######## sdr_wr_burst ########
## src/rtl/sdr_wr_burst.sv

```systemverilog
// SDRAM write-burst sequencer: drains a show-ahead FIFO into an SDRAM row with
// ACTIVE / WRITE / PRECHARGE sequencing, row crossing and refresh pausing.
module sdr_wr_burst #(
  parameter int unsigned DQ_W  = 16,
  parameter int unsigned BL    = 4,
  parameter int unsigned NRCD  = 3,
  parameter int unsigned NWR   = 2,
  parameter int unsigned NRP   = 3,
  parameter int unsigned LEN_W = 12
) (
  input  logic                clk,
  input  logic                rst_n,
  input  logic                wr_req,
  input  logic [LEN_W-1:0]    wr_len,
  input  logic [1:0]          wr_bank,
  input  logic [12:0]         wr_row,
  input  logic [8:0]          wr_col,
  output logic                wr_busy,
  output logic                wr_done,
  input  logic [3:0]          fifo_level,
  output logic                fifo_rd,
  input  logic [DQ_W-1:0]     fifo_data,
  input  logic                need_ref,
  output logic                wr_paused,
  output logic                sdr_cke,
  output logic                sdr_ncs,
  output logic                sdr_nras,
  output logic                sdr_ncas,
  output logic                sdr_nwe,
  output logic [1:0]          sdr_ba,
  output logic [12:0]         sdr_a,
  output logic [DQ_W-1:0]     sdr_dq_out,
  output logic                sdr_dq_oe,
  output logic [DQ_W/8-1:0]   sdr_dqm
);

  localparam int unsigned DM_W = DQ_W / 8;
  localparam int unsigned AW   = 24;
  localparam int unsigned TW   = 8;
  localparam int unsigned BW   = 4;

  localparam logic [2:0] CMD_NOP = 3'b111;
  localparam logic [2:0] CMD_ACT = 3'b011;
  localparam logic [2:0] CMD_WR  = 3'b100;
  localparam logic [2:0] CMD_PRE = 3'b010;

  typedef enum logic [2:0] {
    S_IDLE, S_ACTIVE, S_WRITE, S_WREC, S_PRECHARGE, S_PAUSE
  } state_t;

  state_t            state_q, state_d;
  logic [TW-1:0]     tcnt_q, tcnt_d;
  logic [LEN_W-1:0]  len_q, len_d;
  logic [LEN_W-1:0]  wcnt_q, wcnt_d;
  logic [AW-1:0]     start_q, start_d;
  logic [1:0]        open_ba_q, open_ba_d;
  logic              did_burst_q, did_burst_d;
  logic [BW-1:0]     pop_rem_q, pop_rem_d;
  logic [BW-1:0]     beats_q, beats_d;
  logic              fifo_rd_q, fifo_rd_d;
  logic              busy_q, busy_d;
  logic              done_q, done_d;
  logic              paused_q, paused_d;
  logic [2:0]        cmd_q, cmd_d;
  logic [1:0]        ba_q, ba_d;
  logic [12:0]       a_q, a_d;
  logic [DQ_W-1:0]   dq_q, dq_d;
  logic              oe_q, oe_d;
  logic [DM_W-1:0]   dqm_q, dqm_d;
  logic              cke_q, cke_d;
  logic              ncs_q, ncs_d;

  logic [AW-1:0]     cur_addr;
  logic [8:0]        cur_col;
  logic [12:0]       cur_row;
  logic [1:0]        cur_ba;
  logic [LEN_W-1:0]  remaining;
  logic [BW-1:0]     room;
  logic [BW-1:0]     nb;
  logic              burst_busy;
  logic              open_cur;

  // Current address is the latched start plus words already popped, wrapping at 2^24.
  always_comb begin
    cur_addr   = start_q + AW'(wcnt_q);
    cur_col    = cur_addr[8:0];
    cur_row    = cur_addr[21:9];
    cur_ba     = cur_addr[23:22];
    remaining  = len_q - wcnt_q;
    room       = BW'(BL) - BW'(cur_col & 9'(BL - 1));
    nb         = (remaining < LEN_W'(room)) ? BW'(remaining) : room;
    burst_busy = fifo_rd_q | (pop_rem_q != '0) | (beats_q != '0);
  end

  always_comb begin
    state_d     = state_q;
    tcnt_d      = tcnt_q;
    len_d       = len_q;
    wcnt_d      = fifo_rd_q ? wcnt_q + LEN_W'(1) : wcnt_q;
    start_d     = start_q;
    open_ba_d   = open_ba_q;
    did_burst_d = did_burst_q;
    pop_rem_d   = pop_rem_q;
    beats_d     = beats_q;
    fifo_rd_d   = 1'b0;
    busy_d      = busy_q;
    done_d      = 1'b0;
    paused_d    = paused_q;
    cmd_d       = CMD_NOP;
    ba_d        = ba_q;
    a_d         = a_q;
    dq_d        = '0;
    oe_d        = 1'b0;
    dqm_d       = '1;
    cke_d       = 1'b1;
    ncs_d       = 1'b0;
    open_cur    = 1'b0;

    // Pop train and data beats; the WRITE command rides on the first beat.
    if (pop_rem_q != '0) begin
      fifo_rd_d = 1'b1;
      pop_rem_d = pop_rem_q - BW'(1);
    end
    if (beats_q != '0) begin
      oe_d    = 1'b1;
      beats_d = beats_q - BW'(1);
      dq_d    = fifo_rd_q ? fifo_data : '0;
      dqm_d   = fifo_rd_q ? '0 : '1;
      if (beats_q == BW'(BL)) begin
        cmd_d = CMD_WR;
        ba_d  = cur_ba;
        a_d   = {4'b0000, cur_col};
      end
    end

    case (state_q)
      S_IDLE: begin
        if (wr_req) begin
          if (wr_len != '0) begin
            len_d     = wr_len;
            start_d   = {wr_bank, wr_row, wr_col};
            wcnt_d    = '0;
            busy_d    = 1'b1;
            open_ba_d = wr_bank;
            cmd_d     = CMD_ACT;
            ba_d      = wr_bank;
            a_d       = wr_row;
            tcnt_d    = TW'(NRCD - 1);
            state_d   = S_ACTIVE;
          end else begin
            done_d = 1'b1;
          end
        end
      end
      S_ACTIVE: begin
        if (tcnt_q == '0) begin
          did_burst_d = 1'b0;
          state_d     = S_WRITE;
        end else begin
          tcnt_d = tcnt_q - TW'(1);
        end
      end
      S_WRITE: begin
        if (!burst_busy) begin
          if (did_burst_q && (remaining == '0 || cur_col == '0 || need_ref)) begin
            tcnt_d  = TW'(NWR - 1);
            state_d = S_WREC;
          end else if (remaining != '0 && fifo_level >= nb) begin
            fifo_rd_d   = 1'b1;
            pop_rem_d   = nb - BW'(1);
            beats_d     = BW'(BL);
            did_burst_d = 1'b1;
          end
        end
      end
      S_WREC: begin
        if (tcnt_q == '0) begin
          cmd_d   = CMD_PRE;
          ba_d    = open_ba_q;
          a_d     = '0;
          tcnt_d  = TW'(NRP - 1);
          state_d = S_PRECHARGE;
        end else begin
          tcnt_d = tcnt_q - TW'(1);
        end
      end
      S_PRECHARGE: begin
        if (tcnt_q != '0) begin
          tcnt_d = tcnt_q - TW'(1);
        end else if (need_ref) begin
          paused_d = 1'b1;
          state_d  = S_PAUSE;
        end else if (remaining == '0) begin
          done_d  = 1'b1;
          busy_d  = 1'b0;
          state_d = S_IDLE;
        end else begin
          open_cur = 1'b1;
        end
      end
      S_PAUSE: begin
        if (!need_ref) begin
          paused_d = 1'b0;
          if (remaining == '0) begin
            done_d  = 1'b1;
            busy_d  = 1'b0;
            state_d = S_IDLE;
          end else begin
            open_cur = 1'b1;
          end
        end
      end
      default: state_d = S_IDLE;
    endcase

    // Reopen at the current address, which may sit in a new row or bank.
    if (open_cur) begin
      cmd_d     = CMD_ACT;
      ba_d      = cur_ba;
      a_d       = cur_row;
      open_ba_d = cur_ba;
      tcnt_d    = TW'(NRCD - 1);
      state_d   = S_ACTIVE;
    end
  end

  always_ff @(posedge clk or negedge rst_n) begin
    if (!rst_n) begin
      state_q     <= S_IDLE;
      tcnt_q      <= '0;
      len_q       <= '0;
      wcnt_q      <= '0;
      start_q     <= '0;
      open_ba_q   <= '0;
      did_burst_q <= 1'b0;
      pop_rem_q   <= '0;
      beats_q     <= '0;
      fifo_rd_q   <= 1'b0;
      busy_q      <= 1'b0;
      done_q      <= 1'b0;
      paused_q    <= 1'b0;
      cmd_q       <= CMD_NOP;
      ba_q        <= '0;
      a_q         <= '0;
      dq_q        <= '0;
      oe_q        <= 1'b0;
      dqm_q       <= '1;
      cke_q       <= 1'b1;
      ncs_q       <= 1'b0;
    end else begin
      state_q     <= state_d;
      tcnt_q      <= tcnt_d;
      len_q       <= len_d;
      wcnt_q      <= wcnt_d;
      start_q     <= start_d;
      open_ba_q   <= open_ba_d;
      did_burst_q <= did_burst_d;
      pop_rem_q   <= pop_rem_d;
      beats_q     <= beats_d;
      fifo_rd_q   <= fifo_rd_d;
      busy_q      <= busy_d;
      done_q      <= done_d;
      paused_q    <= paused_d;
      cmd_q       <= cmd_d;
      ba_q        <= ba_d;
      a_q         <= a_d;
      dq_q        <= dq_d;
      oe_q        <= oe_d;
      dqm_q       <= dqm_d;
      cke_q       <= cke_d;
      ncs_q       <= ncs_d;
    end
  end

  assign wr_busy    = busy_q;
  assign wr_done    = done_q;
  assign wr_paused  = paused_q;
  assign fifo_rd    = fifo_rd_q;
  assign sdr_cke    = cke_q;
  assign sdr_ncs    = ncs_q;
  assign sdr_nras   = cmd_q[2];
  assign sdr_ncas   = cmd_q[1];
  assign sdr_nwe    = cmd_q[0];
  assign sdr_ba     = ba_q;
  assign sdr_a      = a_q;
  assign sdr_dq_out = dq_q;
  assign sdr_dq_oe  = oe_q;
  assign sdr_dqm    = dqm_q;

endmodule

```

## config.mk

```make
export PLATFORM = sky130hd
export DESIGN_NAME = sdr_wr_burst
export DESIGN_NICKNAME = d
export VERILOG_FILES = /design/src/rtl/sdr_wr_burst.sv
export SDC_FILE = /design/constraint.sdc
export NUM_CORES = 1
export LEC_CHECK = 0
export ABC_AREA = 1
export CORE_MARGIN = 2
export CORE_UTILIZATION = 50
export DETAILED_ROUTE_END_ITERATION = 6
export PLACE_DENSITY = 0.79
export SLEW_MARGIN = 20
export SYNTH_ARGS = -nofsm -noshare
export SYNTH_HDL_FRONTEND = slang
export SYNTH_SLANG_ARGS = --single-unit
```

## constraint.sdc

```tcl
create_clock -name clk -period 7.3 [get_ports clk]
set_input_delay 1.46 -clock clk [delete_from_list [all_inputs] [get_ports clk]]
set_output_delay 1.46 -clock clk [all_outputs]
set_load 0.02 [all_outputs]
```

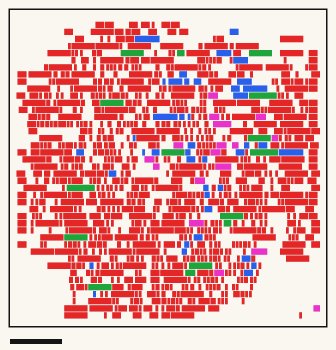
**Above:** sdr_wr_burst (sizing map).
Bar = 20 um.
colour	size	cells
blue	drive 2	41
green	drive 6 and up	15
red	drive 1 or less	925
magenta	drive 3 to 4	17
area growth from synthesis to layout: 21.5%
post-route design area: 8360 sq um
Plain + repair buffers: 103
Final WS setup: 3.17 ns

==> run summary <==
fa+ha+maj area frac -> 0.0677
final setup TNS -> 0 ns
clock buffer count in the final layout -> 10
Non-clk invs -> 133
status -> finished, final reports clean
top cells by count -> 258 x nand2_1, 126 x inv_1, 106 x dfrtp_1
Mapped Cells -> 899
Chip Width -> 121 um
Top reg by flops -> start_q
Avg Cell Area, Syn -> 7.65 sq um
DRT iter0 DRCs -> 369
total CTS buffers -> 9
Top delay family on crit path -> adder cells
Total GRT Usage -> 0.240
FF+latch area -> 2760 sq um
Worst Setup SP -> wcnt_q[0]
CP Data Arrival Time -> 4.39 ns
Post-Place Setup Slack -> 3.21 ns
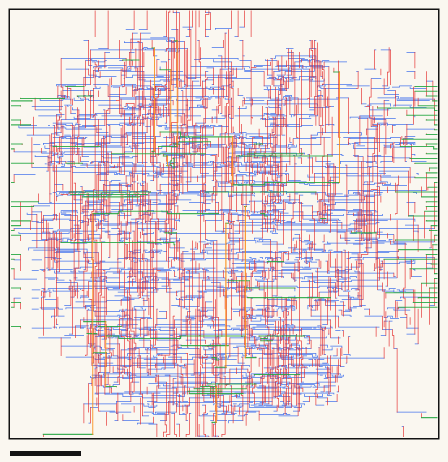
**Above:** sdr_wr_burst (signal wires by layer).
Bar = 20 um.
colour	layer	wire length
green	met3	927 um
red	met2	7670 um
blue	met1	7500 um
orange	met4	299 um

power breakdown:
part | switching [W] | total (W) | internal, W
logic | 0.0000888 | 0.000162 | 0.0000734
registers | 0.0000123 | 0.000637 | 0.000625
clock network | 0.000236 | 0.000574 | 0.000339
total | 0.000337 | 0.00137 | 0.00104
cell usage in the layout, fill, tap and decap left out, drive strengths merged, types with 5 or more instances in the layout:
master           n
o21ai           66
a31oi            6
ha              34
o211ai           9
xor2            27
nand2          271
nand3           52
nand3b           5
inv            134
nor2            74
nand4           10
a21oi           31
nor3            18
dfrtp          106
clkdlybuf4s50   99
clkbuf          10
metal layers:
metal  wire length, um  GRT usage
met5                 0          0
met4               299     0.0862
met3               926     0.0395
met2              7670      0.395
met1              7500      0.318
how the worst min path moves through the flow:
| stage | endpoint | slack (ns) |
|---|---|---|
| floorplan | start_q[0] | 0.45 |
| global placement | start_q[10] | 0.46 |
| detailed placement | start_q[10] | 0.47 |
| CTS | start_q[10] | 0.48 |
| global route | len_q[2] | 0.52 |
| finish | start_q[10] | 0.48 |

######## riscv_fetch_unit ########
[src/rtl/riscv_pkg.sv]
// Shared RV32I definitions: datapath width, opcodes, and the fetch-buffer payload.
package riscv_pkg;

  localparam int unsigned XLEN = 32;
  localparam logic [XLEN-1:0] DEFAULT_RESET_PC = 32'h0000_0000;

  localparam logic [6:0] OPC_LUI      = 7'b0110111;
  localparam logic [6:0] OPC_AUIPC    = 7'b0010111;
  localparam logic [6:0] OPC_JAL      = 7'b1101111;
  localparam logic [6:0] OPC_JALR     = 7'b1100111;
  localparam logic [6:0] OPC_BRANCH   = 7'b1100011;
  localparam logic [6:0] OPC_LOAD     = 7'b0000011;
  localparam logic [6:0] OPC_STORE    = 7'b0100011;
  localparam logic [6:0] OPC_OP_IMM   = 7'b0010011;
  localparam logic [6:0] OPC_OP       = 7'b0110011;
  localparam logic [6:0] OPC_MISC_MEM = 7'b0001111;
  localparam logic [6:0] OPC_SYSTEM   = 7'b1110011;

  typedef struct packed {
    logic [XLEN-1:0] pc;
    logic [XLEN-1:0] inst;
  } fetch_entry_t;

  typedef enum logic [1:0] {
    FETCH_IDLE = 2'd0,
    FETCH_WAIT = 2'd1,
    FETCH_DROP = 2'd2
  } fetch_state_t;

endpackage

[src/rtl/fetch_fifo.sv]
// Instruction buffer between imem responses and decode; flush empties it in one cycle.
module fetch_fifo
  import riscv_pkg::*;
#(
  parameter int unsigned DEPTH = 2,
  localparam int unsigned PTR_W = $clog2(DEPTH),
  localparam int unsigned CNT_W = $clog2(DEPTH + 1)
) (
  input  logic             clk,
  input  logic             rst_n,
  input  logic             push,
  input  fetch_entry_t     push_data,
  input  logic             pop,
  input  logic             flush,
  output fetch_entry_t     head,
  output logic [CNT_W-1:0] count
);

  fetch_entry_t     mem [DEPTH];
  logic [PTR_W-1:0] rd_ptr;
  logic [PTR_W-1:0] wr_ptr;
  logic             do_push;
  logic             do_pop;

  assign do_push = push && !flush && (count != CNT_W'(DEPTH));
  assign do_pop  = pop && !flush && (count != '0);

  // Pointers wrap naturally because DEPTH is a power of two.
  always_ff @(posedge clk or negedge rst_n) begin
    if (!rst_n) begin
      rd_ptr <= '0;
      wr_ptr <= '0;
      count  <= '0;
    end else if (flush) begin
      rd_ptr <= '0;
      wr_ptr <= '0;
      count  <= '0;
    end else begin
      if (do_push) wr_ptr <= wr_ptr + PTR_W'(1);
      if (do_pop)  rd_ptr <= rd_ptr + PTR_W'(1);
      if (do_push && !do_pop)      count <= count + CNT_W'(1);
      else if (!do_push && do_pop) count <= count - CNT_W'(1);
    end
  end

  // Storage is reset so the head reads zero out of reset.
  always_ff @(posedge clk or negedge rst_n) begin
    if (!rst_n) begin
      for (int unsigned i = 0; i < DEPTH; i++) mem[i] <= '0;
    end else if (do_push) begin
      mem[wr_ptr] <= push_data;
    end
  end

  assign head = mem[rd_ptr];

endmodule

[src/rtl/riscv_fetch_unit.sv]
// RV32I fetch: PC, single-outstanding imem handshake, buffered {pc, inst} to decode, redirect flush.
module riscv_fetch_unit
  import riscv_pkg::*;
#(
  parameter logic [31:0] RESET_PC   = DEFAULT_RESET_PC,
  parameter int unsigned FIFO_DEPTH = 2
) (
  input  logic        clk,
  input  logic        rst_n,
  output logic        imem_req,
  output logic [31:0] imem_addr,
  input  logic        imem_gnt,
  input  logic        imem_rvalid,
  input  logic [31:0] imem_rdata,
  input  logic        redirect,
  input  logic [31:0] redirect_pc,
  output logic        inst_valid,
  input  logic        inst_ready,
  output logic [31:0] inst_data,
  output logic [31:0] inst_pc
);

  localparam int unsigned CNT_W = $clog2(FIFO_DEPTH + 1);

  fetch_state_t     state;
  fetch_state_t     state_n;
  logic [XLEN-1:0]  fetch_pc;
  logic [XLEN-1:0]  pend_pc;
  logic [CNT_W-1:0] count;
  fetch_entry_t     head;
  fetch_entry_t     push_entry;
  logic             space_c;
  logic             grant_c;
  logic             push_c;
  logic             pop_c;
  logic             unused_ok;

  // An outstanding request reserves a slot; same-cycle pops are not credited.
  assign space_c  = (32'(count) + 32'(state != FETCH_IDLE)) < FIFO_DEPTH;
  assign imem_req = rst_n && space_c && !redirect && (state == FETCH_IDLE || imem_rvalid);
  assign imem_addr = fetch_pc;
  assign grant_c  = imem_req && imem_gnt;

  assign push_c     = imem_rvalid && (state == FETCH_WAIT) && !redirect;
  assign push_entry = '{pc: pend_pc, inst: imem_rdata};
  assign inst_valid = (count != '0);
  assign pop_c      = inst_valid && inst_ready;
  assign inst_pc    = head.pc;
  assign inst_data  = head.inst;
  assign unused_ok  = ^redirect_pc[1:0];

  always_ff @(posedge clk or negedge rst_n) begin
    if (!rst_n) begin
      state    <= FETCH_IDLE;
      fetch_pc <= RESET_PC;
      pend_pc  <= '0;
    end else begin
      state <= state_n;
      if (redirect)     fetch_pc <= {redirect_pc[XLEN-1:2], 2'b00};
      else if (grant_c) fetch_pc <= fetch_pc + XLEN'(4);
      if (grant_c)      pend_pc  <= fetch_pc;
    end
  end

  // Redirect turns a pending response into one to discard, unless it lands this cycle.
  always_comb begin
    state_n = state;
    if (redirect) begin
      if (imem_rvalid || state == FETCH_IDLE) state_n = FETCH_IDLE;
      else                                    state_n = FETCH_DROP;
    end else begin
      case (state)
        FETCH_IDLE: if (grant_c) state_n = FETCH_WAIT;
        FETCH_WAIT,
        FETCH_DROP: if (imem_rvalid) state_n = grant_c ? FETCH_WAIT : FETCH_IDLE;
        default:    state_n = FETCH_IDLE;
      endcase
    end
  end

  fetch_fifo #(
    .DEPTH(FIFO_DEPTH)
  ) u_fifo (
    .clk      (clk),
    .rst_n    (rst_n),
    .push     (push_c),
    .push_data(push_entry),
    .pop      (pop_c),
    .flush    (redirect),
    .head     (head),
    .count    (count)
  );

endmodule

[config.mk]
export PLATFORM = sky130hd
export DESIGN_NAME = riscv_fetch_unit
export DESIGN_NICKNAME = d
export VERILOG_FILES = /design/src/rtl/riscv_pkg.sv /design/src/rtl/fetch_fifo.sv /design/src/rtl/riscv_fetch_unit.sv
export SDC_FILE = /design/constraint.sdc
export NUM_CORES = 1
export LEC_CHECK = 0
export CAP_MARGIN = 25
export CORE_MARGIN = 2
export CORE_UTILIZATION = 50
export CTS_CLUSTER_DIAMETER = 200
export CTS_CLUSTER_SIZE = 14
export DETAILED_ROUTE_END_ITERATION = 7
export GPL_TIMING_DRIVEN = 0
export PLACE_DENSITY = 0.77
export SLEW_MARGIN = 10
export SYNTH_ARGS = -nofsm -noshare
export SYNTH_HDL_FRONTEND = slang
export SYNTH_SLANG_ARGS = --single-unit
[constraint.sdc]
create_clock -name clk -period 4.8 [get_ports clk]
set_input_delay 0.72 -clock clk [delete_from_list [all_inputs] [get_ports clk]]
set_output_delay 0.72 -clock clk [all_outputs]
set_load 0.02 [all_outputs]
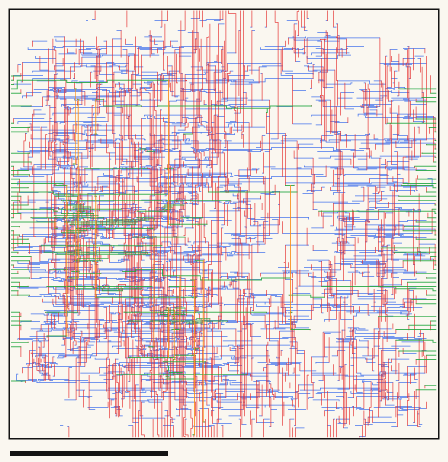
**Above:** riscv_fetch_unit (signal wires by layer).
Bar = 50 um.
colour	layer	wire length
blue	met1	8990 um
green	met3	1680 um
red	met2	9560 um
orange	met4	473 um
Total GRT Usage: 0.237
final wirelength: 20700 um

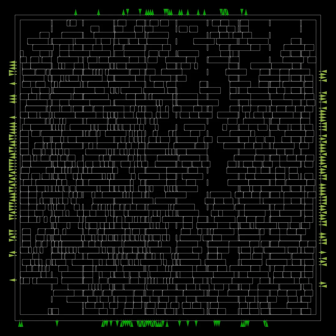
**Above:** riscv_fetch_unit (placed standard cells).
core area: 17100 sq um
num rows: 48
Seq/total area: 0.425
registers: 190
final std cells w/o fill: 1137

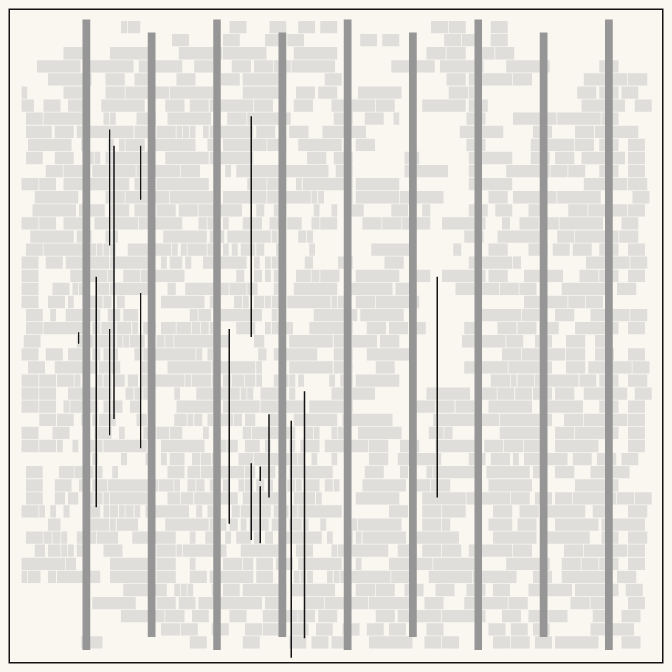
**Above:** riscv_fetch_unit (the metal 4 layer).
Supply wires on this layer in grey. Cells faint in the background.
main direction	vertical
share of all routed wire	2.3%
longest straight run	56.4 um
wire length on this layer	473 um
nets with wire on the layer	14

==> run summary <==
Plain + repair buffers -> 202
die height -> 135 um
Tool Warnings -> 32
clock tree sinks -> 190
Worst Hold Class -> in2async
total CTS buffers -> 17
status -> finished, final reports clean
met3 Resource Use GR -> 0.0614
clock tree buffer depth -> 2
P_int -> 0.00412 W
final core occ -> 0.654
Mapped Cells -> 716
DRT Pass-1 Iters -> 5
Top delay family on crit path -> buffers and inverters
Synth top cell by count -> dfrtp_1
mux share -> 0.247
Worst R2R Setup Slack -> 2.15 ns
fill cell count -> 1374
yosys stat cell total -> 716
ANT cells -> 0
Post-Route M1 WL -> 8990 um
Avg Cell Area, Syn -> 12.1 sq um
clock buffer count in the final layout -> 19
number of global-route vias before repair -> 6447
tap cells -> 225
XORs/XNORs by Area -> 0.00304
WP depth -> 4
==> logic make-up after synthesis <==
logic type,Yosys count
XOR/XNOR,3
adder cells (fa/ha/maj),4
other,1
multiplexers,190
buffers and inverters,52
AND-OR/OR-AND,76
AND/OR/NAND/NOR,200
flip-flops,190
==> power groups by stage <==
stage	sequential [W]	clock, W	combinational, W
after floorplan	0.00243	0	0.00125
after global placement	0.00248	0	0.00207
after detailed placement	0.00250	0	0.00211
after CTS	0.00248	0.00150	0.00213
after global routing	0.00256	0.00157	0.00226
final	0.00248	0.00147	0.00210
==> placed cells by master (no fill, tap or decap), types with 5 or more instances in the layout <==
cell type | synthesis | routed
and3_1 | 5 | 5
o211ai_1 | 7 | 7
clkbuf_1 | 19 | 19
o311ai_1 | 11 | 11
clkbuf_16 | 0 | 17
a21oi_1 | 8 | 8
clkdlybuf4s50_1 | 0 | 159
mux2_1 | 59 | 59
nand4_1 | 6 | 6
nand3_1 | 24 | 24
buf_2 | 15 | 15
o21ai_0 | 18 | 18
o21ai_1 | 7 | 7
inv_1 | 10 | 10
nand2_1 | 124 | 124
mux2_2 | 129 | 129
nor2_1 | 15 | 15
dfrtp_1 | 190 | 190

######## com_rx_fifo ########
**com_rx_fifo: signal wires by layer**

Bar = 50 um.
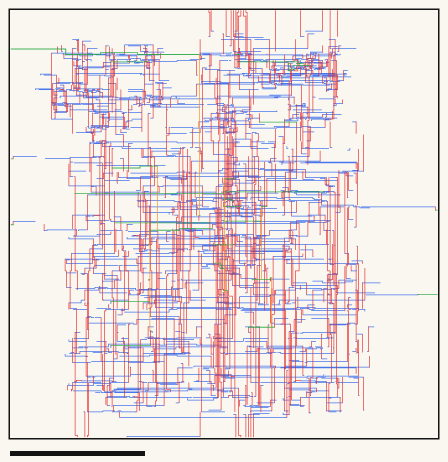
**com_rx_fifo: the metal 4 layer**

Supply wires on this layer in grey. Cells faint in the background.
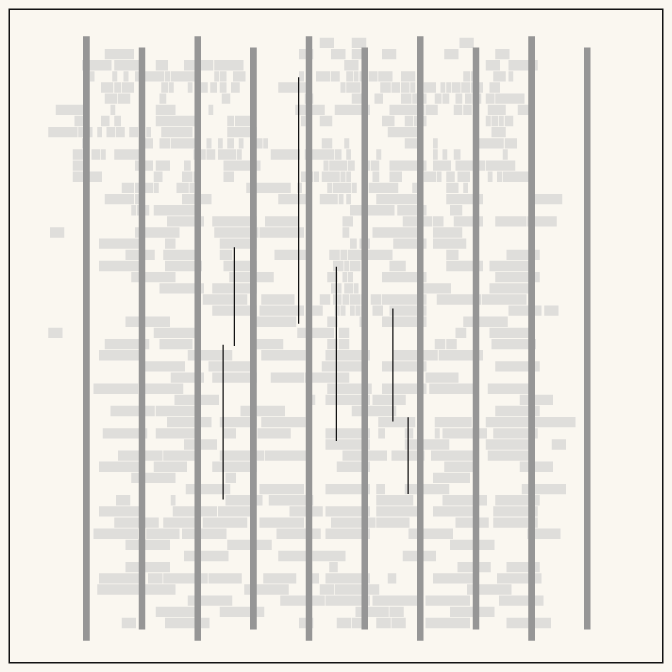
**com_rx_fifo: met3 routing**

Bar = 50 um.
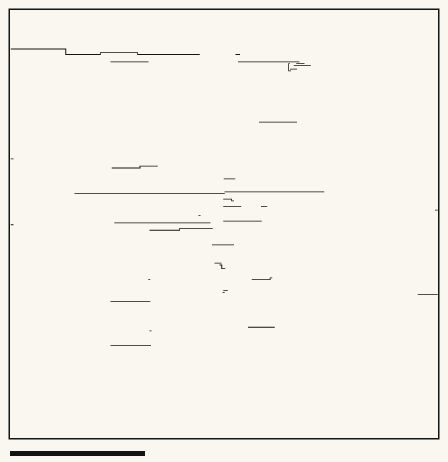
## src/rtl/com_rx_fifo.sv

```systemverilog
// -----------------------------------------------------------------------------
// com_rx_fifo
// Receive-side byte FIFO between the UART async_receiver and serial_ctrl.
// Captures every rxdReady_i strobe into a circular buffer. serial_ctrl pops
// bytes on data-register reads. A level interrupt is raised on a fill
// threshold or after an idle timeout with data pending.
//
// Ports:
//   clk25           system clock (25 MHz)
//   rst             synchronous active-high reset
//   rxdReady_i      one-cycle strobe, rxdData_i valid
//   rxdData_i       received byte
//   popEnable_i     consume head byte this cycle
//   popData_o       head byte (first-word-fall-through), 8'h00 when empty
//   empty_o         FIFO holds no bytes
//   full_o          FIFO holds 2^DEPTH_LOG2 bytes
//   count_o         current occupancy
//   overflow_o      sticky: a byte was dropped while full
//   clearOverflow_i clears overflow_o
//   int_o           level interrupt: threshold or timeout
// -----------------------------------------------------------------------------
module com_rx_fifo #(
    parameter int DEPTH_LOG2     = 4,
    parameter int THRESHOLD      = 8,
    parameter int TIMEOUT_CYCLES = 104166
) (
    input  logic                  clk25,
    input  logic                  rst,
    input  logic                  rxdReady_i,
    input  logic [7:0]            rxdData_i,
    input  logic                  popEnable_i,
    output logic [7:0]            popData_o,
    output logic                  empty_o,
    output logic                  full_o,
    output logic [DEPTH_LOG2:0]   count_o,
    output logic                  overflow_o,
    input  logic                  clearOverflow_i,
    output logic                  int_o
);

    localparam int DEPTH  = 1 << DEPTH_LOG2;
    localparam int IDLE_W = (TIMEOUT_CYCLES > 1) ? $clog2(TIMEOUT_CYCLES) : 1;

    localparam logic [DEPTH_LOG2:0] DEPTH_CNT  = (DEPTH_LOG2 + 1)'(DEPTH);
    localparam logic [DEPTH_LOG2:0] THRESH_CNT = (DEPTH_LOG2 + 1)'(THRESHOLD);
    localparam logic [IDLE_W-1:0]   IDLE_MAX   = IDLE_W'(TIMEOUT_CYCLES - 1);

    logic [7:0]            mem [DEPTH];
    logic [DEPTH_LOG2-1:0] wr_ptr;
    logic [DEPTH_LOG2-1:0] rd_ptr;
    logic [DEPTH_LOG2:0]   count;
    logic [DEPTH_LOG2:0]   count_next;
    logic                  overflow;
    logic                  timeout_flag;
    logic [IDLE_W-1:0]     idle_cnt;

    logic empty;
    logic full;
    logic pop_acc;
    logic push_acc;
    logic drop;

    assign empty = (count == '0);
    assign full  = (count == DEPTH_CNT);

    // A push into a full FIFO is legal when a pop frees the head slot in
    // the same cycle; otherwise the byte is dropped.
    assign pop_acc  = popEnable_i & ~empty;
    assign push_acc = rxdReady_i & (~full | pop_acc);
    assign drop     = rxdReady_i & full & ~pop_acc;

    always_comb begin
        count_next = count;
        case ({push_acc, pop_acc})
            2'b10:   count_next = count + 1'b1;
            2'b01:   count_next = count - 1'b1;
            default: count_next = count;
        endcase
    end

    // Storage is not reset; reset still blocks a write in the same cycle.
    always_ff @(posedge clk25) begin
        if (!rst && push_acc) begin
            mem[wr_ptr] <= rxdData_i;
        end
    end

    always_ff @(posedge clk25) begin
        if (rst) begin
            wr_ptr       <= '0;
            rd_ptr       <= '0;
            count        <= '0;
            overflow     <= 1'b0;
            timeout_flag <= 1'b0;
            idle_cnt     <= '0;
        end else begin
            if (push_acc) begin
                wr_ptr <= wr_ptr + 1'b1;
            end
            if (pop_acc) begin
                rd_ptr <= rd_ptr + 1'b1;
            end
            count <= count_next;

            // New drop event has priority over the clear request.
            if (drop) begin
                overflow <= 1'b1;
            end else if (clearOverflow_i) begin
                overflow <= 1'b0;
            end

            if (push_acc || pop_acc || empty) begin
                idle_cnt <= '0;
            end else if (idle_cnt != IDLE_MAX) begin
                idle_cnt <= idle_cnt + 1'b1;
            end

            // A push alone does not clear a pending timeout; a pop or the
            // FIFO draining does.
            if (pop_acc || (count_next == '0)) begin
                timeout_flag <= 1'b0;
            end else if ((idle_cnt == IDLE_MAX) && !empty) begin
                timeout_flag <= 1'b1;
            end
        end
    end

    assign popData_o  = empty ? '0 : mem[rd_ptr];
    assign empty_o    = empty;
    assign full_o     = full;
    assign count_o    = count;
    assign overflow_o = overflow;
    assign int_o      = (count >= THRESH_CNT) | timeout_flag;

endmodule

```

## config.mk

```make
export PLATFORM = sky130hd
export DESIGN_NAME = com_rx_fifo
export DESIGN_NICKNAME = d
export VERILOG_FILES = /design/src/rtl/com_rx_fifo.sv
export SDC_FILE = /design/constraint.sdc
export NUM_CORES = 1
export LEC_CHECK = 0
export CORE_MARGIN = 5
export CORE_UTILIZATION = 30
export DETAILED_ROUTE_END_ITERATION = 6
export GPL_ROUTABILITY_DRIVEN = 1
export PLACE_DENSITY = 0.43
export REMOVE_ABC_BUFFERS = 1
export SYNTH_ARGS = -nofsm -noshare
export SYNTH_HDL_FRONTEND = slang
export SYNTH_SLANG_ARGS = --single-unit
```

## constraint.sdc

```tcl
create_clock -name clk25 -period 3.4 [get_ports clk25]
set_input_delay 0.51 -clock clk25 [delete_from_list [all_inputs] [get_ports clk25]]
set_output_delay 0.51 -clock clk25 [all_outputs]
set_load 0.01 [all_outputs]
```

==> run summary <==
Worst Path Required -> 2.89 ns
CTS H-tree lvls -> 4
Tcrit/Tclk final -> 0.965
Layout Nets -> 484
Routed met2 length -> 7150 um
yosys stat chip area -> 6660 sq um
die height -> 159 um
Worst Hold Class -> reg2reg
Max Transition Viols Final -> 0
crit path kind -> reg2out
worst r2r dst -> timeout_flag
dominant register cell -> edfxtp_1
Routed met3 length -> 410 um
CP peak stage delay -> 0.57 ns
Final Critical Period -> 3.28 ns
status -> finished, final reports clean
About 'signal wires by layer' of com_rx_fifo:
colour	layer	wire length
red	met2	7150 um
blue	met1	6900 um
orange	met4	209 um
green	met3	411 um
final wirelength: 14700 um
Total GRT Usage: 0.121
routed len/inst: 19.4 um

About 'the metal 4 layer' of com_rx_fifo:
wire length on this layer	209 um
share of all routed wire	1.4%
longest straight run	59.8 um
Vias: 3575

About 'met3 routing' of com_rx_fifo:
main direction	horizontal
longest straight run	55.4 um
nets with wire on the layer	22
wire length on this layer	411 um
share of all routed wire	2.8%

[cell families after synthesis]
logic type | count (synthesis) | share of synthesized area
muxes | 41 | 0.137
adders and majority gates | 9 | 0.0169
xor gates and xnor gates | 22 | 0.0289
DFF | 164 | 0.685
AOI/OAI and AO/OA | 24 | 0.0235
buffers and inverters | 28 | 0.0177
and+or+nand+nor | 120 | 0.0908
[how the worst max path moves through the flow]
stage	to	slack [ns]
floorplan	popData_o[0]	0.16
global route	popData_o[1]	0.007
detailed placement	timeout_flag	0.49
CTS	popData_o[3]	0.06
finish	popData_o[7]	0.12
global placement	timeout_flag	0.51
[registers in the layout, indices dropped and copies added, names as in the netlist, named ones only]
name and flops:
count_o 5, idle_cnt 17, mem 128, overflow_o 1
rd_ptr 4, timeout_flag 1, wr_ptr 4
[per-stage QoR]
stage                     hold WS [ns]  instances  setup WS (ns)
final                            0.523        755          0.119
after global routing             0.544        755        0.00694
after CTS                        0.522        755         0.0553
after detailed placement         0.503        723          0.487
after global placement           0.497        723          0.513
after floorplan                  0.460        390          0.159
[worst min-delay path: stages, from the launching register on]
cell and delay [ns]:
dfxtp_1 0.35, nand2_1 0.07, a21oi_1 0.06

######## dac_serial_tx_flat ########
**dac_serial_tx_flat: placed standard cells**

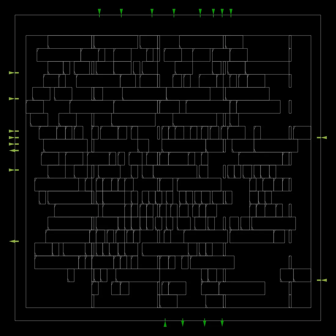
**dac_serial_tx_flat: signal wires by layer**

Bar = 20 um.
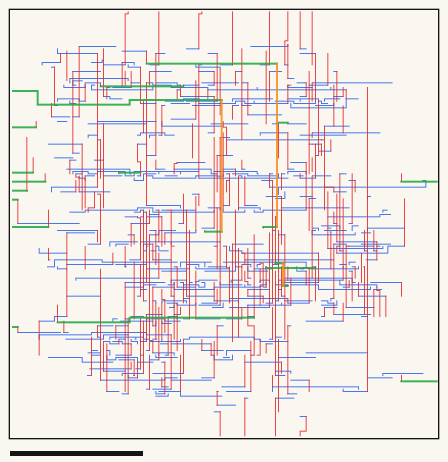
===== src/rtl/dac_serial_tx_if.sv =====
// -----------------------------------------------------------------------------
// dac_serial_tx_if
// Groups the request side (start/mode/data) and the DAC pin side
// (SYNC/SCLK/DIN) plus status (busy/tx_done_tick) of the DAC serial
// transmitter.
//
// Signals:
//   start         request one frame (only honoured while the block is idle)
//   mode[1:0]     DAC power-down mode, frame bits [13:12]
//   data[11:0]    DAC sample, frame bits [11:0]
//   SYNC          active-low frame enable to the DAC
//   SCLK          serial clock to the DAC, idles high
//   DIN           serial data, MSB first
//   busy          frame in progress (including the quiet gap)
//   tx_done_tick  one-cycle pulse when SYNC returns high
//
// Modports:
//   master  requester side: drives start/mode/data and observes the rest
//   slave   transmitter side: consumes start/mode/data and drives the rest
// -----------------------------------------------------------------------------
interface dac_serial_tx_if;
  logic        start;
  logic [1:0]  mode;
  logic [11:0] data;
  logic        SYNC;
  logic        SCLK;
  logic        DIN;
  logic        busy;
  logic        tx_done_tick;

  modport master (
    output start, mode, data,
    input  SYNC, SCLK, DIN, busy, tx_done_tick
  );

  modport slave (
    input  start, mode, data,
    output SYNC, SCLK, DIN, busy, tx_done_tick
  );
endinterface


===== src/rtl/dac_serial_tx.sv =====
// -----------------------------------------------------------------------------
// dac_serial_tx
// Serial transmitter for a 12-bit SPI-style DAC. A start request latches
// {2'b00, mode, data} into a shift register and sends it MSB first on DIN.
// The DAC samples DIN on SCLK falling edges. SYNC frames the transfer and a
// one-cycle tx_done_tick marks the return of SYNC to high.
//
// Ports:
//   clk    system clock, all logic on its rising edge
//   reset  asynchronous, active-low reset
//   bus    dac_serial_tx_if.slave: start/mode/data in; SYNC/SCLK/DIN/busy/
//          tx_done_tick out (all outputs registered)
//
// Parameters:
//   DIV_HALF      clk cycles per SCLK half-period (>=1)
//   QUIET_CYCLES  cycles of SYNC high after a frame before the next start
//                 can be accepted (>=1)
//
// States:
//   state   | meaning
//   --------+---------------------------------------------------------------
//   S_IDLE  | SYNC/SCLK high, DIN low; waiting for start
//   S_SETUP | SYNC low, SCLK high for DIV_HALF cycles, DIN = frame bit 15
//   S_SHIFT | 16 bits, each a SCLK low phase then a high phase
//   S_QUIET | SYNC high, busy still high for QUIET_CYCLES cycles
// -----------------------------------------------------------------------------
module dac_serial_tx #(
  parameter int DIV_HALF     = 2,
  parameter int QUIET_CYCLES = 4
) (
  input  logic             clk,
  input  logic             reset,
  dac_serial_tx_if.slave   bus
);

  typedef enum logic [1:0] {
    S_IDLE  = 2'd0,
    S_SETUP = 2'd1,
    S_SHIFT = 2'd2,
    S_QUIET = 2'd3
  } state_t;

  // One down-counter serves both the SCLK half-period and the quiet gap,
  // so it is sized for the larger of the two reload values.
  localparam int MAXC = (DIV_HALF > QUIET_CYCLES) ? DIV_HALF : QUIET_CYCLES;
  localparam int CW   = (MAXC > 1) ? $clog2(MAXC) : 1;

  localparam logic [CW-1:0] DIV_LOAD   = CW'(DIV_HALF - 1);
  localparam logic [CW-1:0] QUIET_LOAD = CW'(QUIET_CYCLES - 1);

  state_t        r_state;
  logic [CW-1:0] r_cnt;
  logic [3:0]    r_bit;
  logic          r_low;
  logic [15:0]   r_shift;
  logic          r_sync;
  logic          r_sclk;
  logic          r_din;
  logic          r_busy;
  logic          r_tick;

  state_t        w_state_nxt;
  logic [CW-1:0] w_cnt_nxt;
  logic [3:0]    w_bit_nxt;
  logic          w_low_nxt;
  logic [15:0]   w_shift_nxt;
  logic          w_sync_nxt;
  logic          w_sclk_nxt;
  logic          w_din_nxt;
  logic          w_busy_nxt;
  logic          w_tick_nxt;
  logic [15:0]   w_frame;
  logic          w_cnt_zero;

  assign w_frame    = {2'b00, bus.mode, bus.data};
  assign w_cnt_zero = (r_cnt == '0);

  always_ff @(posedge clk or negedge reset) begin
    if (!reset) begin
      r_state <= S_IDLE;
      r_cnt   <= '0;
      r_bit   <= '0;
      r_low   <= 1'b0;
      r_shift <= '0;
      r_sync  <= 1'b1;
      r_sclk  <= 1'b1;
      r_din   <= 1'b0;
      r_busy  <= 1'b0;
      r_tick  <= 1'b0;
    end else begin
      r_state <= w_state_nxt;
      r_cnt   <= w_cnt_nxt;
      r_bit   <= w_bit_nxt;
      r_low   <= w_low_nxt;
      r_shift <= w_shift_nxt;
      r_sync  <= w_sync_nxt;
      r_sclk  <= w_sclk_nxt;
      r_din   <= w_din_nxt;
      r_busy  <= w_busy_nxt;
      r_tick  <= w_tick_nxt;
    end
  end

  always_comb begin
    w_state_nxt = r_state;
    w_cnt_nxt   = r_cnt;
    w_bit_nxt   = r_bit;
    w_low_nxt   = r_low;
    w_shift_nxt = r_shift;
    w_sync_nxt  = r_sync;
    w_sclk_nxt  = r_sclk;
    w_din_nxt   = r_din;
    w_busy_nxt  = r_busy;
    w_tick_nxt  = 1'b0;

    case (r_state)
      S_IDLE: begin
        w_sync_nxt = 1'b1;
        w_sclk_nxt = 1'b1;
        w_din_nxt  = 1'b0;
        w_busy_nxt = 1'b0;
        if (bus.start) begin
          // mode/data are captured here only; later changes are ignored.
          w_shift_nxt = w_frame;
          w_din_nxt   = w_frame[15];
          w_sync_nxt  = 1'b0;
          w_busy_nxt  = 1'b1;
          w_cnt_nxt   = DIV_LOAD;
          w_state_nxt = S_SETUP;
        end
      end

      S_SETUP: begin
        if (w_cnt_zero) begin
          w_sclk_nxt  = 1'b0;
          w_low_nxt   = 1'b1;
          w_bit_nxt   = 4'd15;
          w_cnt_nxt   = DIV_LOAD;
          w_state_nxt = S_SHIFT;
        end else begin
          w_cnt_nxt = r_cnt - CW'(1);
        end
      end

      S_SHIFT: begin
        if (!w_cnt_zero) begin
          w_cnt_nxt = r_cnt - CW'(1);
        end else if (r_low) begin
          // Rising SCLK: move DIN on now so it has a full high phase of
          // setup before the next falling edge. The last bit is held.
          w_sclk_nxt = 1'b1;
          w_low_nxt  = 1'b0;
          w_cnt_nxt  = DIV_LOAD;
          if (r_bit != 4'd0) begin
            w_shift_nxt = {r_shift[14:0], 1'b0};
            w_din_nxt   = r_shift[14];
          end
        end else if (r_bit == 4'd0) begin
          w_sync_nxt  = 1'b1;
          w_sclk_nxt  = 1'b1;
          w_din_nxt   = 1'b0;
          w_tick_nxt  = 1'b1;
          w_cnt_nxt   = QUIET_LOAD;
          w_state_nxt = S_QUIET;
        end else begin
          w_bit_nxt  = r_bit - 4'd1;
          w_sclk_nxt = 1'b0;
          w_low_nxt  = 1'b1;
          w_cnt_nxt  = DIV_LOAD;
        end
      end

      S_QUIET: begin
        if (w_cnt_zero) begin
          w_busy_nxt  = 1'b0;
          w_state_nxt = S_IDLE;
        end else begin
          w_cnt_nxt = r_cnt - CW'(1);
        end
      end

      default: begin
        w_sync_nxt  = 1'b1;
        w_sclk_nxt  = 1'b1;
        w_din_nxt   = 1'b0;
        w_busy_nxt  = 1'b0;
        w_state_nxt = S_IDLE;
      end
    endcase
  end

  assign bus.SYNC         = r_sync;
  assign bus.SCLK         = r_sclk;
  assign bus.DIN          = r_din;
  assign bus.busy         = r_busy;
  assign bus.tx_done_tick = r_tick;

endmodule


===== src/flat_wrapper.sv =====
// flat-port wrapper written by rule: the top's interface ports become plain ports
module dac_serial_tx_flat 
#(
  parameter int DIV_HALF     = 2,
  parameter int QUIET_CYCLES = 4
)
  (clk, reset, bus_start, bus_mode, bus_data, bus_SYNC, bus_SCLK, bus_DIN, bus_busy, bus_tx_done_tick);
  dac_serial_tx_if bus_i ();
  input  logic clk;
  input  logic reset;
  input wire logic [$bits(bus_i.start)-1:0] bus_start;
  input wire logic [$bits(bus_i.mode)-1:0] bus_mode;
  input wire logic [$bits(bus_i.data)-1:0] bus_data;
  output wire logic [$bits(bus_i.SYNC)-1:0] bus_SYNC;
  output wire logic [$bits(bus_i.SCLK)-1:0] bus_SCLK;
  output wire logic [$bits(bus_i.DIN)-1:0] bus_DIN;
  output wire logic [$bits(bus_i.busy)-1:0] bus_busy;
  output wire logic [$bits(bus_i.tx_done_tick)-1:0] bus_tx_done_tick;
  assign bus_i.start = bus_start;
  assign bus_i.mode = bus_mode;
  assign bus_i.data = bus_data;
  assign bus_SYNC = bus_i.SYNC;
  assign bus_SCLK = bus_i.SCLK;
  assign bus_DIN = bus_i.DIN;
  assign bus_busy = bus_i.busy;
  assign bus_tx_done_tick = bus_i.tx_done_tick;
  dac_serial_tx #(.DIV_HALF(DIV_HALF), .QUIET_CYCLES(QUIET_CYCLES)) u_core (.clk(clk), .reset(reset), .bus(bus_i));
endmodule

===== config.mk =====
export PLATFORM = sky130hd
export DESIGN_NAME = dac_serial_tx_flat
export DESIGN_NICKNAME = d
export VERILOG_FILES = /design/src/rtl/dac_serial_tx_if.sv /design/src/rtl/dac_serial_tx.sv /design/src/flat_wrapper.sv
export SDC_FILE = /design/constraint.sdc
export NUM_CORES = 1
export LEC_CHECK = 0
export ABC_AREA = 1
export CORE_MARGIN = 2
export CORE_UTILIZATION = 45
export CTS_BUF_LIST = sky130_fd_sc_hd__clkbuf_16
export DETAILED_ROUTE_END_ITERATION = 8
export HOLD_SLACK_MARGIN = 0.08
export PLACE_DENSITY = 0.67
export SLEW_MARGIN = 20
export SYNTH_ARGS = -nofsm -noshare
export SYNTH_HDL_FRONTEND = slang
export SYNTH_SLANG_ARGS = --single-unit

===== constraint.sdc =====
create_clock -name clk -period 1.95 [get_ports clk]
set_input_delay 0.2925 -clock clk [delete_from_list [all_inputs] [get_ports clk]]
set_output_delay 0.2925 -clock clk [all_outputs]
set_load 0.02 [all_outputs]

==> run summary <==
clock buffer count in the final layout -> 5
Clock Skews -> 0.00516 ns
CP peak stage delay -> 0.42 ns
Gate Area -> 763 sq um
total CTS buffers -> 5
Top delay family on crit path -> simple AND/OR/NAND/NOR gates
Ys Warns -> 0
initial antenna violation count -> 0
Tcrit/Tclk final -> 0.915
relative slew slack -> 0.757
Yosys reg bits -> 29
RSZ-0062 raised after global routing -> no
Antenna Nets Post-Route -> 0
comb_multi_in -> 135
worst skew pair latency -> 0.27 ns
status -> finished, final reports clean
switch share -> 0.424
met2 usage in global routing -> 0.257
Mapped Nets -> 218
clk pwr -> 0.000723 W
## Picture notes: 'placed standard cells' of dac_serial_tx_flat
tap cells: 46
final std cells w/o fill: 265
core area: 3420 sq um
final core occ: 0.589

## Picture notes: 'signal wires by layer' of dac_serial_tx_flat
colour	layer	wire length
red	met2	1420 um
blue	met1	1450 um
orange	met4	47.6 um
green	met3	145 um

## kinds of logic after synthesis
group | after synthesis | share of synthesized area
flops | 29 | 0.447
buf+inv | 29 | 0.0869
fa+ha+maj | 8 | 0.0615
simple gates | 87 | 0.227
mux | 13 | 0.0799
compound gates | 27 | 0.0976
## metrics by stage
step	total power, W	instances	utilization	hold slack (ns)	setup WS (ns)
final	0.00354	265	0.589	0.408	0.165
after detailed placement	0.00281	257	0.546	0.463	0.0880
after global placement	0.00274	257	0.546	0.460	0.186
after CTS	0.00356	265	0.588	0.418	0.0771
after floorplan	0.00252	193	-	-0.00309	0.374
after global routing	0.00386	265	0.589	0.435	0.0147
## worst reg2reg max path: cells and delay by family (launching register included)
kind	cells	cell delay (ns)
fa+ha+maj	1	0.33
compound gates	1	0.11
simple gates	4	0.71
buf+inv	1	0.10
flops	1	0.42
## sequential cells by signal, indices dropped and copies added, names as in the netlist
name                     count
u_core.r_shift              15
u_core.bus.busy              1
u_core.r_state               2
u_core.bus.SYNC              1
u_core.bus.DIN               1
u_core.r_cnt                 2
u_core.r_low                 1
u_core.bus.SCLK              1
u_core.r_bit                 4
u_core.bus.tx_done_tick      1

######## exec_dispatcher ########
**exec_dispatcher: placed standard cells**

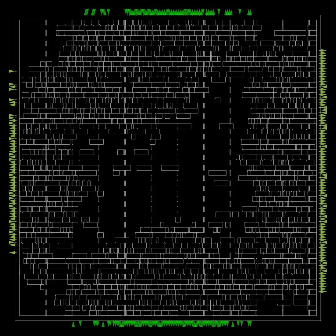
**exec_dispatcher: signal wires by layer**

Bar = 50 um.
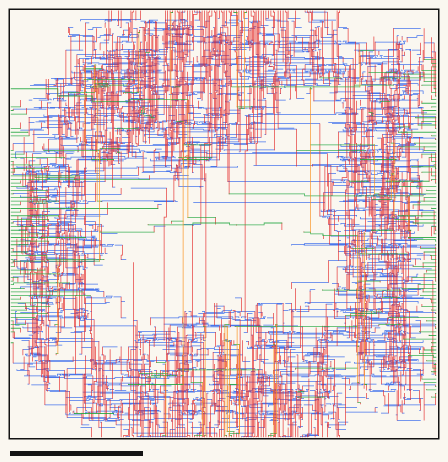
## config.mk

```make
export PLATFORM = sky130hd
export DESIGN_NAME = exec_dispatcher
export DESIGN_NICKNAME = d
export VERILOG_FILES = /design/src/rtl/exec_dispatcher.sv
export SDC_FILE = /design/constraint.sdc
export NUM_CORES = 1
export LEC_CHECK = 0
export ABC_AREA = 1
export ABC_CLOCK_PERIOD_IN_PS = 1900
export CAP_MARGIN = 20
export CORE_MARGIN = 2
export CORE_UTILIZATION = 35
export CTS_CLUSTER_DIAMETER = 60
export DETAILED_ROUTE_END_ITERATION = 16
export PLACE_DENSITY = 0.77
export REMOVE_ABC_BUFFERS = 1
export SLEW_MARGIN = 20
export SYNTH_ARGS = -nofsm -noshare
export SYNTH_HDL_FRONTEND = slang
export SYNTH_SLANG_ARGS = --single-unit
```

## constraint.sdc

```tcl
create_clock -name clk_i -period 1.9 [get_ports clk_i]
set_input_delay 0.38 -clock clk_i [delete_from_list [all_inputs] [get_ports clk_i]]
set_output_delay 0.38 -clock clk_i [all_outputs]
set_load 0.02 [all_outputs]
```

## src/rtl/exec_dispatcher.sv

```systemverilog
// Execution dispatcher: routes launched instructions into one-entry per-unit
// output slots, tracks per-unit outstanding operations with credit counters,
// and raises a same-cycle destination-register lock request.

package maverickOne_pkg;

  localparam int NUM_REGS = 32;
  // The rd field sits directly above the 7-bit opcode.
  localparam int RD_LSB = 7;

  typedef struct packed {
    logic [31:0] imm;
    logic [4:0]  rs2;
    logic [4:0]  rs1;
    logic [4:0]  rd;
    logic [6:0]  opcode;
  } decoded_instr_t;

endpackage

module exec_dispatcher #(
  parameter int NFU     = 4,
  parameter int MAX_OUT = 2,
  parameter int DW      = $bits(maverickOne_pkg::decoded_instr_t),
  parameter int RW      = $clog2(maverickOne_pkg::NUM_REGS),
  // One bit wider than a unit index, so that out-of-range selects
  // (which are dropped and flagged) can actually be presented.
  parameter int SW      = $clog2(NFU) + 1
) (
  input  logic                   clk_i,
  input  logic                   srst_i,
  input  logic                   clear_i,
  input  logic [DW-1:0]          instr_in_i,
  input  logic [SW-1:0]          fu_sel_i,
  input  logic                   instr_in_valid_i,
  output logic                   instr_in_ready_o,
  output logic [NFU-1:0][DW-1:0] fu_instr_o,
  output logic [NFU-1:0]         fu_valid_o,
  input  logic [NFU-1:0]         fu_ready_i,
  input  logic [NFU-1:0]         fu_done_i,
  output logic                   lock_valid_o,
  output logic [RW-1:0]          lock_rd_o,
  output logic                   busy_o,
  output logic                   err_o
);

  localparam int IW = $clog2(NFU);
  localparam int CW = $clog2(MAX_OUT + 1);
  localparam logic [CW-1:0] CNT_MAX = CW'(MAX_OUT);
  localparam logic [SW-1:0] NFU_SEL = SW'(NFU);

  logic [RW-1:0]  in_rd;
  logic [IW-1:0]  sel_idx;
  logic           sel_ok;
  logic           accept;

  logic [NFU-1:0] drain;
  logic [NFU-1:0] free;
  logic [NFU-1:0] flush;
  logic [NFU-1:0] acc_vec;
  logic [NFU-1:0] under;

  logic [NFU-1:0] valid_q;
  logic [NFU-1:0] valid_d;
  logic [DW-1:0]  slot_q [NFU];
  logic [DW-1:0]  slot_d [NFU];
  logic [CW-1:0]  cnt_q  [NFU];
  logic [CW-1:0]  cnt_d  [NFU];
  logic [CW:0]    dec    [NFU];

  logic           err_q;
  logic           err_d;
  logic           busy_q;
  logic           busy_d;

  assign in_rd   = instr_in_i[maverickOne_pkg::RD_LSB +: RW];
  assign sel_idx = fu_sel_i[IW-1:0];
  assign sel_ok  = (fu_sel_i < NFU_SEL);

  // Input handshake, flush selection and lock request for the current cycle.
  always_comb begin
    drain = valid_q & fu_ready_i;
    free  = ~valid_q | drain;
    // A slot leaving through its own handshake in the clear cycle counts as
    // dispatched; only the ones still stuck are flushed.
    flush = clear_i ? (valid_q & ~drain) : '0;

    instr_in_ready_o = 1'b1;
    if (sel_ok) begin
      instr_in_ready_o = ~clear_i & free[sel_idx] & (cnt_q[sel_idx] < CNT_MAX);
    end

    accept  = instr_in_valid_i & instr_in_ready_o & sel_ok;
    acc_vec = '0;
    if (accept) begin
      acc_vec[sel_idx] = 1'b1;
    end

    lock_valid_o = accept & (in_rd != '0);
    lock_rd_o    = lock_valid_o ? in_rd : '0;
  end

  // Per-unit credit counters: +1 on accept, -1 per completion and per
  // flushed slot, saturating at zero with an underflow flag.
  always_comb begin
    under = '0;
    for (int f = 0; f < NFU; f++) begin
      dec[f]   = (CW+1)'(fu_done_i[f]) + (CW+1)'(flush[f]);
      cnt_d[f] = cnt_q[f];
      if (acc_vec[f]) begin
        // clear_i blocks acceptance, so only a completion can offset it.
        if (!fu_done_i[f]) begin
          cnt_d[f] = cnt_q[f] + CW'(1);
        end
      end else if (dec[f] > {1'b0, cnt_q[f]}) begin
        cnt_d[f] = '0;
        under[f] = 1'b1;
      end else begin
        cnt_d[f] = cnt_q[f] - dec[f][CW-1:0];
      end
    end
  end

  // Slot next state, busy summary and sticky error.
  always_comb begin
    valid_d = valid_q;
    busy_d  = 1'b0;
    for (int f = 0; f < NFU; f++) begin
      slot_d[f] = slot_q[f];
      if (acc_vec[f]) begin
        valid_d[f] = 1'b1;
        slot_d[f]  = instr_in_i;
      end else if (drain[f] | flush[f]) begin
        valid_d[f] = 1'b0;
      end
      if (valid_d[f] || (cnt_d[f] != '0)) begin
        busy_d = 1'b1;
      end
    end
    err_d = err_q | (instr_in_valid_i & ~sel_ok) | (|under);
  end

  // State registers with synchronous reset taking priority over everything.
  always_ff @(posedge clk_i) begin
    if (srst_i) begin
      valid_q <= '0;
      err_q   <= 1'b0;
      busy_q  <= 1'b0;
      for (int f = 0; f < NFU; f++) begin
        slot_q[f] <= '0;
        cnt_q[f]  <= '0;
      end
    end else begin
      valid_q <= valid_d;
      err_q   <= err_d;
      busy_q  <= busy_d;
      for (int f = 0; f < NFU; f++) begin
        slot_q[f] <= slot_d[f];
        cnt_q[f]  <= cnt_d[f];
      end
    end
  end

  // Slot contents presented directly to the units.
  always_comb begin
    for (int f = 0; f < NFU; f++) begin
      fu_instr_o[f] = slot_q[f];
    end
  end

  assign fu_valid_o = valid_q;
  assign busy_o     = busy_q;
  assign err_o      = err_q;

endmodule

```

==> run summary <==
setup violation total in the final timing report -> 36
worst r2r dst -> busy_o
non-clock buffer share of cell area -> 0.291
Chip Width -> 160 um
async set-reset flop share out of synthesis -> 0
Tool Warnings -> 27
core area -> 24200 sq um
clock buffer count in the final layout -> 34
fraction of layout cells with a size suffix above 1 -> 0.127
EDFF count, synth -> 0
Plain + repair buffers -> 380
clock tree sinks -> 230
Tcrit/Tclk final -> 1.13
final core occ -> 0.562
status -> finished with violations
Non-clk invs -> 33
pin count of the biggest net entering global routing -> 76
num rows -> 57
violated checks -> negative setup slack
dominant register cell -> dfxtp_1
tap cells -> 324
Final WS setup -> -0.248 ns
CTS resizes -> 97
Ys Warns -> 0
Antenna Nets Post-Route -> 0
Notes on 'placed standard cells' of exec_dispatcher above:
registers: 230
final std cells w/o fill: 1782

Notes on 'signal wires by layer' of exec_dispatcher above:
colour	layer	wire length
red	met2	13900 um
green	met3	2060 um
blue	met1	11700 um
orange	met4	1020 um
Total GRT Usage: 0.208
Vias: 8631
final wirelength: 28600 um

[through the flow]
stage / hold slack, ns / TNS [ns] / cell area, sq um
finish: 0.475 / -2.40 / 13600
global route: 0.499 / -11.02 / 13600
CTS: 0.484 / -1.39 / 13200
detailed placement: 0.469 / -147.65 / 12200
global placement: 0.461 / -129.67 / 12200
floorplan: 0.449 / -201.33 / 8230
[layer usage]
layer  GRT usage  vias to the layer above  share of wire
li1            -                     4212              -
met1       0.248                     4032           0.41
met2       0.363                      319           0.49
met3      0.0491                       68          0.072
met4      0.0799                        0          0.035
met5           0                        -              0
[power breakdown]
| part | switching [W] | internal [W] |
|---|---|---|
| combinational | 0.000660 | 0.000552 |
| sequential | 0.0000579 | 0.00493 |
| clock | 0.00197 | 0.00302 |
| total | 0.00269 | 0.00851 |
[placed cells by master (no fill, tap or decap), types with 7 or more instances in the layout]
cell,instances
clkdlybuf4s50_1,185
o21ai_1,15
dfxtp_2,7
inv_1,25
a21oi_1,17
clkbuf_16,26
dlygate4sd2_1,20
a211oi_1,12
buf_12,12
nand2_1,31
dfxtp_1,223
nor2_4,8
nor2_1,443
o21ai_0,189
buf_4,72
inv_2,7
dlymetal6s2s_1,83

######## ibex_lsu_ctrl ########
**ibex_lsu_ctrl: the metal 4 layer**

Supply wires on this layer in grey. Cells faint in the background.
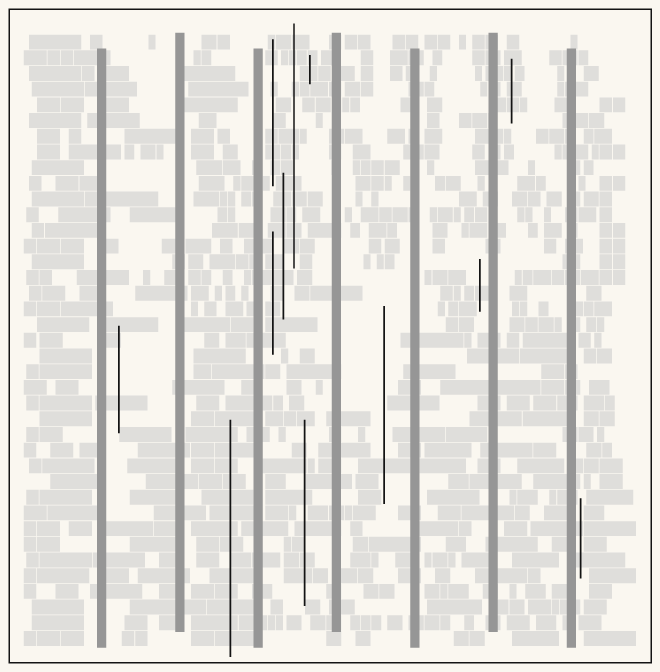
**ibex_lsu_ctrl: signal wires by layer**

Bar = 20 um.
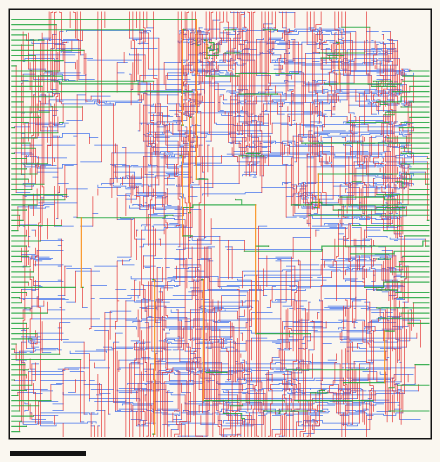
--- config.mk ---
export PLATFORM = sky130hd
export DESIGN_NAME = ibex_lsu_ctrl
export DESIGN_NICKNAME = d
export VERILOG_FILES = /design/src/rtl/ibex_lsu_ctrl.sv
export SDC_FILE = /design/constraint.sdc
export NUM_CORES = 1
export LEC_CHECK = 0
export CORE_AREA = 2 2 109 111
export CTS_CLUSTER_DIAMETER = 60
export DETAILED_ROUTE_END_ITERATION = 16
export DIE_AREA = 0 0 111 113
export DONT_BUFFER_PORTS = 1
export PLACE_DENSITY = 0.68
export SYNTH_ARGS = -nofsm -noshare
export SYNTH_HDL_FRONTEND = slang
export SYNTH_SLANG_ARGS = --single-unit
--- constraint.sdc ---
create_clock -name clk_i -period 3.55 [get_ports clk_i]
set_input_delay 0.71 -clock clk_i [delete_from_list [all_inputs] [get_ports clk_i]]
set_output_delay 0.71 -clock clk_i [all_outputs]
set_load 0.005 [all_outputs]
--- src/rtl/ibex_lsu_ctrl.sv ---
// Load/store unit control: drives the data bus, splits misaligned accesses
// into two word transactions and returns aligned, extended load data to ID.
module ibex_lsu_ctrl #(
    parameter bit SPLIT_ERR_ABORT = 1'b0
) (
    input  logic        clk_i,
    input  logic        rst_ni,
    input  logic        data_req_ex_i,
    input  logic        data_we_ex_i,
    input  logic [1:0]  data_type_ex_i,
    input  logic        data_sign_ext_ex_i,
    input  logic [31:0] data_wdata_ex_i,
    input  logic [31:0] adder_result_ex_i,
    output logic        addr_incr_req_o,
    output logic [31:0] addr_last_o,
    output logic        data_valid_o,
    output logic [31:0] rdata_o,
    output logic        load_err_o,
    output logic        store_err_o,
    output logic        busy_o,
    output logic        data_req_o,
    input  logic        data_gnt_i,
    input  logic        data_rvalid_i,
    input  logic        data_err_i,
    output logic [31:0] data_addr_o,
    output logic        data_we_o,
    output logic [3:0]  data_be_o,
    output logic [31:0] data_wdata_o,
    input  logic [31:0] data_rdata_i
);

    typedef enum logic [2:0] {
        IDLE,
        WAIT_GNT_MIS,
        WAIT_RVALID_MIS,
        WAIT_GNT,
        WAIT_RVALID
    } state_e;

    state_e      state_q, state_d;
    logic [31:0] addr_last_q, addr_last_d;
    logic [31:0] rdata_q, rdata_d;
    logic        err_q, err_d;
    logic        split_q, split_d;

    logic        req;
    logic        incr;
    logic        valid;
    logic [1:0]  off_first;
    logic [1:0]  off_last;
    logic [1:0]  off_bus;
    logic        split_req;
    logic [3:0]  be;
    logic [63:0] wrot;
    logic [31:0] rlo;
    logic [63:0] rcat;
    logic [31:0] rext;

    assign off_first = adder_result_ex_i[1:0];
    assign off_last  = addr_last_q[1:0];
    // second part keeps the offset of the first granted address
    assign off_bus   = incr ? off_last : off_first;

    assign split_req = ((data_type_ex_i == 2'b00) && (off_first != 2'b00)) ||
                       ((data_type_ex_i == 2'b01) && (off_first == 2'b11));

    always_comb begin
        state_d = state_q;
        err_d   = err_q;
        split_d = split_q;
        rdata_d = rdata_q;
        req     = 1'b0;
        incr    = 1'b0;
        valid   = 1'b0;
        unique case (state_q)
            IDLE: begin
                err_d   = 1'b0;
                split_d = 1'b0;
                req     = data_req_ex_i;
                if (data_req_ex_i) begin
                    if (split_req) begin
                        state_d = data_gnt_i ? WAIT_RVALID_MIS : WAIT_GNT_MIS;
                    end else begin
                        state_d = data_gnt_i ? WAIT_RVALID : WAIT_GNT;
                    end
                end
            end
            WAIT_GNT_MIS: begin
                req = 1'b1;
                if (data_gnt_i) begin
                    state_d = WAIT_RVALID_MIS;
                end
            end
            WAIT_RVALID_MIS: begin
                if (data_rvalid_i) begin
                    rdata_d = data_rdata_i;
                    err_d   = err_q | data_err_i;
                    if (SPLIT_ERR_ABORT && data_err_i) begin
                        valid   = 1'b1;
                        state_d = IDLE;
                    end else begin
                        req     = 1'b1;
                        incr    = 1'b1;
                        split_d = 1'b1;
                        state_d = data_gnt_i ? WAIT_RVALID : WAIT_GNT;
                    end
                end
            end
            WAIT_GNT: begin
                req  = 1'b1;
                incr = split_q;
                if (data_gnt_i) begin
                    state_d = WAIT_RVALID;
                end
            end
            WAIT_RVALID: begin
                if (data_rvalid_i) begin
                    valid   = 1'b1;
                    state_d = IDLE;
                end
            end
            default: state_d = IDLE;
        endcase
    end

    always_comb begin
        be = 4'b0000;
        if (incr) begin
            be = (data_type_ex_i == 2'b00) ?
                 (4'hF >> (3'd4 - {1'b0, off_last})) : 4'b0001;
        end else begin
            unique case (data_type_ex_i)
                2'b00: be = 4'hF << off_first;
                2'b01: begin
                    unique case (off_first)
                        2'd0: be = 4'b0011;
                        2'd1: be = 4'b0110;
                        2'd2: be = 4'b1100;
                        default: be = 4'b1000;
                    endcase
                end
                default: be = 4'b0001 << off_first;
            endcase
        end
    end

    assign wrot = {data_wdata_ex_i, data_wdata_ex_i} << {off_bus, 3'b000};

    assign addr_last_d = (data_req_o && data_gnt_i) ?
                         adder_result_ex_i : addr_last_q;

    always_ff @(posedge clk_i or negedge rst_ni) begin
        if (!rst_ni) begin
            state_q     <= IDLE;
            addr_last_q <= 32'h0;
            rdata_q     <= 32'h0;
            err_q       <= 1'b0;
            split_q     <= 1'b0;
        end else begin
            state_q     <= state_d;
            addr_last_q <= addr_last_d;
            rdata_q     <= rdata_d;
            err_q       <= err_d;
            split_q     <= split_d;
        end
    end

    // first word sits below the second in the concatenation
    assign rlo  = split_q ? rdata_q : data_rdata_i;
    assign rcat = {data_rdata_i, rlo} >> {off_last, 3'b000};

    always_comb begin
        unique case (data_type_ex_i)
            2'b00: rext = rcat[31:0];
            2'b01: rext = {{16{data_sign_ext_ex_i & rcat[15]}}, rcat[15:0]};
            default: rext = {{24{data_sign_ext_ex_i & rcat[7]}}, rcat[7:0]};
        endcase
    end

    assign data_req_o      = req & rst_ni;
    assign data_addr_o     = data_req_o ? {adder_result_ex_i[31:2], 2'b00} : 32'h0;
    assign data_we_o       = data_req_o & data_we_ex_i;
    assign data_be_o       = data_req_o ? be : 4'b0000;
    assign data_wdata_o    = data_req_o ? wrot[63:32] : 32'h0;
    assign addr_incr_req_o = data_req_o & incr;
    assign addr_last_o     = addr_last_q;
    assign data_valid_o    = valid;
    assign rdata_o         = valid ? rext : 32'h0;
    assign load_err_o      = valid & (err_q | data_err_i) & ~data_we_ex_i;
    assign store_err_o     = valid & (err_q | data_err_i) & data_we_ex_i;
    assign busy_o          = (state_q != IDLE);

endmodule

==> run summary <==
status -> finished, final reports clean
Antenna Nets Post-Route -> 0
Worst Setup SP -> addr_last_o[0]
core area -> 11300 sq um
Seq/total area -> 0.261
Synth top cell by count -> nand2_1
final setup TNS -> 0 ns
switch share -> 0.408
dominant register cell -> dfrtp_1
clock tree buffer depth -> 2
post-route design area -> 6640 sq um
initial antenna violation count -> 0
crit path cell chain -> buf_12 > nor3_1 > o311ai_4 > a22oi_1
Post-Place Setup Slack -> 0.421 ns
non-clock buffer share of cell area -> 0.0211
area leader, netlist -> dfrtp_1
top cell category -> multi-input combinational cells
Layout Nets -> 751
Worst Hold Class -> in2async
final hold viol count -> 0
Cell Type Count -> 55
About 'the metal 4 layer' of ibex_lsu_ctrl:
longest straight run	42.2 um
nets with wire on the layer	11

About 'signal wires by layer' of ibex_lsu_ctrl:
colour	layer	wire length
green	met3	1640 um
orange	met4	277 um
blue	met1	6960 um
red	met2	8780 um

power groups by stage:
stage,sequential [W],clock [W],combinational [W]
finish,0.00161,0.000885,0.00266
floorplan,0.00138,0,0.00238
detailed placement,0.00162,0,0.00263
global placement,0.00159,0,0.00254
global route,0.00168,0.000936,0.00290
CTS,0.00161,0.000905,0.00264
metrics by stage:
step | total power [W] | hold slack, ns | cells | util
global placement | 0.00413 | 0.416 | 769 | 0.559
finish | 0.00516 | 0.0737 | 785 | 0.589
CTS | 0.00515 | 0.0618 | 784 | 0.586
floorplan | 0.00376 | 0.414 | 690 | -
detailed placement | 0.00425 | 0.416 | 769 | 0.559
global route | 0.00551 | 0.0598 | 785 | 0.589
flip-flops by register name, summed over array words and instances (netlist names):
signal and flops:
addr_last_o 32, state_q 3, split_q 1, rdata_q 32
err_q 1
routing by layer:
metal | vias up | wire [um] | track usage
li1 | 2496 | - | -
met1 | 2663 | 6960 | 0.325
met5 | - | 0 | 0
met3 | 25 | 1640 | 0.0868
met2 | 252 | 8780 | 0.445
met4 | 0 | 276 | 0.0925

######## div_req_sched ########
**div_req_sched: the metal 4 layer**

Supply wires on this layer in grey. Cells faint in the background.
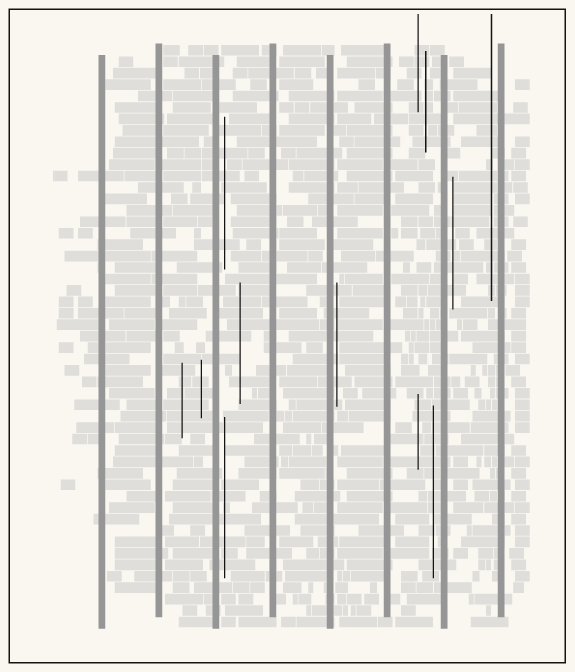
**div_req_sched: signal wires by layer**

Bar = 50 um.
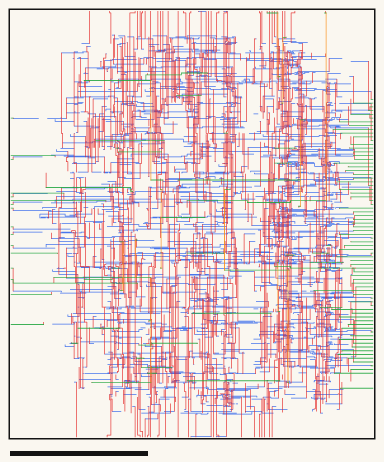
## src/rtl/div_pkg.sv

```systemverilog
// Shared types and constants for the divider request scheduler.
// The request struct widths must equal the DATA_W / TAG_W used by div_req_sched.
package div_pkg;

    localparam int DIV_W     = 16;
    localparam int DIV_TAG_W = 4;

    localparam logic [DIV_W-1:0] DZ_QUOT = '1;

    typedef enum logic [2:0] {
        IDLE,
        LAUNCH,
        GUARD,
        WAIT,
        RESP
    } state_t;

    typedef struct packed {
        logic [DIV_W-1:0]     dividend;
        logic [DIV_W-1:0]     divisor;
        logic [DIV_TAG_W-1:0] tag;
    } div_req_t;

endpackage

```

## src/rtl/div_req_fifo.sv

```systemverilog
// Small synchronous FIFO of divide requests; the head entry is always visible on rd_data.
// DEPTH must be a power of two so the pointers wrap naturally.
module div_req_fifo
    import div_pkg::*;
#(
    parameter  int DEPTH = 4,
    localparam int PTR_W = $clog2(DEPTH),
    localparam int CNT_W = PTR_W + 1
) (
    input  logic             clk,
    input  logic             rst_n,
    input  logic             push,
    input  logic             pop,
    input  div_req_t         wr_data,
    output div_req_t         rd_data,
    output logic             full,
    output logic             empty,
    output logic [CNT_W-1:0] count
);

    div_req_t         mem [DEPTH];
    logic [PTR_W-1:0] wr_ptr;
    logic [PTR_W-1:0] rd_ptr;

    // NOTE: the storage array has no reset; only pointers and count need a known value,
    // and an unreset array can map onto plain RAM or enable-only flops.
    always_ff @(posedge clk) begin
        if (push) begin
            mem[wr_ptr] <= wr_data;
        end
    end

    always_ff @(posedge clk or negedge rst_n) begin
        if (!rst_n) begin
            wr_ptr <= '0;
            rd_ptr <= '0;
            count  <= '0;
        end else begin
            if (push) wr_ptr <= wr_ptr + 1'b1;
            if (pop)  rd_ptr <= rd_ptr + 1'b1;
            case ({push, pop})
                2'b10:   count <= count + 1'b1;
                2'b01:   count <= count - 1'b1;
                default: ;
            endcase
        end
    end

    assign rd_data = mem[rd_ptr];
    assign full    = (count == CNT_W'(DEPTH));
    assign empty   = (count == '0);

endmodule

```

## src/rtl/div_req_sched.sv

```systemverilog
// Request/response front-end for serial_divider: queues tagged requests, runs one divide
// at a time, resolves divide-by-zero locally and returns results in acceptance order.
module div_req_sched
    import div_pkg::*;
#(
    parameter int DATA_W     = 16,
    parameter int TAG_W      = 4,
    parameter int FIFO_DEPTH = 4
) (
    input  logic                          clk,
    input  logic                          rst_n,
    input  logic                          req_valid,
    output logic                          req_ready,
    input  logic [DATA_W-1:0]             req_dividend,
    input  logic [DATA_W-1:0]             req_divisor,
    input  logic [TAG_W-1:0]              req_tag,
    output logic                          rsp_valid,
    input  logic                          rsp_ready,
    output logic [DATA_W-1:0]             rsp_quotient,
    output logic [DATA_W-1:0]             rsp_remainder,
    output logic [TAG_W-1:0]              rsp_tag,
    output logic                          rsp_dz,
    output logic                          div_start,
    output logic [DATA_W-1:0]             div_dividend,
    output logic [DATA_W-1:0]             div_divisor,
    input  logic                          div_done,
    input  logic [DATA_W-1:0]             div_quotient,
    input  logic [DATA_W-1:0]             div_remainder,
    output logic [$clog2(FIFO_DEPTH):0]   fifo_count
);

    state_t            state;
    state_t            state_nxt;
    div_req_t          fifo_wr;
    div_req_t          head;
    logic              fifo_full;
    logic              fifo_empty;
    logic              fifo_push;
    logic              fifo_pop;
    logic [DATA_W-1:0] op_dividend;
    logic [DATA_W-1:0] op_divisor;
    logic [DATA_W-1:0] quot_q;
    logic [DATA_W-1:0] rem_q;
    logic [TAG_W-1:0]  tag_q;
    logic              dz_q;

    assign fifo_wr = '{dividend: req_dividend, divisor: req_divisor, tag: req_tag};

    div_req_fifo #(.DEPTH(FIFO_DEPTH)) u_fifo (
        .clk     (clk),
        .rst_n   (rst_n),
        .push    (fifo_push),
        .pop     (fifo_pop),
        .wr_data (fifo_wr),
        .rd_data (head),
        .full    (fifo_full),
        .empty   (fifo_empty),
        .count   (fifo_count)
    );

    // NOTE: sequential state uses non-blocking assignments so every register samples
    // pre-edge values regardless of process evaluation order.
    always_ff @(posedge clk or negedge rst_n) begin
        if (!rst_n) state <= IDLE;
        else        state <= state_nxt;
    end

    // NOTE: every always_comb output gets a default first, so no path leaves it
    // unassigned and no latch is inferred.
    always_comb begin
        state_nxt = state;
        unique case (state)
            IDLE:    if (!fifo_empty) state_nxt = (head.divisor == '0) ? RESP : LAUNCH;
            LAUNCH:  state_nxt = GUARD;
            // GUARD exists so a done level left over from the previous divide is never taken.
            GUARD:   state_nxt = WAIT;
            WAIT:    if (div_done) state_nxt = RESP;
            RESP:    if (rsp_ready) state_nxt = IDLE;
            default: state_nxt = IDLE;
        endcase
    end

    always_comb begin
        req_ready = !fifo_full;
        fifo_push = req_valid && !fifo_full;
        fifo_pop  = (state == IDLE) && !fifo_empty;
        div_start = (state == LAUNCH);
        rsp_valid = (state == RESP);
    end

    always_ff @(posedge clk or negedge rst_n) begin
        if (!rst_n) begin
            op_dividend <= '0;
            op_divisor  <= '0;
            quot_q      <= '0;
            rem_q       <= '0;
            tag_q       <= '0;
            dz_q        <= 1'b0;
        end else if (fifo_pop) begin
            op_dividend <= head.dividend;
            op_divisor  <= head.divisor;
            tag_q       <= head.tag;
            if (head.divisor == '0) begin
                quot_q <= DZ_QUOT;
                rem_q  <= head.dividend;
                dz_q   <= 1'b1;
            end
        end else if (state == WAIT && div_done) begin
            quot_q <= div_quotient;
            rem_q  <= div_remainder;
            dz_q   <= 1'b0;
        end
    end

    assign div_dividend  = op_dividend;
    assign div_divisor   = op_divisor;
    assign rsp_quotient  = quot_q;
    assign rsp_remainder = rem_q;
    assign rsp_tag       = tag_q;
    assign rsp_dz        = dz_q;

endmodule

```

## config.mk

```make
export PLATFORM = sky130hd
export DESIGN_NAME = div_req_sched
export DESIGN_NICKNAME = d
export VERILOG_FILES = /design/src/rtl/div_pkg.sv /design/src/rtl/div_req_fifo.sv /design/src/rtl/div_req_sched.sv
export SDC_FILE = /design/constraint.sdc
export NUM_CORES = 1
export LEC_CHECK = 0
export ABC_AREA = 0
export CORE_ASPECT_RATIO = 1.2
export CORE_MARGIN = 8
export CORE_UTILIZATION = 53
export CTS_CLUSTER_SIZE = 30
export DETAILED_ROUTE_END_ITERATION = 8
export GPL_TIMING_DRIVEN = 0
export PLACE_DENSITY = 0.8
export SLEW_MARGIN = 20
export SYNTH_ARGS = -nofsm -noshare
export SYNTH_HDL_FRONTEND = slang
export SYNTH_HIERARCHICAL = 1
export SYNTH_SLANG_ARGS = --single-unit
```

## constraint.sdc

```tcl
create_clock -name clk -period 3.3 [get_ports clk]
set_clock_uncertainty 0.1 [all_clocks]
set_input_delay 0.66 -clock clk [delete_from_list [all_inputs] [get_ports clk]]
set_output_delay 0.66 -clock clk [all_outputs]
set_load 0.05 [all_outputs]
```

==> run summary <==
routed len/inst -> 21.8 um
Non-clk invs -> 10
Synth top cell by count -> edfxtp_1
Routed met2 length -> 9990 um
number of global-route vias before repair -> 5262
Cell Type Count -> 35
Max Transition Viols Final -> 0
Top cell excl fill/tap -> clkdlybuf4s50_1
status -> finished, final reports clean
EDFF count, synth -> 144
Gate Area -> 2050 sq um
yosys stat chip area -> 8550 sq um
clock tree buffer depth -> 3
Worst Setup SP -> u_fifo/rd_ptr[1]
fill cell count -> 1037
DRT Pass-1 Iters -> 4
## Picture notes: 'the metal 4 layer' of div_req_sched
nets with wire on the layer	8
share of all routed wire	2.0%
main direction	vertical
longest straight run	68.0 um
wire length on this layer	368 um
final wirelength: 18600 um
Vias: 4711

## Picture notes: 'signal wires by layer' of div_req_sched
colour	layer	wire length
red	met2	9990 um
green	met3	1310 um
blue	met1	6940 um
orange	met4	368 um

==> routing by layer <==
metal | up-vias | track usage
li1 | 2110 | -
met5 | - | 0
met2 | 168 | 0.337
met1 | 2404 | 0.209
met4 | 0 | 0.0493
met3 | 29 | 0.0439
==> power groups by stage <==
stage / sequential, W / clock, W / combinational [W]
6_report: 0.00426 / 0.00225 / 0.00517
5_1_grt: 0.00435 / 0.00239 / 0.00544
4_1_cts: 0.00427 / 0.00230 / 0.00523
3_5_place_dp: 0.00432 / 0 / 0.00521
3_3_place_gp: 0.00427 / 0 / 0.00500
2_1_floorplan: 0.00575 / 0 / 0.00194
==> critical path: stages, from the launching register on <==
cell     delay, ns
dfrtp_1       0.33
buf_2         0.26
buf_2         0.35
mux4_2        0.39
nor4_2        0.37
nand4_1       0.31
or2_1         0.32
buf_6         0.14
buf_6         0.14
o221a_2       0.27
==> logic make-up (layout without fill, tap and decap cells) <==
family	Yosys count	count (layout)
simple gates	88	88
xor+xnor	6	6
flops	223	223
fa+ha+maj	6	6
mux	72	72
compound gates	26	26
buf+inv	33	222

######## ssd_scan_decoder ########
**ssd_scan_decoder: met3 routing**

Bar = 20 um.
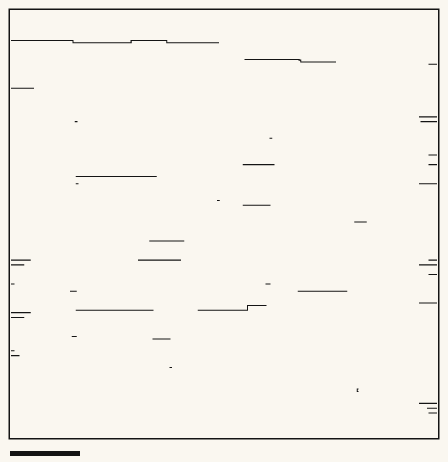
**ssd_scan_decoder: signal wires by layer**

Bar = 20 um.
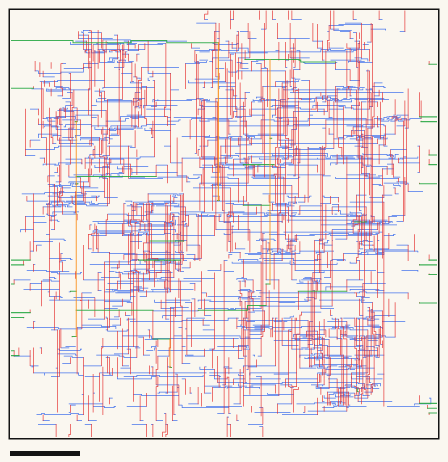
**ssd_scan_decoder: the metal 4 layer**

Supply wires on this layer in grey. Cells faint in the background.
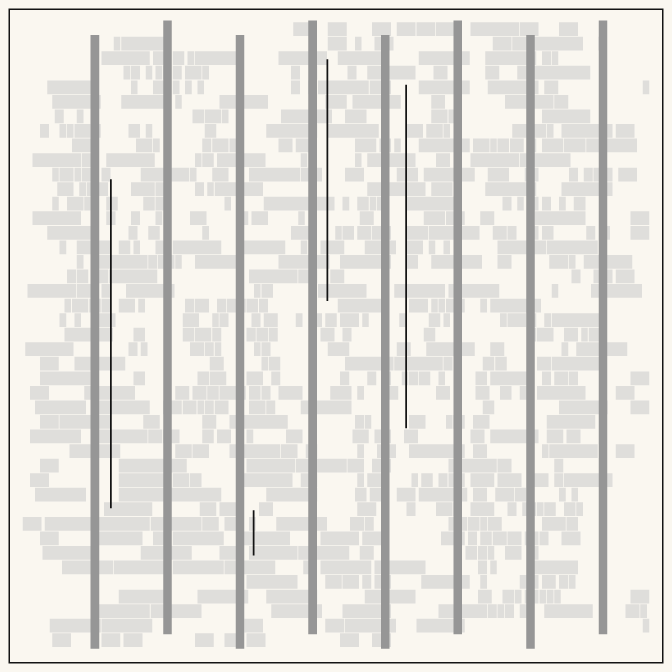
--- src/rtl/ssd_pkg.sv ---
// ssd_pkg -- shared constants for the seven-segment scan decoder.
//
// Holds the 5-bit symbol codes and the 8-bit active-low cathode patterns.
// The pattern table is the one the display encoder drives, so encoder and
// decoder stay bit-identical. Cathode bit order: bit0=a ... bit6=g, bit7=dp.
// Every pattern here has dp off (bit7 = 1).
package ssd_pkg;

  typedef logic [4:0] sym_code_t;

  // Symbol codes
  localparam sym_code_t SYM_0       = 5'd0;
  localparam sym_code_t SYM_1       = 5'd1;
  localparam sym_code_t SYM_2       = 5'd2;
  localparam sym_code_t SYM_3       = 5'd3;
  localparam sym_code_t SYM_4       = 5'd4;
  localparam sym_code_t SYM_5       = 5'd5;
  localparam sym_code_t SYM_6       = 5'd6;
  localparam sym_code_t SYM_7       = 5'd7;
  localparam sym_code_t SYM_8       = 5'd8;
  localparam sym_code_t SYM_9       = 5'd9;
  localparam sym_code_t SYM_F       = 5'd21;
  localparam sym_code_t SYM_A       = 5'd22;
  localparam sym_code_t SYM_I       = 5'd23;
  localparam sym_code_t SYM_L       = 5'd24;
  localparam sym_code_t SYM_E       = 5'd27;
  localparam sym_code_t SYM_LOWER_D = 5'd28;
  localparam sym_code_t SYM_BLANK   = 5'd30;
  localparam sym_code_t SYM_UNKNOWN = 5'd31;

  // Active-low cathode patterns
  localparam logic [7:0] PAT_0       = 8'hC0;
  localparam logic [7:0] PAT_1       = 8'hF9;
  localparam logic [7:0] PAT_2       = 8'hA4;
  localparam logic [7:0] PAT_3       = 8'hB0;
  localparam logic [7:0] PAT_4       = 8'h99;
  localparam logic [7:0] PAT_5       = 8'h92;
  localparam logic [7:0] PAT_6       = 8'h82;
  localparam logic [7:0] PAT_7       = 8'hF8;
  localparam logic [7:0] PAT_8       = 8'h80;
  localparam logic [7:0] PAT_9       = 8'h90;
  localparam logic [7:0] PAT_F       = 8'h8E;
  localparam logic [7:0] PAT_A       = 8'h88;
  localparam logic [7:0] PAT_I       = 8'hCF;
  localparam logic [7:0] PAT_L       = 8'hC7;
  localparam logic [7:0] PAT_E       = 8'h86;
  localparam logic [7:0] PAT_LOWER_D = 8'hA1;
  localparam logic [7:0] PAT_BLANK   = 8'hFF;

endpackage

--- src/rtl/ssd_pattern_decode.sv ---
// ssd_pattern_decode -- combinational segment-pattern to symbol-code lookup.
//
// Ports:
//   seg_i      [6:0]  active-low segments g..a (dp excluded)
//   code_o     [4:0]  symbol code, SYM_UNKNOWN when the pattern is not in the table
//   unknown_o         high when the pattern is not in the table
module ssd_pattern_decode
  import ssd_pkg::*;
(
  input  logic [6:0] seg_i,
  output logic [4:0] code_o,
  output logic       unknown_o
);

  // Table lookup against the shared encoder patterns, dp bit stripped
  always_comb begin
    code_o    = SYM_UNKNOWN;
    unknown_o = 1'b0;
    case (seg_i)
      PAT_0[6:0]:       code_o = SYM_0;
      PAT_1[6:0]:       code_o = SYM_1;
      PAT_2[6:0]:       code_o = SYM_2;
      PAT_3[6:0]:       code_o = SYM_3;
      PAT_4[6:0]:       code_o = SYM_4;
      PAT_5[6:0]:       code_o = SYM_5;
      PAT_6[6:0]:       code_o = SYM_6;
      PAT_7[6:0]:       code_o = SYM_7;
      PAT_8[6:0]:       code_o = SYM_8;
      PAT_9[6:0]:       code_o = SYM_9;
      PAT_F[6:0]:       code_o = SYM_F;
      PAT_A[6:0]:       code_o = SYM_A;
      PAT_I[6:0]:       code_o = SYM_I;
      PAT_L[6:0]:       code_o = SYM_L;
      PAT_E[6:0]:       code_o = SYM_E;
      PAT_LOWER_D[6:0]: code_o = SYM_LOWER_D;
      PAT_BLANK[6:0]:   code_o = SYM_BLANK;
      default: begin
        code_o    = SYM_UNKNOWN;
        unknown_o = 1'b1;
      end
    endcase
  end

endmodule

--- src/rtl/ssd_scan_decoder.sv ---
// ssd_scan_decoder -- recovers the four displayed symbols by snooping the
// anode/cathode lines of a multiplexed seven-segment display.
//
// Optional feature macro: SSD_DP_CAPTURE_EN (capture decimal points and use
// cathode bit7 in change detection). Without it bit7 is ignored and dp is 0.
//
// Ports:
//   clk                 rising-edge clock
//   reset               asynchronous, active-low reset
//   ssdAnode    [7:0]   digit selects, active-low ([3:0] scanned, [7:4] idle high)
//   ssdCathode  [7:0]   segments, active-low (bit0=a .. bit6=g, bit7=dp)
//   digits      [19:0]  four 5-bit symbol codes, digit n at [5n+4:5n]
//   dp          [3:0]   captured decimal points, active-high
//   frame_valid         one-cycle pulse when digits/dp update
//   sym_err             one-cycle pulse for a captured unknown pattern
//   anode_err           pulse for each cycle with an illegal (non-blank) select
//   timeout             level, no capture for TIMEOUT_CYCLES cycles
module ssd_scan_decoder
  import ssd_pkg::*;
#(
  parameter int unsigned STABLE_CYCLES  = 4,
  parameter int unsigned TIMEOUT_CYCLES = 65535
) (
  input  logic        clk,
  input  logic        reset,
  input  logic [7:0]  ssdAnode,
  input  logic [7:0]  ssdCathode,
  output logic [19:0] digits,
  output logic [3:0]  dp,
  output logic        frame_valid,
  output logic        sym_err,
  output logic        anode_err,
  output logic        timeout
);

  localparam logic [7:0]  STABLE_C  = 8'(STABLE_CYCLES);
  localparam logic [19:0] TIMEOUT_C = 20'(TIMEOUT_CYCLES);

`ifdef SSD_DP_CAPTURE_EN
  localparam int KEY_W = 8;
`else
  localparam int KEY_W = 7;
  logic unusedCatDp;
  assign unusedCatDp = ssdCathode[7];
`endif

  logic [7:0]       anMeta_q, anSync_q, anPrev_q;
  logic [KEY_W-1:0] catMeta_q, catSync_q, catPrev_q;
  logic [7:0]       dwell_q, dwell_d;
  logic [3:0]       mask_q, mask_d, maskAfterCap;
  logic [19:0]      tmo_q, tmo_d;
  logic [3:0][4:0]  shadow_q, shadowNext;
  logic [19:0]      digits_q;
  logic             frameValid_q, symErr_q, anodeErr_q;
  logic [1:0]       selIdx;
  logic             selOneLow, legal, changed, capture, publish, anodeBad;
  logic [4:0]       code;
  logic             unknown;

  // Two-flop synchronizers; idle (all ones) is the safe reset value
  always_ff @(posedge clk or negedge reset) begin
    if (!reset) begin
      anMeta_q  <= '1;
      anSync_q  <= '1;
      catMeta_q <= '1;
      catSync_q <= '1;
    end else begin
      anMeta_q  <= ssdAnode;
      anSync_q  <= anMeta_q;
      catMeta_q <= ssdCathode[KEY_W-1:0];
      catSync_q <= catMeta_q;
    end
  end

  // Which digit is selected, and whether exactly one of [3:0] is low
  always_comb begin
    selIdx    = 2'd0;
    selOneLow = 1'b1;
    case (anSync_q[3:0])
      4'b1110: selIdx = 2'd0;
      4'b1101: selIdx = 2'd1;
      4'b1011: selIdx = 2'd2;
      4'b0111: selIdx = 2'd3;
      default: selOneLow = 1'b0;
    endcase
  end

  assign legal    = selOneLow && (anSync_q[7:4] == 4'hF);
  // All-high is inter-digit blanking, not a fault
  assign anodeBad = !legal && (anSync_q != 8'hFF);
  assign changed  = (anSync_q != anPrev_q) || (catSync_q != catPrev_q);

  ssd_pattern_decode u_decode (
    .seg_i     (catSync_q[6:0]),
    .code_o    (code),
    .unknown_o (unknown)
  );

  // Dwell counter; a zero count also restarts so a dwell after an illegal
  // select always begins at 1. Capture needs the count to arrive at
  // STABLE_CYCLES, so a saturated dwell never fires again.
  always_comb begin
    dwell_d = dwell_q;
    if (!legal)
      dwell_d = 8'd0;
    else if (changed || dwell_q == 8'd0)
      dwell_d = 8'd1;
    else if (dwell_q != 8'hFF)
      dwell_d = dwell_q + 8'd1;
  end

  assign capture = legal && (dwell_d == STABLE_C) && (dwell_q != STABLE_C);

  // Mask update; completing the mask publishes and clears it in one step
  always_comb begin
    maskAfterCap = mask_q;
    if (capture)
      maskAfterCap[selIdx] = 1'b1;
  end

  assign publish = capture && (maskAfterCap == 4'hF);
  assign mask_d  = publish ? 4'h0 : maskAfterCap;

  always_comb begin
    shadowNext = shadow_q;
    if (capture)
      shadowNext[selIdx] = code;
  end

  always_comb begin
    tmo_d = tmo_q;
    if (capture)
      tmo_d = 20'd0;
    else if (tmo_q != TIMEOUT_C)
      tmo_d = tmo_q + 20'd1;
  end

  // Control state: previous sample, dwell, mask and timeout counters
  always_ff @(posedge clk or negedge reset) begin
    if (!reset) begin
      anPrev_q  <= '1;
      catPrev_q <= '1;
      dwell_q   <= 8'd0;
      mask_q    <= 4'h0;
      tmo_q     <= 20'd0;
    end else begin
      anPrev_q  <= anSync_q;
      catPrev_q <= catSync_q;
      dwell_q   <= dwell_d;
      mask_q    <= mask_d;
      tmo_q     <= tmo_d;
    end
  end

  // Shadow slots and published digits; publishing uses the post-capture
  // shadow so the output appears one cycle after the completing capture
  always_ff @(posedge clk or negedge reset) begin
    if (!reset) begin
      shadow_q <= {4{SYM_BLANK}};
      digits_q <= {4{SYM_BLANK}};
    end else begin
      shadow_q <= shadowNext;
      if (publish)
        digits_q <= shadowNext;
    end
  end

  // Registered status pulses
  always_ff @(posedge clk or negedge reset) begin
    if (!reset) begin
      frameValid_q <= 1'b0;
      symErr_q     <= 1'b0;
      anodeErr_q   <= 1'b0;
    end else begin
      frameValid_q <= publish;
      symErr_q     <= capture && unknown;
      anodeErr_q   <= anodeBad;
    end
  end

`ifdef SSD_DP_CAPTURE_EN
  logic [3:0] dpShadow_q, dpShadowNext, dp_q;

  always_comb begin
    dpShadowNext = dpShadow_q;
    if (capture)
      dpShadowNext[selIdx] = ~catSync_q[7];
  end

  // Decimal points travel with their digit through shadow and publish
  always_ff @(posedge clk or negedge reset) begin
    if (!reset) begin
      dpShadow_q <= 4'h0;
      dp_q       <= 4'h0;
    end else begin
      dpShadow_q <= dpShadowNext;
      if (publish)
        dp_q <= dpShadowNext;
    end
  end

  assign dp = dp_q;
`else
  assign dp = 4'h0;
`endif

  assign digits      = digits_q;
  assign frame_valid = frameValid_q;
  assign sym_err     = symErr_q;
  assign anode_err   = anodeErr_q;
  assign timeout     = (tmo_q == TIMEOUT_C);

endmodule

--- config.mk ---
export PLATFORM = sky130hd
export DESIGN_NAME = ssd_scan_decoder
export DESIGN_NICKNAME = d
export VERILOG_FILES = /design/src/rtl/ssd_pkg.sv /design/src/rtl/ssd_pattern_decode.sv /design/src/rtl/ssd_scan_decoder.sv
export SDC_FILE = /design/constraint.sdc
export NUM_CORES = 1
export LEC_CHECK = 0
export CELL_PAD_IN_SITES_DETAIL_PLACEMENT = 0
export CELL_PAD_IN_SITES_GLOBAL_PLACEMENT = 1
export CORE_MARGIN = 2
export CORE_UTILIZATION = 40
export CTS_CLUSTER_DIAMETER = 80
export DETAILED_ROUTE_END_ITERATION = 7
export PLACE_DENSITY_LB_ADDON = 0.05
export SLEW_MARGIN = 10
export SYNTH_ARGS = -nofsm -noshare
export SYNTH_HDL_FRONTEND = slang
export SYNTH_SLANG_ARGS = --single-unit
--- constraint.sdc ---
create_clock -name clk -period 2.7 [get_ports clk]
set_clock_uncertainty 0.1 [all_clocks]
set_input_delay 0.54 -clock clk [delete_from_list [all_inputs] [get_ports clk]]
set_output_delay 0.54 -clock clk [all_outputs]
set_load 0.02 [all_outputs]
==> run summary <==
Worst setup EP type -> flop
status -> finished, final reports clean
CP peak stage delay -> 0.62 ns
DP Wirelength -> 8120 um
met1 Usage GRT -> 0.233
DRT iter0 DRCs -> 228
max frequency -> 390 MHz
Chip Width -> 122 um
XORs/XNORs by Area -> 0.0599
FP Core Util -> 0.405
die height -> 122 um
Worst R2R Setup Slack -> 0.14 ns
Post-Route M1 WL -> 5640 um
Worst Path Required -> 2.89 ns
fill cell count -> 1301
# placed instances -> 748
Antenna Nets Post-Route -> 0
total CTS buffers -> 17
Max VDD drop -> 415 uV
About 'met3 routing' of ssd_scan_decoder:
wire length on this layer	290 um
share of all routed wire	2.5%
longest straight run	22.8 um

About 'signal wires by layer' of ssd_scan_decoder:
colour	layer	wire length
red	met2	5540 um
orange	met4	178 um
green	met3	290 um
blue	met1	5640 um

About 'the metal 4 layer' of ssd_scan_decoder:
wire length on this layer	178 um
share of all routed wire	1.5%
Vias: 3971
final wirelength: 11600 um

[how the worst max path moves through the flow]
stage / slack (ns) / startpoint / cells past startpoint / end
after floorplan: 0.12 / catSync_q[3] / 8 / digits[2]
after global placement: 0.07 / dwell_q[0] / 10 / shadow_q[0]
after detailed placement: 0.07 / dwell_q[1] / 10 / shadow_q[0]
after CTS: 0.03 / tmo_q[0] / 6 / timeout
after global routing: 0.007 / catSync_q[6] / 8 / shadow_q[10]
final: 0.14 / anSync_q[3] / 8 / shadow_q[15]
[Yosys cell counts, types with 2 or more instances]
cell,n
a211oi_1,2
a21o_1,6
a21oi_1,28
a311oi_1,6
a31oi_1,7
a41o_1,3
a41oi_1,3
and2_1,10
and3_1,8
and4_1,3
and4b_1,3
buf_2,13
buf_4,6
clkbuf_1,13
dfrtp_1,43
dfstp_2,77
ha_1,3
inv_1,18
mux2_1,10
mux2_2,4
mux2i_1,12
nand2_1,34
nand2_2,3
nand2b_1,5
nand3_1,16
nand3b_1,2
nand4_1,14
nand4b_1,5
nor2_1,65
nor3_1,12
nor3b_1,4
nor4_1,7
o21ai_0,12
o21ai_1,3
o22ai_1,6
o31ai_1,2
or2_2,2
or3_1,2
xnor2_1,28
xor2_1,10

######## taillight_pattern_monitor ########
**taillight_pattern_monitor: pin map**

Bar = 20 um. Pins as bars across the die edge, other pins in grey.
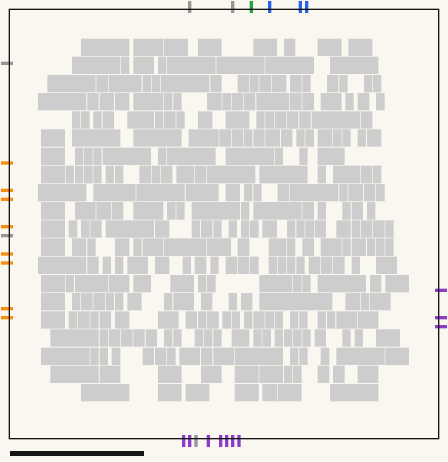
[src/rtl/taillight_pattern_monitor.sv]
// taillight_pattern_monitor
//   Watches the tail-light LED bus and decodes it back into the operating
//   mode. It also checks that each side's blink sequence is legal.
//
//   State table (per-side classifier):
//     state | meaning
//     UNK   | illegal pattern, or a legal pattern that is not a valid step
//     OFF   | side dark on two consecutive ticks
//     ON    | side fully lit on two consecutive ticks (brake)
//     SEQ   | side advanced one blink step since the previous tick
//
//   Ports:
//     clk         system clock
//     reset       synchronous, active-low
//     tick        one-cycle sample strobe, one per blink step
//     led[9:0]    LED bus: [9:7] left group, [6:3] unused, [2:0] right group
//                 (right group is wired mirrored)
//     mode[2:0]   committed mode: 0 IDLE .. 6 HAZARD, 7 UNKNOWN
//     mode_valid  a mode has committed since reset
//     mode_change one-cycle pulse on each commit
//     seq_err     one-cycle pulse, high in the cycle after an offending tick
//     err_count   saturating count of seq_err pulses
module taillight_pattern_monitor #(
  parameter int unsigned STABLE_TICKS = 2,
  parameter int unsigned ERR_W        = 8
) (
  input  logic             clk,
  input  logic             reset,
  input  logic             tick,
  input  logic [9:0]       led,
  output logic [2:0]       mode,
  output logic             mode_valid,
  output logic             mode_change,
  output logic             seq_err,
  output logic [ERR_W-1:0] err_count
);

  typedef enum logic [1:0] {S_UNK, S_OFF, S_ON, S_SEQ} side_t;

  localparam logic [2:0] M_IDLE        = 3'd0;
  localparam logic [2:0] M_LEFT        = 3'd1;
  localparam logic [2:0] M_RIGHT       = 3'd2;
  localparam logic [2:0] M_LEFT_BRAKE  = 3'd3;
  localparam logic [2:0] M_RIGHT_BRAKE = 3'd4;
  localparam logic [2:0] M_BRAKE       = 3'd5;
  localparam logic [2:0] M_HAZARD      = 3'd6;
  localparam logic [2:0] M_UNKNOWN     = 3'd7;

  localparam logic [3:0] ST_CNT = 4'(STABLE_TICKS);

  function automatic logic is_legal(input logic [2:0] p);
    return (p == 3'b000) || (p == 3'b001) || (p == 3'b011) || (p == 3'b111);
  endfunction

  // Successor of an illegal pattern is itself illegal, so it never matches
  // a legal cur.
  function automatic logic [2:0] step(input logic [2:0] p);
    case (p)
      3'b000:  return 3'b001;
      3'b001:  return 3'b011;
      3'b011:  return 3'b111;
      3'b111:  return 3'b000;
      default: return 3'b010;
    endcase
  endfunction

  function automatic side_t classify(input logic [2:0] cur, input logic [2:0] prev);
    if (!is_legal(cur))                      return S_UNK;
    else if (cur == prev && cur == 3'b000)   return S_OFF;
    else if (cur == prev && cur == 3'b111)   return S_ON;
    else if (cur == step(prev))              return S_SEQ;
    else                                     return S_UNK;
  endfunction

  // Dropping to 000 or jumping to 111 from SEQ is signal-off / brake, not
  // an error; only a bad partial step is.
  function automatic logic side_err(input side_t st, input logic [2:0] cur,
                                    input logic [2:0] prev);
    return !is_legal(cur) ||
           (st == S_SEQ && (cur == 3'b001 || cur == 3'b011) && cur != step(prev));
  endfunction

  logic [2:0]       cur_l, cur_r;
  logic [2:0]       l_prev_q, l_prev_d, r_prev_q, r_prev_d;
  side_t            l_st_q, l_st_d, r_st_q, r_st_d;
  logic             pend_q, pend_d;
  logic             seq_err_q, seq_err_d;
  logic [ERR_W-1:0] err_cnt_q, err_cnt_d;
  logic [2:0]       cand_now;
  logic [2:0]       cand_q, cand_d;
  logic [3:0]       cnt_q, cnt_d;
  logic [2:0]       mode_q, mode_d;
  logic             valid_q, valid_d;
  logic             chg_q, chg_d;

  assign cur_l = led[9:7];
  assign cur_r = {led[0], led[1], led[2]};

  // Candidate from the side states registered on the previous tick edge.
  always_comb begin
    cand_now = M_UNKNOWN;
    case ({l_st_q, r_st_q})
      {S_OFF, S_OFF}: cand_now = M_IDLE;
      {S_SEQ, S_OFF}: cand_now = M_LEFT;
      {S_OFF, S_SEQ}: cand_now = M_RIGHT;
      {S_SEQ, S_ON }: cand_now = M_LEFT_BRAKE;
      {S_ON,  S_SEQ}: cand_now = M_RIGHT_BRAKE;
      {S_ON,  S_ON }: cand_now = M_BRAKE;
      {S_SEQ, S_SEQ}: cand_now = (l_prev_q == r_prev_q) ? M_HAZARD : M_UNKNOWN;
      default:        cand_now = M_UNKNOWN;
    endcase
  end

  always_comb begin
    l_prev_d  = l_prev_q;
    r_prev_d  = r_prev_q;
    l_st_d    = l_st_q;
    r_st_d    = r_st_q;
    pend_d    = tick;
    seq_err_d = 1'b0;
    err_cnt_d = err_cnt_q;
    cand_d    = cand_q;
    cnt_d     = cnt_q;
    mode_d    = mode_q;
    valid_d   = valid_q;
    chg_d     = 1'b0;

    if (tick) begin
      l_prev_d  = cur_l;
      r_prev_d  = cur_r;
      l_st_d    = classify(cur_l, l_prev_q);
      r_st_d    = classify(cur_r, r_prev_q);
      seq_err_d = side_err(l_st_q, cur_l, l_prev_q) |
                  side_err(r_st_q, cur_r, r_prev_q) |
                  (led[6:3] != 4'd0);
    end

    if (seq_err_d && err_cnt_q != {ERR_W{1'b1}})
      err_cnt_d = err_cnt_q + 1'b1;

    // Second pipeline stage: debounce the candidate of the previous tick.
    if (pend_q) begin
      cand_d = cand_now;
      if (cand_now == cand_q)
        cnt_d = (cnt_q >= ST_CNT) ? ST_CNT : cnt_q + 4'd1;
      else
        cnt_d = 4'd1;
      if (cnt_d == ST_CNT && cand_now != mode_q) begin
        mode_d  = cand_now;
        chg_d   = 1'b1;
        valid_d = 1'b1;
      end
    end
  end

  always_ff @(posedge clk) begin
    if (!reset) begin
      l_prev_q  <= 3'b000;
      r_prev_q  <= 3'b000;
      l_st_q    <= S_UNK;
      r_st_q    <= S_UNK;
      pend_q    <= 1'b0;
      seq_err_q <= 1'b0;
      err_cnt_q <= '0;
      cand_q    <= M_UNKNOWN;
      cnt_q     <= 4'd0;
      mode_q    <= M_UNKNOWN;
      valid_q   <= 1'b0;
      chg_q     <= 1'b0;
    end else begin
      l_prev_q  <= l_prev_d;
      r_prev_q  <= r_prev_d;
      l_st_q    <= l_st_d;
      r_st_q    <= r_st_d;
      pend_q    <= pend_d;
      seq_err_q <= seq_err_d;
      err_cnt_q <= err_cnt_d;
      cand_q    <= cand_d;
      cnt_q     <= cnt_d;
      mode_q    <= mode_d;
      valid_q   <= valid_d;
      chg_q     <= chg_d;
    end
  end

  assign mode        = mode_q;
  assign mode_valid  = valid_q;
  assign mode_change = chg_q;
  assign seq_err     = seq_err_q;
  assign err_count   = err_cnt_q;

endmodule

[config.mk]
export PLATFORM = sky130hd
export DESIGN_NAME = taillight_pattern_monitor
export DESIGN_NICKNAME = d
export VERILOG_FILES = /design/src/rtl/taillight_pattern_monitor.sv
export SDC_FILE = /design/constraint.sdc
export NUM_CORES = 1
export LEC_CHECK = 0
export ABC_AREA = 1
export CAP_MARGIN = 20
export CORE_MARGIN = 4
export CORE_UTILIZATION = 60
export CTS_BUF_LIST = sky130_fd_sc_hd__clkbuf_8
export DETAILED_ROUTE_END_ITERATION = 16
export PLACE_DENSITY = 0.86
export SYNTH_ARGS = -nofsm -noshare
export SYNTH_HDL_FRONTEND = slang
export SYNTH_SLANG_ARGS = --single-unit
[constraint.sdc]
create_clock -name clk -period 2.55 [get_ports clk]
set_input_delay 0.51 -clock clk [delete_from_list [all_inputs] [get_ports clk]]
set_output_delay 0.51 -clock clk [all_outputs]
set_load 0.005 [all_outputs]
==> run summary <==
status -> finished, final reports clean
DP Wirelength -> 3240 um
Clock Skews -> 0.00466 ns
TritonCTS clock tree -> yes
CTS H-tree lvls -> 2
Tcrit/Tclk final -> 0.753
total power draw -> 0.00118 W
top cells by count -> 72 x nand2_1, 32 x dfxtp_1, 30 x inv_1
Max Transition Viols Final -> 0
initial antenna violation count -> 0
Mapped Cells -> 279
CP startpoint kind -> input port
Worst Hold Class -> reg2reg
RSZ-0062 raised after global routing -> no
final core occ -> 0.765
Yosys top cell area share -> 0.340
combinational power -> 0.000161 W
Cell Type Count -> 25
Notes on 'pin map' of taillight_pattern_monitor above:
colour	port	pins	direction	edge
blue	mode	3	output	top
purple	led	10	input	7 bottom, 3 right
orange	err_count	8	output	left
green	mode_change	1	output	top
# port buffers: 26
die height: 64.1 um
Chip Width: 64.1 um

[worst paths after layout]
path                       end        start  depth (start not counted)  slack (ns)
hold reg to reg       cnt_q[3]     cnt_q[3]                          2        0.43
setup reg to reg       mode[1]  l_prev_q[0]                         13        0.80
setup / recovery  err_count[4]       led[9]                         10        0.63
hold / removal        cnt_q[3]     cnt_q[3]                          2        0.43
[cell type report]
| class | instances | area, sq um |
|---|---|---|
| Clock buffer | 5 | 68.8 |
| Clock inverter | 3 | 38.8 |
| Tap cell | 44 | 55.1 |
| Timing Repair Buffer | 30 | 290 |
| Multi-Input combinational cell | 206 | 1090 |
| Fill cell | 227 | 712 |
| Inverter | 35 | 131 |
| Sequential cell | 32 | 641 |
[registers in the layout (all words and copies together) (netlist names)]
register	count
cand_q	3
cnt_q	4
err_count	8
l_prev_q	3
l_st_q	2
mode	3
mode_change	1
mode_valid	1
pend_q	1
r_prev_q	3
r_st_q	2
seq_err	1
[metal layers]
layer / GRT usage / share of wire / up-vias
met1: 0.269 / 0.45 / 839
met2: 0.388 / 0.49 / 38
met3: 0.0668 / 0.049 / 5
li1: - / - / 960
met5: 0 / 0 / -
met4: 0.0701 / 0.010 / 0

######## stb_axi_wr_engine ########
$ cat src/rtl/stb_pkg.sv
// rtl/stb_pkg.sv - shared types and constants for the store-buffer AXI write engine
package stb_pkg;

  typedef enum logic [1:0] {
    ST_IDLE  = 2'd0,
    ST_BURST = 2'd1,
    ST_ERR   = 2'd2
  } stb_state_t;

  localparam logic [1:0] AXI_BURST_INCR = 2'b01;
  localparam logic [1:0] AXI_RESP_OKAY  = 2'b00;
  localparam int unsigned PAGE_BYTES    = 4096;

  function automatic int unsigned clog2(input int unsigned v);
    int unsigned r;
    r = 0;
    for (int unsigned i = 0; i < 31; i++) begin
      if ((32'd1 << i) < v) r = i + 1;
    end
    return r;
  endfunction

endpackage

$ cat src/rtl/stb_wdata_fifo.sv
// rtl/stb_wdata_fifo.sv - synchronous W-data FIFO with occupancy count
module stb_wdata_fifo #(
  parameter int DEPTH = 4,
  parameter int WIDTH = 128
) (
  input  logic                     clk,
  input  logic                     rst_n,
  input  logic                     push,
  input  logic [WIDTH-1:0]         push_data,
  input  logic                     pop,
  output logic [WIDTH-1:0]         rd_data,
  output logic                     full,
  output logic                     empty,
  output logic [$clog2(DEPTH):0]   count
);
  localparam int PW = $clog2(DEPTH);

  logic [WIDTH-1:0] mem [DEPTH];
  logic [PW-1:0]    wr_ptr, rd_ptr;
  logic             do_push, do_pop;

  assign full    = (count == (PW+1)'(DEPTH));
  assign empty   = (count == '0);
  assign do_push = push && !full;
  assign do_pop  = pop && !empty;
  assign rd_data = mem[rd_ptr];

  always_ff @(posedge clk) begin
    if (do_push) mem[wr_ptr] <= push_data;
  end

  always_ff @(posedge clk or negedge rst_n) begin
    if (!rst_n) begin
      wr_ptr <= '0;
      rd_ptr <= '0;
      count  <= '0;
    end else begin
      if (do_push) wr_ptr <= wr_ptr + 1'b1;
      if (do_pop)  rd_ptr <= rd_ptr + 1'b1;
      case ({do_push, do_pop})
        2'b10:   count <= count + 1'b1;
        2'b01:   count <= count - 1'b1;
        default: count <= count;
      endcase
    end
  end

endmodule

$ cat src/rtl/stb_axi_wr_engine.sv
// rtl/stb_axi_wr_engine.sv - store micro-instructions to native AXI INCR write bursts
module stb_axi_wr_engine
  import stb_pkg::*;
#(
  parameter int UR_ADDR_WIDTH = 11,
  parameter int ADDR_WIDTH    = 32,
  parameter int DATA_WIDTH    = 128,
  parameter int BYTE_STRB     = DATA_WIDTH / 8,
  parameter int ID_WIDTH      = 4,
  parameter int MAX_OUTSTD    = 4,
  parameter int FIFO_DEPTH    = 4
) (
  input  logic                     clk,
  input  logic                     rst_n,
  input  logic                     i_micro_inst_u_valid,
  output logic                     o_micro_inst_u_ready,
  input  logic [3:0]               i_micro_inst_u_len,
  input  logic [BYTE_STRB-1:0]     i_micro_inst_u_byte_strb,
  input  logic [ADDR_WIDTH-1:0]    i_micro_inst_u_gr_base_addr,
  input  logic [UR_ADDR_WIDTH-1:0] i_micro_inst_u_ur_addr,
  input  logic [ID_WIDTH-1:0]      i_micro_inst_u_id,
  output logic                     o_micro_inst_d_done,
  output logic [ID_WIDTH-1:0]      o_micro_inst_d_id,
  output logic                     o_micro_inst_d_err,
  output logic                     o_ur_re,
  output logic [UR_ADDR_WIDTH-1:0] o_ur_addr,
  input  logic [DATA_WIDTH-1:0]    i_ur_rdata,
  output logic [ID_WIDTH-1:0]      awid,
  output logic [ADDR_WIDTH-1:0]    awaddr,
  output logic [3:0]               awlen,
  output logic [2:0]               awsize,
  output logic [1:0]               awburst,
  output logic                     awlock,
  output logic [3:0]               awcache,
  output logic [2:0]               awprot,
  output logic                     awvalid,
  input  logic                     awready,
  output logic [DATA_WIDTH-1:0]    wdata,
  output logic [BYTE_STRB-1:0]     wstrb,
  output logic                     wlast,
  output logic                     wvalid,
  input  logic                     wready,
  input  logic [ID_WIDTH-1:0]      bid,
  input  logic [1:0]               bresp,
  input  logic                     bvalid,
  output logic                     bready,
  output logic [1:0]               o_state
);
  localparam int          SIZE_LOG2 = clog2(BYTE_STRB);
  localparam int          CW        = $clog2(FIFO_DEPTH);
  localparam logic [3:0]  MAX_O     = 4'(MAX_OUTSTD);
  localparam logic [CW+1:0] DEPTH_W = (CW+2)'(FIFO_DEPTH);

  stb_state_t state, state_nxt;

  logic                     run_q;
  logic [3:0]               len_q;
  logic [BYTE_STRB-1:0]     strb_q;
  logic [ADDR_WIDTH-1:0]    addr_q;
  logic [UR_ADDR_WIDTH-1:0] ur_addr_q;
  logic [ID_WIDTH-1:0]      id_q;
  logic [4:0]               rd_cnt, w_cnt;
  logic                     rd_inflight, aw_done, w_done;
  logic [3:0]               outstd;
  logic                     done_q, err_q;
  logic [ID_WIDTH-1:0]      done_id_q;

  logic                     fifo_full, fifo_empty;
  logic [CW:0]              fifo_count;
  logic [DATA_WIDTH-1:0]    fifo_head;

  logic        accept, bad_inst, misaligned, crosses;
  logic [12:0] page_end;
  logic        aw_hs, w_hs, b_fire, fifo_room;

  // run_q holds ready/bready/awsize low until the first clock after reset
  assign o_micro_inst_u_ready = run_q && (state == ST_IDLE) && (outstd < MAX_O);
  assign accept     = i_micro_inst_u_valid && o_micro_inst_u_ready;
  assign misaligned = |i_micro_inst_u_gr_base_addr[SIZE_LOG2-1:0];
  assign page_end   = {1'b0, i_micro_inst_u_gr_base_addr[11:0]}
                    + (({9'd0, i_micro_inst_u_len} + 13'd1) << SIZE_LOG2);
  assign crosses    = page_end > 13'(PAGE_BYTES);
  assign bad_inst   = misaligned || crosses;

  assign bready = run_q && (state != ST_ERR);
  assign b_fire = bvalid && bready && (outstd != 4'd0);

  assign fifo_room = !fifo_full &&
                     (({1'b0, fifo_count} + {{(CW+1){1'b0}}, rd_inflight}) < DEPTH_W);
  assign o_ur_re   = (state == ST_BURST) && (rd_cnt <= {1'b0, len_q}) && fifo_room;
  assign o_ur_addr = ur_addr_q + UR_ADDR_WIDTH'(rd_cnt);

  assign awvalid = (state == ST_BURST) && !aw_done;
  assign awid    = id_q;
  assign awaddr  = addr_q;
  assign awlen   = len_q;
  assign awsize  = run_q ? 3'(SIZE_LOG2) : 3'd0;
  assign awburst = run_q ? AXI_BURST_INCR : 2'b00;
  assign awlock  = 1'b0;
  assign awcache = 4'd0;
  assign awprot  = 3'd0;

  assign wvalid = (state == ST_BURST) && !fifo_empty;
  assign wdata  = wvalid ? fifo_head : '0;
  assign wstrb  = strb_q;
  assign wlast  = wvalid && (w_cnt == {1'b0, len_q});
  assign aw_hs  = awvalid && awready;
  assign w_hs   = wvalid && wready;

  assign o_micro_inst_d_done = done_q;
  assign o_micro_inst_d_err  = err_q;
  assign o_micro_inst_d_id   = done_id_q;
  assign o_state             = state;

  stb_wdata_fifo #(.DEPTH(FIFO_DEPTH), .WIDTH(DATA_WIDTH)) u_fifo (
    .clk       (clk),
    .rst_n     (rst_n),
    .push      (rd_inflight),
    .push_data (i_ur_rdata),
    .pop       (w_hs),
    .rd_data   (fifo_head),
    .full      (fifo_full),
    .empty     (fifo_empty),
    .count     (fifo_count)
  );

  always_ff @(posedge clk or negedge rst_n) begin
    if (!rst_n) state <= ST_IDLE;
    else        state <= state_nxt;
  end

  always_comb begin
    state_nxt = state;
    case (state)
      ST_IDLE:  if (accept) state_nxt = bad_inst ? ST_ERR : ST_BURST;
      ST_BURST: if ((aw_done || aw_hs) && (w_done || (w_hs && wlast))) state_nxt = ST_IDLE;
      ST_ERR:   state_nxt = ST_IDLE;
      default:  state_nxt = ST_IDLE;
    endcase
  end

  always_ff @(posedge clk or negedge rst_n) begin
    if (!rst_n) begin
      run_q       <= 1'b0;
      len_q       <= '0;
      strb_q      <= '0;
      addr_q      <= '0;
      ur_addr_q   <= '0;
      id_q        <= '0;
      rd_cnt      <= '0;
      w_cnt       <= '0;
      rd_inflight <= 1'b0;
      aw_done     <= 1'b0;
      w_done      <= 1'b0;
      outstd      <= '0;
      done_q      <= 1'b0;
      err_q       <= 1'b0;
      done_id_q   <= '0;
    end else begin
      run_q       <= 1'b1;
      rd_inflight <= o_ur_re;
      if (accept) begin
        len_q     <= i_micro_inst_u_len;
        strb_q    <= i_micro_inst_u_byte_strb;
        addr_q    <= i_micro_inst_u_gr_base_addr;
        ur_addr_q <= i_micro_inst_u_ur_addr;
        id_q      <= i_micro_inst_u_id;
        rd_cnt    <= '0;
        w_cnt     <= '0;
        aw_done   <= 1'b0;
        w_done    <= 1'b0;
      end else begin
        if (o_ur_re)        rd_cnt  <= rd_cnt + 5'd1;
        if (w_hs)           w_cnt   <= w_cnt + 5'd1;
        if (aw_hs)          aw_done <= 1'b1;
        if (w_hs && wlast)  w_done  <= 1'b1;
      end
      case ({accept && !bad_inst, b_fire})
        2'b10:   outstd <= outstd + 4'd1;
        2'b01:   outstd <= outstd - 4'd1;
        default: outstd <= outstd;
      endcase
      // bready is low in ERR, so the error pulse and a B completion never share a cycle
      done_q    <= b_fire || (state == ST_ERR);
      err_q     <= (state == ST_ERR) || (b_fire && (bresp != AXI_RESP_OKAY));
      done_id_q <= (state == ST_ERR) ? id_q : (b_fire ? bid : '0);
    end
  end

endmodule

$ cat config.mk
export PLATFORM = sky130hd
export DESIGN_NAME = stb_axi_wr_engine
export DESIGN_NICKNAME = d
export VERILOG_FILES = /design/src/rtl/stb_pkg.sv /design/src/rtl/stb_wdata_fifo.sv /design/src/rtl/stb_axi_wr_engine.sv
export SDC_FILE = /design/constraint.sdc
export NUM_CORES = 1
export LEC_CHECK = 0
export ABC_CLOCK_PERIOD_IN_PS = 4700
export CORE_MARGIN = 3
export CORE_UTILIZATION = 25
export CTS_CLUSTER_SIZE = 30
export DETAILED_ROUTE_END_ITERATION = 10
export GPL_TIMING_DRIVEN = 0
export HOLD_SLACK_MARGIN = 0.03
export MAX_ROUTING_LAYER = met4
export REMOVE_ABC_BUFFERS = 1
export SYNTH_ARGS = -nofsm -noshare
export SYNTH_HDL_FRONTEND = slang
export SYNTH_SLANG_ARGS = --single-unit
export TNS_END_PERCENT = 10
$ cat constraint.sdc
create_clock -name clk -period 4.7 [get_ports clk]
set_input_delay 0.94 -clock clk [delete_from_list [all_inputs] [get_ports clk]]
set_output_delay 0.94 -clock clk [all_outputs]
set_load 0.1 [all_outputs]
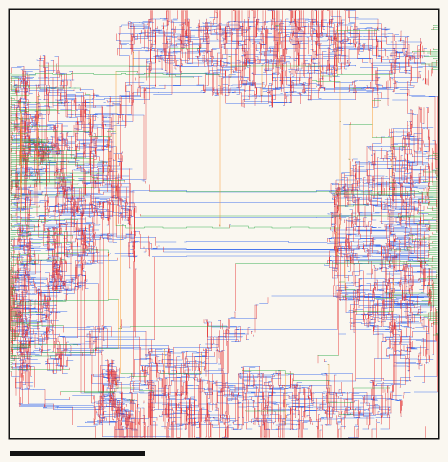
**Above:** stb_axi_wr_engine (signal wires by layer).
Bar = 100 um.
colour	layer	wire length
orange	met4	1180 um
green	met3	5100 um
red	met2	29.4 mm
blue	met1	24.9 mm

## cell usage in the layout (no fill, tap or decap), types with 3 or more instances in the layout
cell type / n
nand4_1: 4
buf_16: 14
nor3_1: 3
dlygate4sd2_1: 124
clkbuf_2: 4
and2_1: 130
xnor2_1: 20
conb_1: 12
nand3_1: 7
a21o_1: 3
a21oi_1: 10
clkinv_1: 6
buf_12: 5
clkbuf_16: 71
and2_4: 4
a41oi_1: 3
bufinv_16: 4
mux4_2: 128
inv_6: 8
xor2_1: 10
clkinv_2: 15
edfxtp_1: 512
nor2_1: 20
ha_1: 26
mux2i_1: 3
o21ai_0: 19
clkbuf_1: 19
nand2_1: 204
inv_1: 26
a22o_1: 4
fa_1: 4
o2111ai_1: 3
dfrtp_1: 98
nor2b_1: 3
nand2b_1: 3
diode_2: 9
clkdlybuf4s50_1: 285
## area by class of cell
class	instances	area [sq um]	area share
Sequential cell	612	17900	0.553
Multi-Input combinational cell	661	6040	0.187
Timing Repair Buffer	436	4490	0.139
Clock buffer	92	1880	0.0580
Tap cell	1265	1580	0.0489
Clock inverter	39	364	0.0113
Inverter	27	101	0.00313
Antenna cell	9	22.5	0.000696
==> run summary <==
EDFF count, synth -> 512
grt total ovfl -> 0
fill cell count -> 9154
post-CTS setup buffers -> 0
Yosys top cell area share -> 0.632
final std cells w/o fill -> 3141
final core occ -> 0.338
clock tree sinks -> 612
yosys aoi share -> 0.0170
Via density -> 4.28
crit path kind -> reg2out
Worst R2R Setup Slack -> 1.25 ns
top cells by count -> 512 x edfxtp_1, 204 x nand2_1, 134 x and2_1
total CTS buffers -> 71
Post-Place Setup Slack -> -0.215 ns
relative slew slack -> 0.143
status -> finished, final reports clean
CP max stage cell -> clkdlybuf4s50_1
biggest area cells -> edfxtp_1 63%, mux4_2 12%, dfrtp_1 10%, and2_1 3.4%, nand2_1 3.1%
TritonCTS clock tree -> yes
clk pwr -> 0.00529 W
mux share -> 0.120

######## crypto_stage_seq ########
**crypto_stage_seq: met3 routing**

Bar = 20 um.
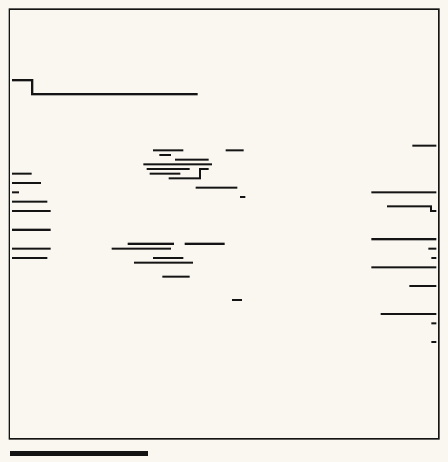
`src/rtl/crypto_stage_seq.sv`:
```
`default_nettype none
// ---------------------------------------------------------------------------
// crypto_stage_seq : burst sequencer driving a fixed-latency crypto pipeline
// Revision 1.0
// ---------------------------------------------------------------------------
module crypto_stage_seq #(
  parameter int PIPE_DEPTH = 3,
  parameter int LEN_W      = 8
) (
  input  logic             clk,
  input  logic             rst,
  input  logic             cfg_valid,
  output logic             cfg_ready,
  input  logic [1:0]       cfg_mode,
  input  logic [LEN_W-1:0] cfg_len,
  input  logic             abort,
  input  logic             src_valid,
  output logic             src_ready,
  output logic [1:0]       fsm_state,
  output logic             out_valid,
  output logic             out_last,
  output logic             busy,
  output logic             done,
  output logic             aborted
);

  typedef enum logic [1:0] {
    IDLE  = 2'd0,
    RUN   = 2'd1,
    DRAIN = 2'd2,
    DONE  = 2'd3
  } state_t;

  state_t                state;
  state_t                state_nx;
  logic [1:0]            mode;
  logic [LEN_W-1:0]      remaining;
  logic [PIPE_DEPTH-1:0] vld;
  logic [PIPE_DEPTH-1:0] lst;
  logic                  aborted_q;

  logic accept;
  logic issue;
  logic issue_last;
  logic cancel;
  logic have_words;

  assign have_words = (remaining != '0);
  assign issue_last = issue && (remaining == LEN_W'(1));

  assign out_valid  = vld[PIPE_DEPTH-1];
  assign out_last   = out_valid & lst[PIPE_DEPTH-1];
  assign fsm_state  = mode;
  assign aborted    = aborted_q;

  always_comb begin
    state_nx  = state;
    cfg_ready = 1'b0;
    src_ready = 1'b0;
    busy      = 1'b1;
    done      = 1'b0;
    accept    = 1'b0;
    issue     = 1'b0;
    cancel    = 1'b0;
    case (state)
      IDLE: begin
        cfg_ready = 1'b1;
        busy      = 1'b0;
        accept    = cfg_valid;
        if (cfg_valid) begin
          state_nx = (cfg_len != '0) ? RUN : DONE;
        end
      end
      RUN: begin
        // A zero count in RUN is unreachable; guard it so nothing is issued.
        src_ready = have_words;
        if (abort) begin
          cancel   = 1'b1;
          state_nx = IDLE;
        end else if (src_valid && have_words) begin
          issue = 1'b1;
          if (remaining == LEN_W'(1)) begin
            state_nx = DRAIN;
          end
        end
      end
      DRAIN: begin
        if (abort) begin
          cancel   = 1'b1;
          state_nx = IDLE;
        end else if (out_last) begin
          state_nx = DONE;
        end
      end
      DONE: begin
        done     = 1'b1;
        state_nx = IDLE;
      end
      default: begin
        state_nx = IDLE;
      end
    endcase
  end

  always_ff @(posedge clk or negedge rst) begin
    if (!rst) begin
      state <= IDLE;
    end else begin
      state <= state_nx;
    end
  end

  always_ff @(posedge clk or negedge rst) begin
    if (!rst) begin
      mode      <= 2'd0;
      remaining <= '0;
      aborted_q <= 1'b0;
    end else begin
      aborted_q <= cancel;
      if (accept) begin
        mode      <= cfg_mode;
        remaining <= cfg_len;
      end else if (cancel) begin
        remaining <= '0;
      end else if (issue) begin
        remaining <= remaining - LEN_W'(1);
      end
    end
  end

  // Valid/last tracker mirrors the datapath latency; a cancel flushes it.
  always_ff @(posedge clk or negedge rst) begin
    if (!rst) begin
      vld <= '0;
      lst <= '0;
    end else if (cancel) begin
      vld <= '0;
      lst <= '0;
    end else begin
      vld[0] <= issue;
      lst[0] <= issue_last;
      for (int i = 1; i < PIPE_DEPTH; i++) begin
        vld[i] <= vld[i-1];
        lst[i] <= lst[i-1];
      end
    end
  end

endmodule
`default_nettype wire

```
`config.mk`:
```
export PLATFORM = sky130hd
export DESIGN_NAME = crypto_stage_seq
export DESIGN_NICKNAME = d
export VERILOG_FILES = /design/src/rtl/crypto_stage_seq.sv
export SDC_FILE = /design/constraint.sdc
export NUM_CORES = 1
export LEC_CHECK = 0
export ABC_AREA = 1
export CAP_MARGIN = 20
export CORE_MARGIN = 2
export CORE_UTILIZATION = 35
export DETAILED_ROUTE_END_ITERATION = 8
export HOLD_SLACK_MARGIN = 0.02
export PLACE_DENSITY_LB_ADDON = 0.25
export SETUP_SLACK_MARGIN = 0.02
export SYNTH_ARGS = -nofsm -noshare
export SYNTH_HDL_FRONTEND = slang
export SYNTH_SLANG_ARGS = --single-unit
```
`constraint.sdc`:
```
create_clock -name clk -period 1.98 [get_ports clk]
set_clock_uncertainty 0.1 [all_clocks]
set_input_delay 0.396 -clock clk [delete_from_list [all_inputs] [get_ports clk]]
set_output_delay 0.396 -clock clk [all_outputs]
set_load 0.05 [all_outputs]
```
==> run summary <==
status -> finished, final reports clean
Yosys top cell area share -> 0.401
RSZ-0062 raised after global routing -> no
CP startpoint kind -> flop
relative slew slack -> 0.668
DP Wirelength -> 2000 um
yosys stat cell total -> 160
initial antenna violation count -> 0
Avg Cell Area, Syn -> 7.41 sq um
R2R Path Start -> state[0]
FF+latch area -> 475 sq um
Routed met2 length -> 1200 um
clock tree buffer depth -> 2
final hold viol count -> 0
setup violation total in the final timing report -> 0
Final Critical Period -> 1.87 ns
fa+ha+maj area frac -> 0.0738
clock buffer count in the final layout -> 3
worst r2r dst -> remaining[5]
Notes on 'met3 routing' of crypto_stage_seq above:
wire length on this layer	196 um
share of all routed wire	7.7%

worst reg2reg max path, stage by stage (launching register included):
cell and delay (ns):
dfrtp_1 0.43, inv_1 0.13, ha_2 0.28, nand2_1 0.09, nand2_2 0.11, inv_4 0.13
nand4_1 0.08, o21ai_0 0.16, nand2_1 0.08, nand2_1 0.06
stage by stage:
step | worst slack (ns) | instances | hold slack [ns] | utilization
after floorplan | 0.0246 | 160 | 0.000409 | -
after global placement | 0.146 | 231 | 0.354 | 0.458
after detailed placement | 0.107 | 231 | 0.364 | 0.458
after CTS | 0.0218 | 235 | 0.318 | 0.471
after global routing | 0.0277 | 236 | 0.338 | 0.477
final | 0.113 | 236 | 0.320 | 0.477
flip-flops by register name (all words and copies together), names as in the netlist:
register,cells
vld,3
remaining,8
fsm_state,2
state,2
aborted,1
lst,3
logic make-up (layout without fill, tap and decap cells):
logic type / count (synthesis) / in the layout
AOI/OAI and AO/OA: 16 / 16
xor gates and xnor gates: 1 / 1
adders and majority gates: 7 / 7
buffers and inverters: 30 / 60
DFF: 19 / 19
and+or+nand+nor: 87 / 87

######## pipe_stage_skid_flat ########
**pipe_stage_skid_flat: the metal 4 layer**

Supply wires on this layer in grey. Cells faint in the background.
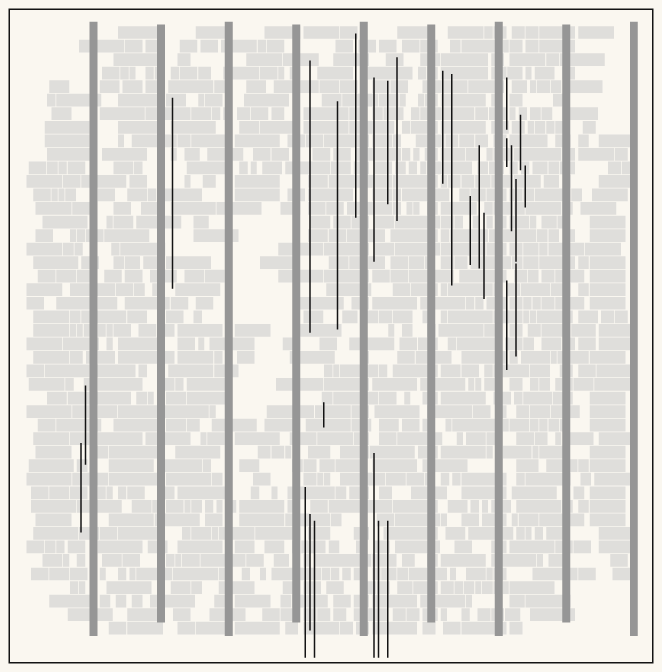
**pipe_stage_skid_flat: placed standard cells**

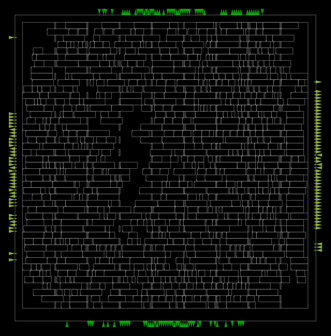
**pipe_stage_skid_flat: signal wires by layer**

Bar = 50 um.
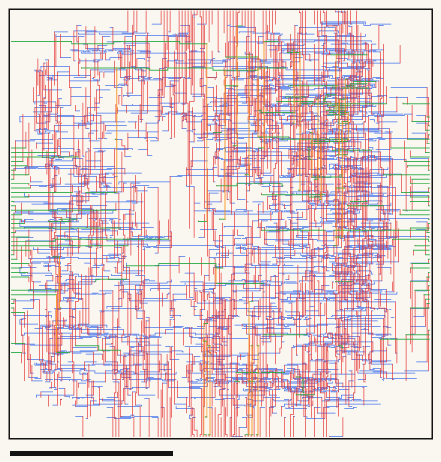
## src/rtl/pipe_stage_skid_if.sv

```systemverilog
// Handshake bundle for one pipeline-stage boundary: upstream offer side and downstream head side.
// The stage itself uses the slave view; whatever feeds and drains it uses the master view.
interface pipe_stage_skid_if #(
    parameter int IR_W = 32,
    parameter int PC_W = 32
);
    logic            in_valid;
    logic            in_ready;
    logic [IR_W-1:0] in_ir;
    logic [PC_W-1:0] in_pc4;
    logic            flush;
    logic            out_valid;
    logic            out_ready;
    logic [IR_W-1:0] out_ir;
    logic [PC_W-1:0] out_pc4;
    logic [PC_W-1:0] out_pc8;

    modport master (
        output in_valid, in_ir, in_pc4, flush, out_ready,
        input  in_ready, out_valid, out_ir, out_pc4, out_pc8
    );

    modport slave (
        input  in_valid, in_ir, in_pc4, flush, out_ready,
        output in_ready, out_valid, out_ir, out_pc4, out_pc8
    );
endinterface

```

## src/rtl/pipe_stage_skid.sv

```systemverilog
// Pipeline-stage register with a two-entry skid buffer, synchronous flush and a saturating
// stall counter. The state encoding doubles as the occupancy count.
//
//   state | meaning
//   EMPTY | nothing held, outputs masked
//   ONE   | head (main) valid, skid free
//   TWO   | head and skid valid, upstream held off
module pipe_stage_skid #(
    parameter int          IR_W   = 32,
    parameter int          PC_W   = 32,
    parameter logic [31:0] NOP_IR = 32'h0000_0000,
    parameter int          CNT_W  = 16
) (
    input  logic                 clk,
    input  logic                 reset,
    pipe_stage_skid_if.slave     bus,
    output logic [1:0]           occupancy,
    output logic [CNT_W-1:0]     stall_cnt
);
    localparam logic [IR_W-1:0] NOP_V = IR_W'(NOP_IR);

    typedef enum logic [1:0] {
        EMPTY = 2'd0,
        ONE   = 2'd1,
        TWO   = 2'd2
    } state_t;

    state_t            state_q, state_d;
    logic              in_ready_q, in_ready_d;
    logic [IR_W-1:0]   main_ir_q, main_ir_d;
    logic [PC_W-1:0]   main_pc4_q, main_pc4_d;
    logic [IR_W-1:0]   skid_ir_q, skid_ir_d;
    logic [PC_W-1:0]   skid_pc4_q, skid_pc4_d;
    logic [CNT_W-1:0]  stall_cnt_q, stall_cnt_d;

    logic out_valid;
    logic in_fire;
    logic out_fire;

    assign out_valid = (state_q != EMPTY);
    assign in_fire   = bus.in_valid & in_ready_q & ~bus.flush;
    assign out_fire  = out_valid & bus.out_ready;

    always_comb begin
        state_d     = state_q;
        main_ir_d   = main_ir_q;
        main_pc4_d  = main_pc4_q;
        skid_ir_d   = skid_ir_q;
        skid_pc4_d  = skid_pc4_q;
        stall_cnt_d = stall_cnt_q;

        case (state_q)
            EMPTY: begin
                if (in_fire) begin
                    state_d    = ONE;
                    main_ir_d  = bus.in_ir;
                    main_pc4_d = bus.in_pc4;
                end
            end
            ONE: begin
                if (in_fire && out_fire) begin
                    main_ir_d  = bus.in_ir;
                    main_pc4_d = bus.in_pc4;
                end else if (in_fire) begin
                    state_d    = TWO;
                    skid_ir_d  = bus.in_ir;
                    skid_pc4_d = bus.in_pc4;
                end else if (out_fire) begin
                    state_d = EMPTY;
                end
            end
            TWO: begin
                if (out_fire) begin
                    state_d    = ONE;
                    main_ir_d  = skid_ir_q;
                    main_pc4_d = skid_pc4_q;
                end
            end
            default: state_d = EMPTY;
        endcase

        // Flush wins over every transition; a same-cycle out_fire was already sampled downstream.
        if (bus.flush) begin
            state_d = EMPTY;
        end

        if (out_valid && !bus.out_ready && (stall_cnt_q != {CNT_W{1'b1}})) begin
            stall_cnt_d = stall_cnt_q + CNT_W'(1);
        end

        in_ready_d = (state_d != TWO);
    end

    always_ff @(posedge clk or negedge reset) begin
        if (!reset) begin
            state_q     <= EMPTY;
            in_ready_q  <= 1'b1;
            main_ir_q   <= '0;
            main_pc4_q  <= '0;
            skid_ir_q   <= '0;
            skid_pc4_q  <= '0;
            stall_cnt_q <= '0;
        end else begin
            state_q     <= state_d;
            in_ready_q  <= in_ready_d;
            main_ir_q   <= main_ir_d;
            main_pc4_q  <= main_pc4_d;
            skid_ir_q   <= skid_ir_d;
            skid_pc4_q  <= skid_pc4_d;
            stall_cnt_q <= stall_cnt_d;
        end
    end

    assign bus.in_ready  = in_ready_q;
    assign bus.out_valid = out_valid;
    assign bus.out_ir    = out_valid ? main_ir_q : NOP_V;
    assign bus.out_pc4   = out_valid ? main_pc4_q : '0;
    assign bus.out_pc8   = out_valid ? (main_pc4_q + PC_W'(4)) : '0;
    assign occupancy     = state_q;
    assign stall_cnt     = stall_cnt_q;
endmodule

```

## src/flat_wrapper.sv

```systemverilog
// flat-port wrapper written by rule: the top's interface ports become plain ports
module pipe_stage_skid_flat 
#(
    parameter int          IR_W   = 32,
    parameter int          PC_W   = 32,
    parameter logic [31:0] NOP_IR = 32'h0000_0000,
    parameter int          CNT_W  = 16
)
  (clk, reset, occupancy, stall_cnt, bus_in_valid, bus_in_ir, bus_in_pc4, bus_flush, bus_out_ready, bus_in_ready, bus_out_valid, bus_out_ir, bus_out_pc4, bus_out_pc8);
  pipe_stage_skid_if #(.IR_W(IR_W), .PC_W(PC_W)) bus_i ();
  input  logic clk;
  input  logic reset;
  output logic [1:0] occupancy;
  output logic [CNT_W-1:0] stall_cnt;
  input wire logic [$bits(bus_i.in_valid)-1:0] bus_in_valid;
  input wire logic [$bits(bus_i.in_ir)-1:0] bus_in_ir;
  input wire logic [$bits(bus_i.in_pc4)-1:0] bus_in_pc4;
  input wire logic [$bits(bus_i.flush)-1:0] bus_flush;
  input wire logic [$bits(bus_i.out_ready)-1:0] bus_out_ready;
  output wire logic [$bits(bus_i.in_ready)-1:0] bus_in_ready;
  output wire logic [$bits(bus_i.out_valid)-1:0] bus_out_valid;
  output wire logic [$bits(bus_i.out_ir)-1:0] bus_out_ir;
  output wire logic [$bits(bus_i.out_pc4)-1:0] bus_out_pc4;
  output wire logic [$bits(bus_i.out_pc8)-1:0] bus_out_pc8;
  assign bus_i.in_valid = bus_in_valid;
  assign bus_i.in_ir = bus_in_ir;
  assign bus_i.in_pc4 = bus_in_pc4;
  assign bus_i.flush = bus_flush;
  assign bus_i.out_ready = bus_out_ready;
  assign bus_in_ready = bus_i.in_ready;
  assign bus_out_valid = bus_i.out_valid;
  assign bus_out_ir = bus_i.out_ir;
  assign bus_out_pc4 = bus_i.out_pc4;
  assign bus_out_pc8 = bus_i.out_pc8;
  pipe_stage_skid #(.IR_W(IR_W), .PC_W(PC_W), .NOP_IR(NOP_IR), .CNT_W(CNT_W)) u_core (.clk(clk), .reset(reset), .bus(bus_i), .occupancy(occupancy), .stall_cnt(stall_cnt));
endmodule
```

## config.mk

```make
export PLATFORM = sky130hd
export DESIGN_NAME = pipe_stage_skid_flat
export DESIGN_NICKNAME = d
export VERILOG_FILES = /design/src/rtl/pipe_stage_skid_if.sv /design/src/rtl/pipe_stage_skid.sv /design/src/flat_wrapper.sv
export SDC_FILE = /design/constraint.sdc
export NUM_CORES = 1
export LEC_CHECK = 0
export CAP_MARGIN = 20
export CORE_AREA = 3 3 126 128
export DETAILED_ROUTE_END_ITERATION = 8
export DIE_AREA = 0 0 129 131
export MAX_ROUTING_LAYER = met4
export PLACE_DENSITY = 0.77
export SLEW_MARGIN = 20
export SYNTH_ARGS = -nofsm -noshare
export SYNTH_HDL_FRONTEND = slang
export SYNTH_SLANG_ARGS = --single-unit
export TNS_END_PERCENT = 50
```

## constraint.sdc

```tcl
create_clock -name clk -period 3.01 [get_ports clk]
set_clock_uncertainty 0.05 [all_clocks]
set_input_delay 0.602 -clock clk [delete_from_list [all_inputs] [get_ports clk]]
set_output_delay 0.602 -clock clk [all_outputs]
set_load 0.1 [all_outputs]
```

==> run summary <==
setup violation total in the final timing report -> 13
Yosys top cell area share -> 0.494
async set-reset flop share out of synthesis -> 1.00
Worst Setup SP -> u_core.main_pc4_q[17]
Layout Nets -> 972
number of global-route vias before repair -> 6409
Mapped Cells -> 699
XORs/XNORs by Area -> 0.0308
Worst Hold Class -> in2async
EDFF count, synth -> 0
violated checks -> negative setup slack
Max Transition Viols Final -> 0
worst r2r dst -> u_core.stall_cnt[1]
clock tree buffer depth -> 2
status -> finished with violations
Final WS setup -> -0.130 ns
Worst Tran Pin Value -> 0.617 ns
About 'the metal 4 layer' of pipe_stage_skid_flat:
share of all routed wire	3.4%
main direction	vertical
longest straight run	54.4 um
wire length on this layer	710 um
final wirelength: 21100 um
Vias: 6218

About 'placed standard cells' of pipe_stage_skid_flat:
fill cell count: 942
core area: 15000 sq um

About 'signal wires by layer' of pipe_stage_skid_flat:
colour	layer	wire length
orange	met4	710 um
red	met2	10800 um
green	met3	1180 um
blue	met1	8370 um

## metal layers
metal	part of all wire	GRT usage	vias to the layer above
met5	0	-	-
met1	0.40	0.300	3084
li1	-	-	2846
met3	0.056	0.0593	61
met4	0.034	0.114	0
met2	0.51	0.432	227
## power by group
group	switching (W)	leakage, nW	internal (W)	total (W)
registers	0.000340	1.82	0.00245	0.00279
clock network	0.000853	0.315	0.00148	0.00234
logic	0.00181	3.20	0.00105	0.00286
## kinds of logic after synthesis
group	after synthesis
and+or+nand+nor	246
DFF	147
muxes	134
AOI/OAI and AO/OA	93
buffers and inverters	51
xor gates and xnor gates	26
adders and majority gates	2
## final cells by class
type                            instances  area [sq um]
Multi-Input combinational cell        502          3760
Tap cell                              188           235
Clock inverter                         14           228
Timing Repair Buffer                  227          3000
Sequential cell                       147          3690
Inverter                                6          22.5
Clock buffer                           18           429
Fill cell                             942          3610
## state kept, by name, summed over array words and instances (netlist names)
| register | cells |
|---|---|
| u_core.bus.in_ready | 1 |
| u_core.skid_ir_q | 32 |
| u_core.occupancy | 2 |
| u_core.main_ir_q | 32 |
| u_core.skid_pc4_q | 32 |
| u_core.stall_cnt | 16 |
| u_core.main_pc4_q | 32 |

######## uart_tx_param ########
**uart_tx_param: signal wires by layer**

Bar = 20 um.
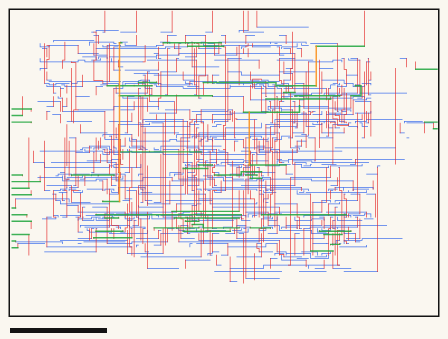
**uart_tx_param: placed standard cells**

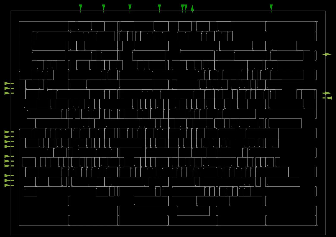
[src/rtl/uart_tx_param.sv]
// Parameterised UART transmitter: start, DATA_BITS data (LSB first), optional parity, STOP_BITS stop.
// Bit period is captured from clk_per_bit at accept time; all outputs come straight from flops.
module uart_tx_param #(
    parameter int DATA_BITS = 8,
    parameter int DIV_WIDTH = 10,
    parameter int PARITY    = 0,
    parameter int STOP_BITS = 1
) (
    input  logic                 clk,
    input  logic                 rst,
    input  logic [DIV_WIDTH-1:0] clk_per_bit,
    input  logic [DATA_BITS-1:0] tx_data,
    input  logic                 tx_valid,
    output logic                 tx_ready,
    output logic                 tx,
    output logic                 busy
);

    localparam int IDX_W = (DATA_BITS > 1) ? $clog2(DATA_BITS) : 1;
    localparam logic [IDX_W-1:0]     LAST_IDX = IDX_W'(DATA_BITS - 1);
    localparam logic [DIV_WIDTH-1:0] DIV_ZERO = {DIV_WIDTH{1'b0}};

    typedef enum logic [2:0] {
        S_IDLE   = 3'd0,
        S_START  = 3'd1,
        S_DATA   = 3'd2,
        S_PARITY = 3'd3,
        S_STOP   = 3'd4
    } state_t;

    state_t                 r_state;
    state_t                 w_state_nxt;
    logic [DIV_WIDTH-1:0]   r_cnt;
    logic [DIV_WIDTH-1:0]   r_div;
    logic [DIV_WIDTH-1:0]   w_div_in;
    logic [IDX_W-1:0]       r_bit_idx;
    logic                   r_stop_idx;
    logic [DATA_BITS-1:0]   r_shift;
    logic                   r_par;
    logic                   r_tx;
    logic                   r_tx_ready;
    logic                   r_busy;
    logic                   w_accept;
    logic                   w_adv;
    logic                   w_last_data;
    logic                   w_last_stop;
    logic                   w_tx_nxt;
    logic                   w_ready_nxt;
    logic                   w_busy_nxt;

    function automatic logic parity_bit(input logic [DATA_BITS-1:0] d);
        parity_bit = (PARITY == 2) ? ~(^d) : (^d);
    endfunction

    // A divisor of 0 behaves like 1: the counter reload value is N-1, clamped at 0.
    assign w_div_in    = (clk_per_bit == DIV_ZERO) ? DIV_ZERO : (clk_per_bit - DIV_WIDTH'(1'b1));
    assign w_accept    = (r_state == S_IDLE) && tx_valid && r_tx_ready;
    assign w_adv       = (r_cnt == DIV_ZERO);
    assign w_last_data = (r_bit_idx == LAST_IDX);
    assign w_last_stop = (STOP_BITS < 2) || r_stop_idx;

    assign tx       = r_tx;
    assign tx_ready = r_tx_ready;
    assign busy     = r_busy;

    // State register
    always_ff @(posedge clk or posedge rst) begin
        if (rst) begin
            r_state <= S_IDLE;
        end else begin
            r_state <= w_state_nxt;
        end
    end

    // Next-state logic
    always_comb begin
        w_state_nxt = r_state;
        case (r_state)
            S_IDLE: begin
                if (w_accept) w_state_nxt = S_START;
                else          w_state_nxt = S_IDLE;
            end
            S_START: begin
                if (w_adv) w_state_nxt = S_DATA;
                else       w_state_nxt = S_START;
            end
            S_DATA: begin
                if (w_adv && w_last_data) w_state_nxt = (PARITY != 0) ? S_PARITY : S_STOP;
                else                      w_state_nxt = S_DATA;
            end
            S_PARITY: begin
                if (w_adv) w_state_nxt = S_STOP;
                else       w_state_nxt = S_PARITY;
            end
            S_STOP: begin
                if (w_adv && w_last_stop) w_state_nxt = S_IDLE;
                else                      w_state_nxt = S_STOP;
            end
            default: w_state_nxt = S_IDLE;
        endcase
    end

    // Next values of the registered line, ready and busy outputs
    always_comb begin
        w_tx_nxt = r_tx;
        case (r_state)
            S_IDLE: begin
                if (w_accept) w_tx_nxt = 1'b0;
                else          w_tx_nxt = 1'b1;
            end
            S_START: begin
                if (w_adv) w_tx_nxt = r_shift[0];
                else       w_tx_nxt = r_tx;
            end
            S_DATA: begin
                if (w_adv && w_last_data) w_tx_nxt = (PARITY != 0) ? r_par : 1'b1;
                else if (w_adv)           w_tx_nxt = r_shift[1];
                else                      w_tx_nxt = r_tx;
            end
            S_PARITY: begin
                if (w_adv) w_tx_nxt = 1'b1;
                else       w_tx_nxt = r_tx;
            end
            S_STOP:  w_tx_nxt = 1'b1;
            default: w_tx_nxt = 1'b1;
        endcase
        w_ready_nxt = (w_state_nxt == S_IDLE);
        w_busy_nxt  = (w_state_nxt != S_IDLE);
    end

    // Output registers
    always_ff @(posedge clk or posedge rst) begin
        if (rst) begin
            r_tx       <= 1'b1;
            r_tx_ready <= 1'b1;
            r_busy     <= 1'b0;
        end else begin
            r_tx       <= w_tx_nxt;
            r_tx_ready <= w_ready_nxt;
            r_busy     <= w_busy_nxt;
        end
    end

    // Bit-period counter, bit/stop indices and captured frame contents
    always_ff @(posedge clk or posedge rst) begin
        if (rst) begin
            r_cnt      <= DIV_ZERO;
            r_div      <= DIV_ZERO;
            r_bit_idx  <= {IDX_W{1'b0}};
            r_stop_idx <= 1'b0;
            r_shift    <= {DATA_BITS{1'b0}};
            r_par      <= 1'b0;
        end else if (w_accept) begin
            r_cnt      <= w_div_in;
            r_div      <= w_div_in;
            r_bit_idx  <= {IDX_W{1'b0}};
            r_stop_idx <= 1'b0;
            r_shift    <= tx_data;
            r_par      <= parity_bit(tx_data);
        end else if (r_state != S_IDLE) begin
            if (w_adv) begin
                r_cnt <= r_div;
                if (r_state == S_DATA) begin
                    r_shift   <= {1'b0, r_shift[DATA_BITS-1:1]};
                    r_bit_idx <= r_bit_idx + IDX_W'(1'b1);
                end else if (r_state == S_STOP) begin
                    r_stop_idx <= ~r_stop_idx;
                end else begin
                    r_bit_idx <= r_bit_idx;
                end
            end else begin
                r_cnt <= r_cnt - DIV_WIDTH'(1'b1);
            end
        end else begin
            r_cnt <= r_cnt;
        end
    end

endmodule

[config.mk]
export PLATFORM = sky130hd
export DESIGN_NAME = uart_tx_param
export DESIGN_NICKNAME = d
export VERILOG_FILES = /design/src/rtl/uart_tx_param.sv
export SDC_FILE = /design/constraint.sdc
export NUM_CORES = 1
export LEC_CHECK = 0
export ABC_AREA = 1
export CORE_ASPECT_RATIO = 0.7
export CORE_MARGIN = 2
export CORE_UTILIZATION = 45
export CTS_CLUSTER_SIZE = 30
export DETAILED_ROUTE_END_ITERATION = 6
export PLACE_DENSITY = 0.76
export REMOVE_ABC_BUFFERS = 1
export SETUP_SLACK_MARGIN = 0.05
export SYNTH_ARGS = -nofsm -noshare
export SYNTH_HDL_FRONTEND = slang
export SYNTH_SLANG_ARGS = --single-unit
[constraint.sdc]
create_clock -name clk -period 2.4 [get_ports clk]
set_input_delay 0.48 -clock clk [delete_from_list [all_inputs] [get_ports clk]]
set_output_delay 0.48 -clock clk [all_outputs]
set_load 0.05 [all_outputs]
==> run summary <==
status -> finished, final reports clean
fa+ha+maj area frac -> 0.0281
Final WS setup -> 0.286 ns
pin count of the biggest net entering global routing -> 38
Via density -> 5.17
Main logic family -> simple AND/OR/NAND/NOR gates
DRT iter0 DRCs -> 153
CTS H-tree lvls -> 2
Mapped Cells -> 301
top power group -> sequential cells
die height -> 62.9 um
yosys aoi share -> 0.0809
DP Wirelength -> 3770 um
Post-DP Area -> 2540 sq um
Ys Warns -> 0
setup violation total in the final timing report -> 0
max layer used -> met4
DRT Pass-1 Iters -> 5
RSZ-0062 raised after global routing -> no
CP peak stage delay -> 0.80 ns
XORs/XNORs by Area -> 0.0275
total power draw -> 0.00112 W
die area -> 5540 sq um
sequential power share -> 0.555
## Picture notes: 'signal wires by layer' of uart_tx_param
colour	layer	wire length
red	met2	1940 um
green	met3	376 um
orange	met4	51.7 um
blue	met1	2550 um
routed len/inst: 12.3 um
Total GRT Usage: 0.198
Vias: 2072
final wirelength: 4910 um

## Picture notes: 'placed standard cells' of uart_tx_param
num rows: 21
Seq/total area: 0.354
tap cells: 69
final std cells w/o fill: 401

==> cell families after synthesis <==
logic type / after synthesis
AOI/OAI and AO/OA: 32
xor gates and xnor gates: 7
adders and majority gates: 5
buffers and inverters: 41
DFF: 37
muxes: 1
and+or+nand+nor: 178
==> path summary, 6_finish.rpt <==
| path | to | slack [ns] | cells after the start |
|---|---|---|---|
| hold reg to reg | r_div[1] | 0.48 | 2 |
| max in group asynchronous | tx_ready | 1.47 | 3 |
| hold / removal | r_div[1] | 0.48 | 2 |
| min in group asynchronous | r_div[5] | 0.59 | 3 |
| setup / recovery | tx | 0.29 | 1 |
| setup reg to reg | r_shift[5] | 0.40 | 12 |
==> area by class of cell <==
class / count / area, sq um
clock buffer: 6 / 72.6
clock inverter: 2 / 10.0
fill: 446 / 2160
inverter: 35 / 136
multi-input combinational: 223 / 1110
sequential: 37 / 928
tap: 69 / 86.3
timing repair buffer: 29 / 275
==> sequential cells by signal (all words and copies together) (netlist names) <==
register	cells
r_cnt	10
r_div	10
r_shift	8
r_bit_idx	3
r_state	3
busy	1
tx	1
tx_ready	1

######## uart_top ########
**uart_top: placed standard cells**

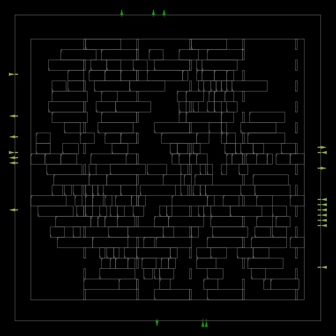
**uart_top: sizing map**

Bar = 20 um.
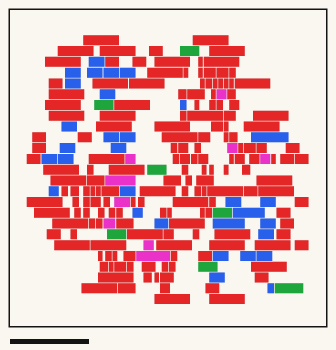
**uart_top: met3 routing**

Bar = 20 um.
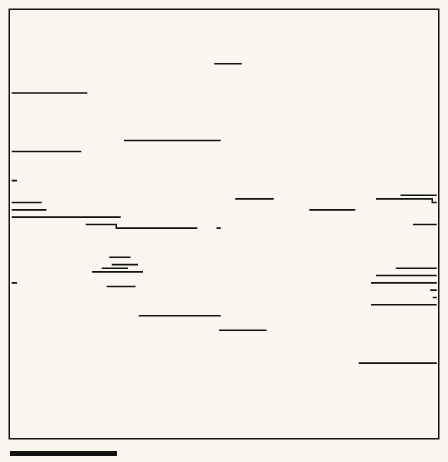
**src/rtl/uart_pkg.sv**
```systemverilog
// Shared types and constants for the 8N1 UART transmitter and receiver.
package uart_pkg;

  localparam int DATA_BITS = 8;

  typedef enum logic {TX_IDLE, TX_TRANSFER} tx_state_e;
  typedef enum logic {RX_IDLE, RX_START} rx_state_e;

  // uclk toggles every half bit time, so a full bit is two half periods.
  function automatic int half_period(int clk_freq, int baud_rate);
    return (clk_freq / baud_rate) / 2;
  endfunction

endpackage

```
**src/rtl/uart_rx.sv**
```systemverilog
// 8N1 receiver: a low level at any idle tick starts a frame; 8 data bits follow, one per tick.
module uart_rx
  import uart_pkg::*;
#(
  parameter int clk_freq  = 1000000,
  parameter int baud_rate = 9600
) (
  input  logic                 clk,
  input  logic                 rst,
  input  logic                 rx,
  output logic [DATA_BITS-1:0] doutrx,
  output logic                 donerx
);

  localparam int half_cnt = half_period(clk_freq, baud_rate);
  localparam int cnt_w = $clog2(half_cnt + 1);
  localparam logic [cnt_w-1:0] half_m1 = cnt_w'(half_cnt - 1);

  logic [cnt_w-1:0]     count;
  logic                 uclk;
  logic                 tick;
  rx_state_e            state;
  logic [2:0]           bitcnt;
  logic [DATA_BITS-1:0] shreg;

  assign tick = (count == half_m1) && !uclk;

  always_ff @(posedge clk or negedge rst) begin
    if (!rst) begin
      count  <= '0;
      uclk   <= 1'b0;
      state  <= RX_IDLE;
      bitcnt <= '0;
      shreg  <= '0;
      doutrx <= '0;
      donerx <= 1'b0;
    end else begin
      if (count == half_m1) begin
        count <= '0;
        uclk  <= ~uclk;
      end else begin
        count <= count + 1'b1;
      end
      if (tick) begin
        case (state)
          RX_IDLE: begin
            donerx <= 1'b0;
            if (rx == 1'b0) begin
              bitcnt <= '0;
              state  <= RX_START;
            end
          end
          RX_START: begin
            // First bit in ends up in bit 0 after eight right shifts.
            shreg <= {rx, shreg[DATA_BITS-1:1]};
            if (bitcnt == 3'(DATA_BITS - 1)) begin
              doutrx <= {rx, shreg[DATA_BITS-1:1]};
              donerx <= 1'b1;
              state  <= RX_IDLE;
            end else begin
              bitcnt <= bitcnt + 1'b1;
            end
          end
          default: state <= RX_IDLE;
        endcase
      end
    end
  end

endmodule

```
**src/rtl/uart_tx.sv**
```systemverilog
// 8N1 transmitter: start bit, 8 data bits LSB first, stop bit; advances on uclk rising ticks.
module uart_tx
  import uart_pkg::*;
#(
  parameter int clk_freq  = 1000000,
  parameter int baud_rate = 9600
) (
  input  logic                 clk,
  input  logic                 rst,
  input  logic                 newd,
  input  logic [DATA_BITS-1:0] dintx,
  output logic                 tx,
  output logic                 donetx
);

  localparam int half_cnt = half_period(clk_freq, baud_rate);
  localparam int cnt_w = $clog2(half_cnt + 1);
  localparam logic [cnt_w-1:0] half_m1 = cnt_w'(half_cnt - 1);

  logic [cnt_w-1:0]     count;
  logic                 uclk;
  logic                 tick;
  tx_state_e            state;
  logic [3:0]           bitcnt;
  logic [DATA_BITS-1:0] data;

  // The tick is the clk cycle on which uclk goes from 0 to 1.
  assign tick = (count == half_m1) && !uclk;

  always_ff @(posedge clk or negedge rst) begin
    if (!rst) begin
      count  <= '0;
      uclk   <= 1'b0;
      state  <= TX_IDLE;
      tx     <= 1'b1;
      donetx <= 1'b0;
      bitcnt <= '0;
      data   <= '0;
    end else begin
      if (count == half_m1) begin
        count <= '0;
        uclk  <= ~uclk;
      end else begin
        count <= count + 1'b1;
      end
      if (tick) begin
        case (state)
          TX_IDLE: begin
            donetx <= 1'b0;
            if (newd) begin
              data   <= dintx;
              tx     <= 1'b0;
              bitcnt <= '0;
              state  <= TX_TRANSFER;
            end else begin
              tx <= 1'b1;
            end
          end
          TX_TRANSFER: begin
            if (bitcnt == 4'(DATA_BITS)) begin
              tx     <= 1'b1;
              donetx <= 1'b1;
              state  <= TX_IDLE;
            end else begin
              tx     <= data[bitcnt[2:0]];
              bitcnt <= bitcnt + 1'b1;
            end
          end
          default: state <= TX_IDLE;
        endcase
      end
    end
  end

endmodule

```
**src/rtl/uart_top.sv**
```systemverilog
// Full-duplex UART: independent transmitter and receiver, each with its own bit clock.
module uart_top
  import uart_pkg::*;
#(
  parameter int clk_freq  = 1000000,
  parameter int baud_rate = 9600
) (
  input  logic                 clk,
  input  logic                 rst,
  input  logic                 rx,
  input  logic [DATA_BITS-1:0] dintx,
  input  logic                 newd,
  output logic                 tx,
  output logic [DATA_BITS-1:0] doutrx,
  output logic                 donetx,
  output logic                 donerx
);

  uart_tx #(.clk_freq(clk_freq), .baud_rate(baud_rate)) utx (
    .clk    (clk),
    .rst    (rst),
    .newd   (newd),
    .dintx  (dintx),
    .tx     (tx),
    .donetx (donetx)
  );

  uart_rx #(.clk_freq(clk_freq), .baud_rate(baud_rate)) urx (
    .clk    (clk),
    .rst    (rst),
    .rx     (rx),
    .doutrx (doutrx),
    .donerx (donerx)
  );

endmodule

```
**config.mk**
```make
export PLATFORM = sky130hd
export DESIGN_NAME = uart_top
export DESIGN_NICKNAME = d
export VERILOG_FILES = /design/src/rtl/uart_pkg.sv /design/src/rtl/uart_rx.sv /design/src/rtl/uart_tx.sv /design/src/rtl/uart_top.sv
export SDC_FILE = /design/constraint.sdc
export NUM_CORES = 1
export LEC_CHECK = 0
export CAP_MARGIN = 40
export CORE_MARGIN = 4
export CORE_UTILIZATION = 43
export CTS_BUF_LIST = sky130_fd_sc_hd__clkbuf_4 sky130_fd_sc_hd__clkbuf_8 sky130_fd_sc_hd__clkbuf_16
export DETAILED_ROUTE_END_ITERATION = 8
export PLACE_DENSITY = 0.66
export REMOVE_ABC_BUFFERS = 1
export SYNTH_ARGS = -nofsm -noshare
export SYNTH_HDL_FRONTEND = slang
export SYNTH_SLANG_ARGS = --single-unit
```
**constraint.sdc**
```tcl
create_clock -name clk -period 1.9 [get_ports clk]
set_input_delay 0.475 -clock clk [delete_from_list [all_inputs] [get_ports clk]]
set_output_delay 0.475 -clock clk [all_outputs]
set_load 0.005 [all_outputs]
```
==> run summary <==
Simple Share, Synth -> 0.166
routed len/inst -> 14.7 um
fa+ha+maj area frac -> 0.0396
final core occ -> 0.547
fraction of area in multi-input gates -> 0.359
CP max stage cell -> dfstp_2
fill cell count -> 422
logic gate share of total power -> 0.038
NetSw -> 0.000373 W
Yosys reg bits -> 49
most frequent cells in the layout -> 48 x dfrtp_1, 23 x mux2_2, 21 x clkdlybuf4s50_1
registers -> 49
Layout Nets -> 233
Bufs and invs on worst path -> 1
status -> finished, final reports clean
mux share -> 0.146
final hold viol count -> 0
area growth from synthesis to layout -> 19.9%
sequential power share -> 0.602
Worst Path Max Fanout -> 2
comb_multi_in -> 125
total CTS buffers -> 5
DRT iter0 DRCs -> 84
About 'placed standard cells' of uart_top:
tap cells: 67
Seq/total area: 0.463
core area: 4850 sq um
num rows: 25
final std cells w/o fill: 282

About 'sizing map' of uart_top:
colour	size	cells
magenta	drive 3 to 4	9
blue	drive 2	31
green	drive 6 and up	7
red	drive 1 or less	168

About 'met3 routing' of uart_top:
longest straight run	20.0 um
main direction	horizontal
Vias: 1476
final wirelength: 4140 um
met3 Resource Use GR: 0.0463

## worst max path at each step
stage | slack [ns] | cells after the start | endpoint
after floorplan | -0.36 | 5 | utx.data[0]
after global placement | 0.11 | 4 | utx.data[1]
after detailed placement | 0.07 | 4 | utx.data[3]
after CTS | 0.08 | 1 | tx
after global routing | 0.03 | 5 | utx.data[6]
final | 0.10 | 1 | tx
## synthesized netlist by cell type (all sizes together)
cell    count  area share
o22a        1      0.0040
or3         1      0.0034
dfrtp      48        0.54
nand3b      5       0.017
nor3b       2      0.0068
nand3      15       0.034
mux2i       2      0.0091
a21oi       8       0.018
and2        1      0.0034
nand4       1      0.0028
nor4        1      0.0096
clkbuf      2      0.0034
and3        2      0.0057
mux4        2       0.020
nand4b      2       0.015
inv         5      0.0085
a211oi      1      0.0034
a31oi       1      0.0028
or4         1      0.0034
buf         1      0.0023
mux2       23        0.12
ha          7       0.040
o21bai      1      0.0034
o21ai      12       0.027
nor2b       3      0.0085
dfstp       1       0.012
nand2       9       0.019
and4        1      0.0045
nor3        2      0.0045
and3b       1      0.0040
nor2       15       0.025
xnor2       5       0.020

######## microwave_ctrl ########
**microwave_ctrl: sizing map**

Bar = 10 um.
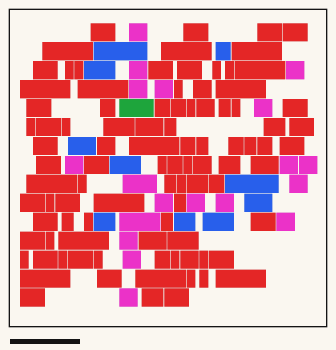
**microwave_ctrl: met3 routing**

Bar = 10 um.
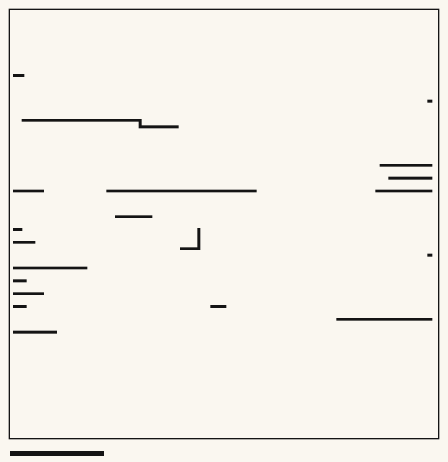
**microwave_ctrl: placed standard cells**

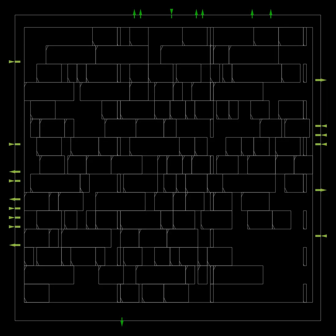
==> src/rtl/microwave_ctrl.sv <==
// rtl/microwave_ctrl.sv - microwave sequencing FSM driving Timer, magnetron and beep
// Optional quick-start (0:30 on start with empty timer) enabled by defining QUICK_START_EN.
module microwave_ctrl #(
    parameter int MAX_DIGITS  = 3,
    parameter int BEEP_CYCLES = 3,
    parameter int DIGIT_W     = 4
) (
    input  logic               clk,
    input  logic               clr,
    input  logic               key_valid,
    input  logic [DIGIT_W-1:0] key_data,
    input  logic               start,
    input  logic               stop,
    input  logic               door_closed,
    input  logic               timer_zero,
    output logic               timer_load_n,
    output logic               timer_clr_n,
    output logic               timer_en_n,
    output logic [DIGIT_W-1:0] timer_data,
    output logic               mag_on,
    output logic               beep,
    output logic [2:0]         state
);

    localparam int CW = $clog2(MAX_DIGITS + 1);
    localparam int BW = $clog2(BEEP_CYCLES + 1);

    typedef enum logic [2:0] {
        IDLE   = 3'd0,
        ENTRY  = 3'd1,
        COOK   = 3'd2,
        PAUSED = 3'd3,
`ifdef QUICK_START_EN
        QLOAD1 = 3'd5,
        QLOAD2 = 3'd6,
`endif
        DONE   = 3'd4
    } state_t;

    state_t             state_r, state_n;
    logic [CW-1:0]      digit_cnt, cnt_n;
    logic [BW-1:0]      beep_cnt, bcnt_n;
    logic               load_n_n, clr_n_n;
    logic [DIGIT_W-1:0] data_n;
    logic               key_ok, start_ok;

    assign key_ok   = key_valid && (key_data <= DIGIT_W'(9));
    assign start_ok = start && door_closed && !timer_zero;
    assign state    = state_r;

    always_comb begin
        state_n  = state_r;
        cnt_n    = digit_cnt;
        bcnt_n   = beep_cnt;
        load_n_n = 1'b1;
        clr_n_n  = 1'b1;
        data_n   = timer_data;
        case (state_r)
            IDLE: begin
                if (stop) begin
                    clr_n_n = 1'b0;
                end else if (start_ok) begin
                    state_n = COOK;
`ifdef QUICK_START_EN
                end else if (start && door_closed && timer_zero) begin
                    state_n  = QLOAD1;
                    load_n_n = 1'b0;
                    data_n   = DIGIT_W'(3);
`endif
                end else if (key_ok) begin
                    state_n  = ENTRY;
                    load_n_n = 1'b0;
                    data_n   = key_data;
                    cnt_n    = CW'(1);
                end
            end
            ENTRY: begin
                if (stop) begin
                    state_n = IDLE;
                    clr_n_n = 1'b0;
                    cnt_n   = '0;
                end else if (start_ok) begin
                    state_n = COOK;
                    cnt_n   = '0;
                end else if (key_ok && digit_cnt < CW'(MAX_DIGITS)) begin
                    load_n_n = 1'b0;
                    data_n   = key_data;
                    cnt_n    = digit_cnt + CW'(1);
                end
            end
            COOK: begin
                if (timer_zero) begin
                    state_n = DONE;
                    bcnt_n  = BW'(1);
                end else if (stop || !door_closed) begin
                    state_n = PAUSED;
                end
            end
            PAUSED: begin
                if (stop) begin
                    state_n = IDLE;
                    clr_n_n = 1'b0;
                end else if (start_ok) begin
                    state_n = COOK;
                end
            end
            DONE: begin
                if (stop) begin
                    state_n = IDLE;
                end else if (key_ok) begin
                    state_n  = ENTRY;
                    load_n_n = 1'b0;
                    data_n   = key_data;
                    cnt_n    = CW'(1);
                end else if (beep_cnt < BW'(BEEP_CYCLES)) begin
                    bcnt_n = beep_cnt + BW'(1);
                end else begin
                    state_n = IDLE;
                end
            end
`ifdef QUICK_START_EN
            QLOAD1: begin
                if (stop) begin
                    state_n = IDLE;
                    clr_n_n = 1'b0;
                end else begin
                    state_n  = QLOAD2;
                    load_n_n = 1'b0;
                    data_n   = '0;
                end
            end
            QLOAD2: begin
                if (stop) begin
                    state_n = IDLE;
                    clr_n_n = 1'b0;
                end else begin
                    state_n = COOK;
                end
            end
`endif
            default: state_n = IDLE;
        endcase
    end

    // Outputs are registered from the next-state decode so they change with the state.
    always_ff @(posedge clk) begin
        if (clr) begin
            state_r      <= IDLE;
            digit_cnt    <= '0;
            beep_cnt     <= '0;
            timer_clr_n  <= 1'b0;
            timer_load_n <= 1'b1;
            timer_en_n   <= 1'b1;
            timer_data   <= '0;
            mag_on       <= 1'b0;
            beep         <= 1'b0;
        end else begin
            state_r      <= state_n;
            digit_cnt    <= cnt_n;
            beep_cnt     <= bcnt_n;
            timer_clr_n  <= clr_n_n;
            timer_load_n <= load_n_n;
            timer_en_n   <= (state_n != COOK);
            timer_data   <= data_n;
            mag_on       <= (state_n == COOK);
            beep         <= (state_n == DONE);
        end
    end

endmodule
==> config.mk <==
export PLATFORM = sky130hd
export DESIGN_NAME = microwave_ctrl
export DESIGN_NICKNAME = d
export VERILOG_FILES = /design/src/rtl/microwave_ctrl.sv
export SDC_FILE = /design/constraint.sdc
export NUM_CORES = 1
export LEC_CHECK = 0
export CORE_UTILIZATION = 46
export DETAILED_ROUTE_END_ITERATION = 7
export PLACE_DENSITY_LB_ADDON = 0.25
export SKIP_CTS_REPAIR_TIMING = 1
export SLEW_MARGIN = 0
export SYNTH_ARGS = -nofsm -noshare
export SYNTH_HDL_FRONTEND = slang
export SYNTH_SLANG_ARGS = --single-unit
==> constraint.sdc <==
create_clock -name clk -period 1.81 [get_ports clk]
set_input_delay 0.2715 -clock clk [delete_from_list [all_inputs] [get_ports clk]]
set_output_delay 0.2715 -clock clk [all_outputs]
set_load 0.05 [all_outputs]
==> run summary <==
worst r2r dst -> beep_cnt[1]
hold path start -> timer_data[2]
P per Cell Area -> 657 nW/um^2
Worst R2R Setup Slack -> 0.14 ns
io pins -> 23
CP peak stage delay -> 0.81 ns
Worst Path Required -> 1.54 ns
CTS H-tree lvls -> 1
Top delay family on crit path -> buffers and inverters
WP depth -> 1
yosys stat cell total -> 93
DRT iter0 DRCs -> 11
number of flip-flops in the largest register -> 4
Max VDD drop -> 510 uV
setup violation total in the final timing report -> 0
fa+ha+maj area frac -> 0.0289
status -> finished, final reports clean
Max Transition Viols Final -> 0
Chip Width -> 45.4 um
Synth Seq Share -> 0.370
## Picture notes: 'sizing map' of microwave_ctrl
colour	size	cells
magenta	drive 3 to 4	19
blue	drive 2	10
green	drive 6 and up	1
red	drive 1 or less	94

## Picture notes: 'met3 routing' of microwave_ctrl
longest straight run	15.6 um
share of all routed wire	4.9%
main direction	horizontal
Vias: 775
final wirelength: 1860 um
met3 Resource Use GR: 0.0280

## Picture notes: 'placed standard cells' of microwave_ctrl
num rows: 15
registers: 16
final std cells w/o fill: 149
final core occ: 0.678
fill cell count: 141

cell type report:
cell class / count / area share
Inverter: 5 / 0.0159
Clock buffer: 4 / 0.0307
Multi-Input combinational cell: 66 / 0.405
Sequential cell: 16 / 0.273
Timing Repair Buffer: 33 / 0.249
Tap cell: 25 / 0.0264
placed cells by master (no fill, tap or decap), types with 2 or more instances in the layout:
cell type / n
clkdlybuf4s50_1: 19
dfxtp_1: 14
buf_4: 14
nand2_1: 13
mux2i_1: 6
inv_1: 5
nor2_1: 5
a21oi_1: 5
nand2b_1: 3
clkbuf_4: 3
o21ai_0: 2
a21oi_2: 2
nand4bb_1: 2
nand4_1: 2
ha_1: 2
dfxtp_2: 2
metrics by stage:
| stage | setup TNS [ns] | hold WS [ns] | area [sq um] | total power (W) |
|---|---|---|---|---|
| after global routing | 0 | 0.487 | 1180 | 0.000812 |
| after detailed placement | -0.641 | 0.450 | 1150 | 0.000543 |
| after CTS | 0 | 0.467 | 1180 | 0.000784 |
| after global placement | -0.497 | 0.444 | 1150 | 0.000540 |
| final | 0 | 0.464 | 1180 | 0.000778 |
| after floorplan | 0 | 0.336 | 867 | 0.000476 |

######## ov7670_capture ########
**ov7670_capture: met3 routing**

Bar = 20 um.
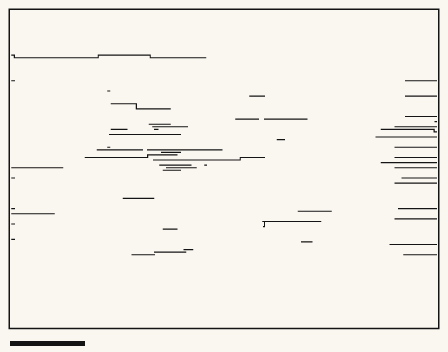
**ov7670_capture: sizing map**

Bar = 20 um.
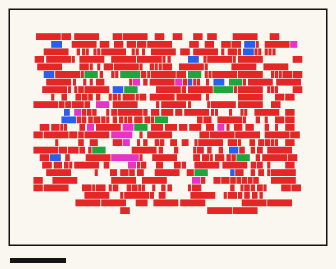
==> src/rtl/ov7670_capture.sv <==
// OV7670 pixel capture: registers sensor pins, packs RGB565 byte pairs into RGB444
// and writes them to a line-structured frame buffer, flagging overruns and short frames.
module ov7670_capture #(
    parameter int H_PIXELS = 320,
    parameter int V_LINES  = 240,
    parameter int ADDR_W   = 17
) (
    input  logic              pclk,
    input  logic              reset,
    input  logic              enable,
    input  logic              vsync,
    input  logic              href,
    input  logic [7:0]        D_data,
    output logic              wr_en,
    output logic [ADDR_W-1:0] wr_addr,
    output logic [11:0]       wr_data,
    output logic              frame_done,
    output logic              overflow,
    output logic              short_frame
);

    localparam int COL_W     = $clog2(H_PIXELS + 1);
    localparam int ROW_W_MIN = $clog2(V_LINES + 1);
    localparam int ROW_W     = (ROW_W_MIN > 9) ? ROW_W_MIN : 9;

    localparam logic [COL_W-1:0]  H_LIM     = COL_W'(H_PIXELS);
    localparam logic [ROW_W-1:0]  V_LIM     = ROW_W'(V_LINES);
    localparam logic [ADDR_W-1:0] ADDR_STEP = ADDR_W'(H_PIXELS);

    typedef enum logic {
        WAIT_SOF,
        ACTIVE
    } state_t;

    state_t state;
    state_t next_state;

    logic              vs_q;
    logic              hr_q;
    logic [7:0]        d_q;
    logic              vs_prev;
    logic              hr_prev;
    logic              phase;
    logic [7:0]        byte1;
    logic [COL_W-1:0]  col;
    logic [ROW_W-1:0]  row;
    logic [ADDR_W-1:0] row_base;
    logic              start_frame;
    logic              end_frame;

    logic vs_rise;
    logic vs_fall;
    logic hr_fall;
    logic in_range;

    assign vs_rise  = vs_q & ~vs_prev;
    assign vs_fall  = ~vs_q & vs_prev;
    assign hr_fall  = ~hr_q & hr_prev;
    assign in_range = (col < H_LIM) && (row < V_LIM);

    always_ff @(posedge pclk or negedge reset) begin
        if (!reset) begin
            vs_q    <= 1'b0;
            hr_q    <= 1'b0;
            d_q     <= 8'd0;
            vs_prev <= 1'b0;
            hr_prev <= 1'b0;
        end else begin
            vs_q    <= vsync;
            hr_q    <= href;
            d_q     <= D_data;
            vs_prev <= vs_q;
            hr_prev <= hr_q;
        end
    end

    always_ff @(posedge pclk or negedge reset) begin
        if (!reset) begin
            state <= WAIT_SOF;
        end else begin
            state <= next_state;
        end
    end

    // enable only matters at the vsync falling edge; a running frame always completes
    always_comb begin
        next_state  = state;
        start_frame = 1'b0;
        end_frame   = 1'b0;
        case (state)
            WAIT_SOF: begin
                if (vs_fall && enable) begin
                    next_state  = ACTIVE;
                    start_frame = 1'b1;
                end
            end
            ACTIVE: begin
                if (vs_rise) begin
                    next_state = WAIT_SOF;
                    end_frame  = 1'b1;
                end
            end
            default: next_state = WAIT_SOF;
        endcase
    end

    always_ff @(posedge pclk or negedge reset) begin
        if (!reset) begin
            wr_en       <= 1'b0;
            wr_addr     <= '0;
            wr_data     <= 12'd0;
            frame_done  <= 1'b0;
            overflow    <= 1'b0;
            short_frame <= 1'b0;
            phase       <= 1'b0;
            byte1       <= 8'd0;
            col         <= '0;
            row         <= '0;
            row_base    <= '0;
        end else begin
            wr_en      <= 1'b0;
            frame_done <= 1'b0;
            if (start_frame) begin
                col      <= '0;
                row      <= '0;
                row_base <= '0;
                overflow <= 1'b0;
                phase    <= 1'b0;
            end else if (state == ACTIVE) begin
                if (hr_q) begin
                    phase <= ~phase;
                    if (!phase) begin
                        byte1 <= d_q;
                    end else if (in_range) begin
                        wr_en   <= 1'b1;
                        wr_addr <= row_base + ADDR_W'(col);
                        wr_data <= {byte1[7:4], byte1[2:0], d_q[7], d_q[4:1]};
                        col     <= col + 1'b1;
                    end else begin
                        overflow <= 1'b1;
                    end
                end else begin
                    // A dangling byte1 is dropped here; empty lines leave the row untouched
                    phase <= 1'b0;
                    if (hr_fall) begin
                        if ((col != '0) && (row < V_LIM)) begin
                            row      <= row + 1'b1;
                            row_base <= row_base + ADDR_STEP;
                        end
                        col <= '0;
                    end
                end
                if (end_frame) begin
                    frame_done  <= 1'b1;
                    short_frame <= (row < V_LIM);
                end
            end else begin
                phase <= 1'b0;
            end
        end
    end

endmodule

==> config.mk <==
export PLATFORM = sky130hd
export DESIGN_NAME = ov7670_capture
export DESIGN_NICKNAME = d
export VERILOG_FILES = /design/src/rtl/ov7670_capture.sv
export SDC_FILE = /design/constraint.sdc
export NUM_CORES = 1
export LEC_CHECK = 0
export CORE_ASPECT_RATIO = 0.7
export CORE_MARGIN = 8
export CORE_UTILIZATION = 54
export DETAILED_ROUTE_END_ITERATION = 10
export MAX_ROUTING_LAYER = met4
export PLACE_DENSITY = 0.76
export SYNTH_ARGS = -nofsm -noshare
export SYNTH_HDL_FRONTEND = slang
export SYNTH_SLANG_ARGS = --single-unit
export TNS_END_PERCENT = 100
==> constraint.sdc <==
create_clock -name pclk -period 2.3 [get_ports pclk]
set_input_delay 0.46 -clock pclk [delete_from_list [all_inputs] [get_ports pclk]]
set_output_delay 0.46 -clock pclk [all_outputs]
set_load 0.02 [all_outputs]
==> run summary <==
top flop regs -> wr_addr x17, wr_data x12, row_base x11
met1 Usage GRT -> 0.219
final setup TNS -> 0 ns
gpl congestion -> 0.835
crit path kind -> reg2reg
clock tree buffer depth -> 2
Worst setup EP type -> flop
status -> finished, final reports clean
Bufs and invs on worst path -> 2
Routed met2 length -> 3350 um
FP Core Util -> 0.547
CP peak stage delay -> 0.49 ns
post-CTS setup buffers -> 0
Chip Width -> 114 um
routed len/inst -> 15.1 um
P per Cell Area -> 993 nW/um^2
async set-reset flop share out of synthesis -> 1.00
CTS resizes -> 0
Main logic family -> simple AND/OR/NAND/NOR gates
die height -> 84.4 um
max layer used -> met4
CP Data Arrival Time -> 2.25 ns
NetSw -> 0.00148 W
total CTS buffers -> 9
RSZ-0062 raised after global routing -> no
## Picture notes: 'met3 routing' of ov7670_capture
nets with wire on the layer	47
longest straight run	23.0 um
share of all routed wire	6.9%
main direction	horizontal

## Picture notes: 'sizing map' of ov7670_capture
colour	size	cells
green	drive 6 and up	11
magenta	drive 3 to 4	13
red	drive 1 or less	357
blue	drive 2	13

==> final cells by class <==
cell class	count	area, sq um
Tap cell	94	118
Inverter	7	26.3
Clock buffer	12	135
Sequential cell	83	2080
Timing Repair Buffer	53	533
Multi-Input combinational cell	235	1430
Clock inverter	4	27.5
Fill cell	520	2250
==> cells in the mapped netlist, drive strengths merged, types with 2 or more instances <==
library cell | count | area share
inv | 6 | 0.0062
o22ai | 2 | 0.0035
or3 | 7 | 0.012
buf | 7 | 0.012
nand3 | 11 | 0.015
o21a | 3 | 0.0062
a41oi | 3 | 0.012
and2 | 3 | 0.0052
o31ai | 4 | 0.0083
nor4 | 3 | 0.0052
or4 | 3 | 0.0073
o21ai | 20 | 0.028
nor2 | 9 | 0.0094
and3 | 4 | 0.0069
xnor2 | 3 | 0.0073
o211ai | 4 | 0.012
dfrtp | 83 | 0.58
nor3 | 6 | 0.0097
nand4 | 6 | 0.010
mux2i | 9 | 0.025
a21oi | 9 | 0.012
and3b | 3 | 0.0073
nand2 | 82 | 0.085
o31a | 3 | 0.0073
mux2 | 8 | 0.025
ha | 7 | 0.024
clkbuf | 8 | 0.0087
a31oi | 8 | 0.014

######## cpu7_mem_arb ########
### src/rtl/cpu7_mem_arb_pkg.sv
// rtl/cpu7_mem_arb_pkg.sv - shared encodings and width helpers for the memory-port arbiter
package cpu7_mem_arb_pkg;

  // FIFO entry layout is {id, we}; the we bit doubles as the expected response type.
  typedef enum logic {
    RSP_READ  = 1'b0,
    RSP_WRITE = 1'b1
  } rsp_type_e;

  function automatic int id_width(input int nch);
    return (nch <= 2) ? 1 : $clog2(nch);
  endfunction

  function automatic int ptr_width(input int depth);
    return (depth <= 2) ? 1 : $clog2(depth);
  endfunction

  function automatic int cnt_width(input int depth);
    return $clog2(depth + 1);
  endfunction

endpackage

### src/rtl/cpu7_mem_arb_id_fifo.sv
// rtl/cpu7_mem_arb_id_fifo.sv - in-order tracker of issued {id, we} entries
module cpu7_mem_arb_id_fifo
  import cpu7_mem_arb_pkg::*;
#(
  parameter int DEPTH = 4,
  parameter int W     = 3,
  localparam int CW   = cnt_width(DEPTH)
) (
  input  logic          clk_i,
  input  logic          rst_i,
  input  logic          push_i,
  input  logic [W-1:0]  push_data_i,
  input  logic          pop_i,
  output logic [W-1:0]  head_o,
  output logic [CW-1:0] count_o,
  output logic          empty_o
);

  localparam int PW = ptr_width(DEPTH);

  logic [W-1:0]  mem_q [DEPTH];
  logic [PW-1:0] wr_q, wr_d, rd_q, rd_d;
  logic [CW-1:0] cnt_q, cnt_d;
  logic          do_pop;

  assign do_pop  = pop_i & (cnt_q != '0);
  assign head_o  = mem_q[rd_q];
  assign count_o = cnt_q;
  assign empty_o = (cnt_q == '0);

  // Pointers wrap explicitly so non-power-of-two depths work.
  always_comb begin
    wr_d  = wr_q;
    rd_d  = rd_q;
    cnt_d = cnt_q + CW'(push_i) - CW'(do_pop);
    if (push_i) wr_d = (wr_q == PW'(DEPTH - 1)) ? '0 : wr_q + PW'(1);
    if (do_pop) rd_d = (rd_q == PW'(DEPTH - 1)) ? '0 : rd_q + PW'(1);
  end

  always_ff @(posedge clk_i or posedge rst_i) begin
    if (rst_i) begin
      wr_q  <= '0;
      rd_q  <= '0;
      cnt_q <= '0;
      for (int i = 0; i < DEPTH; i++) mem_q[i] <= '0;
    end else begin
      wr_q  <= wr_d;
      rd_q  <= rd_d;
      cnt_q <= cnt_d;
      if (push_i) mem_q[wr_q] <= push_data_i;
    end
  end

endmodule

### src/rtl/cpu7_mem_arb.sv
// rtl/cpu7_mem_arb.sv - round-robin N-channel arbiter onto one in-order downstream memory port
module cpu7_mem_arb
  import cpu7_mem_arb_pkg::*;
#(
  parameter int NCH   = 3,
  parameter int AW    = 32,
  parameter int DW    = 32,
  parameter int OUTST = 4
) (
  input  logic                  clk_i,
  input  logic                  reset_i,
  input  logic [NCH-1:0]        ch_req_i,
  input  logic [NCH-1:0]        ch_we_i,
  input  logic [NCH*AW-1:0]     ch_addr_i,
  input  logic [NCH*DW-1:0]     ch_wdata_i,
  input  logic [NCH*DW/8-1:0]   ch_strb_i,
  output logic [NCH-1:0]        ch_ack_o,
  output logic [NCH-1:0]        ch_rvalid_o,
  output logic [DW-1:0]         ch_rdata_o,
  output logic [NCH-1:0]        ch_wdone_o,
  output logic                  mem_req_o,
  output logic                  mem_we_o,
  output logic [AW-1:0]         mem_addr_o,
  output logic [DW-1:0]         mem_wdata_o,
  output logic [DW/8-1:0]       mem_strb_o,
  input  logic                  mem_ack_i,
  input  logic                  mem_rvalid_i,
  input  logic [DW-1:0]         mem_rdata_i,
  input  logic                  mem_wdone_i,
  output logic                  busy_o,
  output logic                  err_o
);

  localparam int IDW = id_width(NCH);
  localparam int SW  = DW / 8;
  localparam int CW  = cnt_width(OUTST);

  logic           slot_v_q, slot_v_d;
  logic [IDW-1:0] slot_id_q, slot_id_d;
  logic           slot_we_q, slot_we_d;
  logic [AW-1:0]  slot_addr_q, slot_addr_d;
  logic [DW-1:0]  slot_wdata_q, slot_wdata_d;
  logic [SW-1:0]  slot_strb_q, slot_strb_d;
  logic [IDW-1:0] rr_q, rr_d;
  logic           err_q, err_d;

  logic [IDW-1:0] grant;
  logic           any_req, xfer, can_fill, accept;
  logic           rsp_any, pop, mismatch;
  logic [IDW:0]   fifo_head;
  logic [CW-1:0]  fifo_cnt;
  logic           fifo_empty;
  logic [IDW-1:0] head_id;
  rsp_type_e      head_type;

  // First requester at or after rr_q, wrapping.
  always_comb begin
    int  idx;
    logic found;
    grant = '0;
    found = 1'b0;
    idx   = 0;
    for (int i = 0; i < NCH; i++) begin
      idx = int'(rr_q) + i;
      if (idx >= NCH) idx = idx - NCH;
      if (!found && ch_req_i[idx]) begin
        found = 1'b1;
        grant = IDW'(idx);
      end
    end
  end

  // Credit counts the slot as already outstanding; a same-cycle pop frees nothing until next cycle.
  assign any_req  = |ch_req_i;
  assign xfer     = slot_v_q & mem_ack_i;
  assign can_fill = (~slot_v_q | xfer) & ((int'(fifo_cnt) + int'(slot_v_q)) < OUTST);
  assign accept   = can_fill & any_req & ~reset_i;
  assign ch_ack_o = accept ? (NCH'(1) << grant) : '0;

  always_comb begin
    slot_v_d     = slot_v_q;
    slot_id_d    = slot_id_q;
    slot_we_d    = slot_we_q;
    slot_addr_d  = slot_addr_q;
    slot_wdata_d = slot_wdata_q;
    slot_strb_d  = slot_strb_q;
    rr_d         = rr_q;
    if (accept) begin
      slot_v_d     = 1'b1;
      slot_id_d    = grant;
      slot_we_d    = ch_we_i[grant];
      slot_addr_d  = ch_addr_i[int'(grant)*AW +: AW];
      slot_wdata_d = ch_wdata_i[int'(grant)*DW +: DW];
      slot_strb_d  = ch_strb_i[int'(grant)*SW +: SW];
      rr_d         = (int'(grant) == NCH - 1) ? '0 : grant + IDW'(1);
    end else if (xfer) begin
      slot_v_d = 1'b0;
    end
  end

  assign mem_req_o   = slot_v_q;
  assign mem_we_o    = slot_we_q;
  assign mem_addr_o  = slot_addr_q;
  assign mem_wdata_o = slot_wdata_q;
  assign mem_strb_o  = slot_strb_q;

  cpu7_mem_arb_id_fifo #(
    .DEPTH (OUTST),
    .W     (IDW + 1)
  ) u_id_fifo (
    .clk_i       (clk_i),
    .rst_i       (reset_i),
    .push_i      (xfer),
    .push_data_i ({slot_id_q, slot_we_q}),
    .pop_i       (pop),
    .head_o      (fifo_head),
    .count_o     (fifo_cnt),
    .empty_o     (fifo_empty)
  );

  // Responses route by the FIFO head; rvalid takes priority when both strobes fire.
  assign head_id     = fifo_head[IDW:1];
  assign head_type   = rsp_type_e'(fifo_head[0]);
  assign rsp_any     = mem_rvalid_i | mem_wdone_i;
  assign pop         = rsp_any & ~fifo_empty;
  assign mismatch    = mem_rvalid_i ? (head_type == RSP_WRITE) : (head_type == RSP_READ);
  assign ch_rvalid_o = (mem_rvalid_i & ~fifo_empty) ? (NCH'(1) << head_id) : '0;
  assign ch_wdone_o  = (mem_wdone_i & ~mem_rvalid_i & ~fifo_empty) ? (NCH'(1) << head_id) : '0;
  assign ch_rdata_o  = mem_rdata_i;
  assign busy_o      = slot_v_q | ~fifo_empty;
  assign err_o       = err_q;

  always_comb begin
    err_d = err_q;
    if (rsp_any & fifo_empty)        err_d = 1'b1;
    if (mem_rvalid_i & mem_wdone_i)  err_d = 1'b1;
    if (pop & mismatch)              err_d = 1'b1;
  end

  always_ff @(posedge clk_i or posedge reset_i) begin
    if (reset_i) begin
      slot_v_q     <= 1'b0;
      slot_id_q    <= '0;
      slot_we_q    <= 1'b0;
      slot_addr_q  <= '0;
      slot_wdata_q <= '0;
      slot_strb_q  <= '0;
      rr_q         <= '0;
      err_q        <= 1'b0;
    end else begin
      slot_v_q     <= slot_v_d;
      slot_id_q    <= slot_id_d;
      slot_we_q    <= slot_we_d;
      slot_addr_q  <= slot_addr_d;
      slot_wdata_q <= slot_wdata_d;
      slot_strb_q  <= slot_strb_d;
      rr_q         <= rr_d;
      err_q        <= err_d;
    end
  end

endmodule

### config.mk
export PLATFORM = sky130hd
export DESIGN_NAME = cpu7_mem_arb
export DESIGN_NICKNAME = d
export VERILOG_FILES = /design/src/rtl/cpu7_mem_arb_pkg.sv /design/src/rtl/cpu7_mem_arb_id_fifo.sv /design/src/rtl/cpu7_mem_arb.sv
export SDC_FILE = /design/constraint.sdc
export NUM_CORES = 1
export LEC_CHECK = 0
export ABC_AREA = 1
export CORE_AREA = 3 3 137 139
export CTS_CLUSTER_DIAMETER = 80
export DETAILED_ROUTE_END_ITERATION = 8
export DIE_AREA = 0 0 140 142
export GPL_TIMING_DRIVEN = 0
export PLACE_DENSITY = 0.85
export SLEW_MARGIN = 40
export SYNTH_ARGS = -nofsm -noshare
export SYNTH_HDL_FRONTEND = slang
export SYNTH_SLANG_ARGS = --single-unit
### constraint.sdc
create_clock -name clk_i -period 5.9 [get_ports clk_i]
set_input_delay 0.885 -clock clk_i [delete_from_list [all_inputs] [get_ports clk_i]]
set_output_delay 0.885 -clock clk_i [all_outputs]
set_load 0.005 [all_outputs]
==> run summary <==
Chip Width -> 140 um
Mapped Nets -> 1150
area leader, netlist -> dfrtp_1
hold path start -> u_id_fifo.mem_q[9]
top cells by count -> 211 x inv_1, 209 x nand2_1, 94 x dfrtp_1
final setup TNS -> 0 ns
Worst Hold Class -> reg2reg
FP Core Util -> 0.344
max frequency -> 215 MHz
crit path kind -> in2out
final hold viol count -> 0
Tool Warnings -> 32
clk pwr -> 0.000554 W
met1 Usage GRT -> 0.242
Tcrit/Tclk final -> 0.787
first-pass GRT wire length -> 34400 um
status -> finished, final reports clean
DRT Pass-1 Iters -> 5
## worst max-delay path: stages
cell and delay [ns]:
clkdlybuf4s50_1 0.49, inv_8 0.29, buf_16 0.30, o211ai_1 0.18, nor3_4 0.45, nand2_2 0.27
clkbuf_2 0.28, inv_1 0.09, clkdlybuf4s50_1 0.49
## worst max path at each step
stage | from | end | slack [ns] | cells after the start
detailed placement | reset_i | ch_ack_o[2] | 1.12 | 9
global placement | reset_i | ch_ack_o[2] | -1.37 | 8
floorplan | reset_i | ch_ack_o[2] | 0.98 | 6
CTS | reset_i | ch_ack_o[2] | 1.12 | 9
finish | reset_i | ch_ack_o[2] | 1.26 | 9
global route | reset_i | ch_ack_o[2] | 0.98 | 9
## cells by family (layout without fill, tap and decap cells)
logic type | Yosys count | in the layout | share of synthesized area
xor+xnor | 2 | 2 | 0.00286
compound gates | 169 | 169 | 0.158
buf+inv | 287 | 630 | 0.206
simple gates | 325 | 325 | 0.221
fa+ha+maj | 13 | 13 | 0.0278
flops | 94 | 94 | 0.384
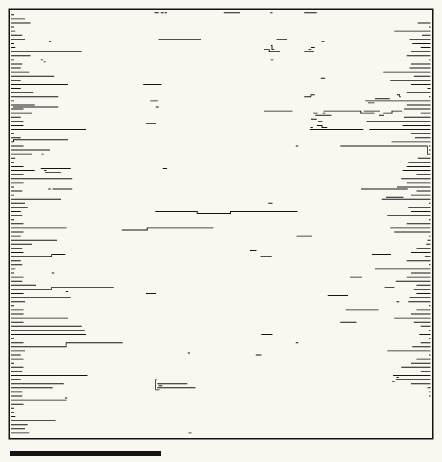
**Above:** cpu7_mem_arb (met3 routing).
Bar = 50 um.
longest straight run	28.8 um
main direction	horizontal
share of all routed wire	7.8%
nets with wire on the layer	243
final wirelength: 22300 um
met3 Resource Use GR: 0.0538

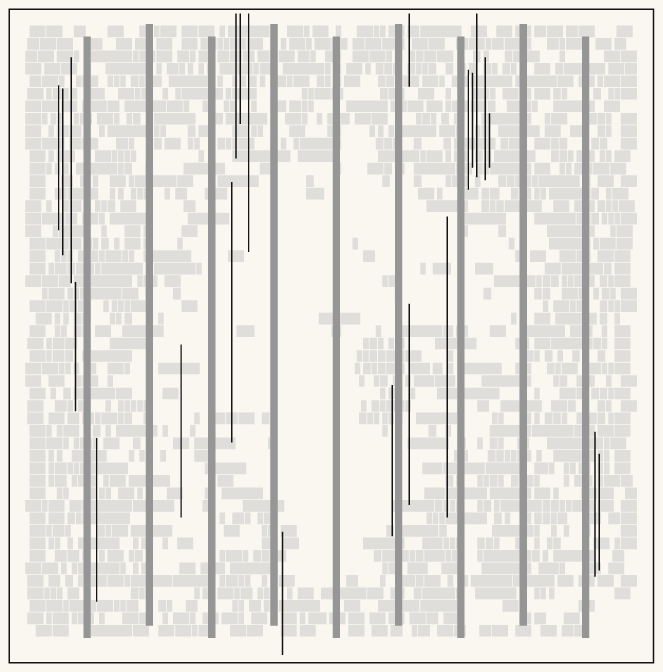
**Above:** cpu7_mem_arb (the metal 4 layer).
Supply wires on this layer in grey. Cells faint in the background.
longest straight run	65.3 um
main direction	vertical
nets with wire on the layer	21
wire length on this layer	740 um
Vias: 6797


######## demux1x2_buf ########
**demux1x2_buf: sizing map**

Bar = 50 um.
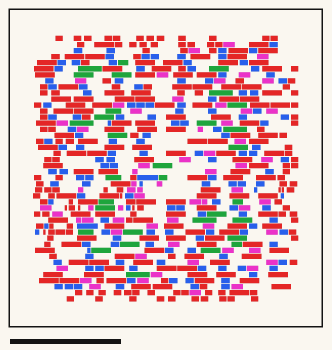
**demux1x2_buf: signal wires by layer**

Bar = 50 um.
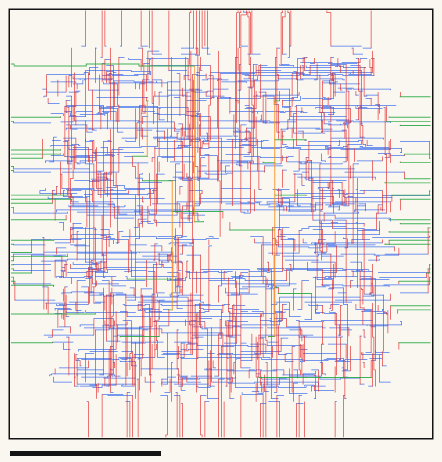
**demux1x2_buf: placed standard cells**

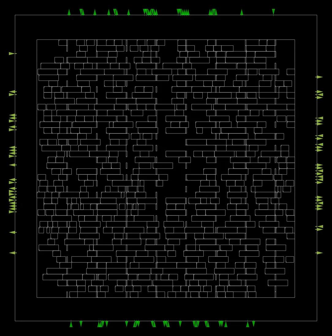
`src/rtl/demux1x2_buf_pkg.sv`:
```
// rtl/demux1x2_buf_pkg.sv - shared constants for the 1-to-2 buffered demux
//
// Purpose: holds the datapath default word width shared with the select mux
// and other datapath blocks, plus the select encodings for the demux.
// Ports: none (package).
package demux1x2_buf_pkg;

  localparam int DEFAULT_DATA_BITS = 32;

  localparam logic DEMUX_PORT0 = 1'b0;
  localparam logic DEMUX_PORT1 = 1'b1;

endpackage

```
`src/rtl/demux1x2_buf_out_fifo.sv`:
```
// rtl/demux1x2_buf_out_fifo.sv - per-destination output buffer of the demux
//
// Purpose: DEPTH-entry FIFO with registered head outputs, one per demux port.
// Ports:
//   clk, rst             clock, asynchronous active-high reset
//   push, push_data      write request and word (ignored when full)
//   pop                  consumer ready (ignored when empty)
//   valid, data          head entry valid / head entry word
//   not_full             at least one free slot
module demux_out_fifo
  import demux1x2_buf_pkg::*;
#(
  parameter int DATA_BITS = DEFAULT_DATA_BITS,
  parameter int DEPTH     = 2
) (
  input  logic                 clk,
  input  logic                 rst,
  input  logic                 push,
  input  logic [DATA_BITS-1:0] push_data,
  input  logic                 pop,
  output logic                 valid,
  output logic [DATA_BITS-1:0] data,
  output logic                 not_full
);

  localparam int PTR_W = $clog2(DEPTH);
  localparam int CNT_W = PTR_W + 1;
  localparam logic [CNT_W-1:0] FULL_CNT = CNT_W'(DEPTH);

  logic [DATA_BITS-1:0] mem_q [DEPTH];
  logic [DATA_BITS-1:0] mem_d [DEPTH];
  logic [PTR_W-1:0]     wr_ptr_q, wr_ptr_d;
  logic [PTR_W-1:0]     rd_ptr_q, rd_ptr_d;
  logic [CNT_W-1:0]     count_q, count_d;
  logic                 do_push;
  logic                 do_pop;

  // Full/empty guards are evaluated on the registered count, so a pop in the
  // same cycle never makes room for a push that cycle.
  assign do_push = push && (count_q != FULL_CNT);
  assign do_pop  = pop && (count_q != '0);

  always_comb begin
    mem_d    = mem_q;
    wr_ptr_d = wr_ptr_q;
    rd_ptr_d = rd_ptr_q;
    count_d  = count_q;
    if (do_push) begin
      mem_d[wr_ptr_q] = push_data;
      wr_ptr_d        = wr_ptr_q + PTR_W'(1);
    end
    if (do_pop) begin
      rd_ptr_d = rd_ptr_q + PTR_W'(1);
    end
    case ({do_push, do_pop})
      2'b10:   count_d = count_q + CNT_W'(1);
      2'b01:   count_d = count_q - CNT_W'(1);
      default: count_d = count_q;
    endcase
  end

  always_ff @(posedge clk or posedge rst) begin
    if (rst) begin
      wr_ptr_q <= '0;
      rd_ptr_q <= '0;
      count_q  <= '0;
      for (int i = 0; i < DEPTH; i++) begin
        mem_q[i] <= '0;
      end
    end else begin
      wr_ptr_q <= wr_ptr_d;
      rd_ptr_q <= rd_ptr_d;
      count_q  <= count_d;
      mem_q    <= mem_d;
    end
  end

  // Head outputs come straight from registers/storage: no push-to-output bypass.
  assign valid    = (count_q != '0);
  assign data     = mem_q[rd_ptr_q];
  assign not_full = (count_q != FULL_CNT);

endmodule

```
`src/rtl/demux1x2_buf.sv`:
```
// rtl/demux1x2_buf.sv - registered 1-to-2 demultiplexer with per-port buffers
//
// Purpose: routes each accepted input word to port 0 or port 1 by s_sel; each
// port has its own FIFO so back-pressure on one port never stalls the other.
// Ports:
//   clk, rst                      clock, asynchronous active-high reset
//   s_valid, s_ready, s_sel,      input stream handshake, destination select,
//   s_data                        and word
//   m0_valid, m0_ready, m0_data   port 0 output stream
//   m1_valid, m1_ready, m1_data   port 1 output stream
//   busy                          either buffer holds a word
module demux1x2_buf
  import demux1x2_buf_pkg::*;
#(
  parameter int DATA_BITS = DEFAULT_DATA_BITS,
  parameter int DEPTH     = 2
) (
  input  logic                 clk,
  input  logic                 rst,
  input  logic                 s_valid,
  output logic                 s_ready,
  input  logic                 s_sel,
  input  logic [DATA_BITS-1:0] s_data,
  output logic                 m0_valid,
  input  logic                 m0_ready,
  output logic [DATA_BITS-1:0] m0_data,
  output logic                 m1_valid,
  input  logic                 m1_ready,
  output logic [DATA_BITS-1:0] m1_data,
  output logic                 busy
);

  logic not_full0, not_full1;
  logic push0, push1;

  // s_ready depends only on s_sel and the selected port's registered count.
  assign s_ready = (s_sel == DEMUX_PORT1) ? not_full1 : not_full0;

  assign push0 = s_valid && s_ready && (s_sel == DEMUX_PORT0);
  assign push1 = s_valid && s_ready && (s_sel == DEMUX_PORT1);

  demux_out_fifo #(
    .DATA_BITS (DATA_BITS),
    .DEPTH     (DEPTH)
  ) u_fifo0 (
    .clk       (clk),
    .rst       (rst),
    .push      (push0),
    .push_data (s_data),
    .pop       (m0_ready),
    .valid     (m0_valid),
    .data      (m0_data),
    .not_full  (not_full0)
  );

  demux_out_fifo #(
    .DATA_BITS (DATA_BITS),
    .DEPTH     (DEPTH)
  ) u_fifo1 (
    .clk       (clk),
    .rst       (rst),
    .push      (push1),
    .push_data (s_data),
    .pop       (m1_ready),
    .valid     (m1_valid),
    .data      (m1_data),
    .not_full  (not_full1)
  );

  // Valid flags are registered-count derived, so busy is too.
  assign busy = m0_valid || m1_valid;

endmodule

```
`config.mk`:
```
export PLATFORM = sky130hd
export DESIGN_NAME = demux1x2_buf
export DESIGN_NICKNAME = d
export VERILOG_FILES = /design/src/rtl/demux1x2_buf_pkg.sv /design/src/rtl/demux1x2_buf_out_fifo.sv /design/src/rtl/demux1x2_buf.sv
export SDC_FILE = /design/constraint.sdc
export NUM_CORES = 1
export LEC_CHECK = 0
export CELL_PAD_IN_SITES_DETAIL_PLACEMENT = 0
export CELL_PAD_IN_SITES_GLOBAL_PLACEMENT = 1
export CORE_AREA = 10 10 130 132
export DETAILED_ROUTE_END_ITERATION = 8
export DIE_AREA = 0 0 140 142
export PLACE_DENSITY_LB_ADDON = 0.1
export RECOVER_POWER = 50
export SYNTH_ARGS = -nofsm -noshare
export SYNTH_HDL_FRONTEND = slang
export SYNTH_HIERARCHICAL = 1
export SYNTH_SLANG_ARGS = --single-unit
```
`constraint.sdc`:
```
create_clock -name clk -period 2.75 [get_ports clk]
set_clock_uncertainty 0.15 [all_clocks]
set_input_delay 0.55 -clock clk [delete_from_list [all_inputs] [get_ports clk]]
set_output_delay 0.55 -clock clk [all_outputs]
set_load 0.02 [all_outputs]
```
==> run summary <==
setup violation total in the final timing report -> 0
Yosys reg bits -> 136
mapped cell area -> 6310 sq um
DRT Pass-1 Iters -> 4
DP Wirelength -> 8860 um
area growth from synthesis to layout -> 29.0%
Final Critical Period -> 2.69 ns
Max Transition Viols Final -> 138
CP Data Arrival Time -> 1.99 ns
Chip Width -> 140 um
worst skew pair latency -> 0.41 ns
first-pass GRT wire length -> 22700 um
total power draw -> 0.0118 W
die area -> 19900 sq um
CTS resizes -> 1
Mapped Cells -> 382
Simple Share, Synth -> 0.0216
die height -> 142 um
FP Core Util -> 0.441
clock tree buffer depth -> 2
status -> finished with violations
CP startpoint kind -> flop
Max Cap Violations -> 2
Lkg Pwr -> 3.50 nW
Tcrit/Tclk final -> 0.977
violated checks -> max-capacitance violations, max-slew violations
fraction of layout cells with a size suffix above 1 -> 0.467
Vias -> 3485
About 'sizing map' of demux1x2_buf:
colour	size	cells
blue	drive 2	145
green	drive 6 and up	31
red	drive 1 or less	273
magenta	drive 3 to 4	63

About 'signal wires by layer' of demux1x2_buf:
colour	layer	wire length
green	met3	684 um
orange	met4	191 um
red	met2	6500 um
blue	met1	6390 um
Total GRT Usage: 0.145
final wirelength: 13800 um
routed len/inst: 19.8 um

About 'placed standard cells' of demux1x2_buf:
registers: 136
final core occ: 0.569
tap cells: 184
Seq/total area: 0.418

-- worst paths after layout --
kind,startpoint,depth (start not counted),to
worst max-delay path,u_fifo1/rd_ptr_q,3,m1_data[24]
worst min-delay path,u_fifo0/mem_q[26],1,u_fifo0/mem_q[26]
worst max register to register,u_fifo0/count_q[0],5,u_fifo0/mem_q[30]
worst min register to register,u_fifo0/mem_q[26],1,u_fifo0/mem_q[26]
max in group asynchronous,rst,3,u_fifo1/rd_ptr_q
min in group asynchronous,rst,3,u_fifo0/mem_q[10]
-- stage by stage --
step / instances / cell area (sq um)
final: 696 / 8140
after floorplan: 382 / 6310
after global placement: 663 / 7540
after detailed placement: 663 / 7540
after CTS: 696 / 8230
after global routing: 696 / 8140
-- routing by layer --
| layer | part of all wire | vias to the layer above |
|---|---|---|
| met1 | 0.46 | 1806 |
| met2 | 0.47 | 73 |
| met3 | 0.050 | 15 |
| li1 | - | 1591 |
| met5 | 0 | - |
| met4 | 0.014 | 0 |
-- critical path: stages, from the launching register on --
cell and delay [ns]:
dfrtp_2 0.45, buf_12 0.19, mux2_2 0.38, clkdlybuf4s50_1 0.55

######## vector_mem_sequencer ########
**vector_mem_sequencer: signal wires by layer**

Bar = 50 um.
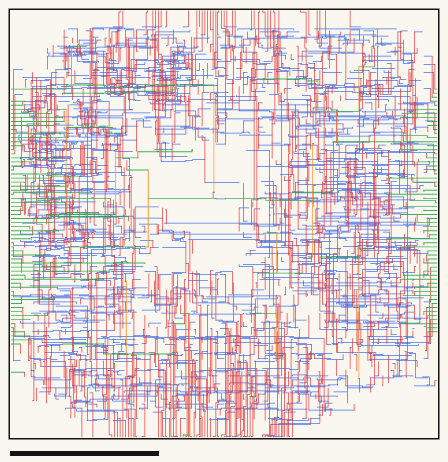
**vector_mem_sequencer: sizing map**

Bar = 50 um.
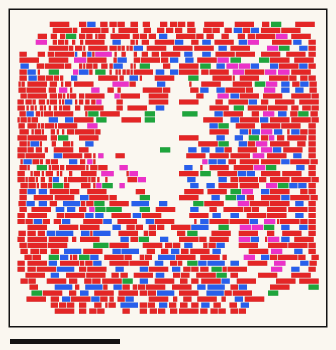
**vector_mem_sequencer: placed standard cells**

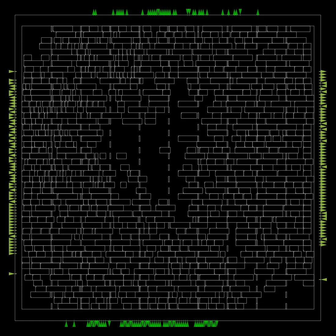
`src/rtl/vector_mem_sequencer.sv`:
```
// Vector load/store sequencer: splits one vector access into LANES
// scalar memory accesses and stalls the pipeline while it runs.
module vector_mem_sequencer #(
  parameter int LANES  = 4,
  parameter int DATA_W = 16,
  parameter int ADDR_W = 16
) (
  input  logic                    clk,
  input  logic                    rst,
  input  logic                    start_load,
  input  logic                    start_store,
  input  logic [ADDR_W-1:0]       base_addr,
  input  logic [LANES*DATA_W-1:0] store_vec,
  input  logic [DATA_W-1:0]       mem_rdata,
  output logic [ADDR_W-1:0]       mem_addr,
  output logic                    mem_re,
  output logic                    mem_we,
  output logic [DATA_W-1:0]       mem_wdata,
  output logic                    stall,
  output logic [LANES*DATA_W-1:0] load_vec,
  output logic                    load_valid,
  output logic                    store_done,
  output logic                    proto_err,
  output logic [18:0]             busy_count
);

  localparam int IW = $clog2(LANES);
  localparam logic [IW-1:0] IDX_LAST = IW'(LANES - 1);

  typedef enum logic [2:0] {
    S_IDLE, S_READ, S_LAST, S_WRITE, S_DONE
  } state_t;

  state_t r_state;
  state_t w_next;

  logic [IW-1:0]     r_idx;
  logic [IW-1:0]     w_prev;
  logic [ADDR_W-1:0] r_base;
  logic              r_is_load;
  logic              r_perr;
  logic [18:0]       r_busy;
  logic [DATA_W-1:0] r_sv  [LANES];
  logic [DATA_W-1:0] r_buf [LANES];
  logic [DATA_W-1:0] r_lv  [LANES];
  logic              w_start;
  logic              w_active;

  assign w_start  = start_load | start_store;
  assign w_prev   = r_idx - IW'(1);
  assign w_active = (r_state == S_READ) |
                    (r_state == S_LAST) |
                    (r_state == S_WRITE);

  always_ff @(posedge clk or negedge rst) begin
    if (!rst) r_state <= S_IDLE;
    else      r_state <= w_next;
  end

  always_comb begin
    w_next = r_state;
    unique case (r_state)
      S_IDLE: begin
        if (start_load)       w_next = S_READ;
        else if (start_store) w_next = S_WRITE;
      end
      S_READ:  if (r_idx == IDX_LAST) w_next = S_LAST;
      S_LAST:  w_next = S_DONE;
      S_WRITE: if (r_idx == IDX_LAST) w_next = S_DONE;
      S_DONE:  w_next = S_IDLE;
      default: w_next = S_IDLE;
    endcase
  end

  always_comb begin
    mem_re     = 1'b0;
    mem_we     = 1'b0;
    mem_addr   = '0;
    mem_wdata  = '0;
    load_valid = 1'b0;
    store_done = 1'b0;
    stall      = w_active | ((r_state == S_IDLE) & w_start);
    unique case (r_state)
      S_READ: begin
        mem_re   = 1'b1;
        mem_addr = r_base + ADDR_W'(r_idx);
      end
      S_WRITE: begin
        mem_we    = 1'b1;
        mem_addr  = r_base + ADDR_W'(r_idx);
        mem_wdata = r_sv[r_idx];
      end
      S_DONE: begin
        load_valid = r_is_load;
        store_done = ~r_is_load;
      end
      default: ;
    endcase
  end

  always_ff @(posedge clk or negedge rst) begin
    if (!rst) begin
      r_idx     <= '0;
      r_base    <= '0;
      r_is_load <= 1'b0;
      r_perr    <= 1'b0;
      r_busy    <= '0;
      for (int i = 0; i < LANES; i++) begin
        r_sv[i]  <= '0;
        r_buf[i] <= '0;
        r_lv[i]  <= '0;
      end
    end else begin
      if (stall && r_busy != '1) r_busy <= r_busy + 19'd1;
      if (w_active && w_start) r_perr <= 1'b1;
      unique case (r_state)
        S_IDLE: begin
          if (start_load && start_store) r_perr <= 1'b1;
          if (w_start) begin
            r_base    <= base_addr;
            r_idx     <= '0;
            r_is_load <= start_load;
            if (!start_load)
              for (int i = 0; i < LANES; i++)
                r_sv[i] <= store_vec[i*DATA_W +: DATA_W];
          end
        end
        S_READ: begin
          // read data trails the strobe by a cycle
          if (r_idx != '0) r_buf[w_prev] <= mem_rdata;
          r_idx <= r_idx + IW'(1);
        end
        S_LAST: begin
          for (int i = 0; i < LANES - 1; i++)
            r_lv[i] <= r_buf[i];
          r_lv[LANES-1] <= mem_rdata;
        end
        S_WRITE: r_idx <= r_idx + IW'(1);
        default: ;
      endcase
    end
  end

  for (genvar g = 0; g < LANES; g++) begin : g_lv
    assign load_vec[g*DATA_W +: DATA_W] = r_lv[g];
  end

  assign proto_err  = r_perr;
  assign busy_count = r_busy;

endmodule

```
`config.mk`:
```
export PLATFORM = sky130hd
export DESIGN_NAME = vector_mem_sequencer
export DESIGN_NICKNAME = d
export VERILOG_FILES = /design/src/rtl/vector_mem_sequencer.sv
export SDC_FILE = /design/constraint.sdc
export NUM_CORES = 1
export LEC_CHECK = 0
export CORE_MARGIN = 3
export CORE_UTILIZATION = 50
export CTS_BUF_LIST = sky130_fd_sc_hd__clkbuf_8
export CTS_CLUSTER_SIZE = 16
export DETAILED_ROUTE_END_ITERATION = 8
export PLACE_DENSITY = 0.84
export SLEW_MARGIN = 20
export SYNTH_ARGS = -nofsm -noshare
export SYNTH_HDL_FRONTEND = slang
export SYNTH_SLANG_ARGS = --single-unit
```
`constraint.sdc`:
```
create_clock -name clk -period 3.37 [get_ports clk]
set_input_delay 0.5055 -clock clk [delete_from_list [all_inputs] [get_ports clk]]
set_output_delay 0.5055 -clock clk [all_outputs]
set_load 0.02 [all_outputs]
```
==> run summary <==
status -> finished, final reports clean
Post-DP Area -> 12000 sq um
total power draw -> 0.0124 W
Max VDD drop -> 597 uV
Avg Cell Area, Syn -> 14.9 sq um
setup violation total in the final timing report -> 0
met2 usage in global routing -> 0.337
area leader, netlist -> dfrtp_1
fraction of area in multi-input gates -> 0.303
gpl congestion -> 0.795
non-clock buffer share of cell area -> 0.185
TritonCTS clock tree -> yes
final core occ -> 0.693
clock root buffer -> clkbuf_8
die height -> 144 um
Cell Type Count -> 53
Ys Warns -> 0
biggest area cells -> dfrtp_1 57%, mux2_2 16%, mux2_4 4.9%, mux4_2 3.8%, mux2_1 2.5%
Total GRT Usage -> 0.204
# port buffers -> 220
fraction of layout cells with a size suffix above 1 -> 0.297
R2R Path Start -> r_idx[0]
clock buffer count in the final layout -> 47
DRT Pass-1 Iters -> 4
Worst R2R Setup Slack -> 1.15 ns
# placed instances -> 1073
Lkg Pwr -> 5.54 nW
Worst Path Max Fanout -> 5
crit path cell chain -> ha_1 > inv_1 > fa_1 > nor2b_2 > nand2_1 > xor2_1 > nor2_1 > clkdlybuf4s50_1
Notes on 'signal wires by layer' of vector_mem_sequencer above:
colour	layer	wire length
red	met2	10100 um
green	met3	1460 um
orange	met4	384 um
blue	met1	8900 um

Notes on 'sizing map' of vector_mem_sequencer above:
colour	size	cells
blue	drive 2	167
magenta	drive 3 to 4	51
green	drive 6 and up	51
red	drive 1 or less	638
Final WS setup: 0.211 ns
Plain + repair buffers: 232
post-route design area: 12700 sq um
area growth from synthesis to layout: 33.6%

Notes on 'placed standard cells' of vector_mem_sequencer above:
final std cells w/o fill: 1136
fill cell count: 1302

-- worst min-delay path by stage --
stage                    from             to  slack (ns)  cells past startpoint
finish                    rst   load_vec[27]        0.10                      1
floorplan                 rst  busy_count[0]        0.21                      0
global placement    proto_err      proto_err        0.46                      1
CTS                       rst   load_vec[27]        0.11                      1
global route              rst   load_vec[26]        0.15                      1
detailed placement  proto_err      proto_err        0.47                      1
-- what timing repair did --
action                                  in CTS  in global routing
endpoints found under the setup margin       3                  7
resized                                      4                  8
hold endpoints to repair                     0                  0
-- cells by family after synthesis --
group	after synthesis	share of synthesized area
mux	207	0.276
flops	218	0.574
simple gates	116	0.0722
xor+xnor	26	0.0240
buf+inv	42	0.0234
compound gates	22	0.0176
fa+ha+maj	9	0.0126
-- layout by cell type (no fill, tap or decap), types with 6 or more instances in the layout --
master / instances
dfrtp_1: 218
clkdlybuf4s50_1: 210
mux2_2: 139
clkbuf_8: 48
mux2_4: 31
inv_1: 28
nor2_1: 25
mux2_1: 21
nor2b_1: 19
nand2_1: 17
mux4_2: 16
xnor2_1: 15
nand3_1: 12
xor2_1: 11
buf_4: 9
nand4_1: 8
ha_1: 8
nor3_1: 7
o21ai_0: 6
dlymetal6s2s_1: 6

######## spi_cmd_master ########
**spi_cmd_master: signal wires by layer**

Bar = 20 um.
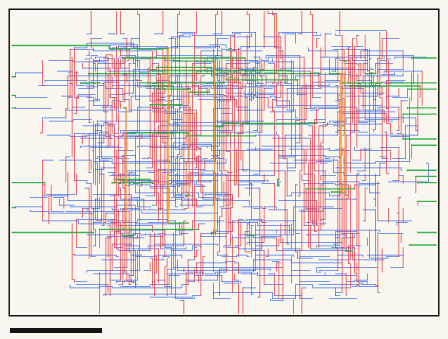
**spi_cmd_master: the metal 4 layer**

Supply wires on this layer in grey. Cells faint in the background.
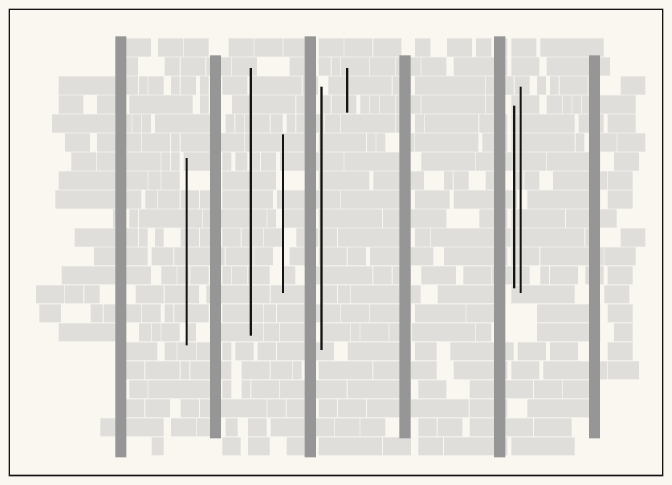
**spi_cmd_master: placed standard cells**

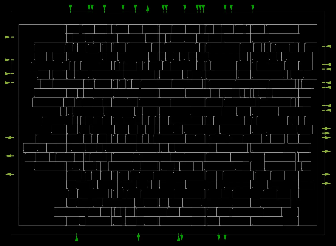
### config.mk
export PLATFORM = sky130hd
export DESIGN_NAME = spi_cmd_master
export DESIGN_NICKNAME = d
export VERILOG_FILES = /design/src/rtl/spi_cmd_master.sv
export SDC_FILE = /design/constraint.sdc
export NUM_CORES = 1
export LEC_CHECK = 0
export CAP_MARGIN = 20
export CORE_ASPECT_RATIO = 0.7
export CORE_MARGIN = 2
export CORE_UTILIZATION = 45
export CTS_BUF_LIST = sky130_fd_sc_hd__clkbuf_8 sky130_fd_sc_hd__clkbuf_16
export DETAILED_ROUTE_END_ITERATION = 16
export GPL_TIMING_DRIVEN = 1
export PLACE_DENSITY = 0.72
export SETUP_SLACK_MARGIN = 0.05
export SLEW_MARGIN = 5
export SYNTH_ARGS = -nofsm -noshare
export SYNTH_HDL_FRONTEND = slang
export SYNTH_SLANG_ARGS = --single-unit
### constraint.sdc
create_clock -name clk -period 1.7 [get_ports clk]
set_clock_uncertainty 0.1 [all_clocks]
set_input_delay 0.34 -clock clk [delete_from_list [all_inputs] [get_ports clk]]
set_output_delay 0.34 -clock clk [all_outputs]
set_load 0.005 [all_outputs]
### src/rtl/spi_cmd_master.sv
// Register-access SPI master (mode 0, MSB first): one command word becomes one
// frame of {write, addr, data}. The last DATA_W bits sampled from MISO are returned.
module spi_cmd_master #(
    parameter int unsigned CLK_DIV = 4,
    parameter int unsigned ADDR_W  = 15,
    parameter int unsigned DATA_W  = 8
) (
    input  logic              clk,
    input  logic              rst,
    input  logic              cmd_valid,
    output logic              cmd_ready,
    input  logic              cmd_write,
    input  logic [ADDR_W-1:0] cmd_addr,
    input  logic [DATA_W-1:0] cmd_wdata,
    output logic              rsp_valid,
    output logic [DATA_W-1:0] rsp_rdata,
    output logic              busy,
    output logic              sclk_out,
    output logic              ss_out,
    output logic              mosi_out,
    input  logic              miso_in
);

    localparam int unsigned N     = 1 + ADDR_W + DATA_W;
    localparam int unsigned DIV_W = $clog2(CLK_DIV);
    localparam int unsigned BIT_W = $clog2(N);
    localparam logic [DIV_W-1:0] DIV_LAST = DIV_W'(CLK_DIV - 1);
    localparam logic [BIT_W-1:0] BIT_LAST = BIT_W'(N - 1);

    typedef enum logic [2:0] {StIdle, StSetup, StShift, StHold, StGap} state_e;

    state_e             state_q, state_d;
    logic [DIV_W-1:0]   div_q, div_d;
    logic [BIT_W-1:0]   bit_q, bit_d;
    logic [N-1:0]       tx_q, tx_d;
    logic [DATA_W-1:0]  rx_q, rx_d;
    logic [DATA_W-1:0]  rdata_q, rdata_d;
    logic               sclk_q, sclk_d;
    logic               ss_q, ss_d;
    logic               mosi_q, mosi_d;
    logic               rsp_valid_q, rsp_valid_d;
    logic               busy_q, busy_d;
    logic               div_last;

    assign div_last = (div_q == DIV_LAST);

    always_comb begin
        state_d     = state_q;
        div_d       = div_last ? '0 : div_q + DIV_W'(1);
        bit_d       = bit_q;
        tx_d        = tx_q;
        rx_d        = rx_q;
        rdata_d     = rdata_q;
        sclk_d      = sclk_q;
        ss_d        = ss_q;
        mosi_d      = mosi_q;
        rsp_valid_d = 1'b0;
        busy_d      = busy_q;

        case (state_q)
            StIdle: begin
                div_d = '0;
                if (cmd_valid) begin
                    state_d = StSetup;
                    tx_d    = {cmd_write, cmd_addr, {DATA_W{cmd_write}} & cmd_wdata};
                    ss_d    = 1'b0;
                    mosi_d  = cmd_write;
                    busy_d  = 1'b1;
                    bit_d   = '0;
                end
            end
            StSetup: begin
                if (div_last) begin
                    state_d = StShift;
                    sclk_d  = 1'b1;
                    rx_d    = {rx_q[DATA_W-2:0], miso_in};
                end
            end
            StShift: begin
                if (div_last) begin
                    if (sclk_q) begin
                        sclk_d = 1'b0;
                        if (bit_q == BIT_LAST) begin
                            state_d = StHold;
                            mosi_d  = 1'b0;
                        end else begin
                            bit_d  = bit_q + BIT_W'(1);
                            tx_d   = tx_q << 1;
                            mosi_d = tx_q[N-2];
                        end
                    end else begin
                        // miso is stable half a period ahead, so sample it directly
                        sclk_d = 1'b1;
                        rx_d   = {rx_q[DATA_W-2:0], miso_in};
                    end
                end
            end
            StHold: begin
                if (div_last) begin
                    state_d     = StGap;
                    ss_d        = 1'b1;
                    rsp_valid_d = 1'b1;
                    rdata_d     = rx_q;
                end
            end
            StGap: begin
                if (div_last) begin
                    state_d = StIdle;
                    busy_d  = 1'b0;
                end
            end
            default: state_d = StIdle;
        endcase
    end

    always_ff @(posedge clk or posedge rst) begin
        if (rst) begin
            state_q     <= StIdle;
            div_q       <= '0;
            bit_q       <= '0;
            tx_q        <= '0;
            rx_q        <= '0;
            rdata_q     <= '0;
            sclk_q      <= 1'b0;
            ss_q        <= 1'b1;
            mosi_q      <= 1'b0;
            rsp_valid_q <= 1'b0;
            busy_q      <= 1'b0;
        end else begin
            state_q     <= state_d;
            div_q       <= div_d;
            bit_q       <= bit_d;
            tx_q        <= tx_d;
            rx_q        <= rx_d;
            rdata_q     <= rdata_d;
            sclk_q      <= sclk_d;
            ss_q        <= ss_d;
            mosi_q      <= mosi_d;
            rsp_valid_q <= rsp_valid_d;
            busy_q      <= busy_d;
        end
    end

    assign cmd_ready = (state_q == StIdle);
    assign rsp_valid = rsp_valid_q;
    assign rsp_rdata = rdata_q;
    assign busy      = busy_q;
    assign sclk_out  = sclk_q;
    assign ss_out    = ss_q;
    assign mosi_out  = mosi_q;

endmodule

==> run summary <==
yosys stat cell total -> 250
met1 Usage GRT -> 0.296
Max Cap Violations -> 0
combinational power -> 0.00398 W
Antenna Nets Post-Route -> 0
fraction of layout cells with a size suffix above 1 -> 0.434
yosys stat chip area -> 2520 sq um
ClkCell Share -> 0.0201
clock buffer count in the final layout -> 5
die height -> 66.6 um
number of global-route vias before repair -> 2022
mux share -> 0.0755
relative slew slack -> 0.629
setup violation total in the final timing report -> 16
Final WS setup -> -0.0531 ns
Post-Route M1 WL -> 3400 um
num rows -> 22
die area -> 6220 sq um
status -> finished with violations
power in sequential cells -> 0.00239 W
violated checks -> negative setup slack
P per Cell Area -> 1730 nW/um^2
top cells by count -> 53 x dfrtp_1, 45 x nand2_1, 29 x nor2_1
Worst Hold Class -> in2async
Cell Type Count -> 38
RSZ-0062 raised after global routing -> yes
Yosys reg bits -> 54
## Picture notes: 'signal wires by layer' of spi_cmd_master
colour	layer	wire length
red	met2	3800 um
orange	met4	186 um
green	met3	476 um
blue	met1	3400 um

## Picture notes: 'the metal 4 layer' of spi_cmd_master
longest straight run	38.1 um
wire length on this layer	186 um
Vias: 2258
final wirelength: 7870 um

## Picture notes: 'placed standard cells' of spi_cmd_master
final core occ: 0.772
registers: 54
core area: 5310 sq um

metrics by stage:
step           cells  hold WS, ns  utilization  instance area (sq um)
6_report         406        0.346        0.772                   4100
2_1_floorplan    250        0.307            -                   2520
5_1_grt          406        0.380        0.772                   4100
3_5_place_dp     369        0.335        0.586                   3120
4_1_cts          393        0.353        0.680                   3610
3_3_place_gp     369        0.328        0.586                   3120
worst max-delay path by stage:
stage                   start       end  slack, ns  depth (start not counted)
finish               div_q[0]   tx_q[0]      -0.05                          6
global route         div_q[0]   tx_q[0]      -0.11                          6
CTS                  div_q[0]   tx_q[7]      -0.03                          6
detailed placement  cmd_valid  bit_q[3]      -0.26                          6
global placement    cmd_valid  tx_q[19]      -0.20                          6
floorplan            div_q[0]  bit_q[0]       0.11                          7
tightest hold or removal path: cells and delay by family:
kind                   cells  cell delay, ns
buffers and inverters      3            0.82
timing repair:
action                                  4_1_cts  5_1_grt
setup buffers                                11       12
pin swaps                                     9       12
endpoints found under the hold margin         0        0
resized                                      47       70
endpoints found under the setup margin       29       45
gates cloned                                  6        3

######## sd_cmd_responder ########
**sd_cmd_responder: sizing map**

Bar = 20 um.
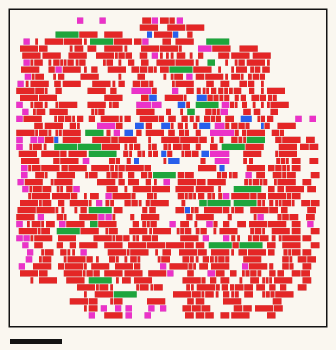
[src/rtl/sd_cmd_responder.sv]
// Card-side SD CMD line responder: deframes 48-bit host commands (CRC7 checked)
// and answers with an R1-format frame after NCR SD clock rises.
module sd_cmd_responder #(
    parameter int          NCR          = 2,
    parameter logic [63:0] NO_RESP_MASK = 64'h0000_0000_0000_0001
) (
    input  logic        clk,
    input  logic        reset,
    input  logic        sd_clock,
    input  logic        sd_cmd_in,
    output logic        sd_cmd_out,
    output logic        sd_cmd_oe,
    output logic        cmd_valid,
    output logic [5:0]  cmd_index,
    output logic [31:0] cmd_arg,
    output logic        crc_err,
    output logic        frame_err,
    input  logic [31:0] resp_status,
    output logic        busy
);

    localparam logic [2:0] ST_IDLE  = 3'd0;
    localparam logic [2:0] ST_RX    = 3'd1;
    localparam logic [2:0] ST_CHECK = 3'd2;
    localparam logic [2:0] ST_WAIT  = 3'd3;
    localparam logic [2:0] ST_TX    = 3'd4;

    logic        clk_meta_reg, clk_sync_reg, clk_prev_reg;
    logic        cmd_meta_reg, cmd_sync_reg;
    logic        sd_rise, sd_fall;
    logic [2:0]  state_reg;
    logic [47:0] rx_shift_reg;
    logic [5:0]  bit_cnt_reg;
    logic [6:0]  crc_reg;
    logic [39:0] tx_shift_reg;
    logic [6:0]  ncr_cnt_reg;
    logic        ncr_done_reg;

    logic        tx_bit;
    logic [39:0] tx_shift_next;
    logic [6:0]  crc_tx_next;
    logic [5:0]  rx_index;
    logic        rx_no_resp;

    // One serial CRC7 step, polynomial x^7 + x^3 + 1
    function automatic logic [6:0] crc7_step(input logic [6:0] c, input logic b);
        logic fb;
        fb = b ^ c[6];
        return {c[5:3], c[2] ^ fb, c[1:0], fb};
    endfunction

    assign sd_rise    = clk_sync_reg & ~clk_prev_reg;
    assign sd_fall    = ~clk_sync_reg & clk_prev_reg;
    assign rx_index   = rx_shift_reg[45:40];
    assign rx_no_resp = NO_RESP_MASK[rx_index];

    // Response bit selection: 40 payload bits (CRC accumulated as they go), 7 CRC bits, end bit
    always_comb begin
        tx_bit        = 1'b1;
        tx_shift_next = tx_shift_reg;
        crc_tx_next   = {crc_reg[5:0], 1'b0};
        if (bit_cnt_reg < 6'd40) begin
            tx_bit        = tx_shift_reg[39];
            tx_shift_next = {tx_shift_reg[38:0], 1'b0};
            crc_tx_next   = crc7_step(crc_reg, tx_shift_reg[39]);
        end else if (bit_cnt_reg < 6'd47) begin
            tx_bit = crc_reg[6];
        end
    end

    always_ff @(posedge clk) begin
        if (reset) begin
            clk_meta_reg <= 1'b0;
            clk_sync_reg <= 1'b0;
            clk_prev_reg <= 1'b0;
            cmd_meta_reg <= 1'b1;
            cmd_sync_reg <= 1'b1;
            state_reg    <= ST_IDLE;
            rx_shift_reg <= '0;
            bit_cnt_reg  <= '0;
            crc_reg      <= '0;
            tx_shift_reg <= '0;
            ncr_cnt_reg  <= '0;
            ncr_done_reg <= 1'b0;
            sd_cmd_out   <= 1'b1;
            sd_cmd_oe    <= 1'b0;
            cmd_valid    <= 1'b0;
            cmd_index    <= '0;
            cmd_arg      <= '0;
            crc_err      <= 1'b0;
            frame_err    <= 1'b0;
            busy         <= 1'b0;
        end else begin
            clk_meta_reg <= sd_clock;
            clk_sync_reg <= clk_meta_reg;
            clk_prev_reg <= clk_sync_reg;
            cmd_meta_reg <= sd_cmd_in;
            cmd_sync_reg <= cmd_meta_reg;
            cmd_valid    <= 1'b0;
            crc_err      <= 1'b0;
            frame_err    <= 1'b0;

            case (state_reg)
                ST_IDLE: begin
                    if (sd_rise && !cmd_sync_reg) begin
                        rx_shift_reg <= '0;
                        bit_cnt_reg  <= 6'd1;
                        crc_reg      <= '0;
                        busy         <= 1'b1;
                        state_reg    <= ST_RX;
                    end
                end
                ST_RX: begin
                    if (sd_rise) begin
                        rx_shift_reg <= {rx_shift_reg[46:0], cmd_sync_reg};
                        if (bit_cnt_reg <= 6'd39)
                            crc_reg <= crc7_step(crc_reg, cmd_sync_reg);
                        if (bit_cnt_reg == 6'd47)
                            state_reg <= ST_CHECK;
                        else
                            bit_cnt_reg <= bit_cnt_reg + 6'd1;
                    end
                end
                ST_CHECK: begin
                    if (rx_shift_reg[47] || !rx_shift_reg[46] || !rx_shift_reg[0]) begin
                        frame_err <= 1'b1;
                        busy      <= 1'b0;
                        state_reg <= ST_IDLE;
                    end else if (rx_shift_reg[7:1] != crc_reg) begin
                        crc_err   <= 1'b1;
                        busy      <= 1'b0;
                        state_reg <= ST_IDLE;
                    end else begin
                        cmd_index    <= rx_index;
                        cmd_arg      <= rx_shift_reg[39:8];
                        cmd_valid    <= 1'b1;
                        tx_shift_reg <= {2'b00, rx_index, resp_status};
                        crc_reg      <= '0;
                        bit_cnt_reg  <= '0;
                        ncr_cnt_reg  <= '0;
                        ncr_done_reg <= 1'b0;
                        if (rx_no_resp) begin
                            busy      <= 1'b0;
                            state_reg <= ST_IDLE;
                        end else begin
                            state_reg <= ST_WAIT;
                        end
                    end
                end
                ST_WAIT: begin
                    if (sd_rise && !ncr_done_reg) begin
                        if (ncr_cnt_reg == 7'(NCR - 1))
                            ncr_done_reg <= 1'b1;
                        else
                            ncr_cnt_reg <= ncr_cnt_reg + 7'd1;
                    end
                    // Start bit goes out on the first fall after the NCR-th rise
                    if (sd_fall && ncr_done_reg) begin
                        sd_cmd_oe    <= 1'b1;
                        sd_cmd_out   <= tx_bit;
                        tx_shift_reg <= tx_shift_next;
                        crc_reg      <= crc_tx_next;
                        bit_cnt_reg  <= bit_cnt_reg + 6'd1;
                        state_reg    <= ST_TX;
                    end
                end
                ST_TX: begin
                    if (sd_fall) begin
                        if (bit_cnt_reg == 6'd48) begin
                            sd_cmd_oe  <= 1'b0;
                            sd_cmd_out <= 1'b1;
                            busy       <= 1'b0;
                            state_reg  <= ST_IDLE;
                        end else begin
                            sd_cmd_out   <= tx_bit;
                            tx_shift_reg <= tx_shift_next;
                            crc_reg      <= crc_tx_next;
                            bit_cnt_reg  <= bit_cnt_reg + 6'd1;
                        end
                    end
                end
                default: state_reg <= ST_IDLE;
            endcase
        end
    end

endmodule

[config.mk]
export PLATFORM = sky130hd
export DESIGN_NAME = sd_cmd_responder
export DESIGN_NICKNAME = d
export VERILOG_FILES = /design/src/rtl/sd_cmd_responder.sv
export SDC_FILE = /design/constraint.sdc
export NUM_CORES = 1
export LEC_CHECK = 0
export CORE_MARGIN = 2
export CORE_UTILIZATION = 50
export CTS_CLUSTER_DIAMETER = 150
export DETAILED_ROUTE_END_ITERATION = 10
export PLACE_DENSITY = 0.74
export SYNTH_ARGS = -nofsm -noshare
export SYNTH_HDL_FRONTEND = slang
export SYNTH_SLANG_ARGS = --single-unit
[constraint.sdc]
create_clock -name clk -period 3 [get_ports clk]
set_clock_uncertainty 0.2 [all_clocks]
set_input_delay 0.6 -clock clk [delete_from_list [all_inputs] [get_ports clk]]
set_output_delay 0.6 -clock clk [all_outputs]
set_load 0.1 [all_outputs]
==> run summary <==
logic gate share of total power -> 0.029
relative slew slack -> 0.418
Worst Path Required -> 3.16 ns
Final Critical Period -> 2.73 ns
# DRC -> 0
Post-Route M1 WL -> 7290 um
yosys aoi share -> 0.148
Yosys reg bits -> 162
Main logic family -> simple AND/OR/NAND/NOR gates
Final WS setup -> 0.270 ns
status -> finished, final reports clean
clock root buffer -> clkbuf_16
top power group -> sequential cells
# hold bufs at CTS -> 0
switch share -> 0.220
DP Wirelength -> 10200 um
io pins -> 80
Worst setup EP type -> flop
yosys stat chip area -> 7010 sq um
CP max stage cell -> dfxtp_1
hold path start -> cmd_meta_reg
Notes on 'sizing map' of sd_cmd_responder above:
colour	size	cells
magenta	drive 3 to 4	75
red	drive 1 or less	708
blue	drive 2	18
green	drive 6 and up	25

## final cells by class
type,count,area [sq um],area share
clock buffer,18,429,0.0512
timing repair buffer,94,816,0.0973
multi-input combinational,529,3480,0.415
inverter,9,33.8,0.00403
clock inverter,14,155,0.0185
sequential,162,3240,0.387
tap,180,225,0.0269
## cell usage after synthesis, types with 2 or more instances
cell,n,area (sq um)
nand3b_1,2,15.0
nand4_1,4,25.0
dfxtp_1,162,3240
buf_4,2,15.0
o311ai_0,3,26.3
a21oi_1,19,95.1
nor2_1,98,368
o21a_1,3,22.5
or4_1,46,345
o22ai_1,2,12.5
a22oi_1,48,360
mux2i_1,83,831
clkbuf_1,32,120
nor2b_1,10,62.6
clkbuf_2,7,35.0
o31ai_1,7,52.6
o21ai_1,18,90.1
nor3_1,4,20.0
nand2_1,65,244
ha_1,4,50.1
inv_1,8,30.0
xnor2_1,4,35.0
a31oi_1,3,18.8
nor3b_1,3,22.5
o21ai_0,32,160
xor2_1,5,43.8
nand2b_1,4,25.0
nand3_1,14,70.1
or2_2,3,18.8
or3_1,2,12.5
and3_1,5,31.3
buf_2,19,95.1
nor4_1,3,18.8

######## bus_dev_port ########
**bus_dev_port: placed standard cells**

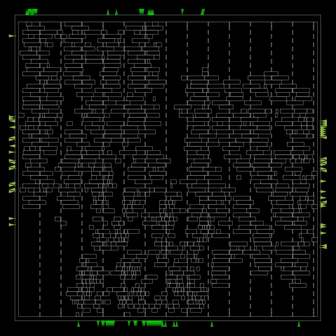
$ cat src/rtl/bus_dev_pkg.sv
// Shared helpers for the device-side bus port: destination-ID extraction and
// saturating counter increment.
package bus_dev_pkg;
  localparam int CNT_W   = 8;
  localparam int MAX_PKT = 64;
  localparam int MAX_ID  = 16;

  // Destination ID is the top id_w bits of a pckg_sz-bit packet.
  function automatic logic [MAX_ID-1:0] dest_id(input logic [MAX_PKT-1:0] pkt,
                                                input int unsigned pckg_sz,
                                                input int unsigned id_w);
    logic [MAX_PKT-1:0] shifted;
    logic [MAX_ID-1:0]  mask;
    shifted = pkt >> (pckg_sz - id_w);
    mask    = '1;
    mask    = mask >> (MAX_ID - id_w);
    return shifted[MAX_ID-1:0] & mask;
  endfunction

  function automatic logic [CNT_W-1:0] sat_inc(input logic [CNT_W-1:0] cnt,
                                               input logic en);
    return (en && (cnt != '1)) ? cnt + CNT_W'(1) : cnt;
  endfunction
endpackage

$ cat src/rtl/sync_fifo_fwft.sv
// First-word-fall-through synchronous FIFO; head is driven straight from
// storage and reads as zero while empty.
module sync_fifo_fwft #(
  parameter int WIDTH = 16,
  parameter int DEPTH = 8
) (
  input  logic             clk,
  input  logic             reset,
  input  logic             wr,
  input  logic [WIDTH-1:0] wdata,
  input  logic             rd,
  output logic [WIDTH-1:0] rdata,
  output logic             full,
  output logic             empty
);
  localparam int AW = $clog2(DEPTH);

  logic [WIDTH-1:0] mem [DEPTH];
  logic [AW-1:0]    wptr_reg;
  logic [AW-1:0]    rptr_reg;
  logic [AW:0]      count_reg;
  logic             wr_en;
  logic             rd_en;

  assign full  = (count_reg == (AW+1)'(DEPTH));
  assign empty = (count_reg == '0);
  // A pop frees the slot the same edge, so a write into a full FIFO is
  // accepted when paired with a read; a read of an empty FIFO never is.
  assign wr_en = wr && (!full || rd);
  assign rd_en = rd && !empty;
  assign rdata = empty ? '0 : mem[rptr_reg];

  always_ff @(posedge clk) begin
    if (!reset && wr_en) mem[wptr_reg] <= wdata;
  end

  always_ff @(posedge clk) begin
    if (reset) begin
      wptr_reg  <= '0;
      rptr_reg  <= '0;
      count_reg <= '0;
    end else begin
      if (wr_en) wptr_reg <= wptr_reg + AW'(1);
      if (rd_en) rptr_reg <= rptr_reg + AW'(1);
      case ({wr_en, rd_en})
        2'b10:   count_reg <= count_reg + (AW+1)'(1);
        2'b01:   count_reg <= count_reg - (AW+1)'(1);
        default: count_reg <= count_reg;
      endcase
    end
  end
endmodule

$ cat src/rtl/bus_dev_port.sv
// Device-side bus port: TX queue toward the bus, address-filtered RX queue
// toward the device, plus saturating drop/filter statistics.
module bus_dev_port
  import bus_dev_pkg::*;
#(
  parameter int              PCKG_SZ   = 16,
  parameter int              ID_W      = 4,
  parameter logic [ID_W-1:0] BROADCAST = {ID_W{1'b1}},
  parameter int              DEV_ID    = 0,
  parameter int              DEPTH     = 8
) (
  input  logic               clk,
  input  logic               reset,
  input  logic               tx_wr,
  input  logic [PCKG_SZ-1:0] tx_data,
  output logic               tx_full,
  output logic               pndng,
  output logic [PCKG_SZ-1:0] D_pop,
  input  logic               pop,
  input  logic               push,
  input  logic [PCKG_SZ-1:0] D_push,
  output logic               rx_valid,
  output logic [PCKG_SZ-1:0] rx_data,
  input  logic               rx_rd,
  output logic [CNT_W-1:0]   tx_drop_cnt,
  output logic [CNT_W-1:0]   rx_drop_cnt,
  output logic [CNT_W-1:0]   rx_filt_cnt
);
  logic              tx_empty;
  logic              rx_full;
  logic              rx_empty;
  logic [MAX_ID-1:0] dest;
  logic              addr_hit;
  logic [CNT_W-1:0]  tx_drop_reg;
  logic [CNT_W-1:0]  rx_drop_reg;
  logic [CNT_W-1:0]  rx_filt_reg;

  sync_fifo_fwft #(.WIDTH(PCKG_SZ), .DEPTH(DEPTH)) u_tx_fifo (
    .clk(clk), .reset(reset), .wr(tx_wr), .wdata(tx_data), .rd(pop),
    .rdata(D_pop), .full(tx_full), .empty(tx_empty)
  );

  assign dest     = dest_id(MAX_PKT'(D_push), PCKG_SZ, ID_W);
  assign addr_hit = push && ((dest == MAX_ID'(DEV_ID)) || (dest == MAX_ID'(BROADCAST)));

  sync_fifo_fwft #(.WIDTH(PCKG_SZ), .DEPTH(DEPTH)) u_rx_fifo (
    .clk(clk), .reset(reset), .wr(addr_hit), .wdata(D_push), .rd(rx_rd),
    .rdata(rx_data), .full(rx_full), .empty(rx_empty)
  );

  assign pndng    = !tx_empty;
  assign rx_valid = !rx_empty;

  always_ff @(posedge clk) begin
    if (reset) begin
      tx_drop_reg <= '0;
      rx_drop_reg <= '0;
      rx_filt_reg <= '0;
    end else begin
      tx_drop_reg <= sat_inc(tx_drop_reg, tx_wr && tx_full && !pop);
      rx_drop_reg <= sat_inc(rx_drop_reg, addr_hit && rx_full && !rx_rd);
      rx_filt_reg <= sat_inc(rx_filt_reg, push && !addr_hit);
    end
  end

  assign tx_drop_cnt = tx_drop_reg;
  assign rx_drop_cnt = rx_drop_reg;
  assign rx_filt_cnt = rx_filt_reg;
endmodule

$ cat config.mk
export PLATFORM = sky130hd
export DESIGN_NAME = bus_dev_port
export DESIGN_NICKNAME = d
export VERILOG_FILES = /design/src/rtl/bus_dev_pkg.sv /design/src/rtl/sync_fifo_fwft.sv /design/src/rtl/bus_dev_port.sv
export SDC_FILE = /design/constraint.sdc
export NUM_CORES = 1
export LEC_CHECK = 0
export CORE_MARGIN = 2
export CORE_UTILIZATION = 32
export DETAILED_ROUTE_END_ITERATION = 6
export PLACE_DENSITY = 0.48
export SLEW_MARGIN = 25
export SYNTH_ARGS = -nofsm -noshare
export SYNTH_HDL_FRONTEND = slang
export SYNTH_HIERARCHICAL = 1
export SYNTH_SLANG_ARGS = --single-unit
export TNS_END_PERCENT = 100
$ cat constraint.sdc
create_clock -name clk -period 7.5 [get_ports clk]
set_input_delay 0.75 -clock clk [delete_from_list [all_inputs] [get_ports clk]]
set_output_delay 0.75 -clock clk [all_outputs]
set_load 0.005 [all_outputs]
==> run summary <==
status -> finished, final reports clean
NetSw -> 0.00117 W
Synth top cell by count -> edfxtp_1
Non-clk invs -> 12
Chip Width -> 200 um
# port buffers -> 96
first-pass GRT wire length -> 40900 um
P_int -> 0.00350 W
Max VDD drop -> 232 uV
clk pwr -> 0.00167 W
Total GRT Usage -> 0.132
Mapped Cells -> 698
Seq/total area -> 0.571
ClkCell Share -> 0.0751
final wirelength -> 26300 um
logic gate share of total power -> 0.222
Ys Warns -> 6
worst skew pair latency -> 0.50 ns
FF-to-FF path depth -> 9
final core occ -> 0.402
P per Cell Area -> 306 nW/um^2
dominant register cell -> edfxtp_1
Reg clk slew, reported paths -> 0.05 ns
number of global-route vias before repair -> 7000
Plain + repair buffers -> 120
CTS H-tree lvls -> 2
max frequency -> 270 MHz
gpl congestion -> 0.740
About 'placed standard cells' of bus_dev_port:
final std cells w/o fill: 1362
fill cell count: 3450
core area: 37800 sq um
tap cells: 511
num rows: 71

-- layout by cell type (no fill, tap or decap), drive strengths merged, types with 3 or more instances in the layout --
master	count
clkdlybuf4s50	95
o211ai	4
mux4	64
nor4b	4
nor2	72
xor2	10
nand3b	6
buf	25
nor4	8
o41ai	3
nand4	5
edfxtp	256
clkinv	8
nor3	9
bufinv	4
and3	3
a21oi	16
mux2	7
nand2b	4
nor2b	7
clkbuf	47
inv	13
or4b	3
nand2	15
xnor2	5
ha	13
or3	6
o21ai	10
mux2i	42
nand3	6
a311oi	3
dfxtp	50
-- metrics by stage --
stage | hold slack (ns) | instances | worst slack [ns]
finish | 0.508 | 1362 | 3.80
global placement | 0.477 | 1296 | 3.36
floorplan | 0.476 | 698 | 3.36
CTS | 0.513 | 1359 | 3.71
global route | 0.548 | 1362 | 3.61
detailed placement | 0.502 | 1298 | 3.17
-- worst max-delay path: cells and delay by family --
family	cells	cell delay (ns)
AOI/OAI and AO/OA	2	0.61
and+or+nand+nor	3	1.64
buffers and inverters	2	0.90
-- per-layer routing --
metal	vias up	GRT usage	routed length, um
met2	148	0.234	13400
met1	3413	0.159	11100
li1	3049	-	-
met4	2	0.0365	528
met5	-	0	16
met3	39	0.0314	1320

######## ptos_lane_scheduler_flat ########
## src/rtl/ptos_lane_scheduler_if.sv

```systemverilog
// Lane-side and serializer-side signal bundle for ptos_lane_scheduler.
// The master modport is the scheduler; the slave modport is the lane/serializer environment.
interface ptos_lane_scheduler_if #(
    parameter int NUM_LANES = 4
);
    localparam int LW = $clog2(NUM_LANES);

    logic [8*NUM_LANES-1:0] lane_data;
    logic [NUM_LANES-1:0]   lane_valid;
    logic [NUM_LANES-1:0]   lane_pop;
    logic [7:0]             data_out;
    logic                   valid_out;
    logic [LW-1:0]          lane_sel;
    logic                   frame_start;
    logic                   sync_done;
    logic [15:0]            frames_sent;

    modport master (
        input  lane_data, lane_valid,
        output lane_pop, data_out, valid_out, lane_sel, frame_start, sync_done, frames_sent
    );

    modport slave (
        output lane_data, lane_valid,
        input  lane_pop, data_out, valid_out, lane_sel, frame_start, sync_done, frames_sent
    );
endinterface

```

## src/rtl/ptos_lane_scheduler.sv

```systemverilog
// Frame-aligned round-robin scheduler feeding one byte per 8-cycle frame to the shared serializer.
// state   | meaning
// ST_SYNC | after reset: comma frames only, counting boundaries up to SYNC_FRAMES
// ST_RUN  | round-robin arbitration at every frame boundary
module ptos_lane_scheduler #(
    parameter int NUM_LANES   = 4,
    parameter int SYNC_FRAMES = 4
) (
    input  logic i_clk_32f,
    input  logic i_reset,
    input  logic i_enable,
    ptos_lane_scheduler_if.master bus
);
    localparam int LW = $clog2(NUM_LANES);

    typedef enum logic {ST_SYNC, ST_RUN} state_t;

    state_t                r_state;
    logic [2:0]            r_phase;
    logic [3:0]            r_comma_cnt;
    logic [LW-1:0]         r_rr_ptr;
    logic [7:0]            r_data_out;
    logic                  r_valid_out;
    logic [LW-1:0]         r_lane_sel;
    logic [NUM_LANES-1:0]  r_lane_pop;
    logic                  r_frame_start;
    logic                  r_sync_done;
    logic [15:0]           r_frames_sent;

    logic                  w_found;
    logic [LW-1:0]         w_win;
    logic [LW-1:0]         w_idx;
    logic                  w_arb_en;
    logic [7:0]            w_byte;

    // Search starts one past the last winner; the LW-bit add wraps for power-of-two lane counts.
    always_comb begin
        w_found = 1'b0;
        w_win   = r_rr_ptr;
        w_idx   = '0;
        for (int i = 1; i <= NUM_LANES; i++) begin
            w_idx = r_rr_ptr + LW'(i);
            if (!w_found && bus.lane_valid[w_idx]) begin
                w_found = 1'b1;
                w_win   = w_idx;
            end
        end
    end

    assign w_arb_en = i_enable && ((r_state == ST_RUN) || (r_comma_cnt == 4'(SYNC_FRAMES)));
    assign w_byte   = bus.lane_data[{w_win, 3'b000} +: 8];

    always_ff @(posedge i_clk_32f) begin
        if (!i_reset) begin
            r_state       <= ST_SYNC;
            r_phase       <= 3'd0;
            r_comma_cnt   <= 4'd0;
            r_rr_ptr      <= LW'(NUM_LANES - 1);
            r_data_out    <= 8'hBC;
            r_valid_out   <= 1'b0;
            r_lane_sel    <= '0;
            r_lane_pop    <= '0;
            r_frame_start <= 1'b0;
            r_sync_done   <= 1'b0;
            r_frames_sent <= 16'd0;
        end else begin
            r_phase       <= r_phase + 3'd1;
            r_lane_pop    <= '0;
            r_frame_start <= 1'b0;
            if (r_phase == 3'd7) begin
                r_frame_start <= 1'b1;
                // The boundary that finds the comma count complete is also the first grant slot.
                if (r_state == ST_SYNC) begin
                    if (r_comma_cnt == 4'(SYNC_FRAMES)) begin
                        r_state     <= ST_RUN;
                        r_sync_done <= 1'b1;
                    end else begin
                        r_comma_cnt <= r_comma_cnt + 4'd1;
                    end
                end
                if (w_arb_en && w_found) begin
                    r_data_out    <= w_byte;
                    r_valid_out   <= 1'b1;
                    r_lane_sel    <= w_win;
                    r_lane_pop    <= NUM_LANES'(1) << w_win;
                    r_rr_ptr      <= w_win;
                    r_frames_sent <= r_frames_sent + 16'd1;
                end else begin
                    r_data_out  <= 8'hBC;
                    r_valid_out <= 1'b0;
                end
            end
        end
    end

    assign bus.data_out    = r_data_out;
    assign bus.valid_out   = r_valid_out;
    assign bus.lane_sel    = r_lane_sel;
    assign bus.lane_pop    = r_lane_pop;
    assign bus.frame_start = r_frame_start;
    assign bus.sync_done   = r_sync_done;
    assign bus.frames_sent = r_frames_sent;
endmodule
```

## src/flat_wrapper.sv

```systemverilog
// flat-port wrapper written by rule: the top's interface ports become plain ports
module ptos_lane_scheduler_flat 
#(
    parameter int NUM_LANES   = 4,
    parameter int SYNC_FRAMES = 4
)
  (i_clk_32f, i_reset, i_enable, bus_lane_data, bus_lane_valid, bus_lane_pop, bus_data_out, bus_valid_out, bus_lane_sel, bus_frame_start, bus_sync_done, bus_frames_sent);
  ptos_lane_scheduler_if #(.NUM_LANES(NUM_LANES)) bus_i ();
  input  logic i_clk_32f;
  input  logic i_reset;
  input  logic i_enable;
  input wire logic [$bits(bus_i.lane_data)-1:0] bus_lane_data;
  input wire logic [$bits(bus_i.lane_valid)-1:0] bus_lane_valid;
  output wire logic [$bits(bus_i.lane_pop)-1:0] bus_lane_pop;
  output wire logic [$bits(bus_i.data_out)-1:0] bus_data_out;
  output wire logic [$bits(bus_i.valid_out)-1:0] bus_valid_out;
  output wire logic [$bits(bus_i.lane_sel)-1:0] bus_lane_sel;
  output wire logic [$bits(bus_i.frame_start)-1:0] bus_frame_start;
  output wire logic [$bits(bus_i.sync_done)-1:0] bus_sync_done;
  output wire logic [$bits(bus_i.frames_sent)-1:0] bus_frames_sent;
  assign bus_i.lane_data = bus_lane_data;
  assign bus_i.lane_valid = bus_lane_valid;
  assign bus_lane_pop = bus_i.lane_pop;
  assign bus_data_out = bus_i.data_out;
  assign bus_valid_out = bus_i.valid_out;
  assign bus_lane_sel = bus_i.lane_sel;
  assign bus_frame_start = bus_i.frame_start;
  assign bus_sync_done = bus_i.sync_done;
  assign bus_frames_sent = bus_i.frames_sent;
  ptos_lane_scheduler #(.NUM_LANES(NUM_LANES), .SYNC_FRAMES(SYNC_FRAMES)) u_core (.i_clk_32f(i_clk_32f), .i_reset(i_reset), .i_enable(i_enable), .bus(bus_i));
endmodule
```

## config.mk

```make
export PLATFORM = sky130hd
export DESIGN_NAME = ptos_lane_scheduler_flat
export DESIGN_NICKNAME = d
export VERILOG_FILES = /design/src/rtl/ptos_lane_scheduler_if.sv /design/src/rtl/ptos_lane_scheduler.sv /design/src/flat_wrapper.sv
export SDC_FILE = /design/constraint.sdc
export NUM_CORES = 1
export LEC_CHECK = 0
export CAP_MARGIN = 20
export CORE_ASPECT_RATIO = 0.7
export CORE_MARGIN = 2
export CORE_UTILIZATION = 30
export CTS_BUF_LIST = sky130_fd_sc_hd__clkbuf_4 sky130_fd_sc_hd__clkbuf_8 sky130_fd_sc_hd__clkbuf_16
export DETAILED_ROUTE_END_ITERATION = 10
export DONT_BUFFER_PORTS = 1
export PLACE_DENSITY = 0.54
export SETUP_SLACK_MARGIN = 0.3
export SLEW_MARGIN = 5
export SYNTH_ARGS = -nofsm -noshare
export SYNTH_HDL_FRONTEND = slang
export SYNTH_SLANG_ARGS = --single-unit
export TNS_END_PERCENT = 1
```

## constraint.sdc

```tcl
create_clock -name i_clk_32f -period 1.7 [get_ports i_clk_32f]
set_input_delay 0.17 -clock i_clk_32f [delete_from_list [all_inputs] [get_ports i_clk_32f]]
set_output_delay 0.17 -clock i_clk_32f [all_outputs]
set_load 0.005 [all_outputs]
```

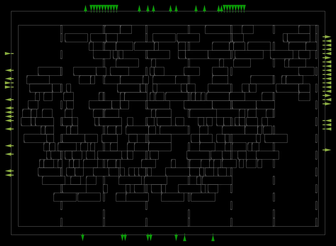
**Above:** ptos_lane_scheduler_flat (placed standard cells).
tap cells: 91
fill cell count: 635
registers: 43
core area: 6370 sq um
final core occ: 0.423

==> run summary <==
status -> finished with violations
Simple Share, Synth -> 0.243
Vias -> 1639
violated checks -> negative setup slack
CP peak stage delay -> 0.33 ns
worst r2r dst -> u_core.bus.frames_sent[14]
Synth top cell by count -> dfxtp_1
Tool Warnings -> 31
ClkCell Share -> 0.0386
final wirelength -> 5140 um
Worst Path Required -> 1.94 ns
relative slew slack -> 0.757
# port buffers -> 0
Final WS setup -> -0.00804 ns
setup violation total in the final timing report -> 1
Chip Width -> 102 um
sequential power share -> 0.538
XORs/XNORs by Area -> 0.0696
Worst Setup SP -> u_core.r_comma_cnt[1]
Antenna Nets Post-Route -> 0
NetSw -> 0.000433 W
Layout Nets -> 285
logic gate share of total power -> 0.075
Non-clk invs -> 7
num rows -> 24
-- cell usage in the layout (no fill, tap or decap), drive strengths merged, types with 2 or more instances in the layout --
cell type | Yosys | routed
o21ai | 8 | 8
nor3 | 5 | 5
nand3 | 6 | 6
clkbuf | 2 | 8
dfxtp | 43 | 43
mux2i | 18 | 18
and2 | 6 | 6
and4 | 2 | 2
nor2 | 32 | 32
or3 | 2 | 2
a21oi | 7 | 7
ha | 5 | 5
nand4 | 6 | 6
o221ai | 3 | 3
xnor2 | 10 | 10
nand2 | 14 | 14
buf | 5 | 27
a221oi | 5 | 5
nand2b | 2 | 2
nor4 | 6 | 6
xor2 | 6 | 6
inv | 7 | 7
-- repair_timing --
action / in CTS / in global routing
setup buffers: 1 / 5
endpoints found under the hold margin: 6 / 6
endpoints found under the setup margin: 37 / 37
resized: 27 / 15
gates cloned: 0 / 1
pin swaps: 32 / 11
-- per-stage QoR --
stage | total power, W | worst slack, ns | cell area (sq um)
after floorplan | 0.00112 | 0.0734 | 2040
after global placement | 0.00114 | -0.0133 | 2290
after detailed placement | 0.00114 | -0.0764 | 2290
after CTS | 0.00189 | -0.0281 | 2550
after global routing | 0.00197 | -0.108 | 2690
final | 0.00188 | -0.00804 | 2690

######## div_result_reconstructor ########
[config.mk]
export PLATFORM = sky130hd
export DESIGN_NAME = div_result_reconstructor
export DESIGN_NICKNAME = d
export VERILOG_FILES = /design/src/rtl/div_result_reconstructor.sv
export SDC_FILE = /design/constraint.sdc
export NUM_CORES = 1
export LEC_CHECK = 0
export ABC_CLOCK_PERIOD_IN_PS = 6000
export CORE_ASPECT_RATIO = 0.7
export CORE_MARGIN = 5
export CORE_UTILIZATION = 40
export CTS_BUF_LIST = sky130_fd_sc_hd__clkbuf_4 sky130_fd_sc_hd__clkbuf_8
export DETAILED_ROUTE_END_ITERATION = 6
export GPL_TIMING_DRIVEN = 1
export PLACE_DENSITY = 0.7
export SETUP_SLACK_MARGIN = 0.02
export SYNTH_ARGS = -nofsm -noshare
export SYNTH_HDL_FRONTEND = slang
export SYNTH_SLANG_ARGS = --single-unit
[constraint.sdc]
create_clock -name clk -period 6 [get_ports clk]
set_input_delay 1.2 -clock clk [delete_from_list [all_inputs] [get_ports clk]]
set_output_delay 1.2 -clock clk [all_outputs]
set_load 0.01 [all_outputs]
[src/rtl/div_result_reconstructor.sv]
// Rebuilds n_hat = q*d + r with a fixed-latency shift-add multiplier and reports err = n - n_hat.
// Optional statistics (sum of err^2, sample count) are enabled by defining DIV_ERR_STATS_EN.
module div_result_reconstructor #(
  parameter int W     = 8,
  parameter int ACC_W = 48,
  parameter int CNT_W = 32
) (
  input  logic             clk,
  input  logic             rst_n,
  input  logic             in_valid,
  output logic             in_ready,
  input  logic [2*W-1:0]   n,
  input  logic [W-1:0]     d,
  input  logic [W-1:0]     q,
  input  logic [W-1:0]     r,
  output logic             out_valid,
  input  logic             out_ready,
  output logic [2*W-1:0]   n_hat,
  output logic [2*W:0]     err,
  output logic             div_zero,
  output logic             exact
`ifdef DIV_ERR_STATS_EN
  ,
  input  logic             stats_clr,
  output logic [ACC_W-1:0] sq_err_acc,
  output logic [CNT_W-1:0] sample_cnt
`endif
);

  localparam int CNT_BW = $clog2(W + 1);

  typedef enum logic [1:0] {
    IDLE = 2'd0,
    MUL  = 2'd1,
    DONE = 2'd2
  } state_t;

  state_t              state_r;
  state_t              state_nxt_s;
  logic [2*W-1:0]      n_r;
  logic [2*W-1:0]      acc_r;
  logic [2*W-1:0]      mcand_r;
  logic [W-1:0]        mplier_r;
  logic [CNT_BW-1:0]   cnt_r;
  logic                d_zero_r;
  logic [2*W-1:0]      n_hat_r;
  logic [2*W:0]        err_r;
  logic                div_zero_r;
  logic                exact_r;

  logic                accept_s;
  logic                last_s;
  logic                hs_s;
  logic [2*W-1:0]      acc_add_s;
  logic [2*W:0]        err_s;

  assign in_ready  = (state_r == IDLE);
  assign out_valid = (state_r == DONE);
  assign accept_s  = in_valid && (state_r == IDLE);
  assign hs_s      = out_ready && (state_r == DONE);
  assign last_s    = (cnt_r == CNT_BW'(W - 1));
  assign n_hat     = n_hat_r;
  assign err       = err_r;
  assign div_zero  = div_zero_r;
  assign exact     = exact_r;

  // Partial-product add for the current multiplier bit and the resulting error
  always_comb begin
    acc_add_s = acc_r;
    if (mplier_r[0]) begin
      acc_add_s = acc_r + mcand_r;
    end else begin
      acc_add_s = acc_r;
    end
    err_s = {1'b0, n_r} - {1'b0, acc_add_s};
  end

  // Next-state logic
  always_comb begin
    state_nxt_s = state_r;
    case (state_r)
      IDLE: begin
        if (in_valid) state_nxt_s = MUL;
        else          state_nxt_s = IDLE;
      end
      MUL: begin
        if (last_s) state_nxt_s = DONE;
        else        state_nxt_s = MUL;
      end
      DONE: begin
        if (out_ready) state_nxt_s = IDLE;
        else           state_nxt_s = DONE;
      end
      default: state_nxt_s = IDLE;
    endcase
  end

  // State register
  always_ff @(posedge clk or negedge rst_n) begin
    if (!rst_n) state_r <= IDLE;
    else        state_r <= state_nxt_s;
  end

  // Operand capture, shift-add iteration and result registers (results update only on the last MUL edge)
  always_ff @(posedge clk or negedge rst_n) begin
    if (!rst_n) begin
      n_r        <= {(2*W){1'b0}};
      acc_r      <= {(2*W){1'b0}};
      mcand_r    <= {(2*W){1'b0}};
      mplier_r   <= {W{1'b0}};
      cnt_r      <= {CNT_BW{1'b0}};
      d_zero_r   <= 1'b0;
      n_hat_r    <= {(2*W){1'b0}};
      err_r      <= {(2*W+1){1'b0}};
      div_zero_r <= 1'b0;
      exact_r    <= 1'b0;
    end else begin
      case (state_r)
        IDLE: begin
          if (accept_s) begin
            n_r      <= n;
            acc_r    <= {{W{1'b0}}, r};
            mcand_r  <= {{W{1'b0}}, d};
            mplier_r <= q;
            cnt_r    <= {CNT_BW{1'b0}};
            d_zero_r <= (d == {W{1'b0}});
          end
        end
        MUL: begin
          acc_r    <= acc_add_s;
          mcand_r  <= mcand_r << 1;
          mplier_r <= mplier_r >> 1;
          cnt_r    <= cnt_r + CNT_BW'(1);
          if (last_s) begin
            n_hat_r    <= acc_add_s;
            err_r      <= err_s;
            div_zero_r <= d_zero_r;
            exact_r    <= (err_s == {(2*W+1){1'b0}});
          end
        end
        DONE: begin
          n_hat_r <= n_hat_r;
        end
        default: begin
          n_hat_r <= n_hat_r;
        end
      endcase
    end
  end

`ifdef DIV_ERR_STATS_EN
  localparam int SQ_W  = 4*W + 2;
  localparam int SUM_W = ((ACC_W > SQ_W) ? ACC_W : SQ_W) + 1;

  function automatic logic [ACC_W-1:0] sat_add_acc(input logic [ACC_W-1:0] a,
                                                   input logic [SQ_W-1:0]  b);
    logic [SUM_W-1:0] sum;
    logic [SUM_W-1:0] lim;
    sum = SUM_W'(a) + SUM_W'(b);
    lim = {{(SUM_W-ACC_W){1'b0}}, {ACC_W{1'b1}}};
    if (sum > lim) sat_add_acc = {ACC_W{1'b1}};
    else           sat_add_acc = sum[ACC_W-1:0];
  endfunction

  logic [ACC_W-1:0] sq_err_acc_r;
  logic [CNT_W-1:0] sample_cnt_r;
  logic [2*W:0]     mag_s;
  logic [SQ_W-1:0]  sq_s;

  assign sq_err_acc = sq_err_acc_r;
  assign sample_cnt = sample_cnt_r;

  // Magnitude of the signed error, squared
  always_comb begin
    mag_s = err_r;
    if (err_r[2*W]) mag_s = -err_r;
    else            mag_s = err_r;
    sq_s = SQ_W'(mag_s) * SQ_W'(mag_s);
  end

  // Saturating statistics; a clear takes priority over a coincident handshake
  always_ff @(posedge clk or negedge rst_n) begin
    if (!rst_n) begin
      sq_err_acc_r <= {ACC_W{1'b0}};
      sample_cnt_r <= {CNT_W{1'b0}};
    end else if (stats_clr) begin
      sq_err_acc_r <= {ACC_W{1'b0}};
      sample_cnt_r <= {CNT_W{1'b0}};
    end else if (hs_s) begin
      sq_err_acc_r <= sat_add_acc(sq_err_acc_r, sq_s);
      if (sample_cnt_r != {CNT_W{1'b1}}) sample_cnt_r <= sample_cnt_r + CNT_W'(1);
    end
  end
`else
  logic unused_hs_s;
  assign unused_hs_s = hs_s;
`endif

endmodule

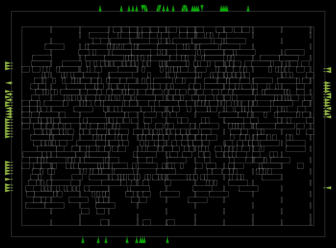
**Above:** div_result_reconstructor (placed standard cells).
final std cells w/o fill: 870
tap cells: 185
core area: 13300 sq um
final core occ: 0.502

cells by family after synthesis:
group           count (synthesis)  share of synthesized area
simple gates                  246                      0.204
compound gates                159                      0.190
flops                          98                      0.446
buf+inv                        42                     0.0302
fa+ha+maj                      31                     0.0719
xor+xnor                       27                     0.0430
mux                             8                     0.0150
how the worst min path moves through the flow:
stage              from       end  slack [ns]  cells after the start
2_1_floorplan  d_zero_r  div_zero        0.44                      2
3_3_place_gp    err[13]   err[13]        0.46                      2
3_5_place_dp   d_zero_r  div_zero        0.47                      2
4_1_cts        d_zero_r  div_zero        0.49                      2
5_1_grt          err[5]    err[5]        0.51                      2
6_report         err[5]    err[5]        0.48                      2
state kept, by name, indices dropped and copies added, names as in the netlist:
register	count
err	17
mplier_r	8
mcand_r	16
state_r	2
acc_r	16
div_zero	1
n_hat	16
cnt_r	4
d_zero_r	1
n_r	16
exact	1
routing by layer:
| layer | part of all wire | vias to the layer above |
|---|---|---|
| li1 | - | 2299 |
| met1 | 0.48 | 2288 |
| met2 | 0.46 | 124 |
| met3 | 0.051 | 17 |
| met4 | 0.011 | 0 |
| met5 | 0 | - |
==> run summary <==
# hold bufs at CTS -> 0
fraction of area in multi-input gates -> 0.432
FF+latch area -> 2450 sq um
Top delay family on crit path -> AND-OR/OR-AND gates
ClkCell Share -> 0.0303
dominant register cell -> dfrtp_1
TritonCTS clock tree -> yes
Worst Path Max Fanout -> 5
non-clock buffer share of cell area -> 0.128
top cells by count -> 135 x nand2_1, 98 x dfrtp_1, 63 x o21ai_0
Reg clk slew, reported paths -> 0.10 ns
RSZ-0062 raised after global routing -> no
final hold viol count -> 0
status -> finished, final reports clean
fraction of layout cells with a size suffix above 1 -> 0.0701
Clock Skews -> 0.0119 ns
relative slew slack -> 0.235
Post-DP Area -> 6480 sq um
Tool Warnings -> 26
clock tree buffer depth -> 2
Plain + repair buffers -> 88
CP max stage cell -> or4_1


==> layout pictures side by side <==
The metal 4 layer.
Supply wires on this layer in grey. Cells faint in the background.
(a)
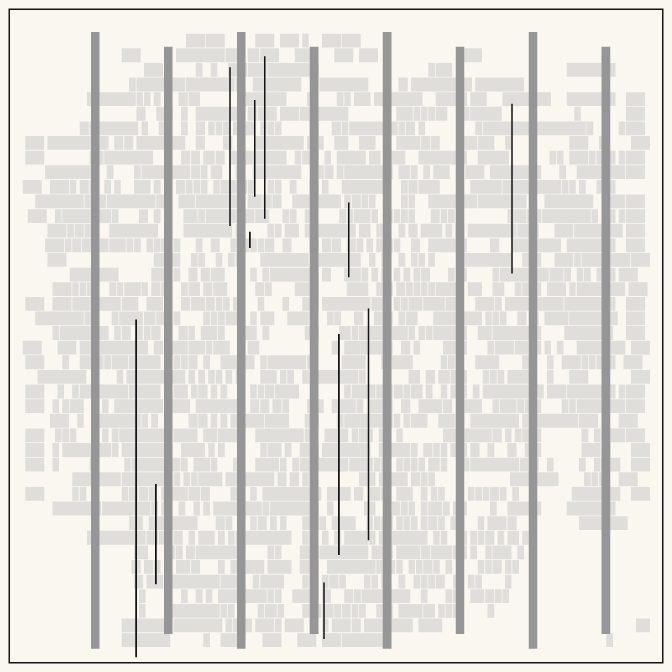
(b)
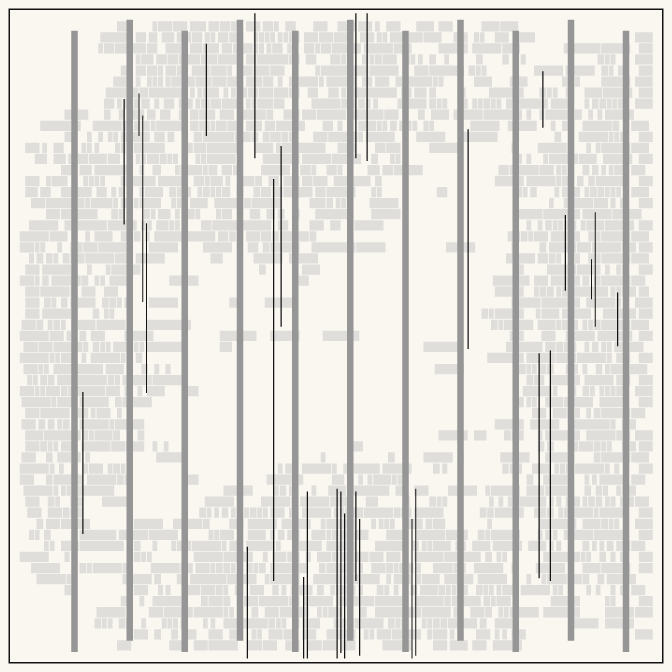
(c)
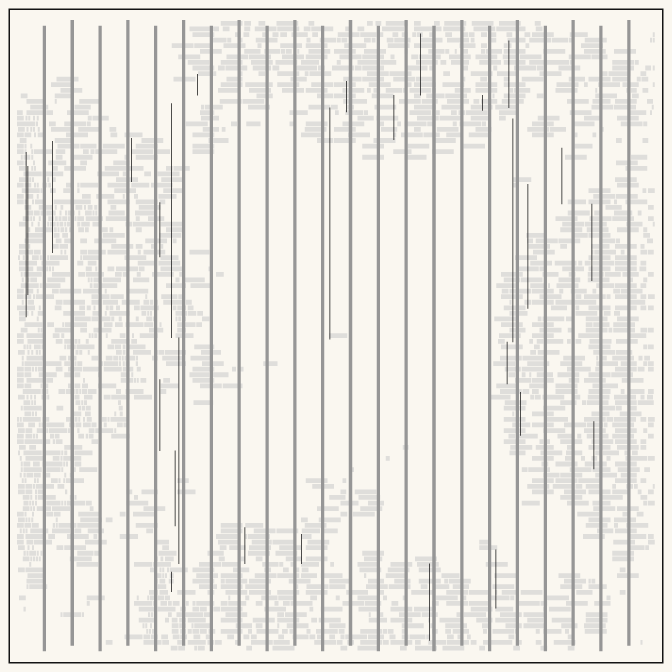
(d)
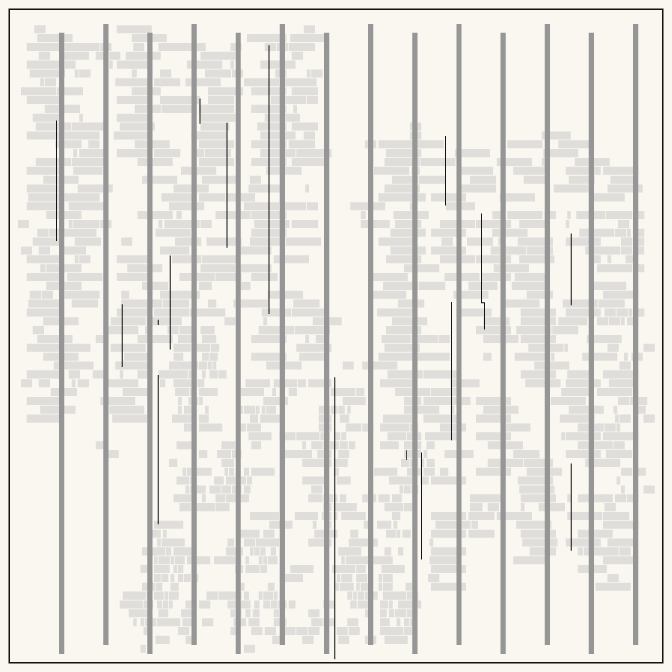
(e)
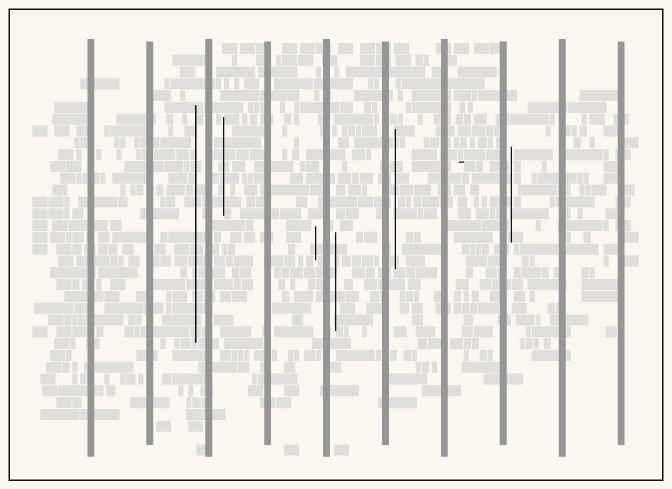
(f)
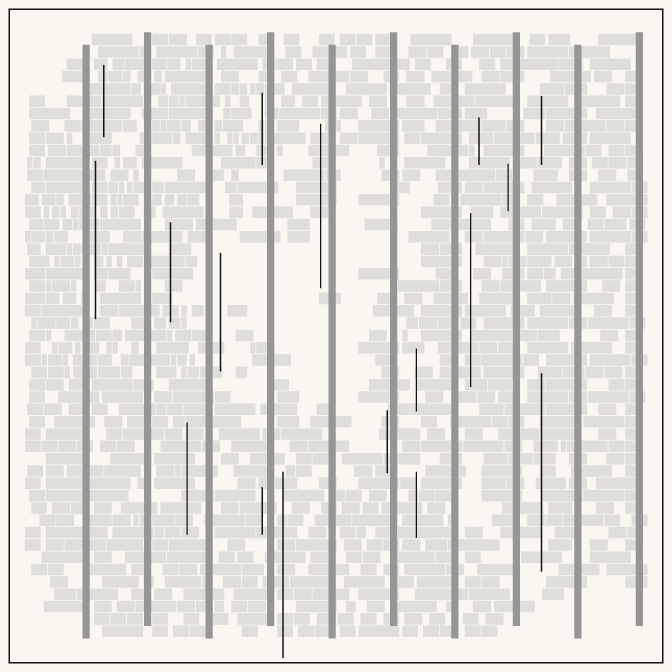
| from | picture |
|---|---|
| bus_dev_port | (d) |
| div_result_reconstructor | (e) |
| sdr_wr_burst | (a) |
| exec_dispatcher | (b) |
| stb_axi_wr_engine | (c) |
| vector_mem_sequencer | (f) |


==> gallery <==
Pin map.
shot_01.png
Bar = 20 um. Pins as bars across the die edge, other pins in grey.
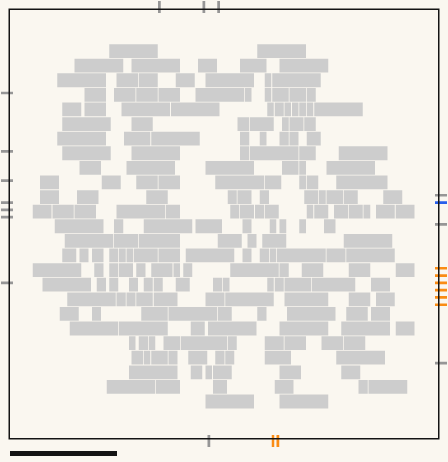
shot_02.png
Bar = 20 um. Pins as bars across the die edge, other pins in grey.
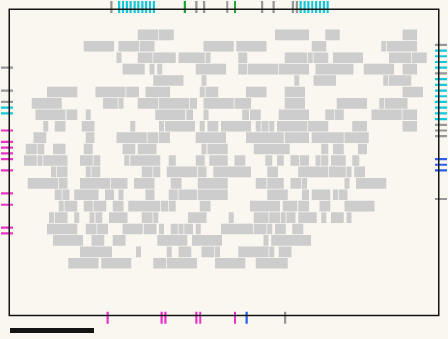
shot_03.png
Bar = 10 um. Pins as bars across the die edge, other pins in grey.
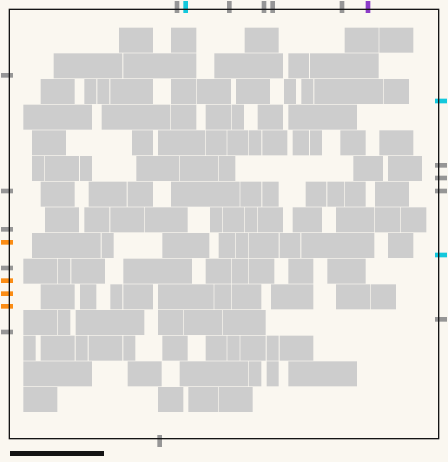
shot_04.png
Bar = 20 um. Pins as bars across the die edge, other pins in grey.
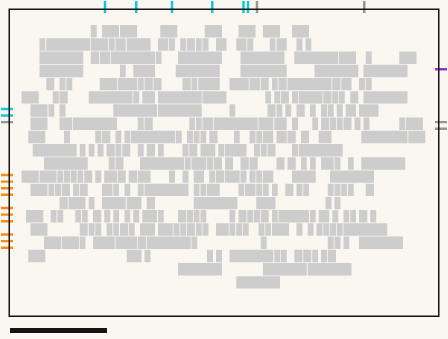
shot_05.png
Bar = 20 um. Pins as bars across the die edge, other pins in grey.
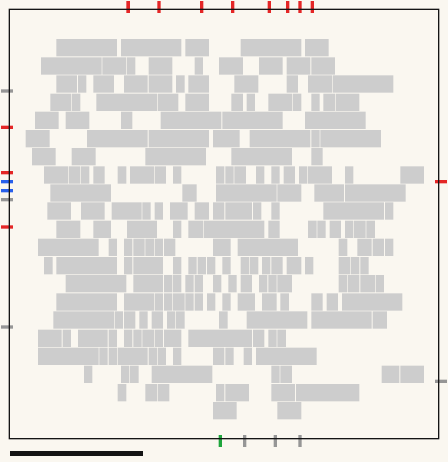
shot_06.png
Bar = 20 um. Pins as bars across the die edge, other pins in grey.
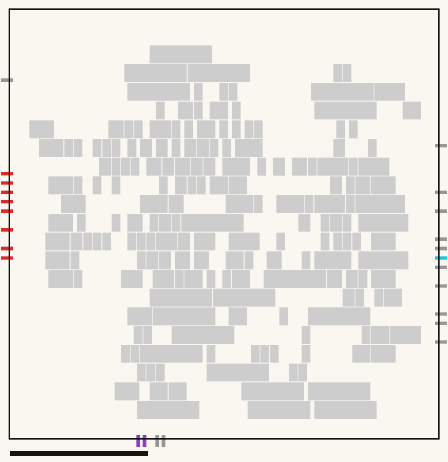
shot_05.png is dac_serial_tx_flat.
shot_03.png is microwave_ctrl.
shot_01.png is uart_top.
shot_04.png is uart_tx_param.
shot_06.png is crypto_stage_seq.
shot_02.png is ptos_lane_scheduler_flat.
Of these, smallest die: shot_03.png

No activity file was given, so power comes from the tool's default toggle rates.
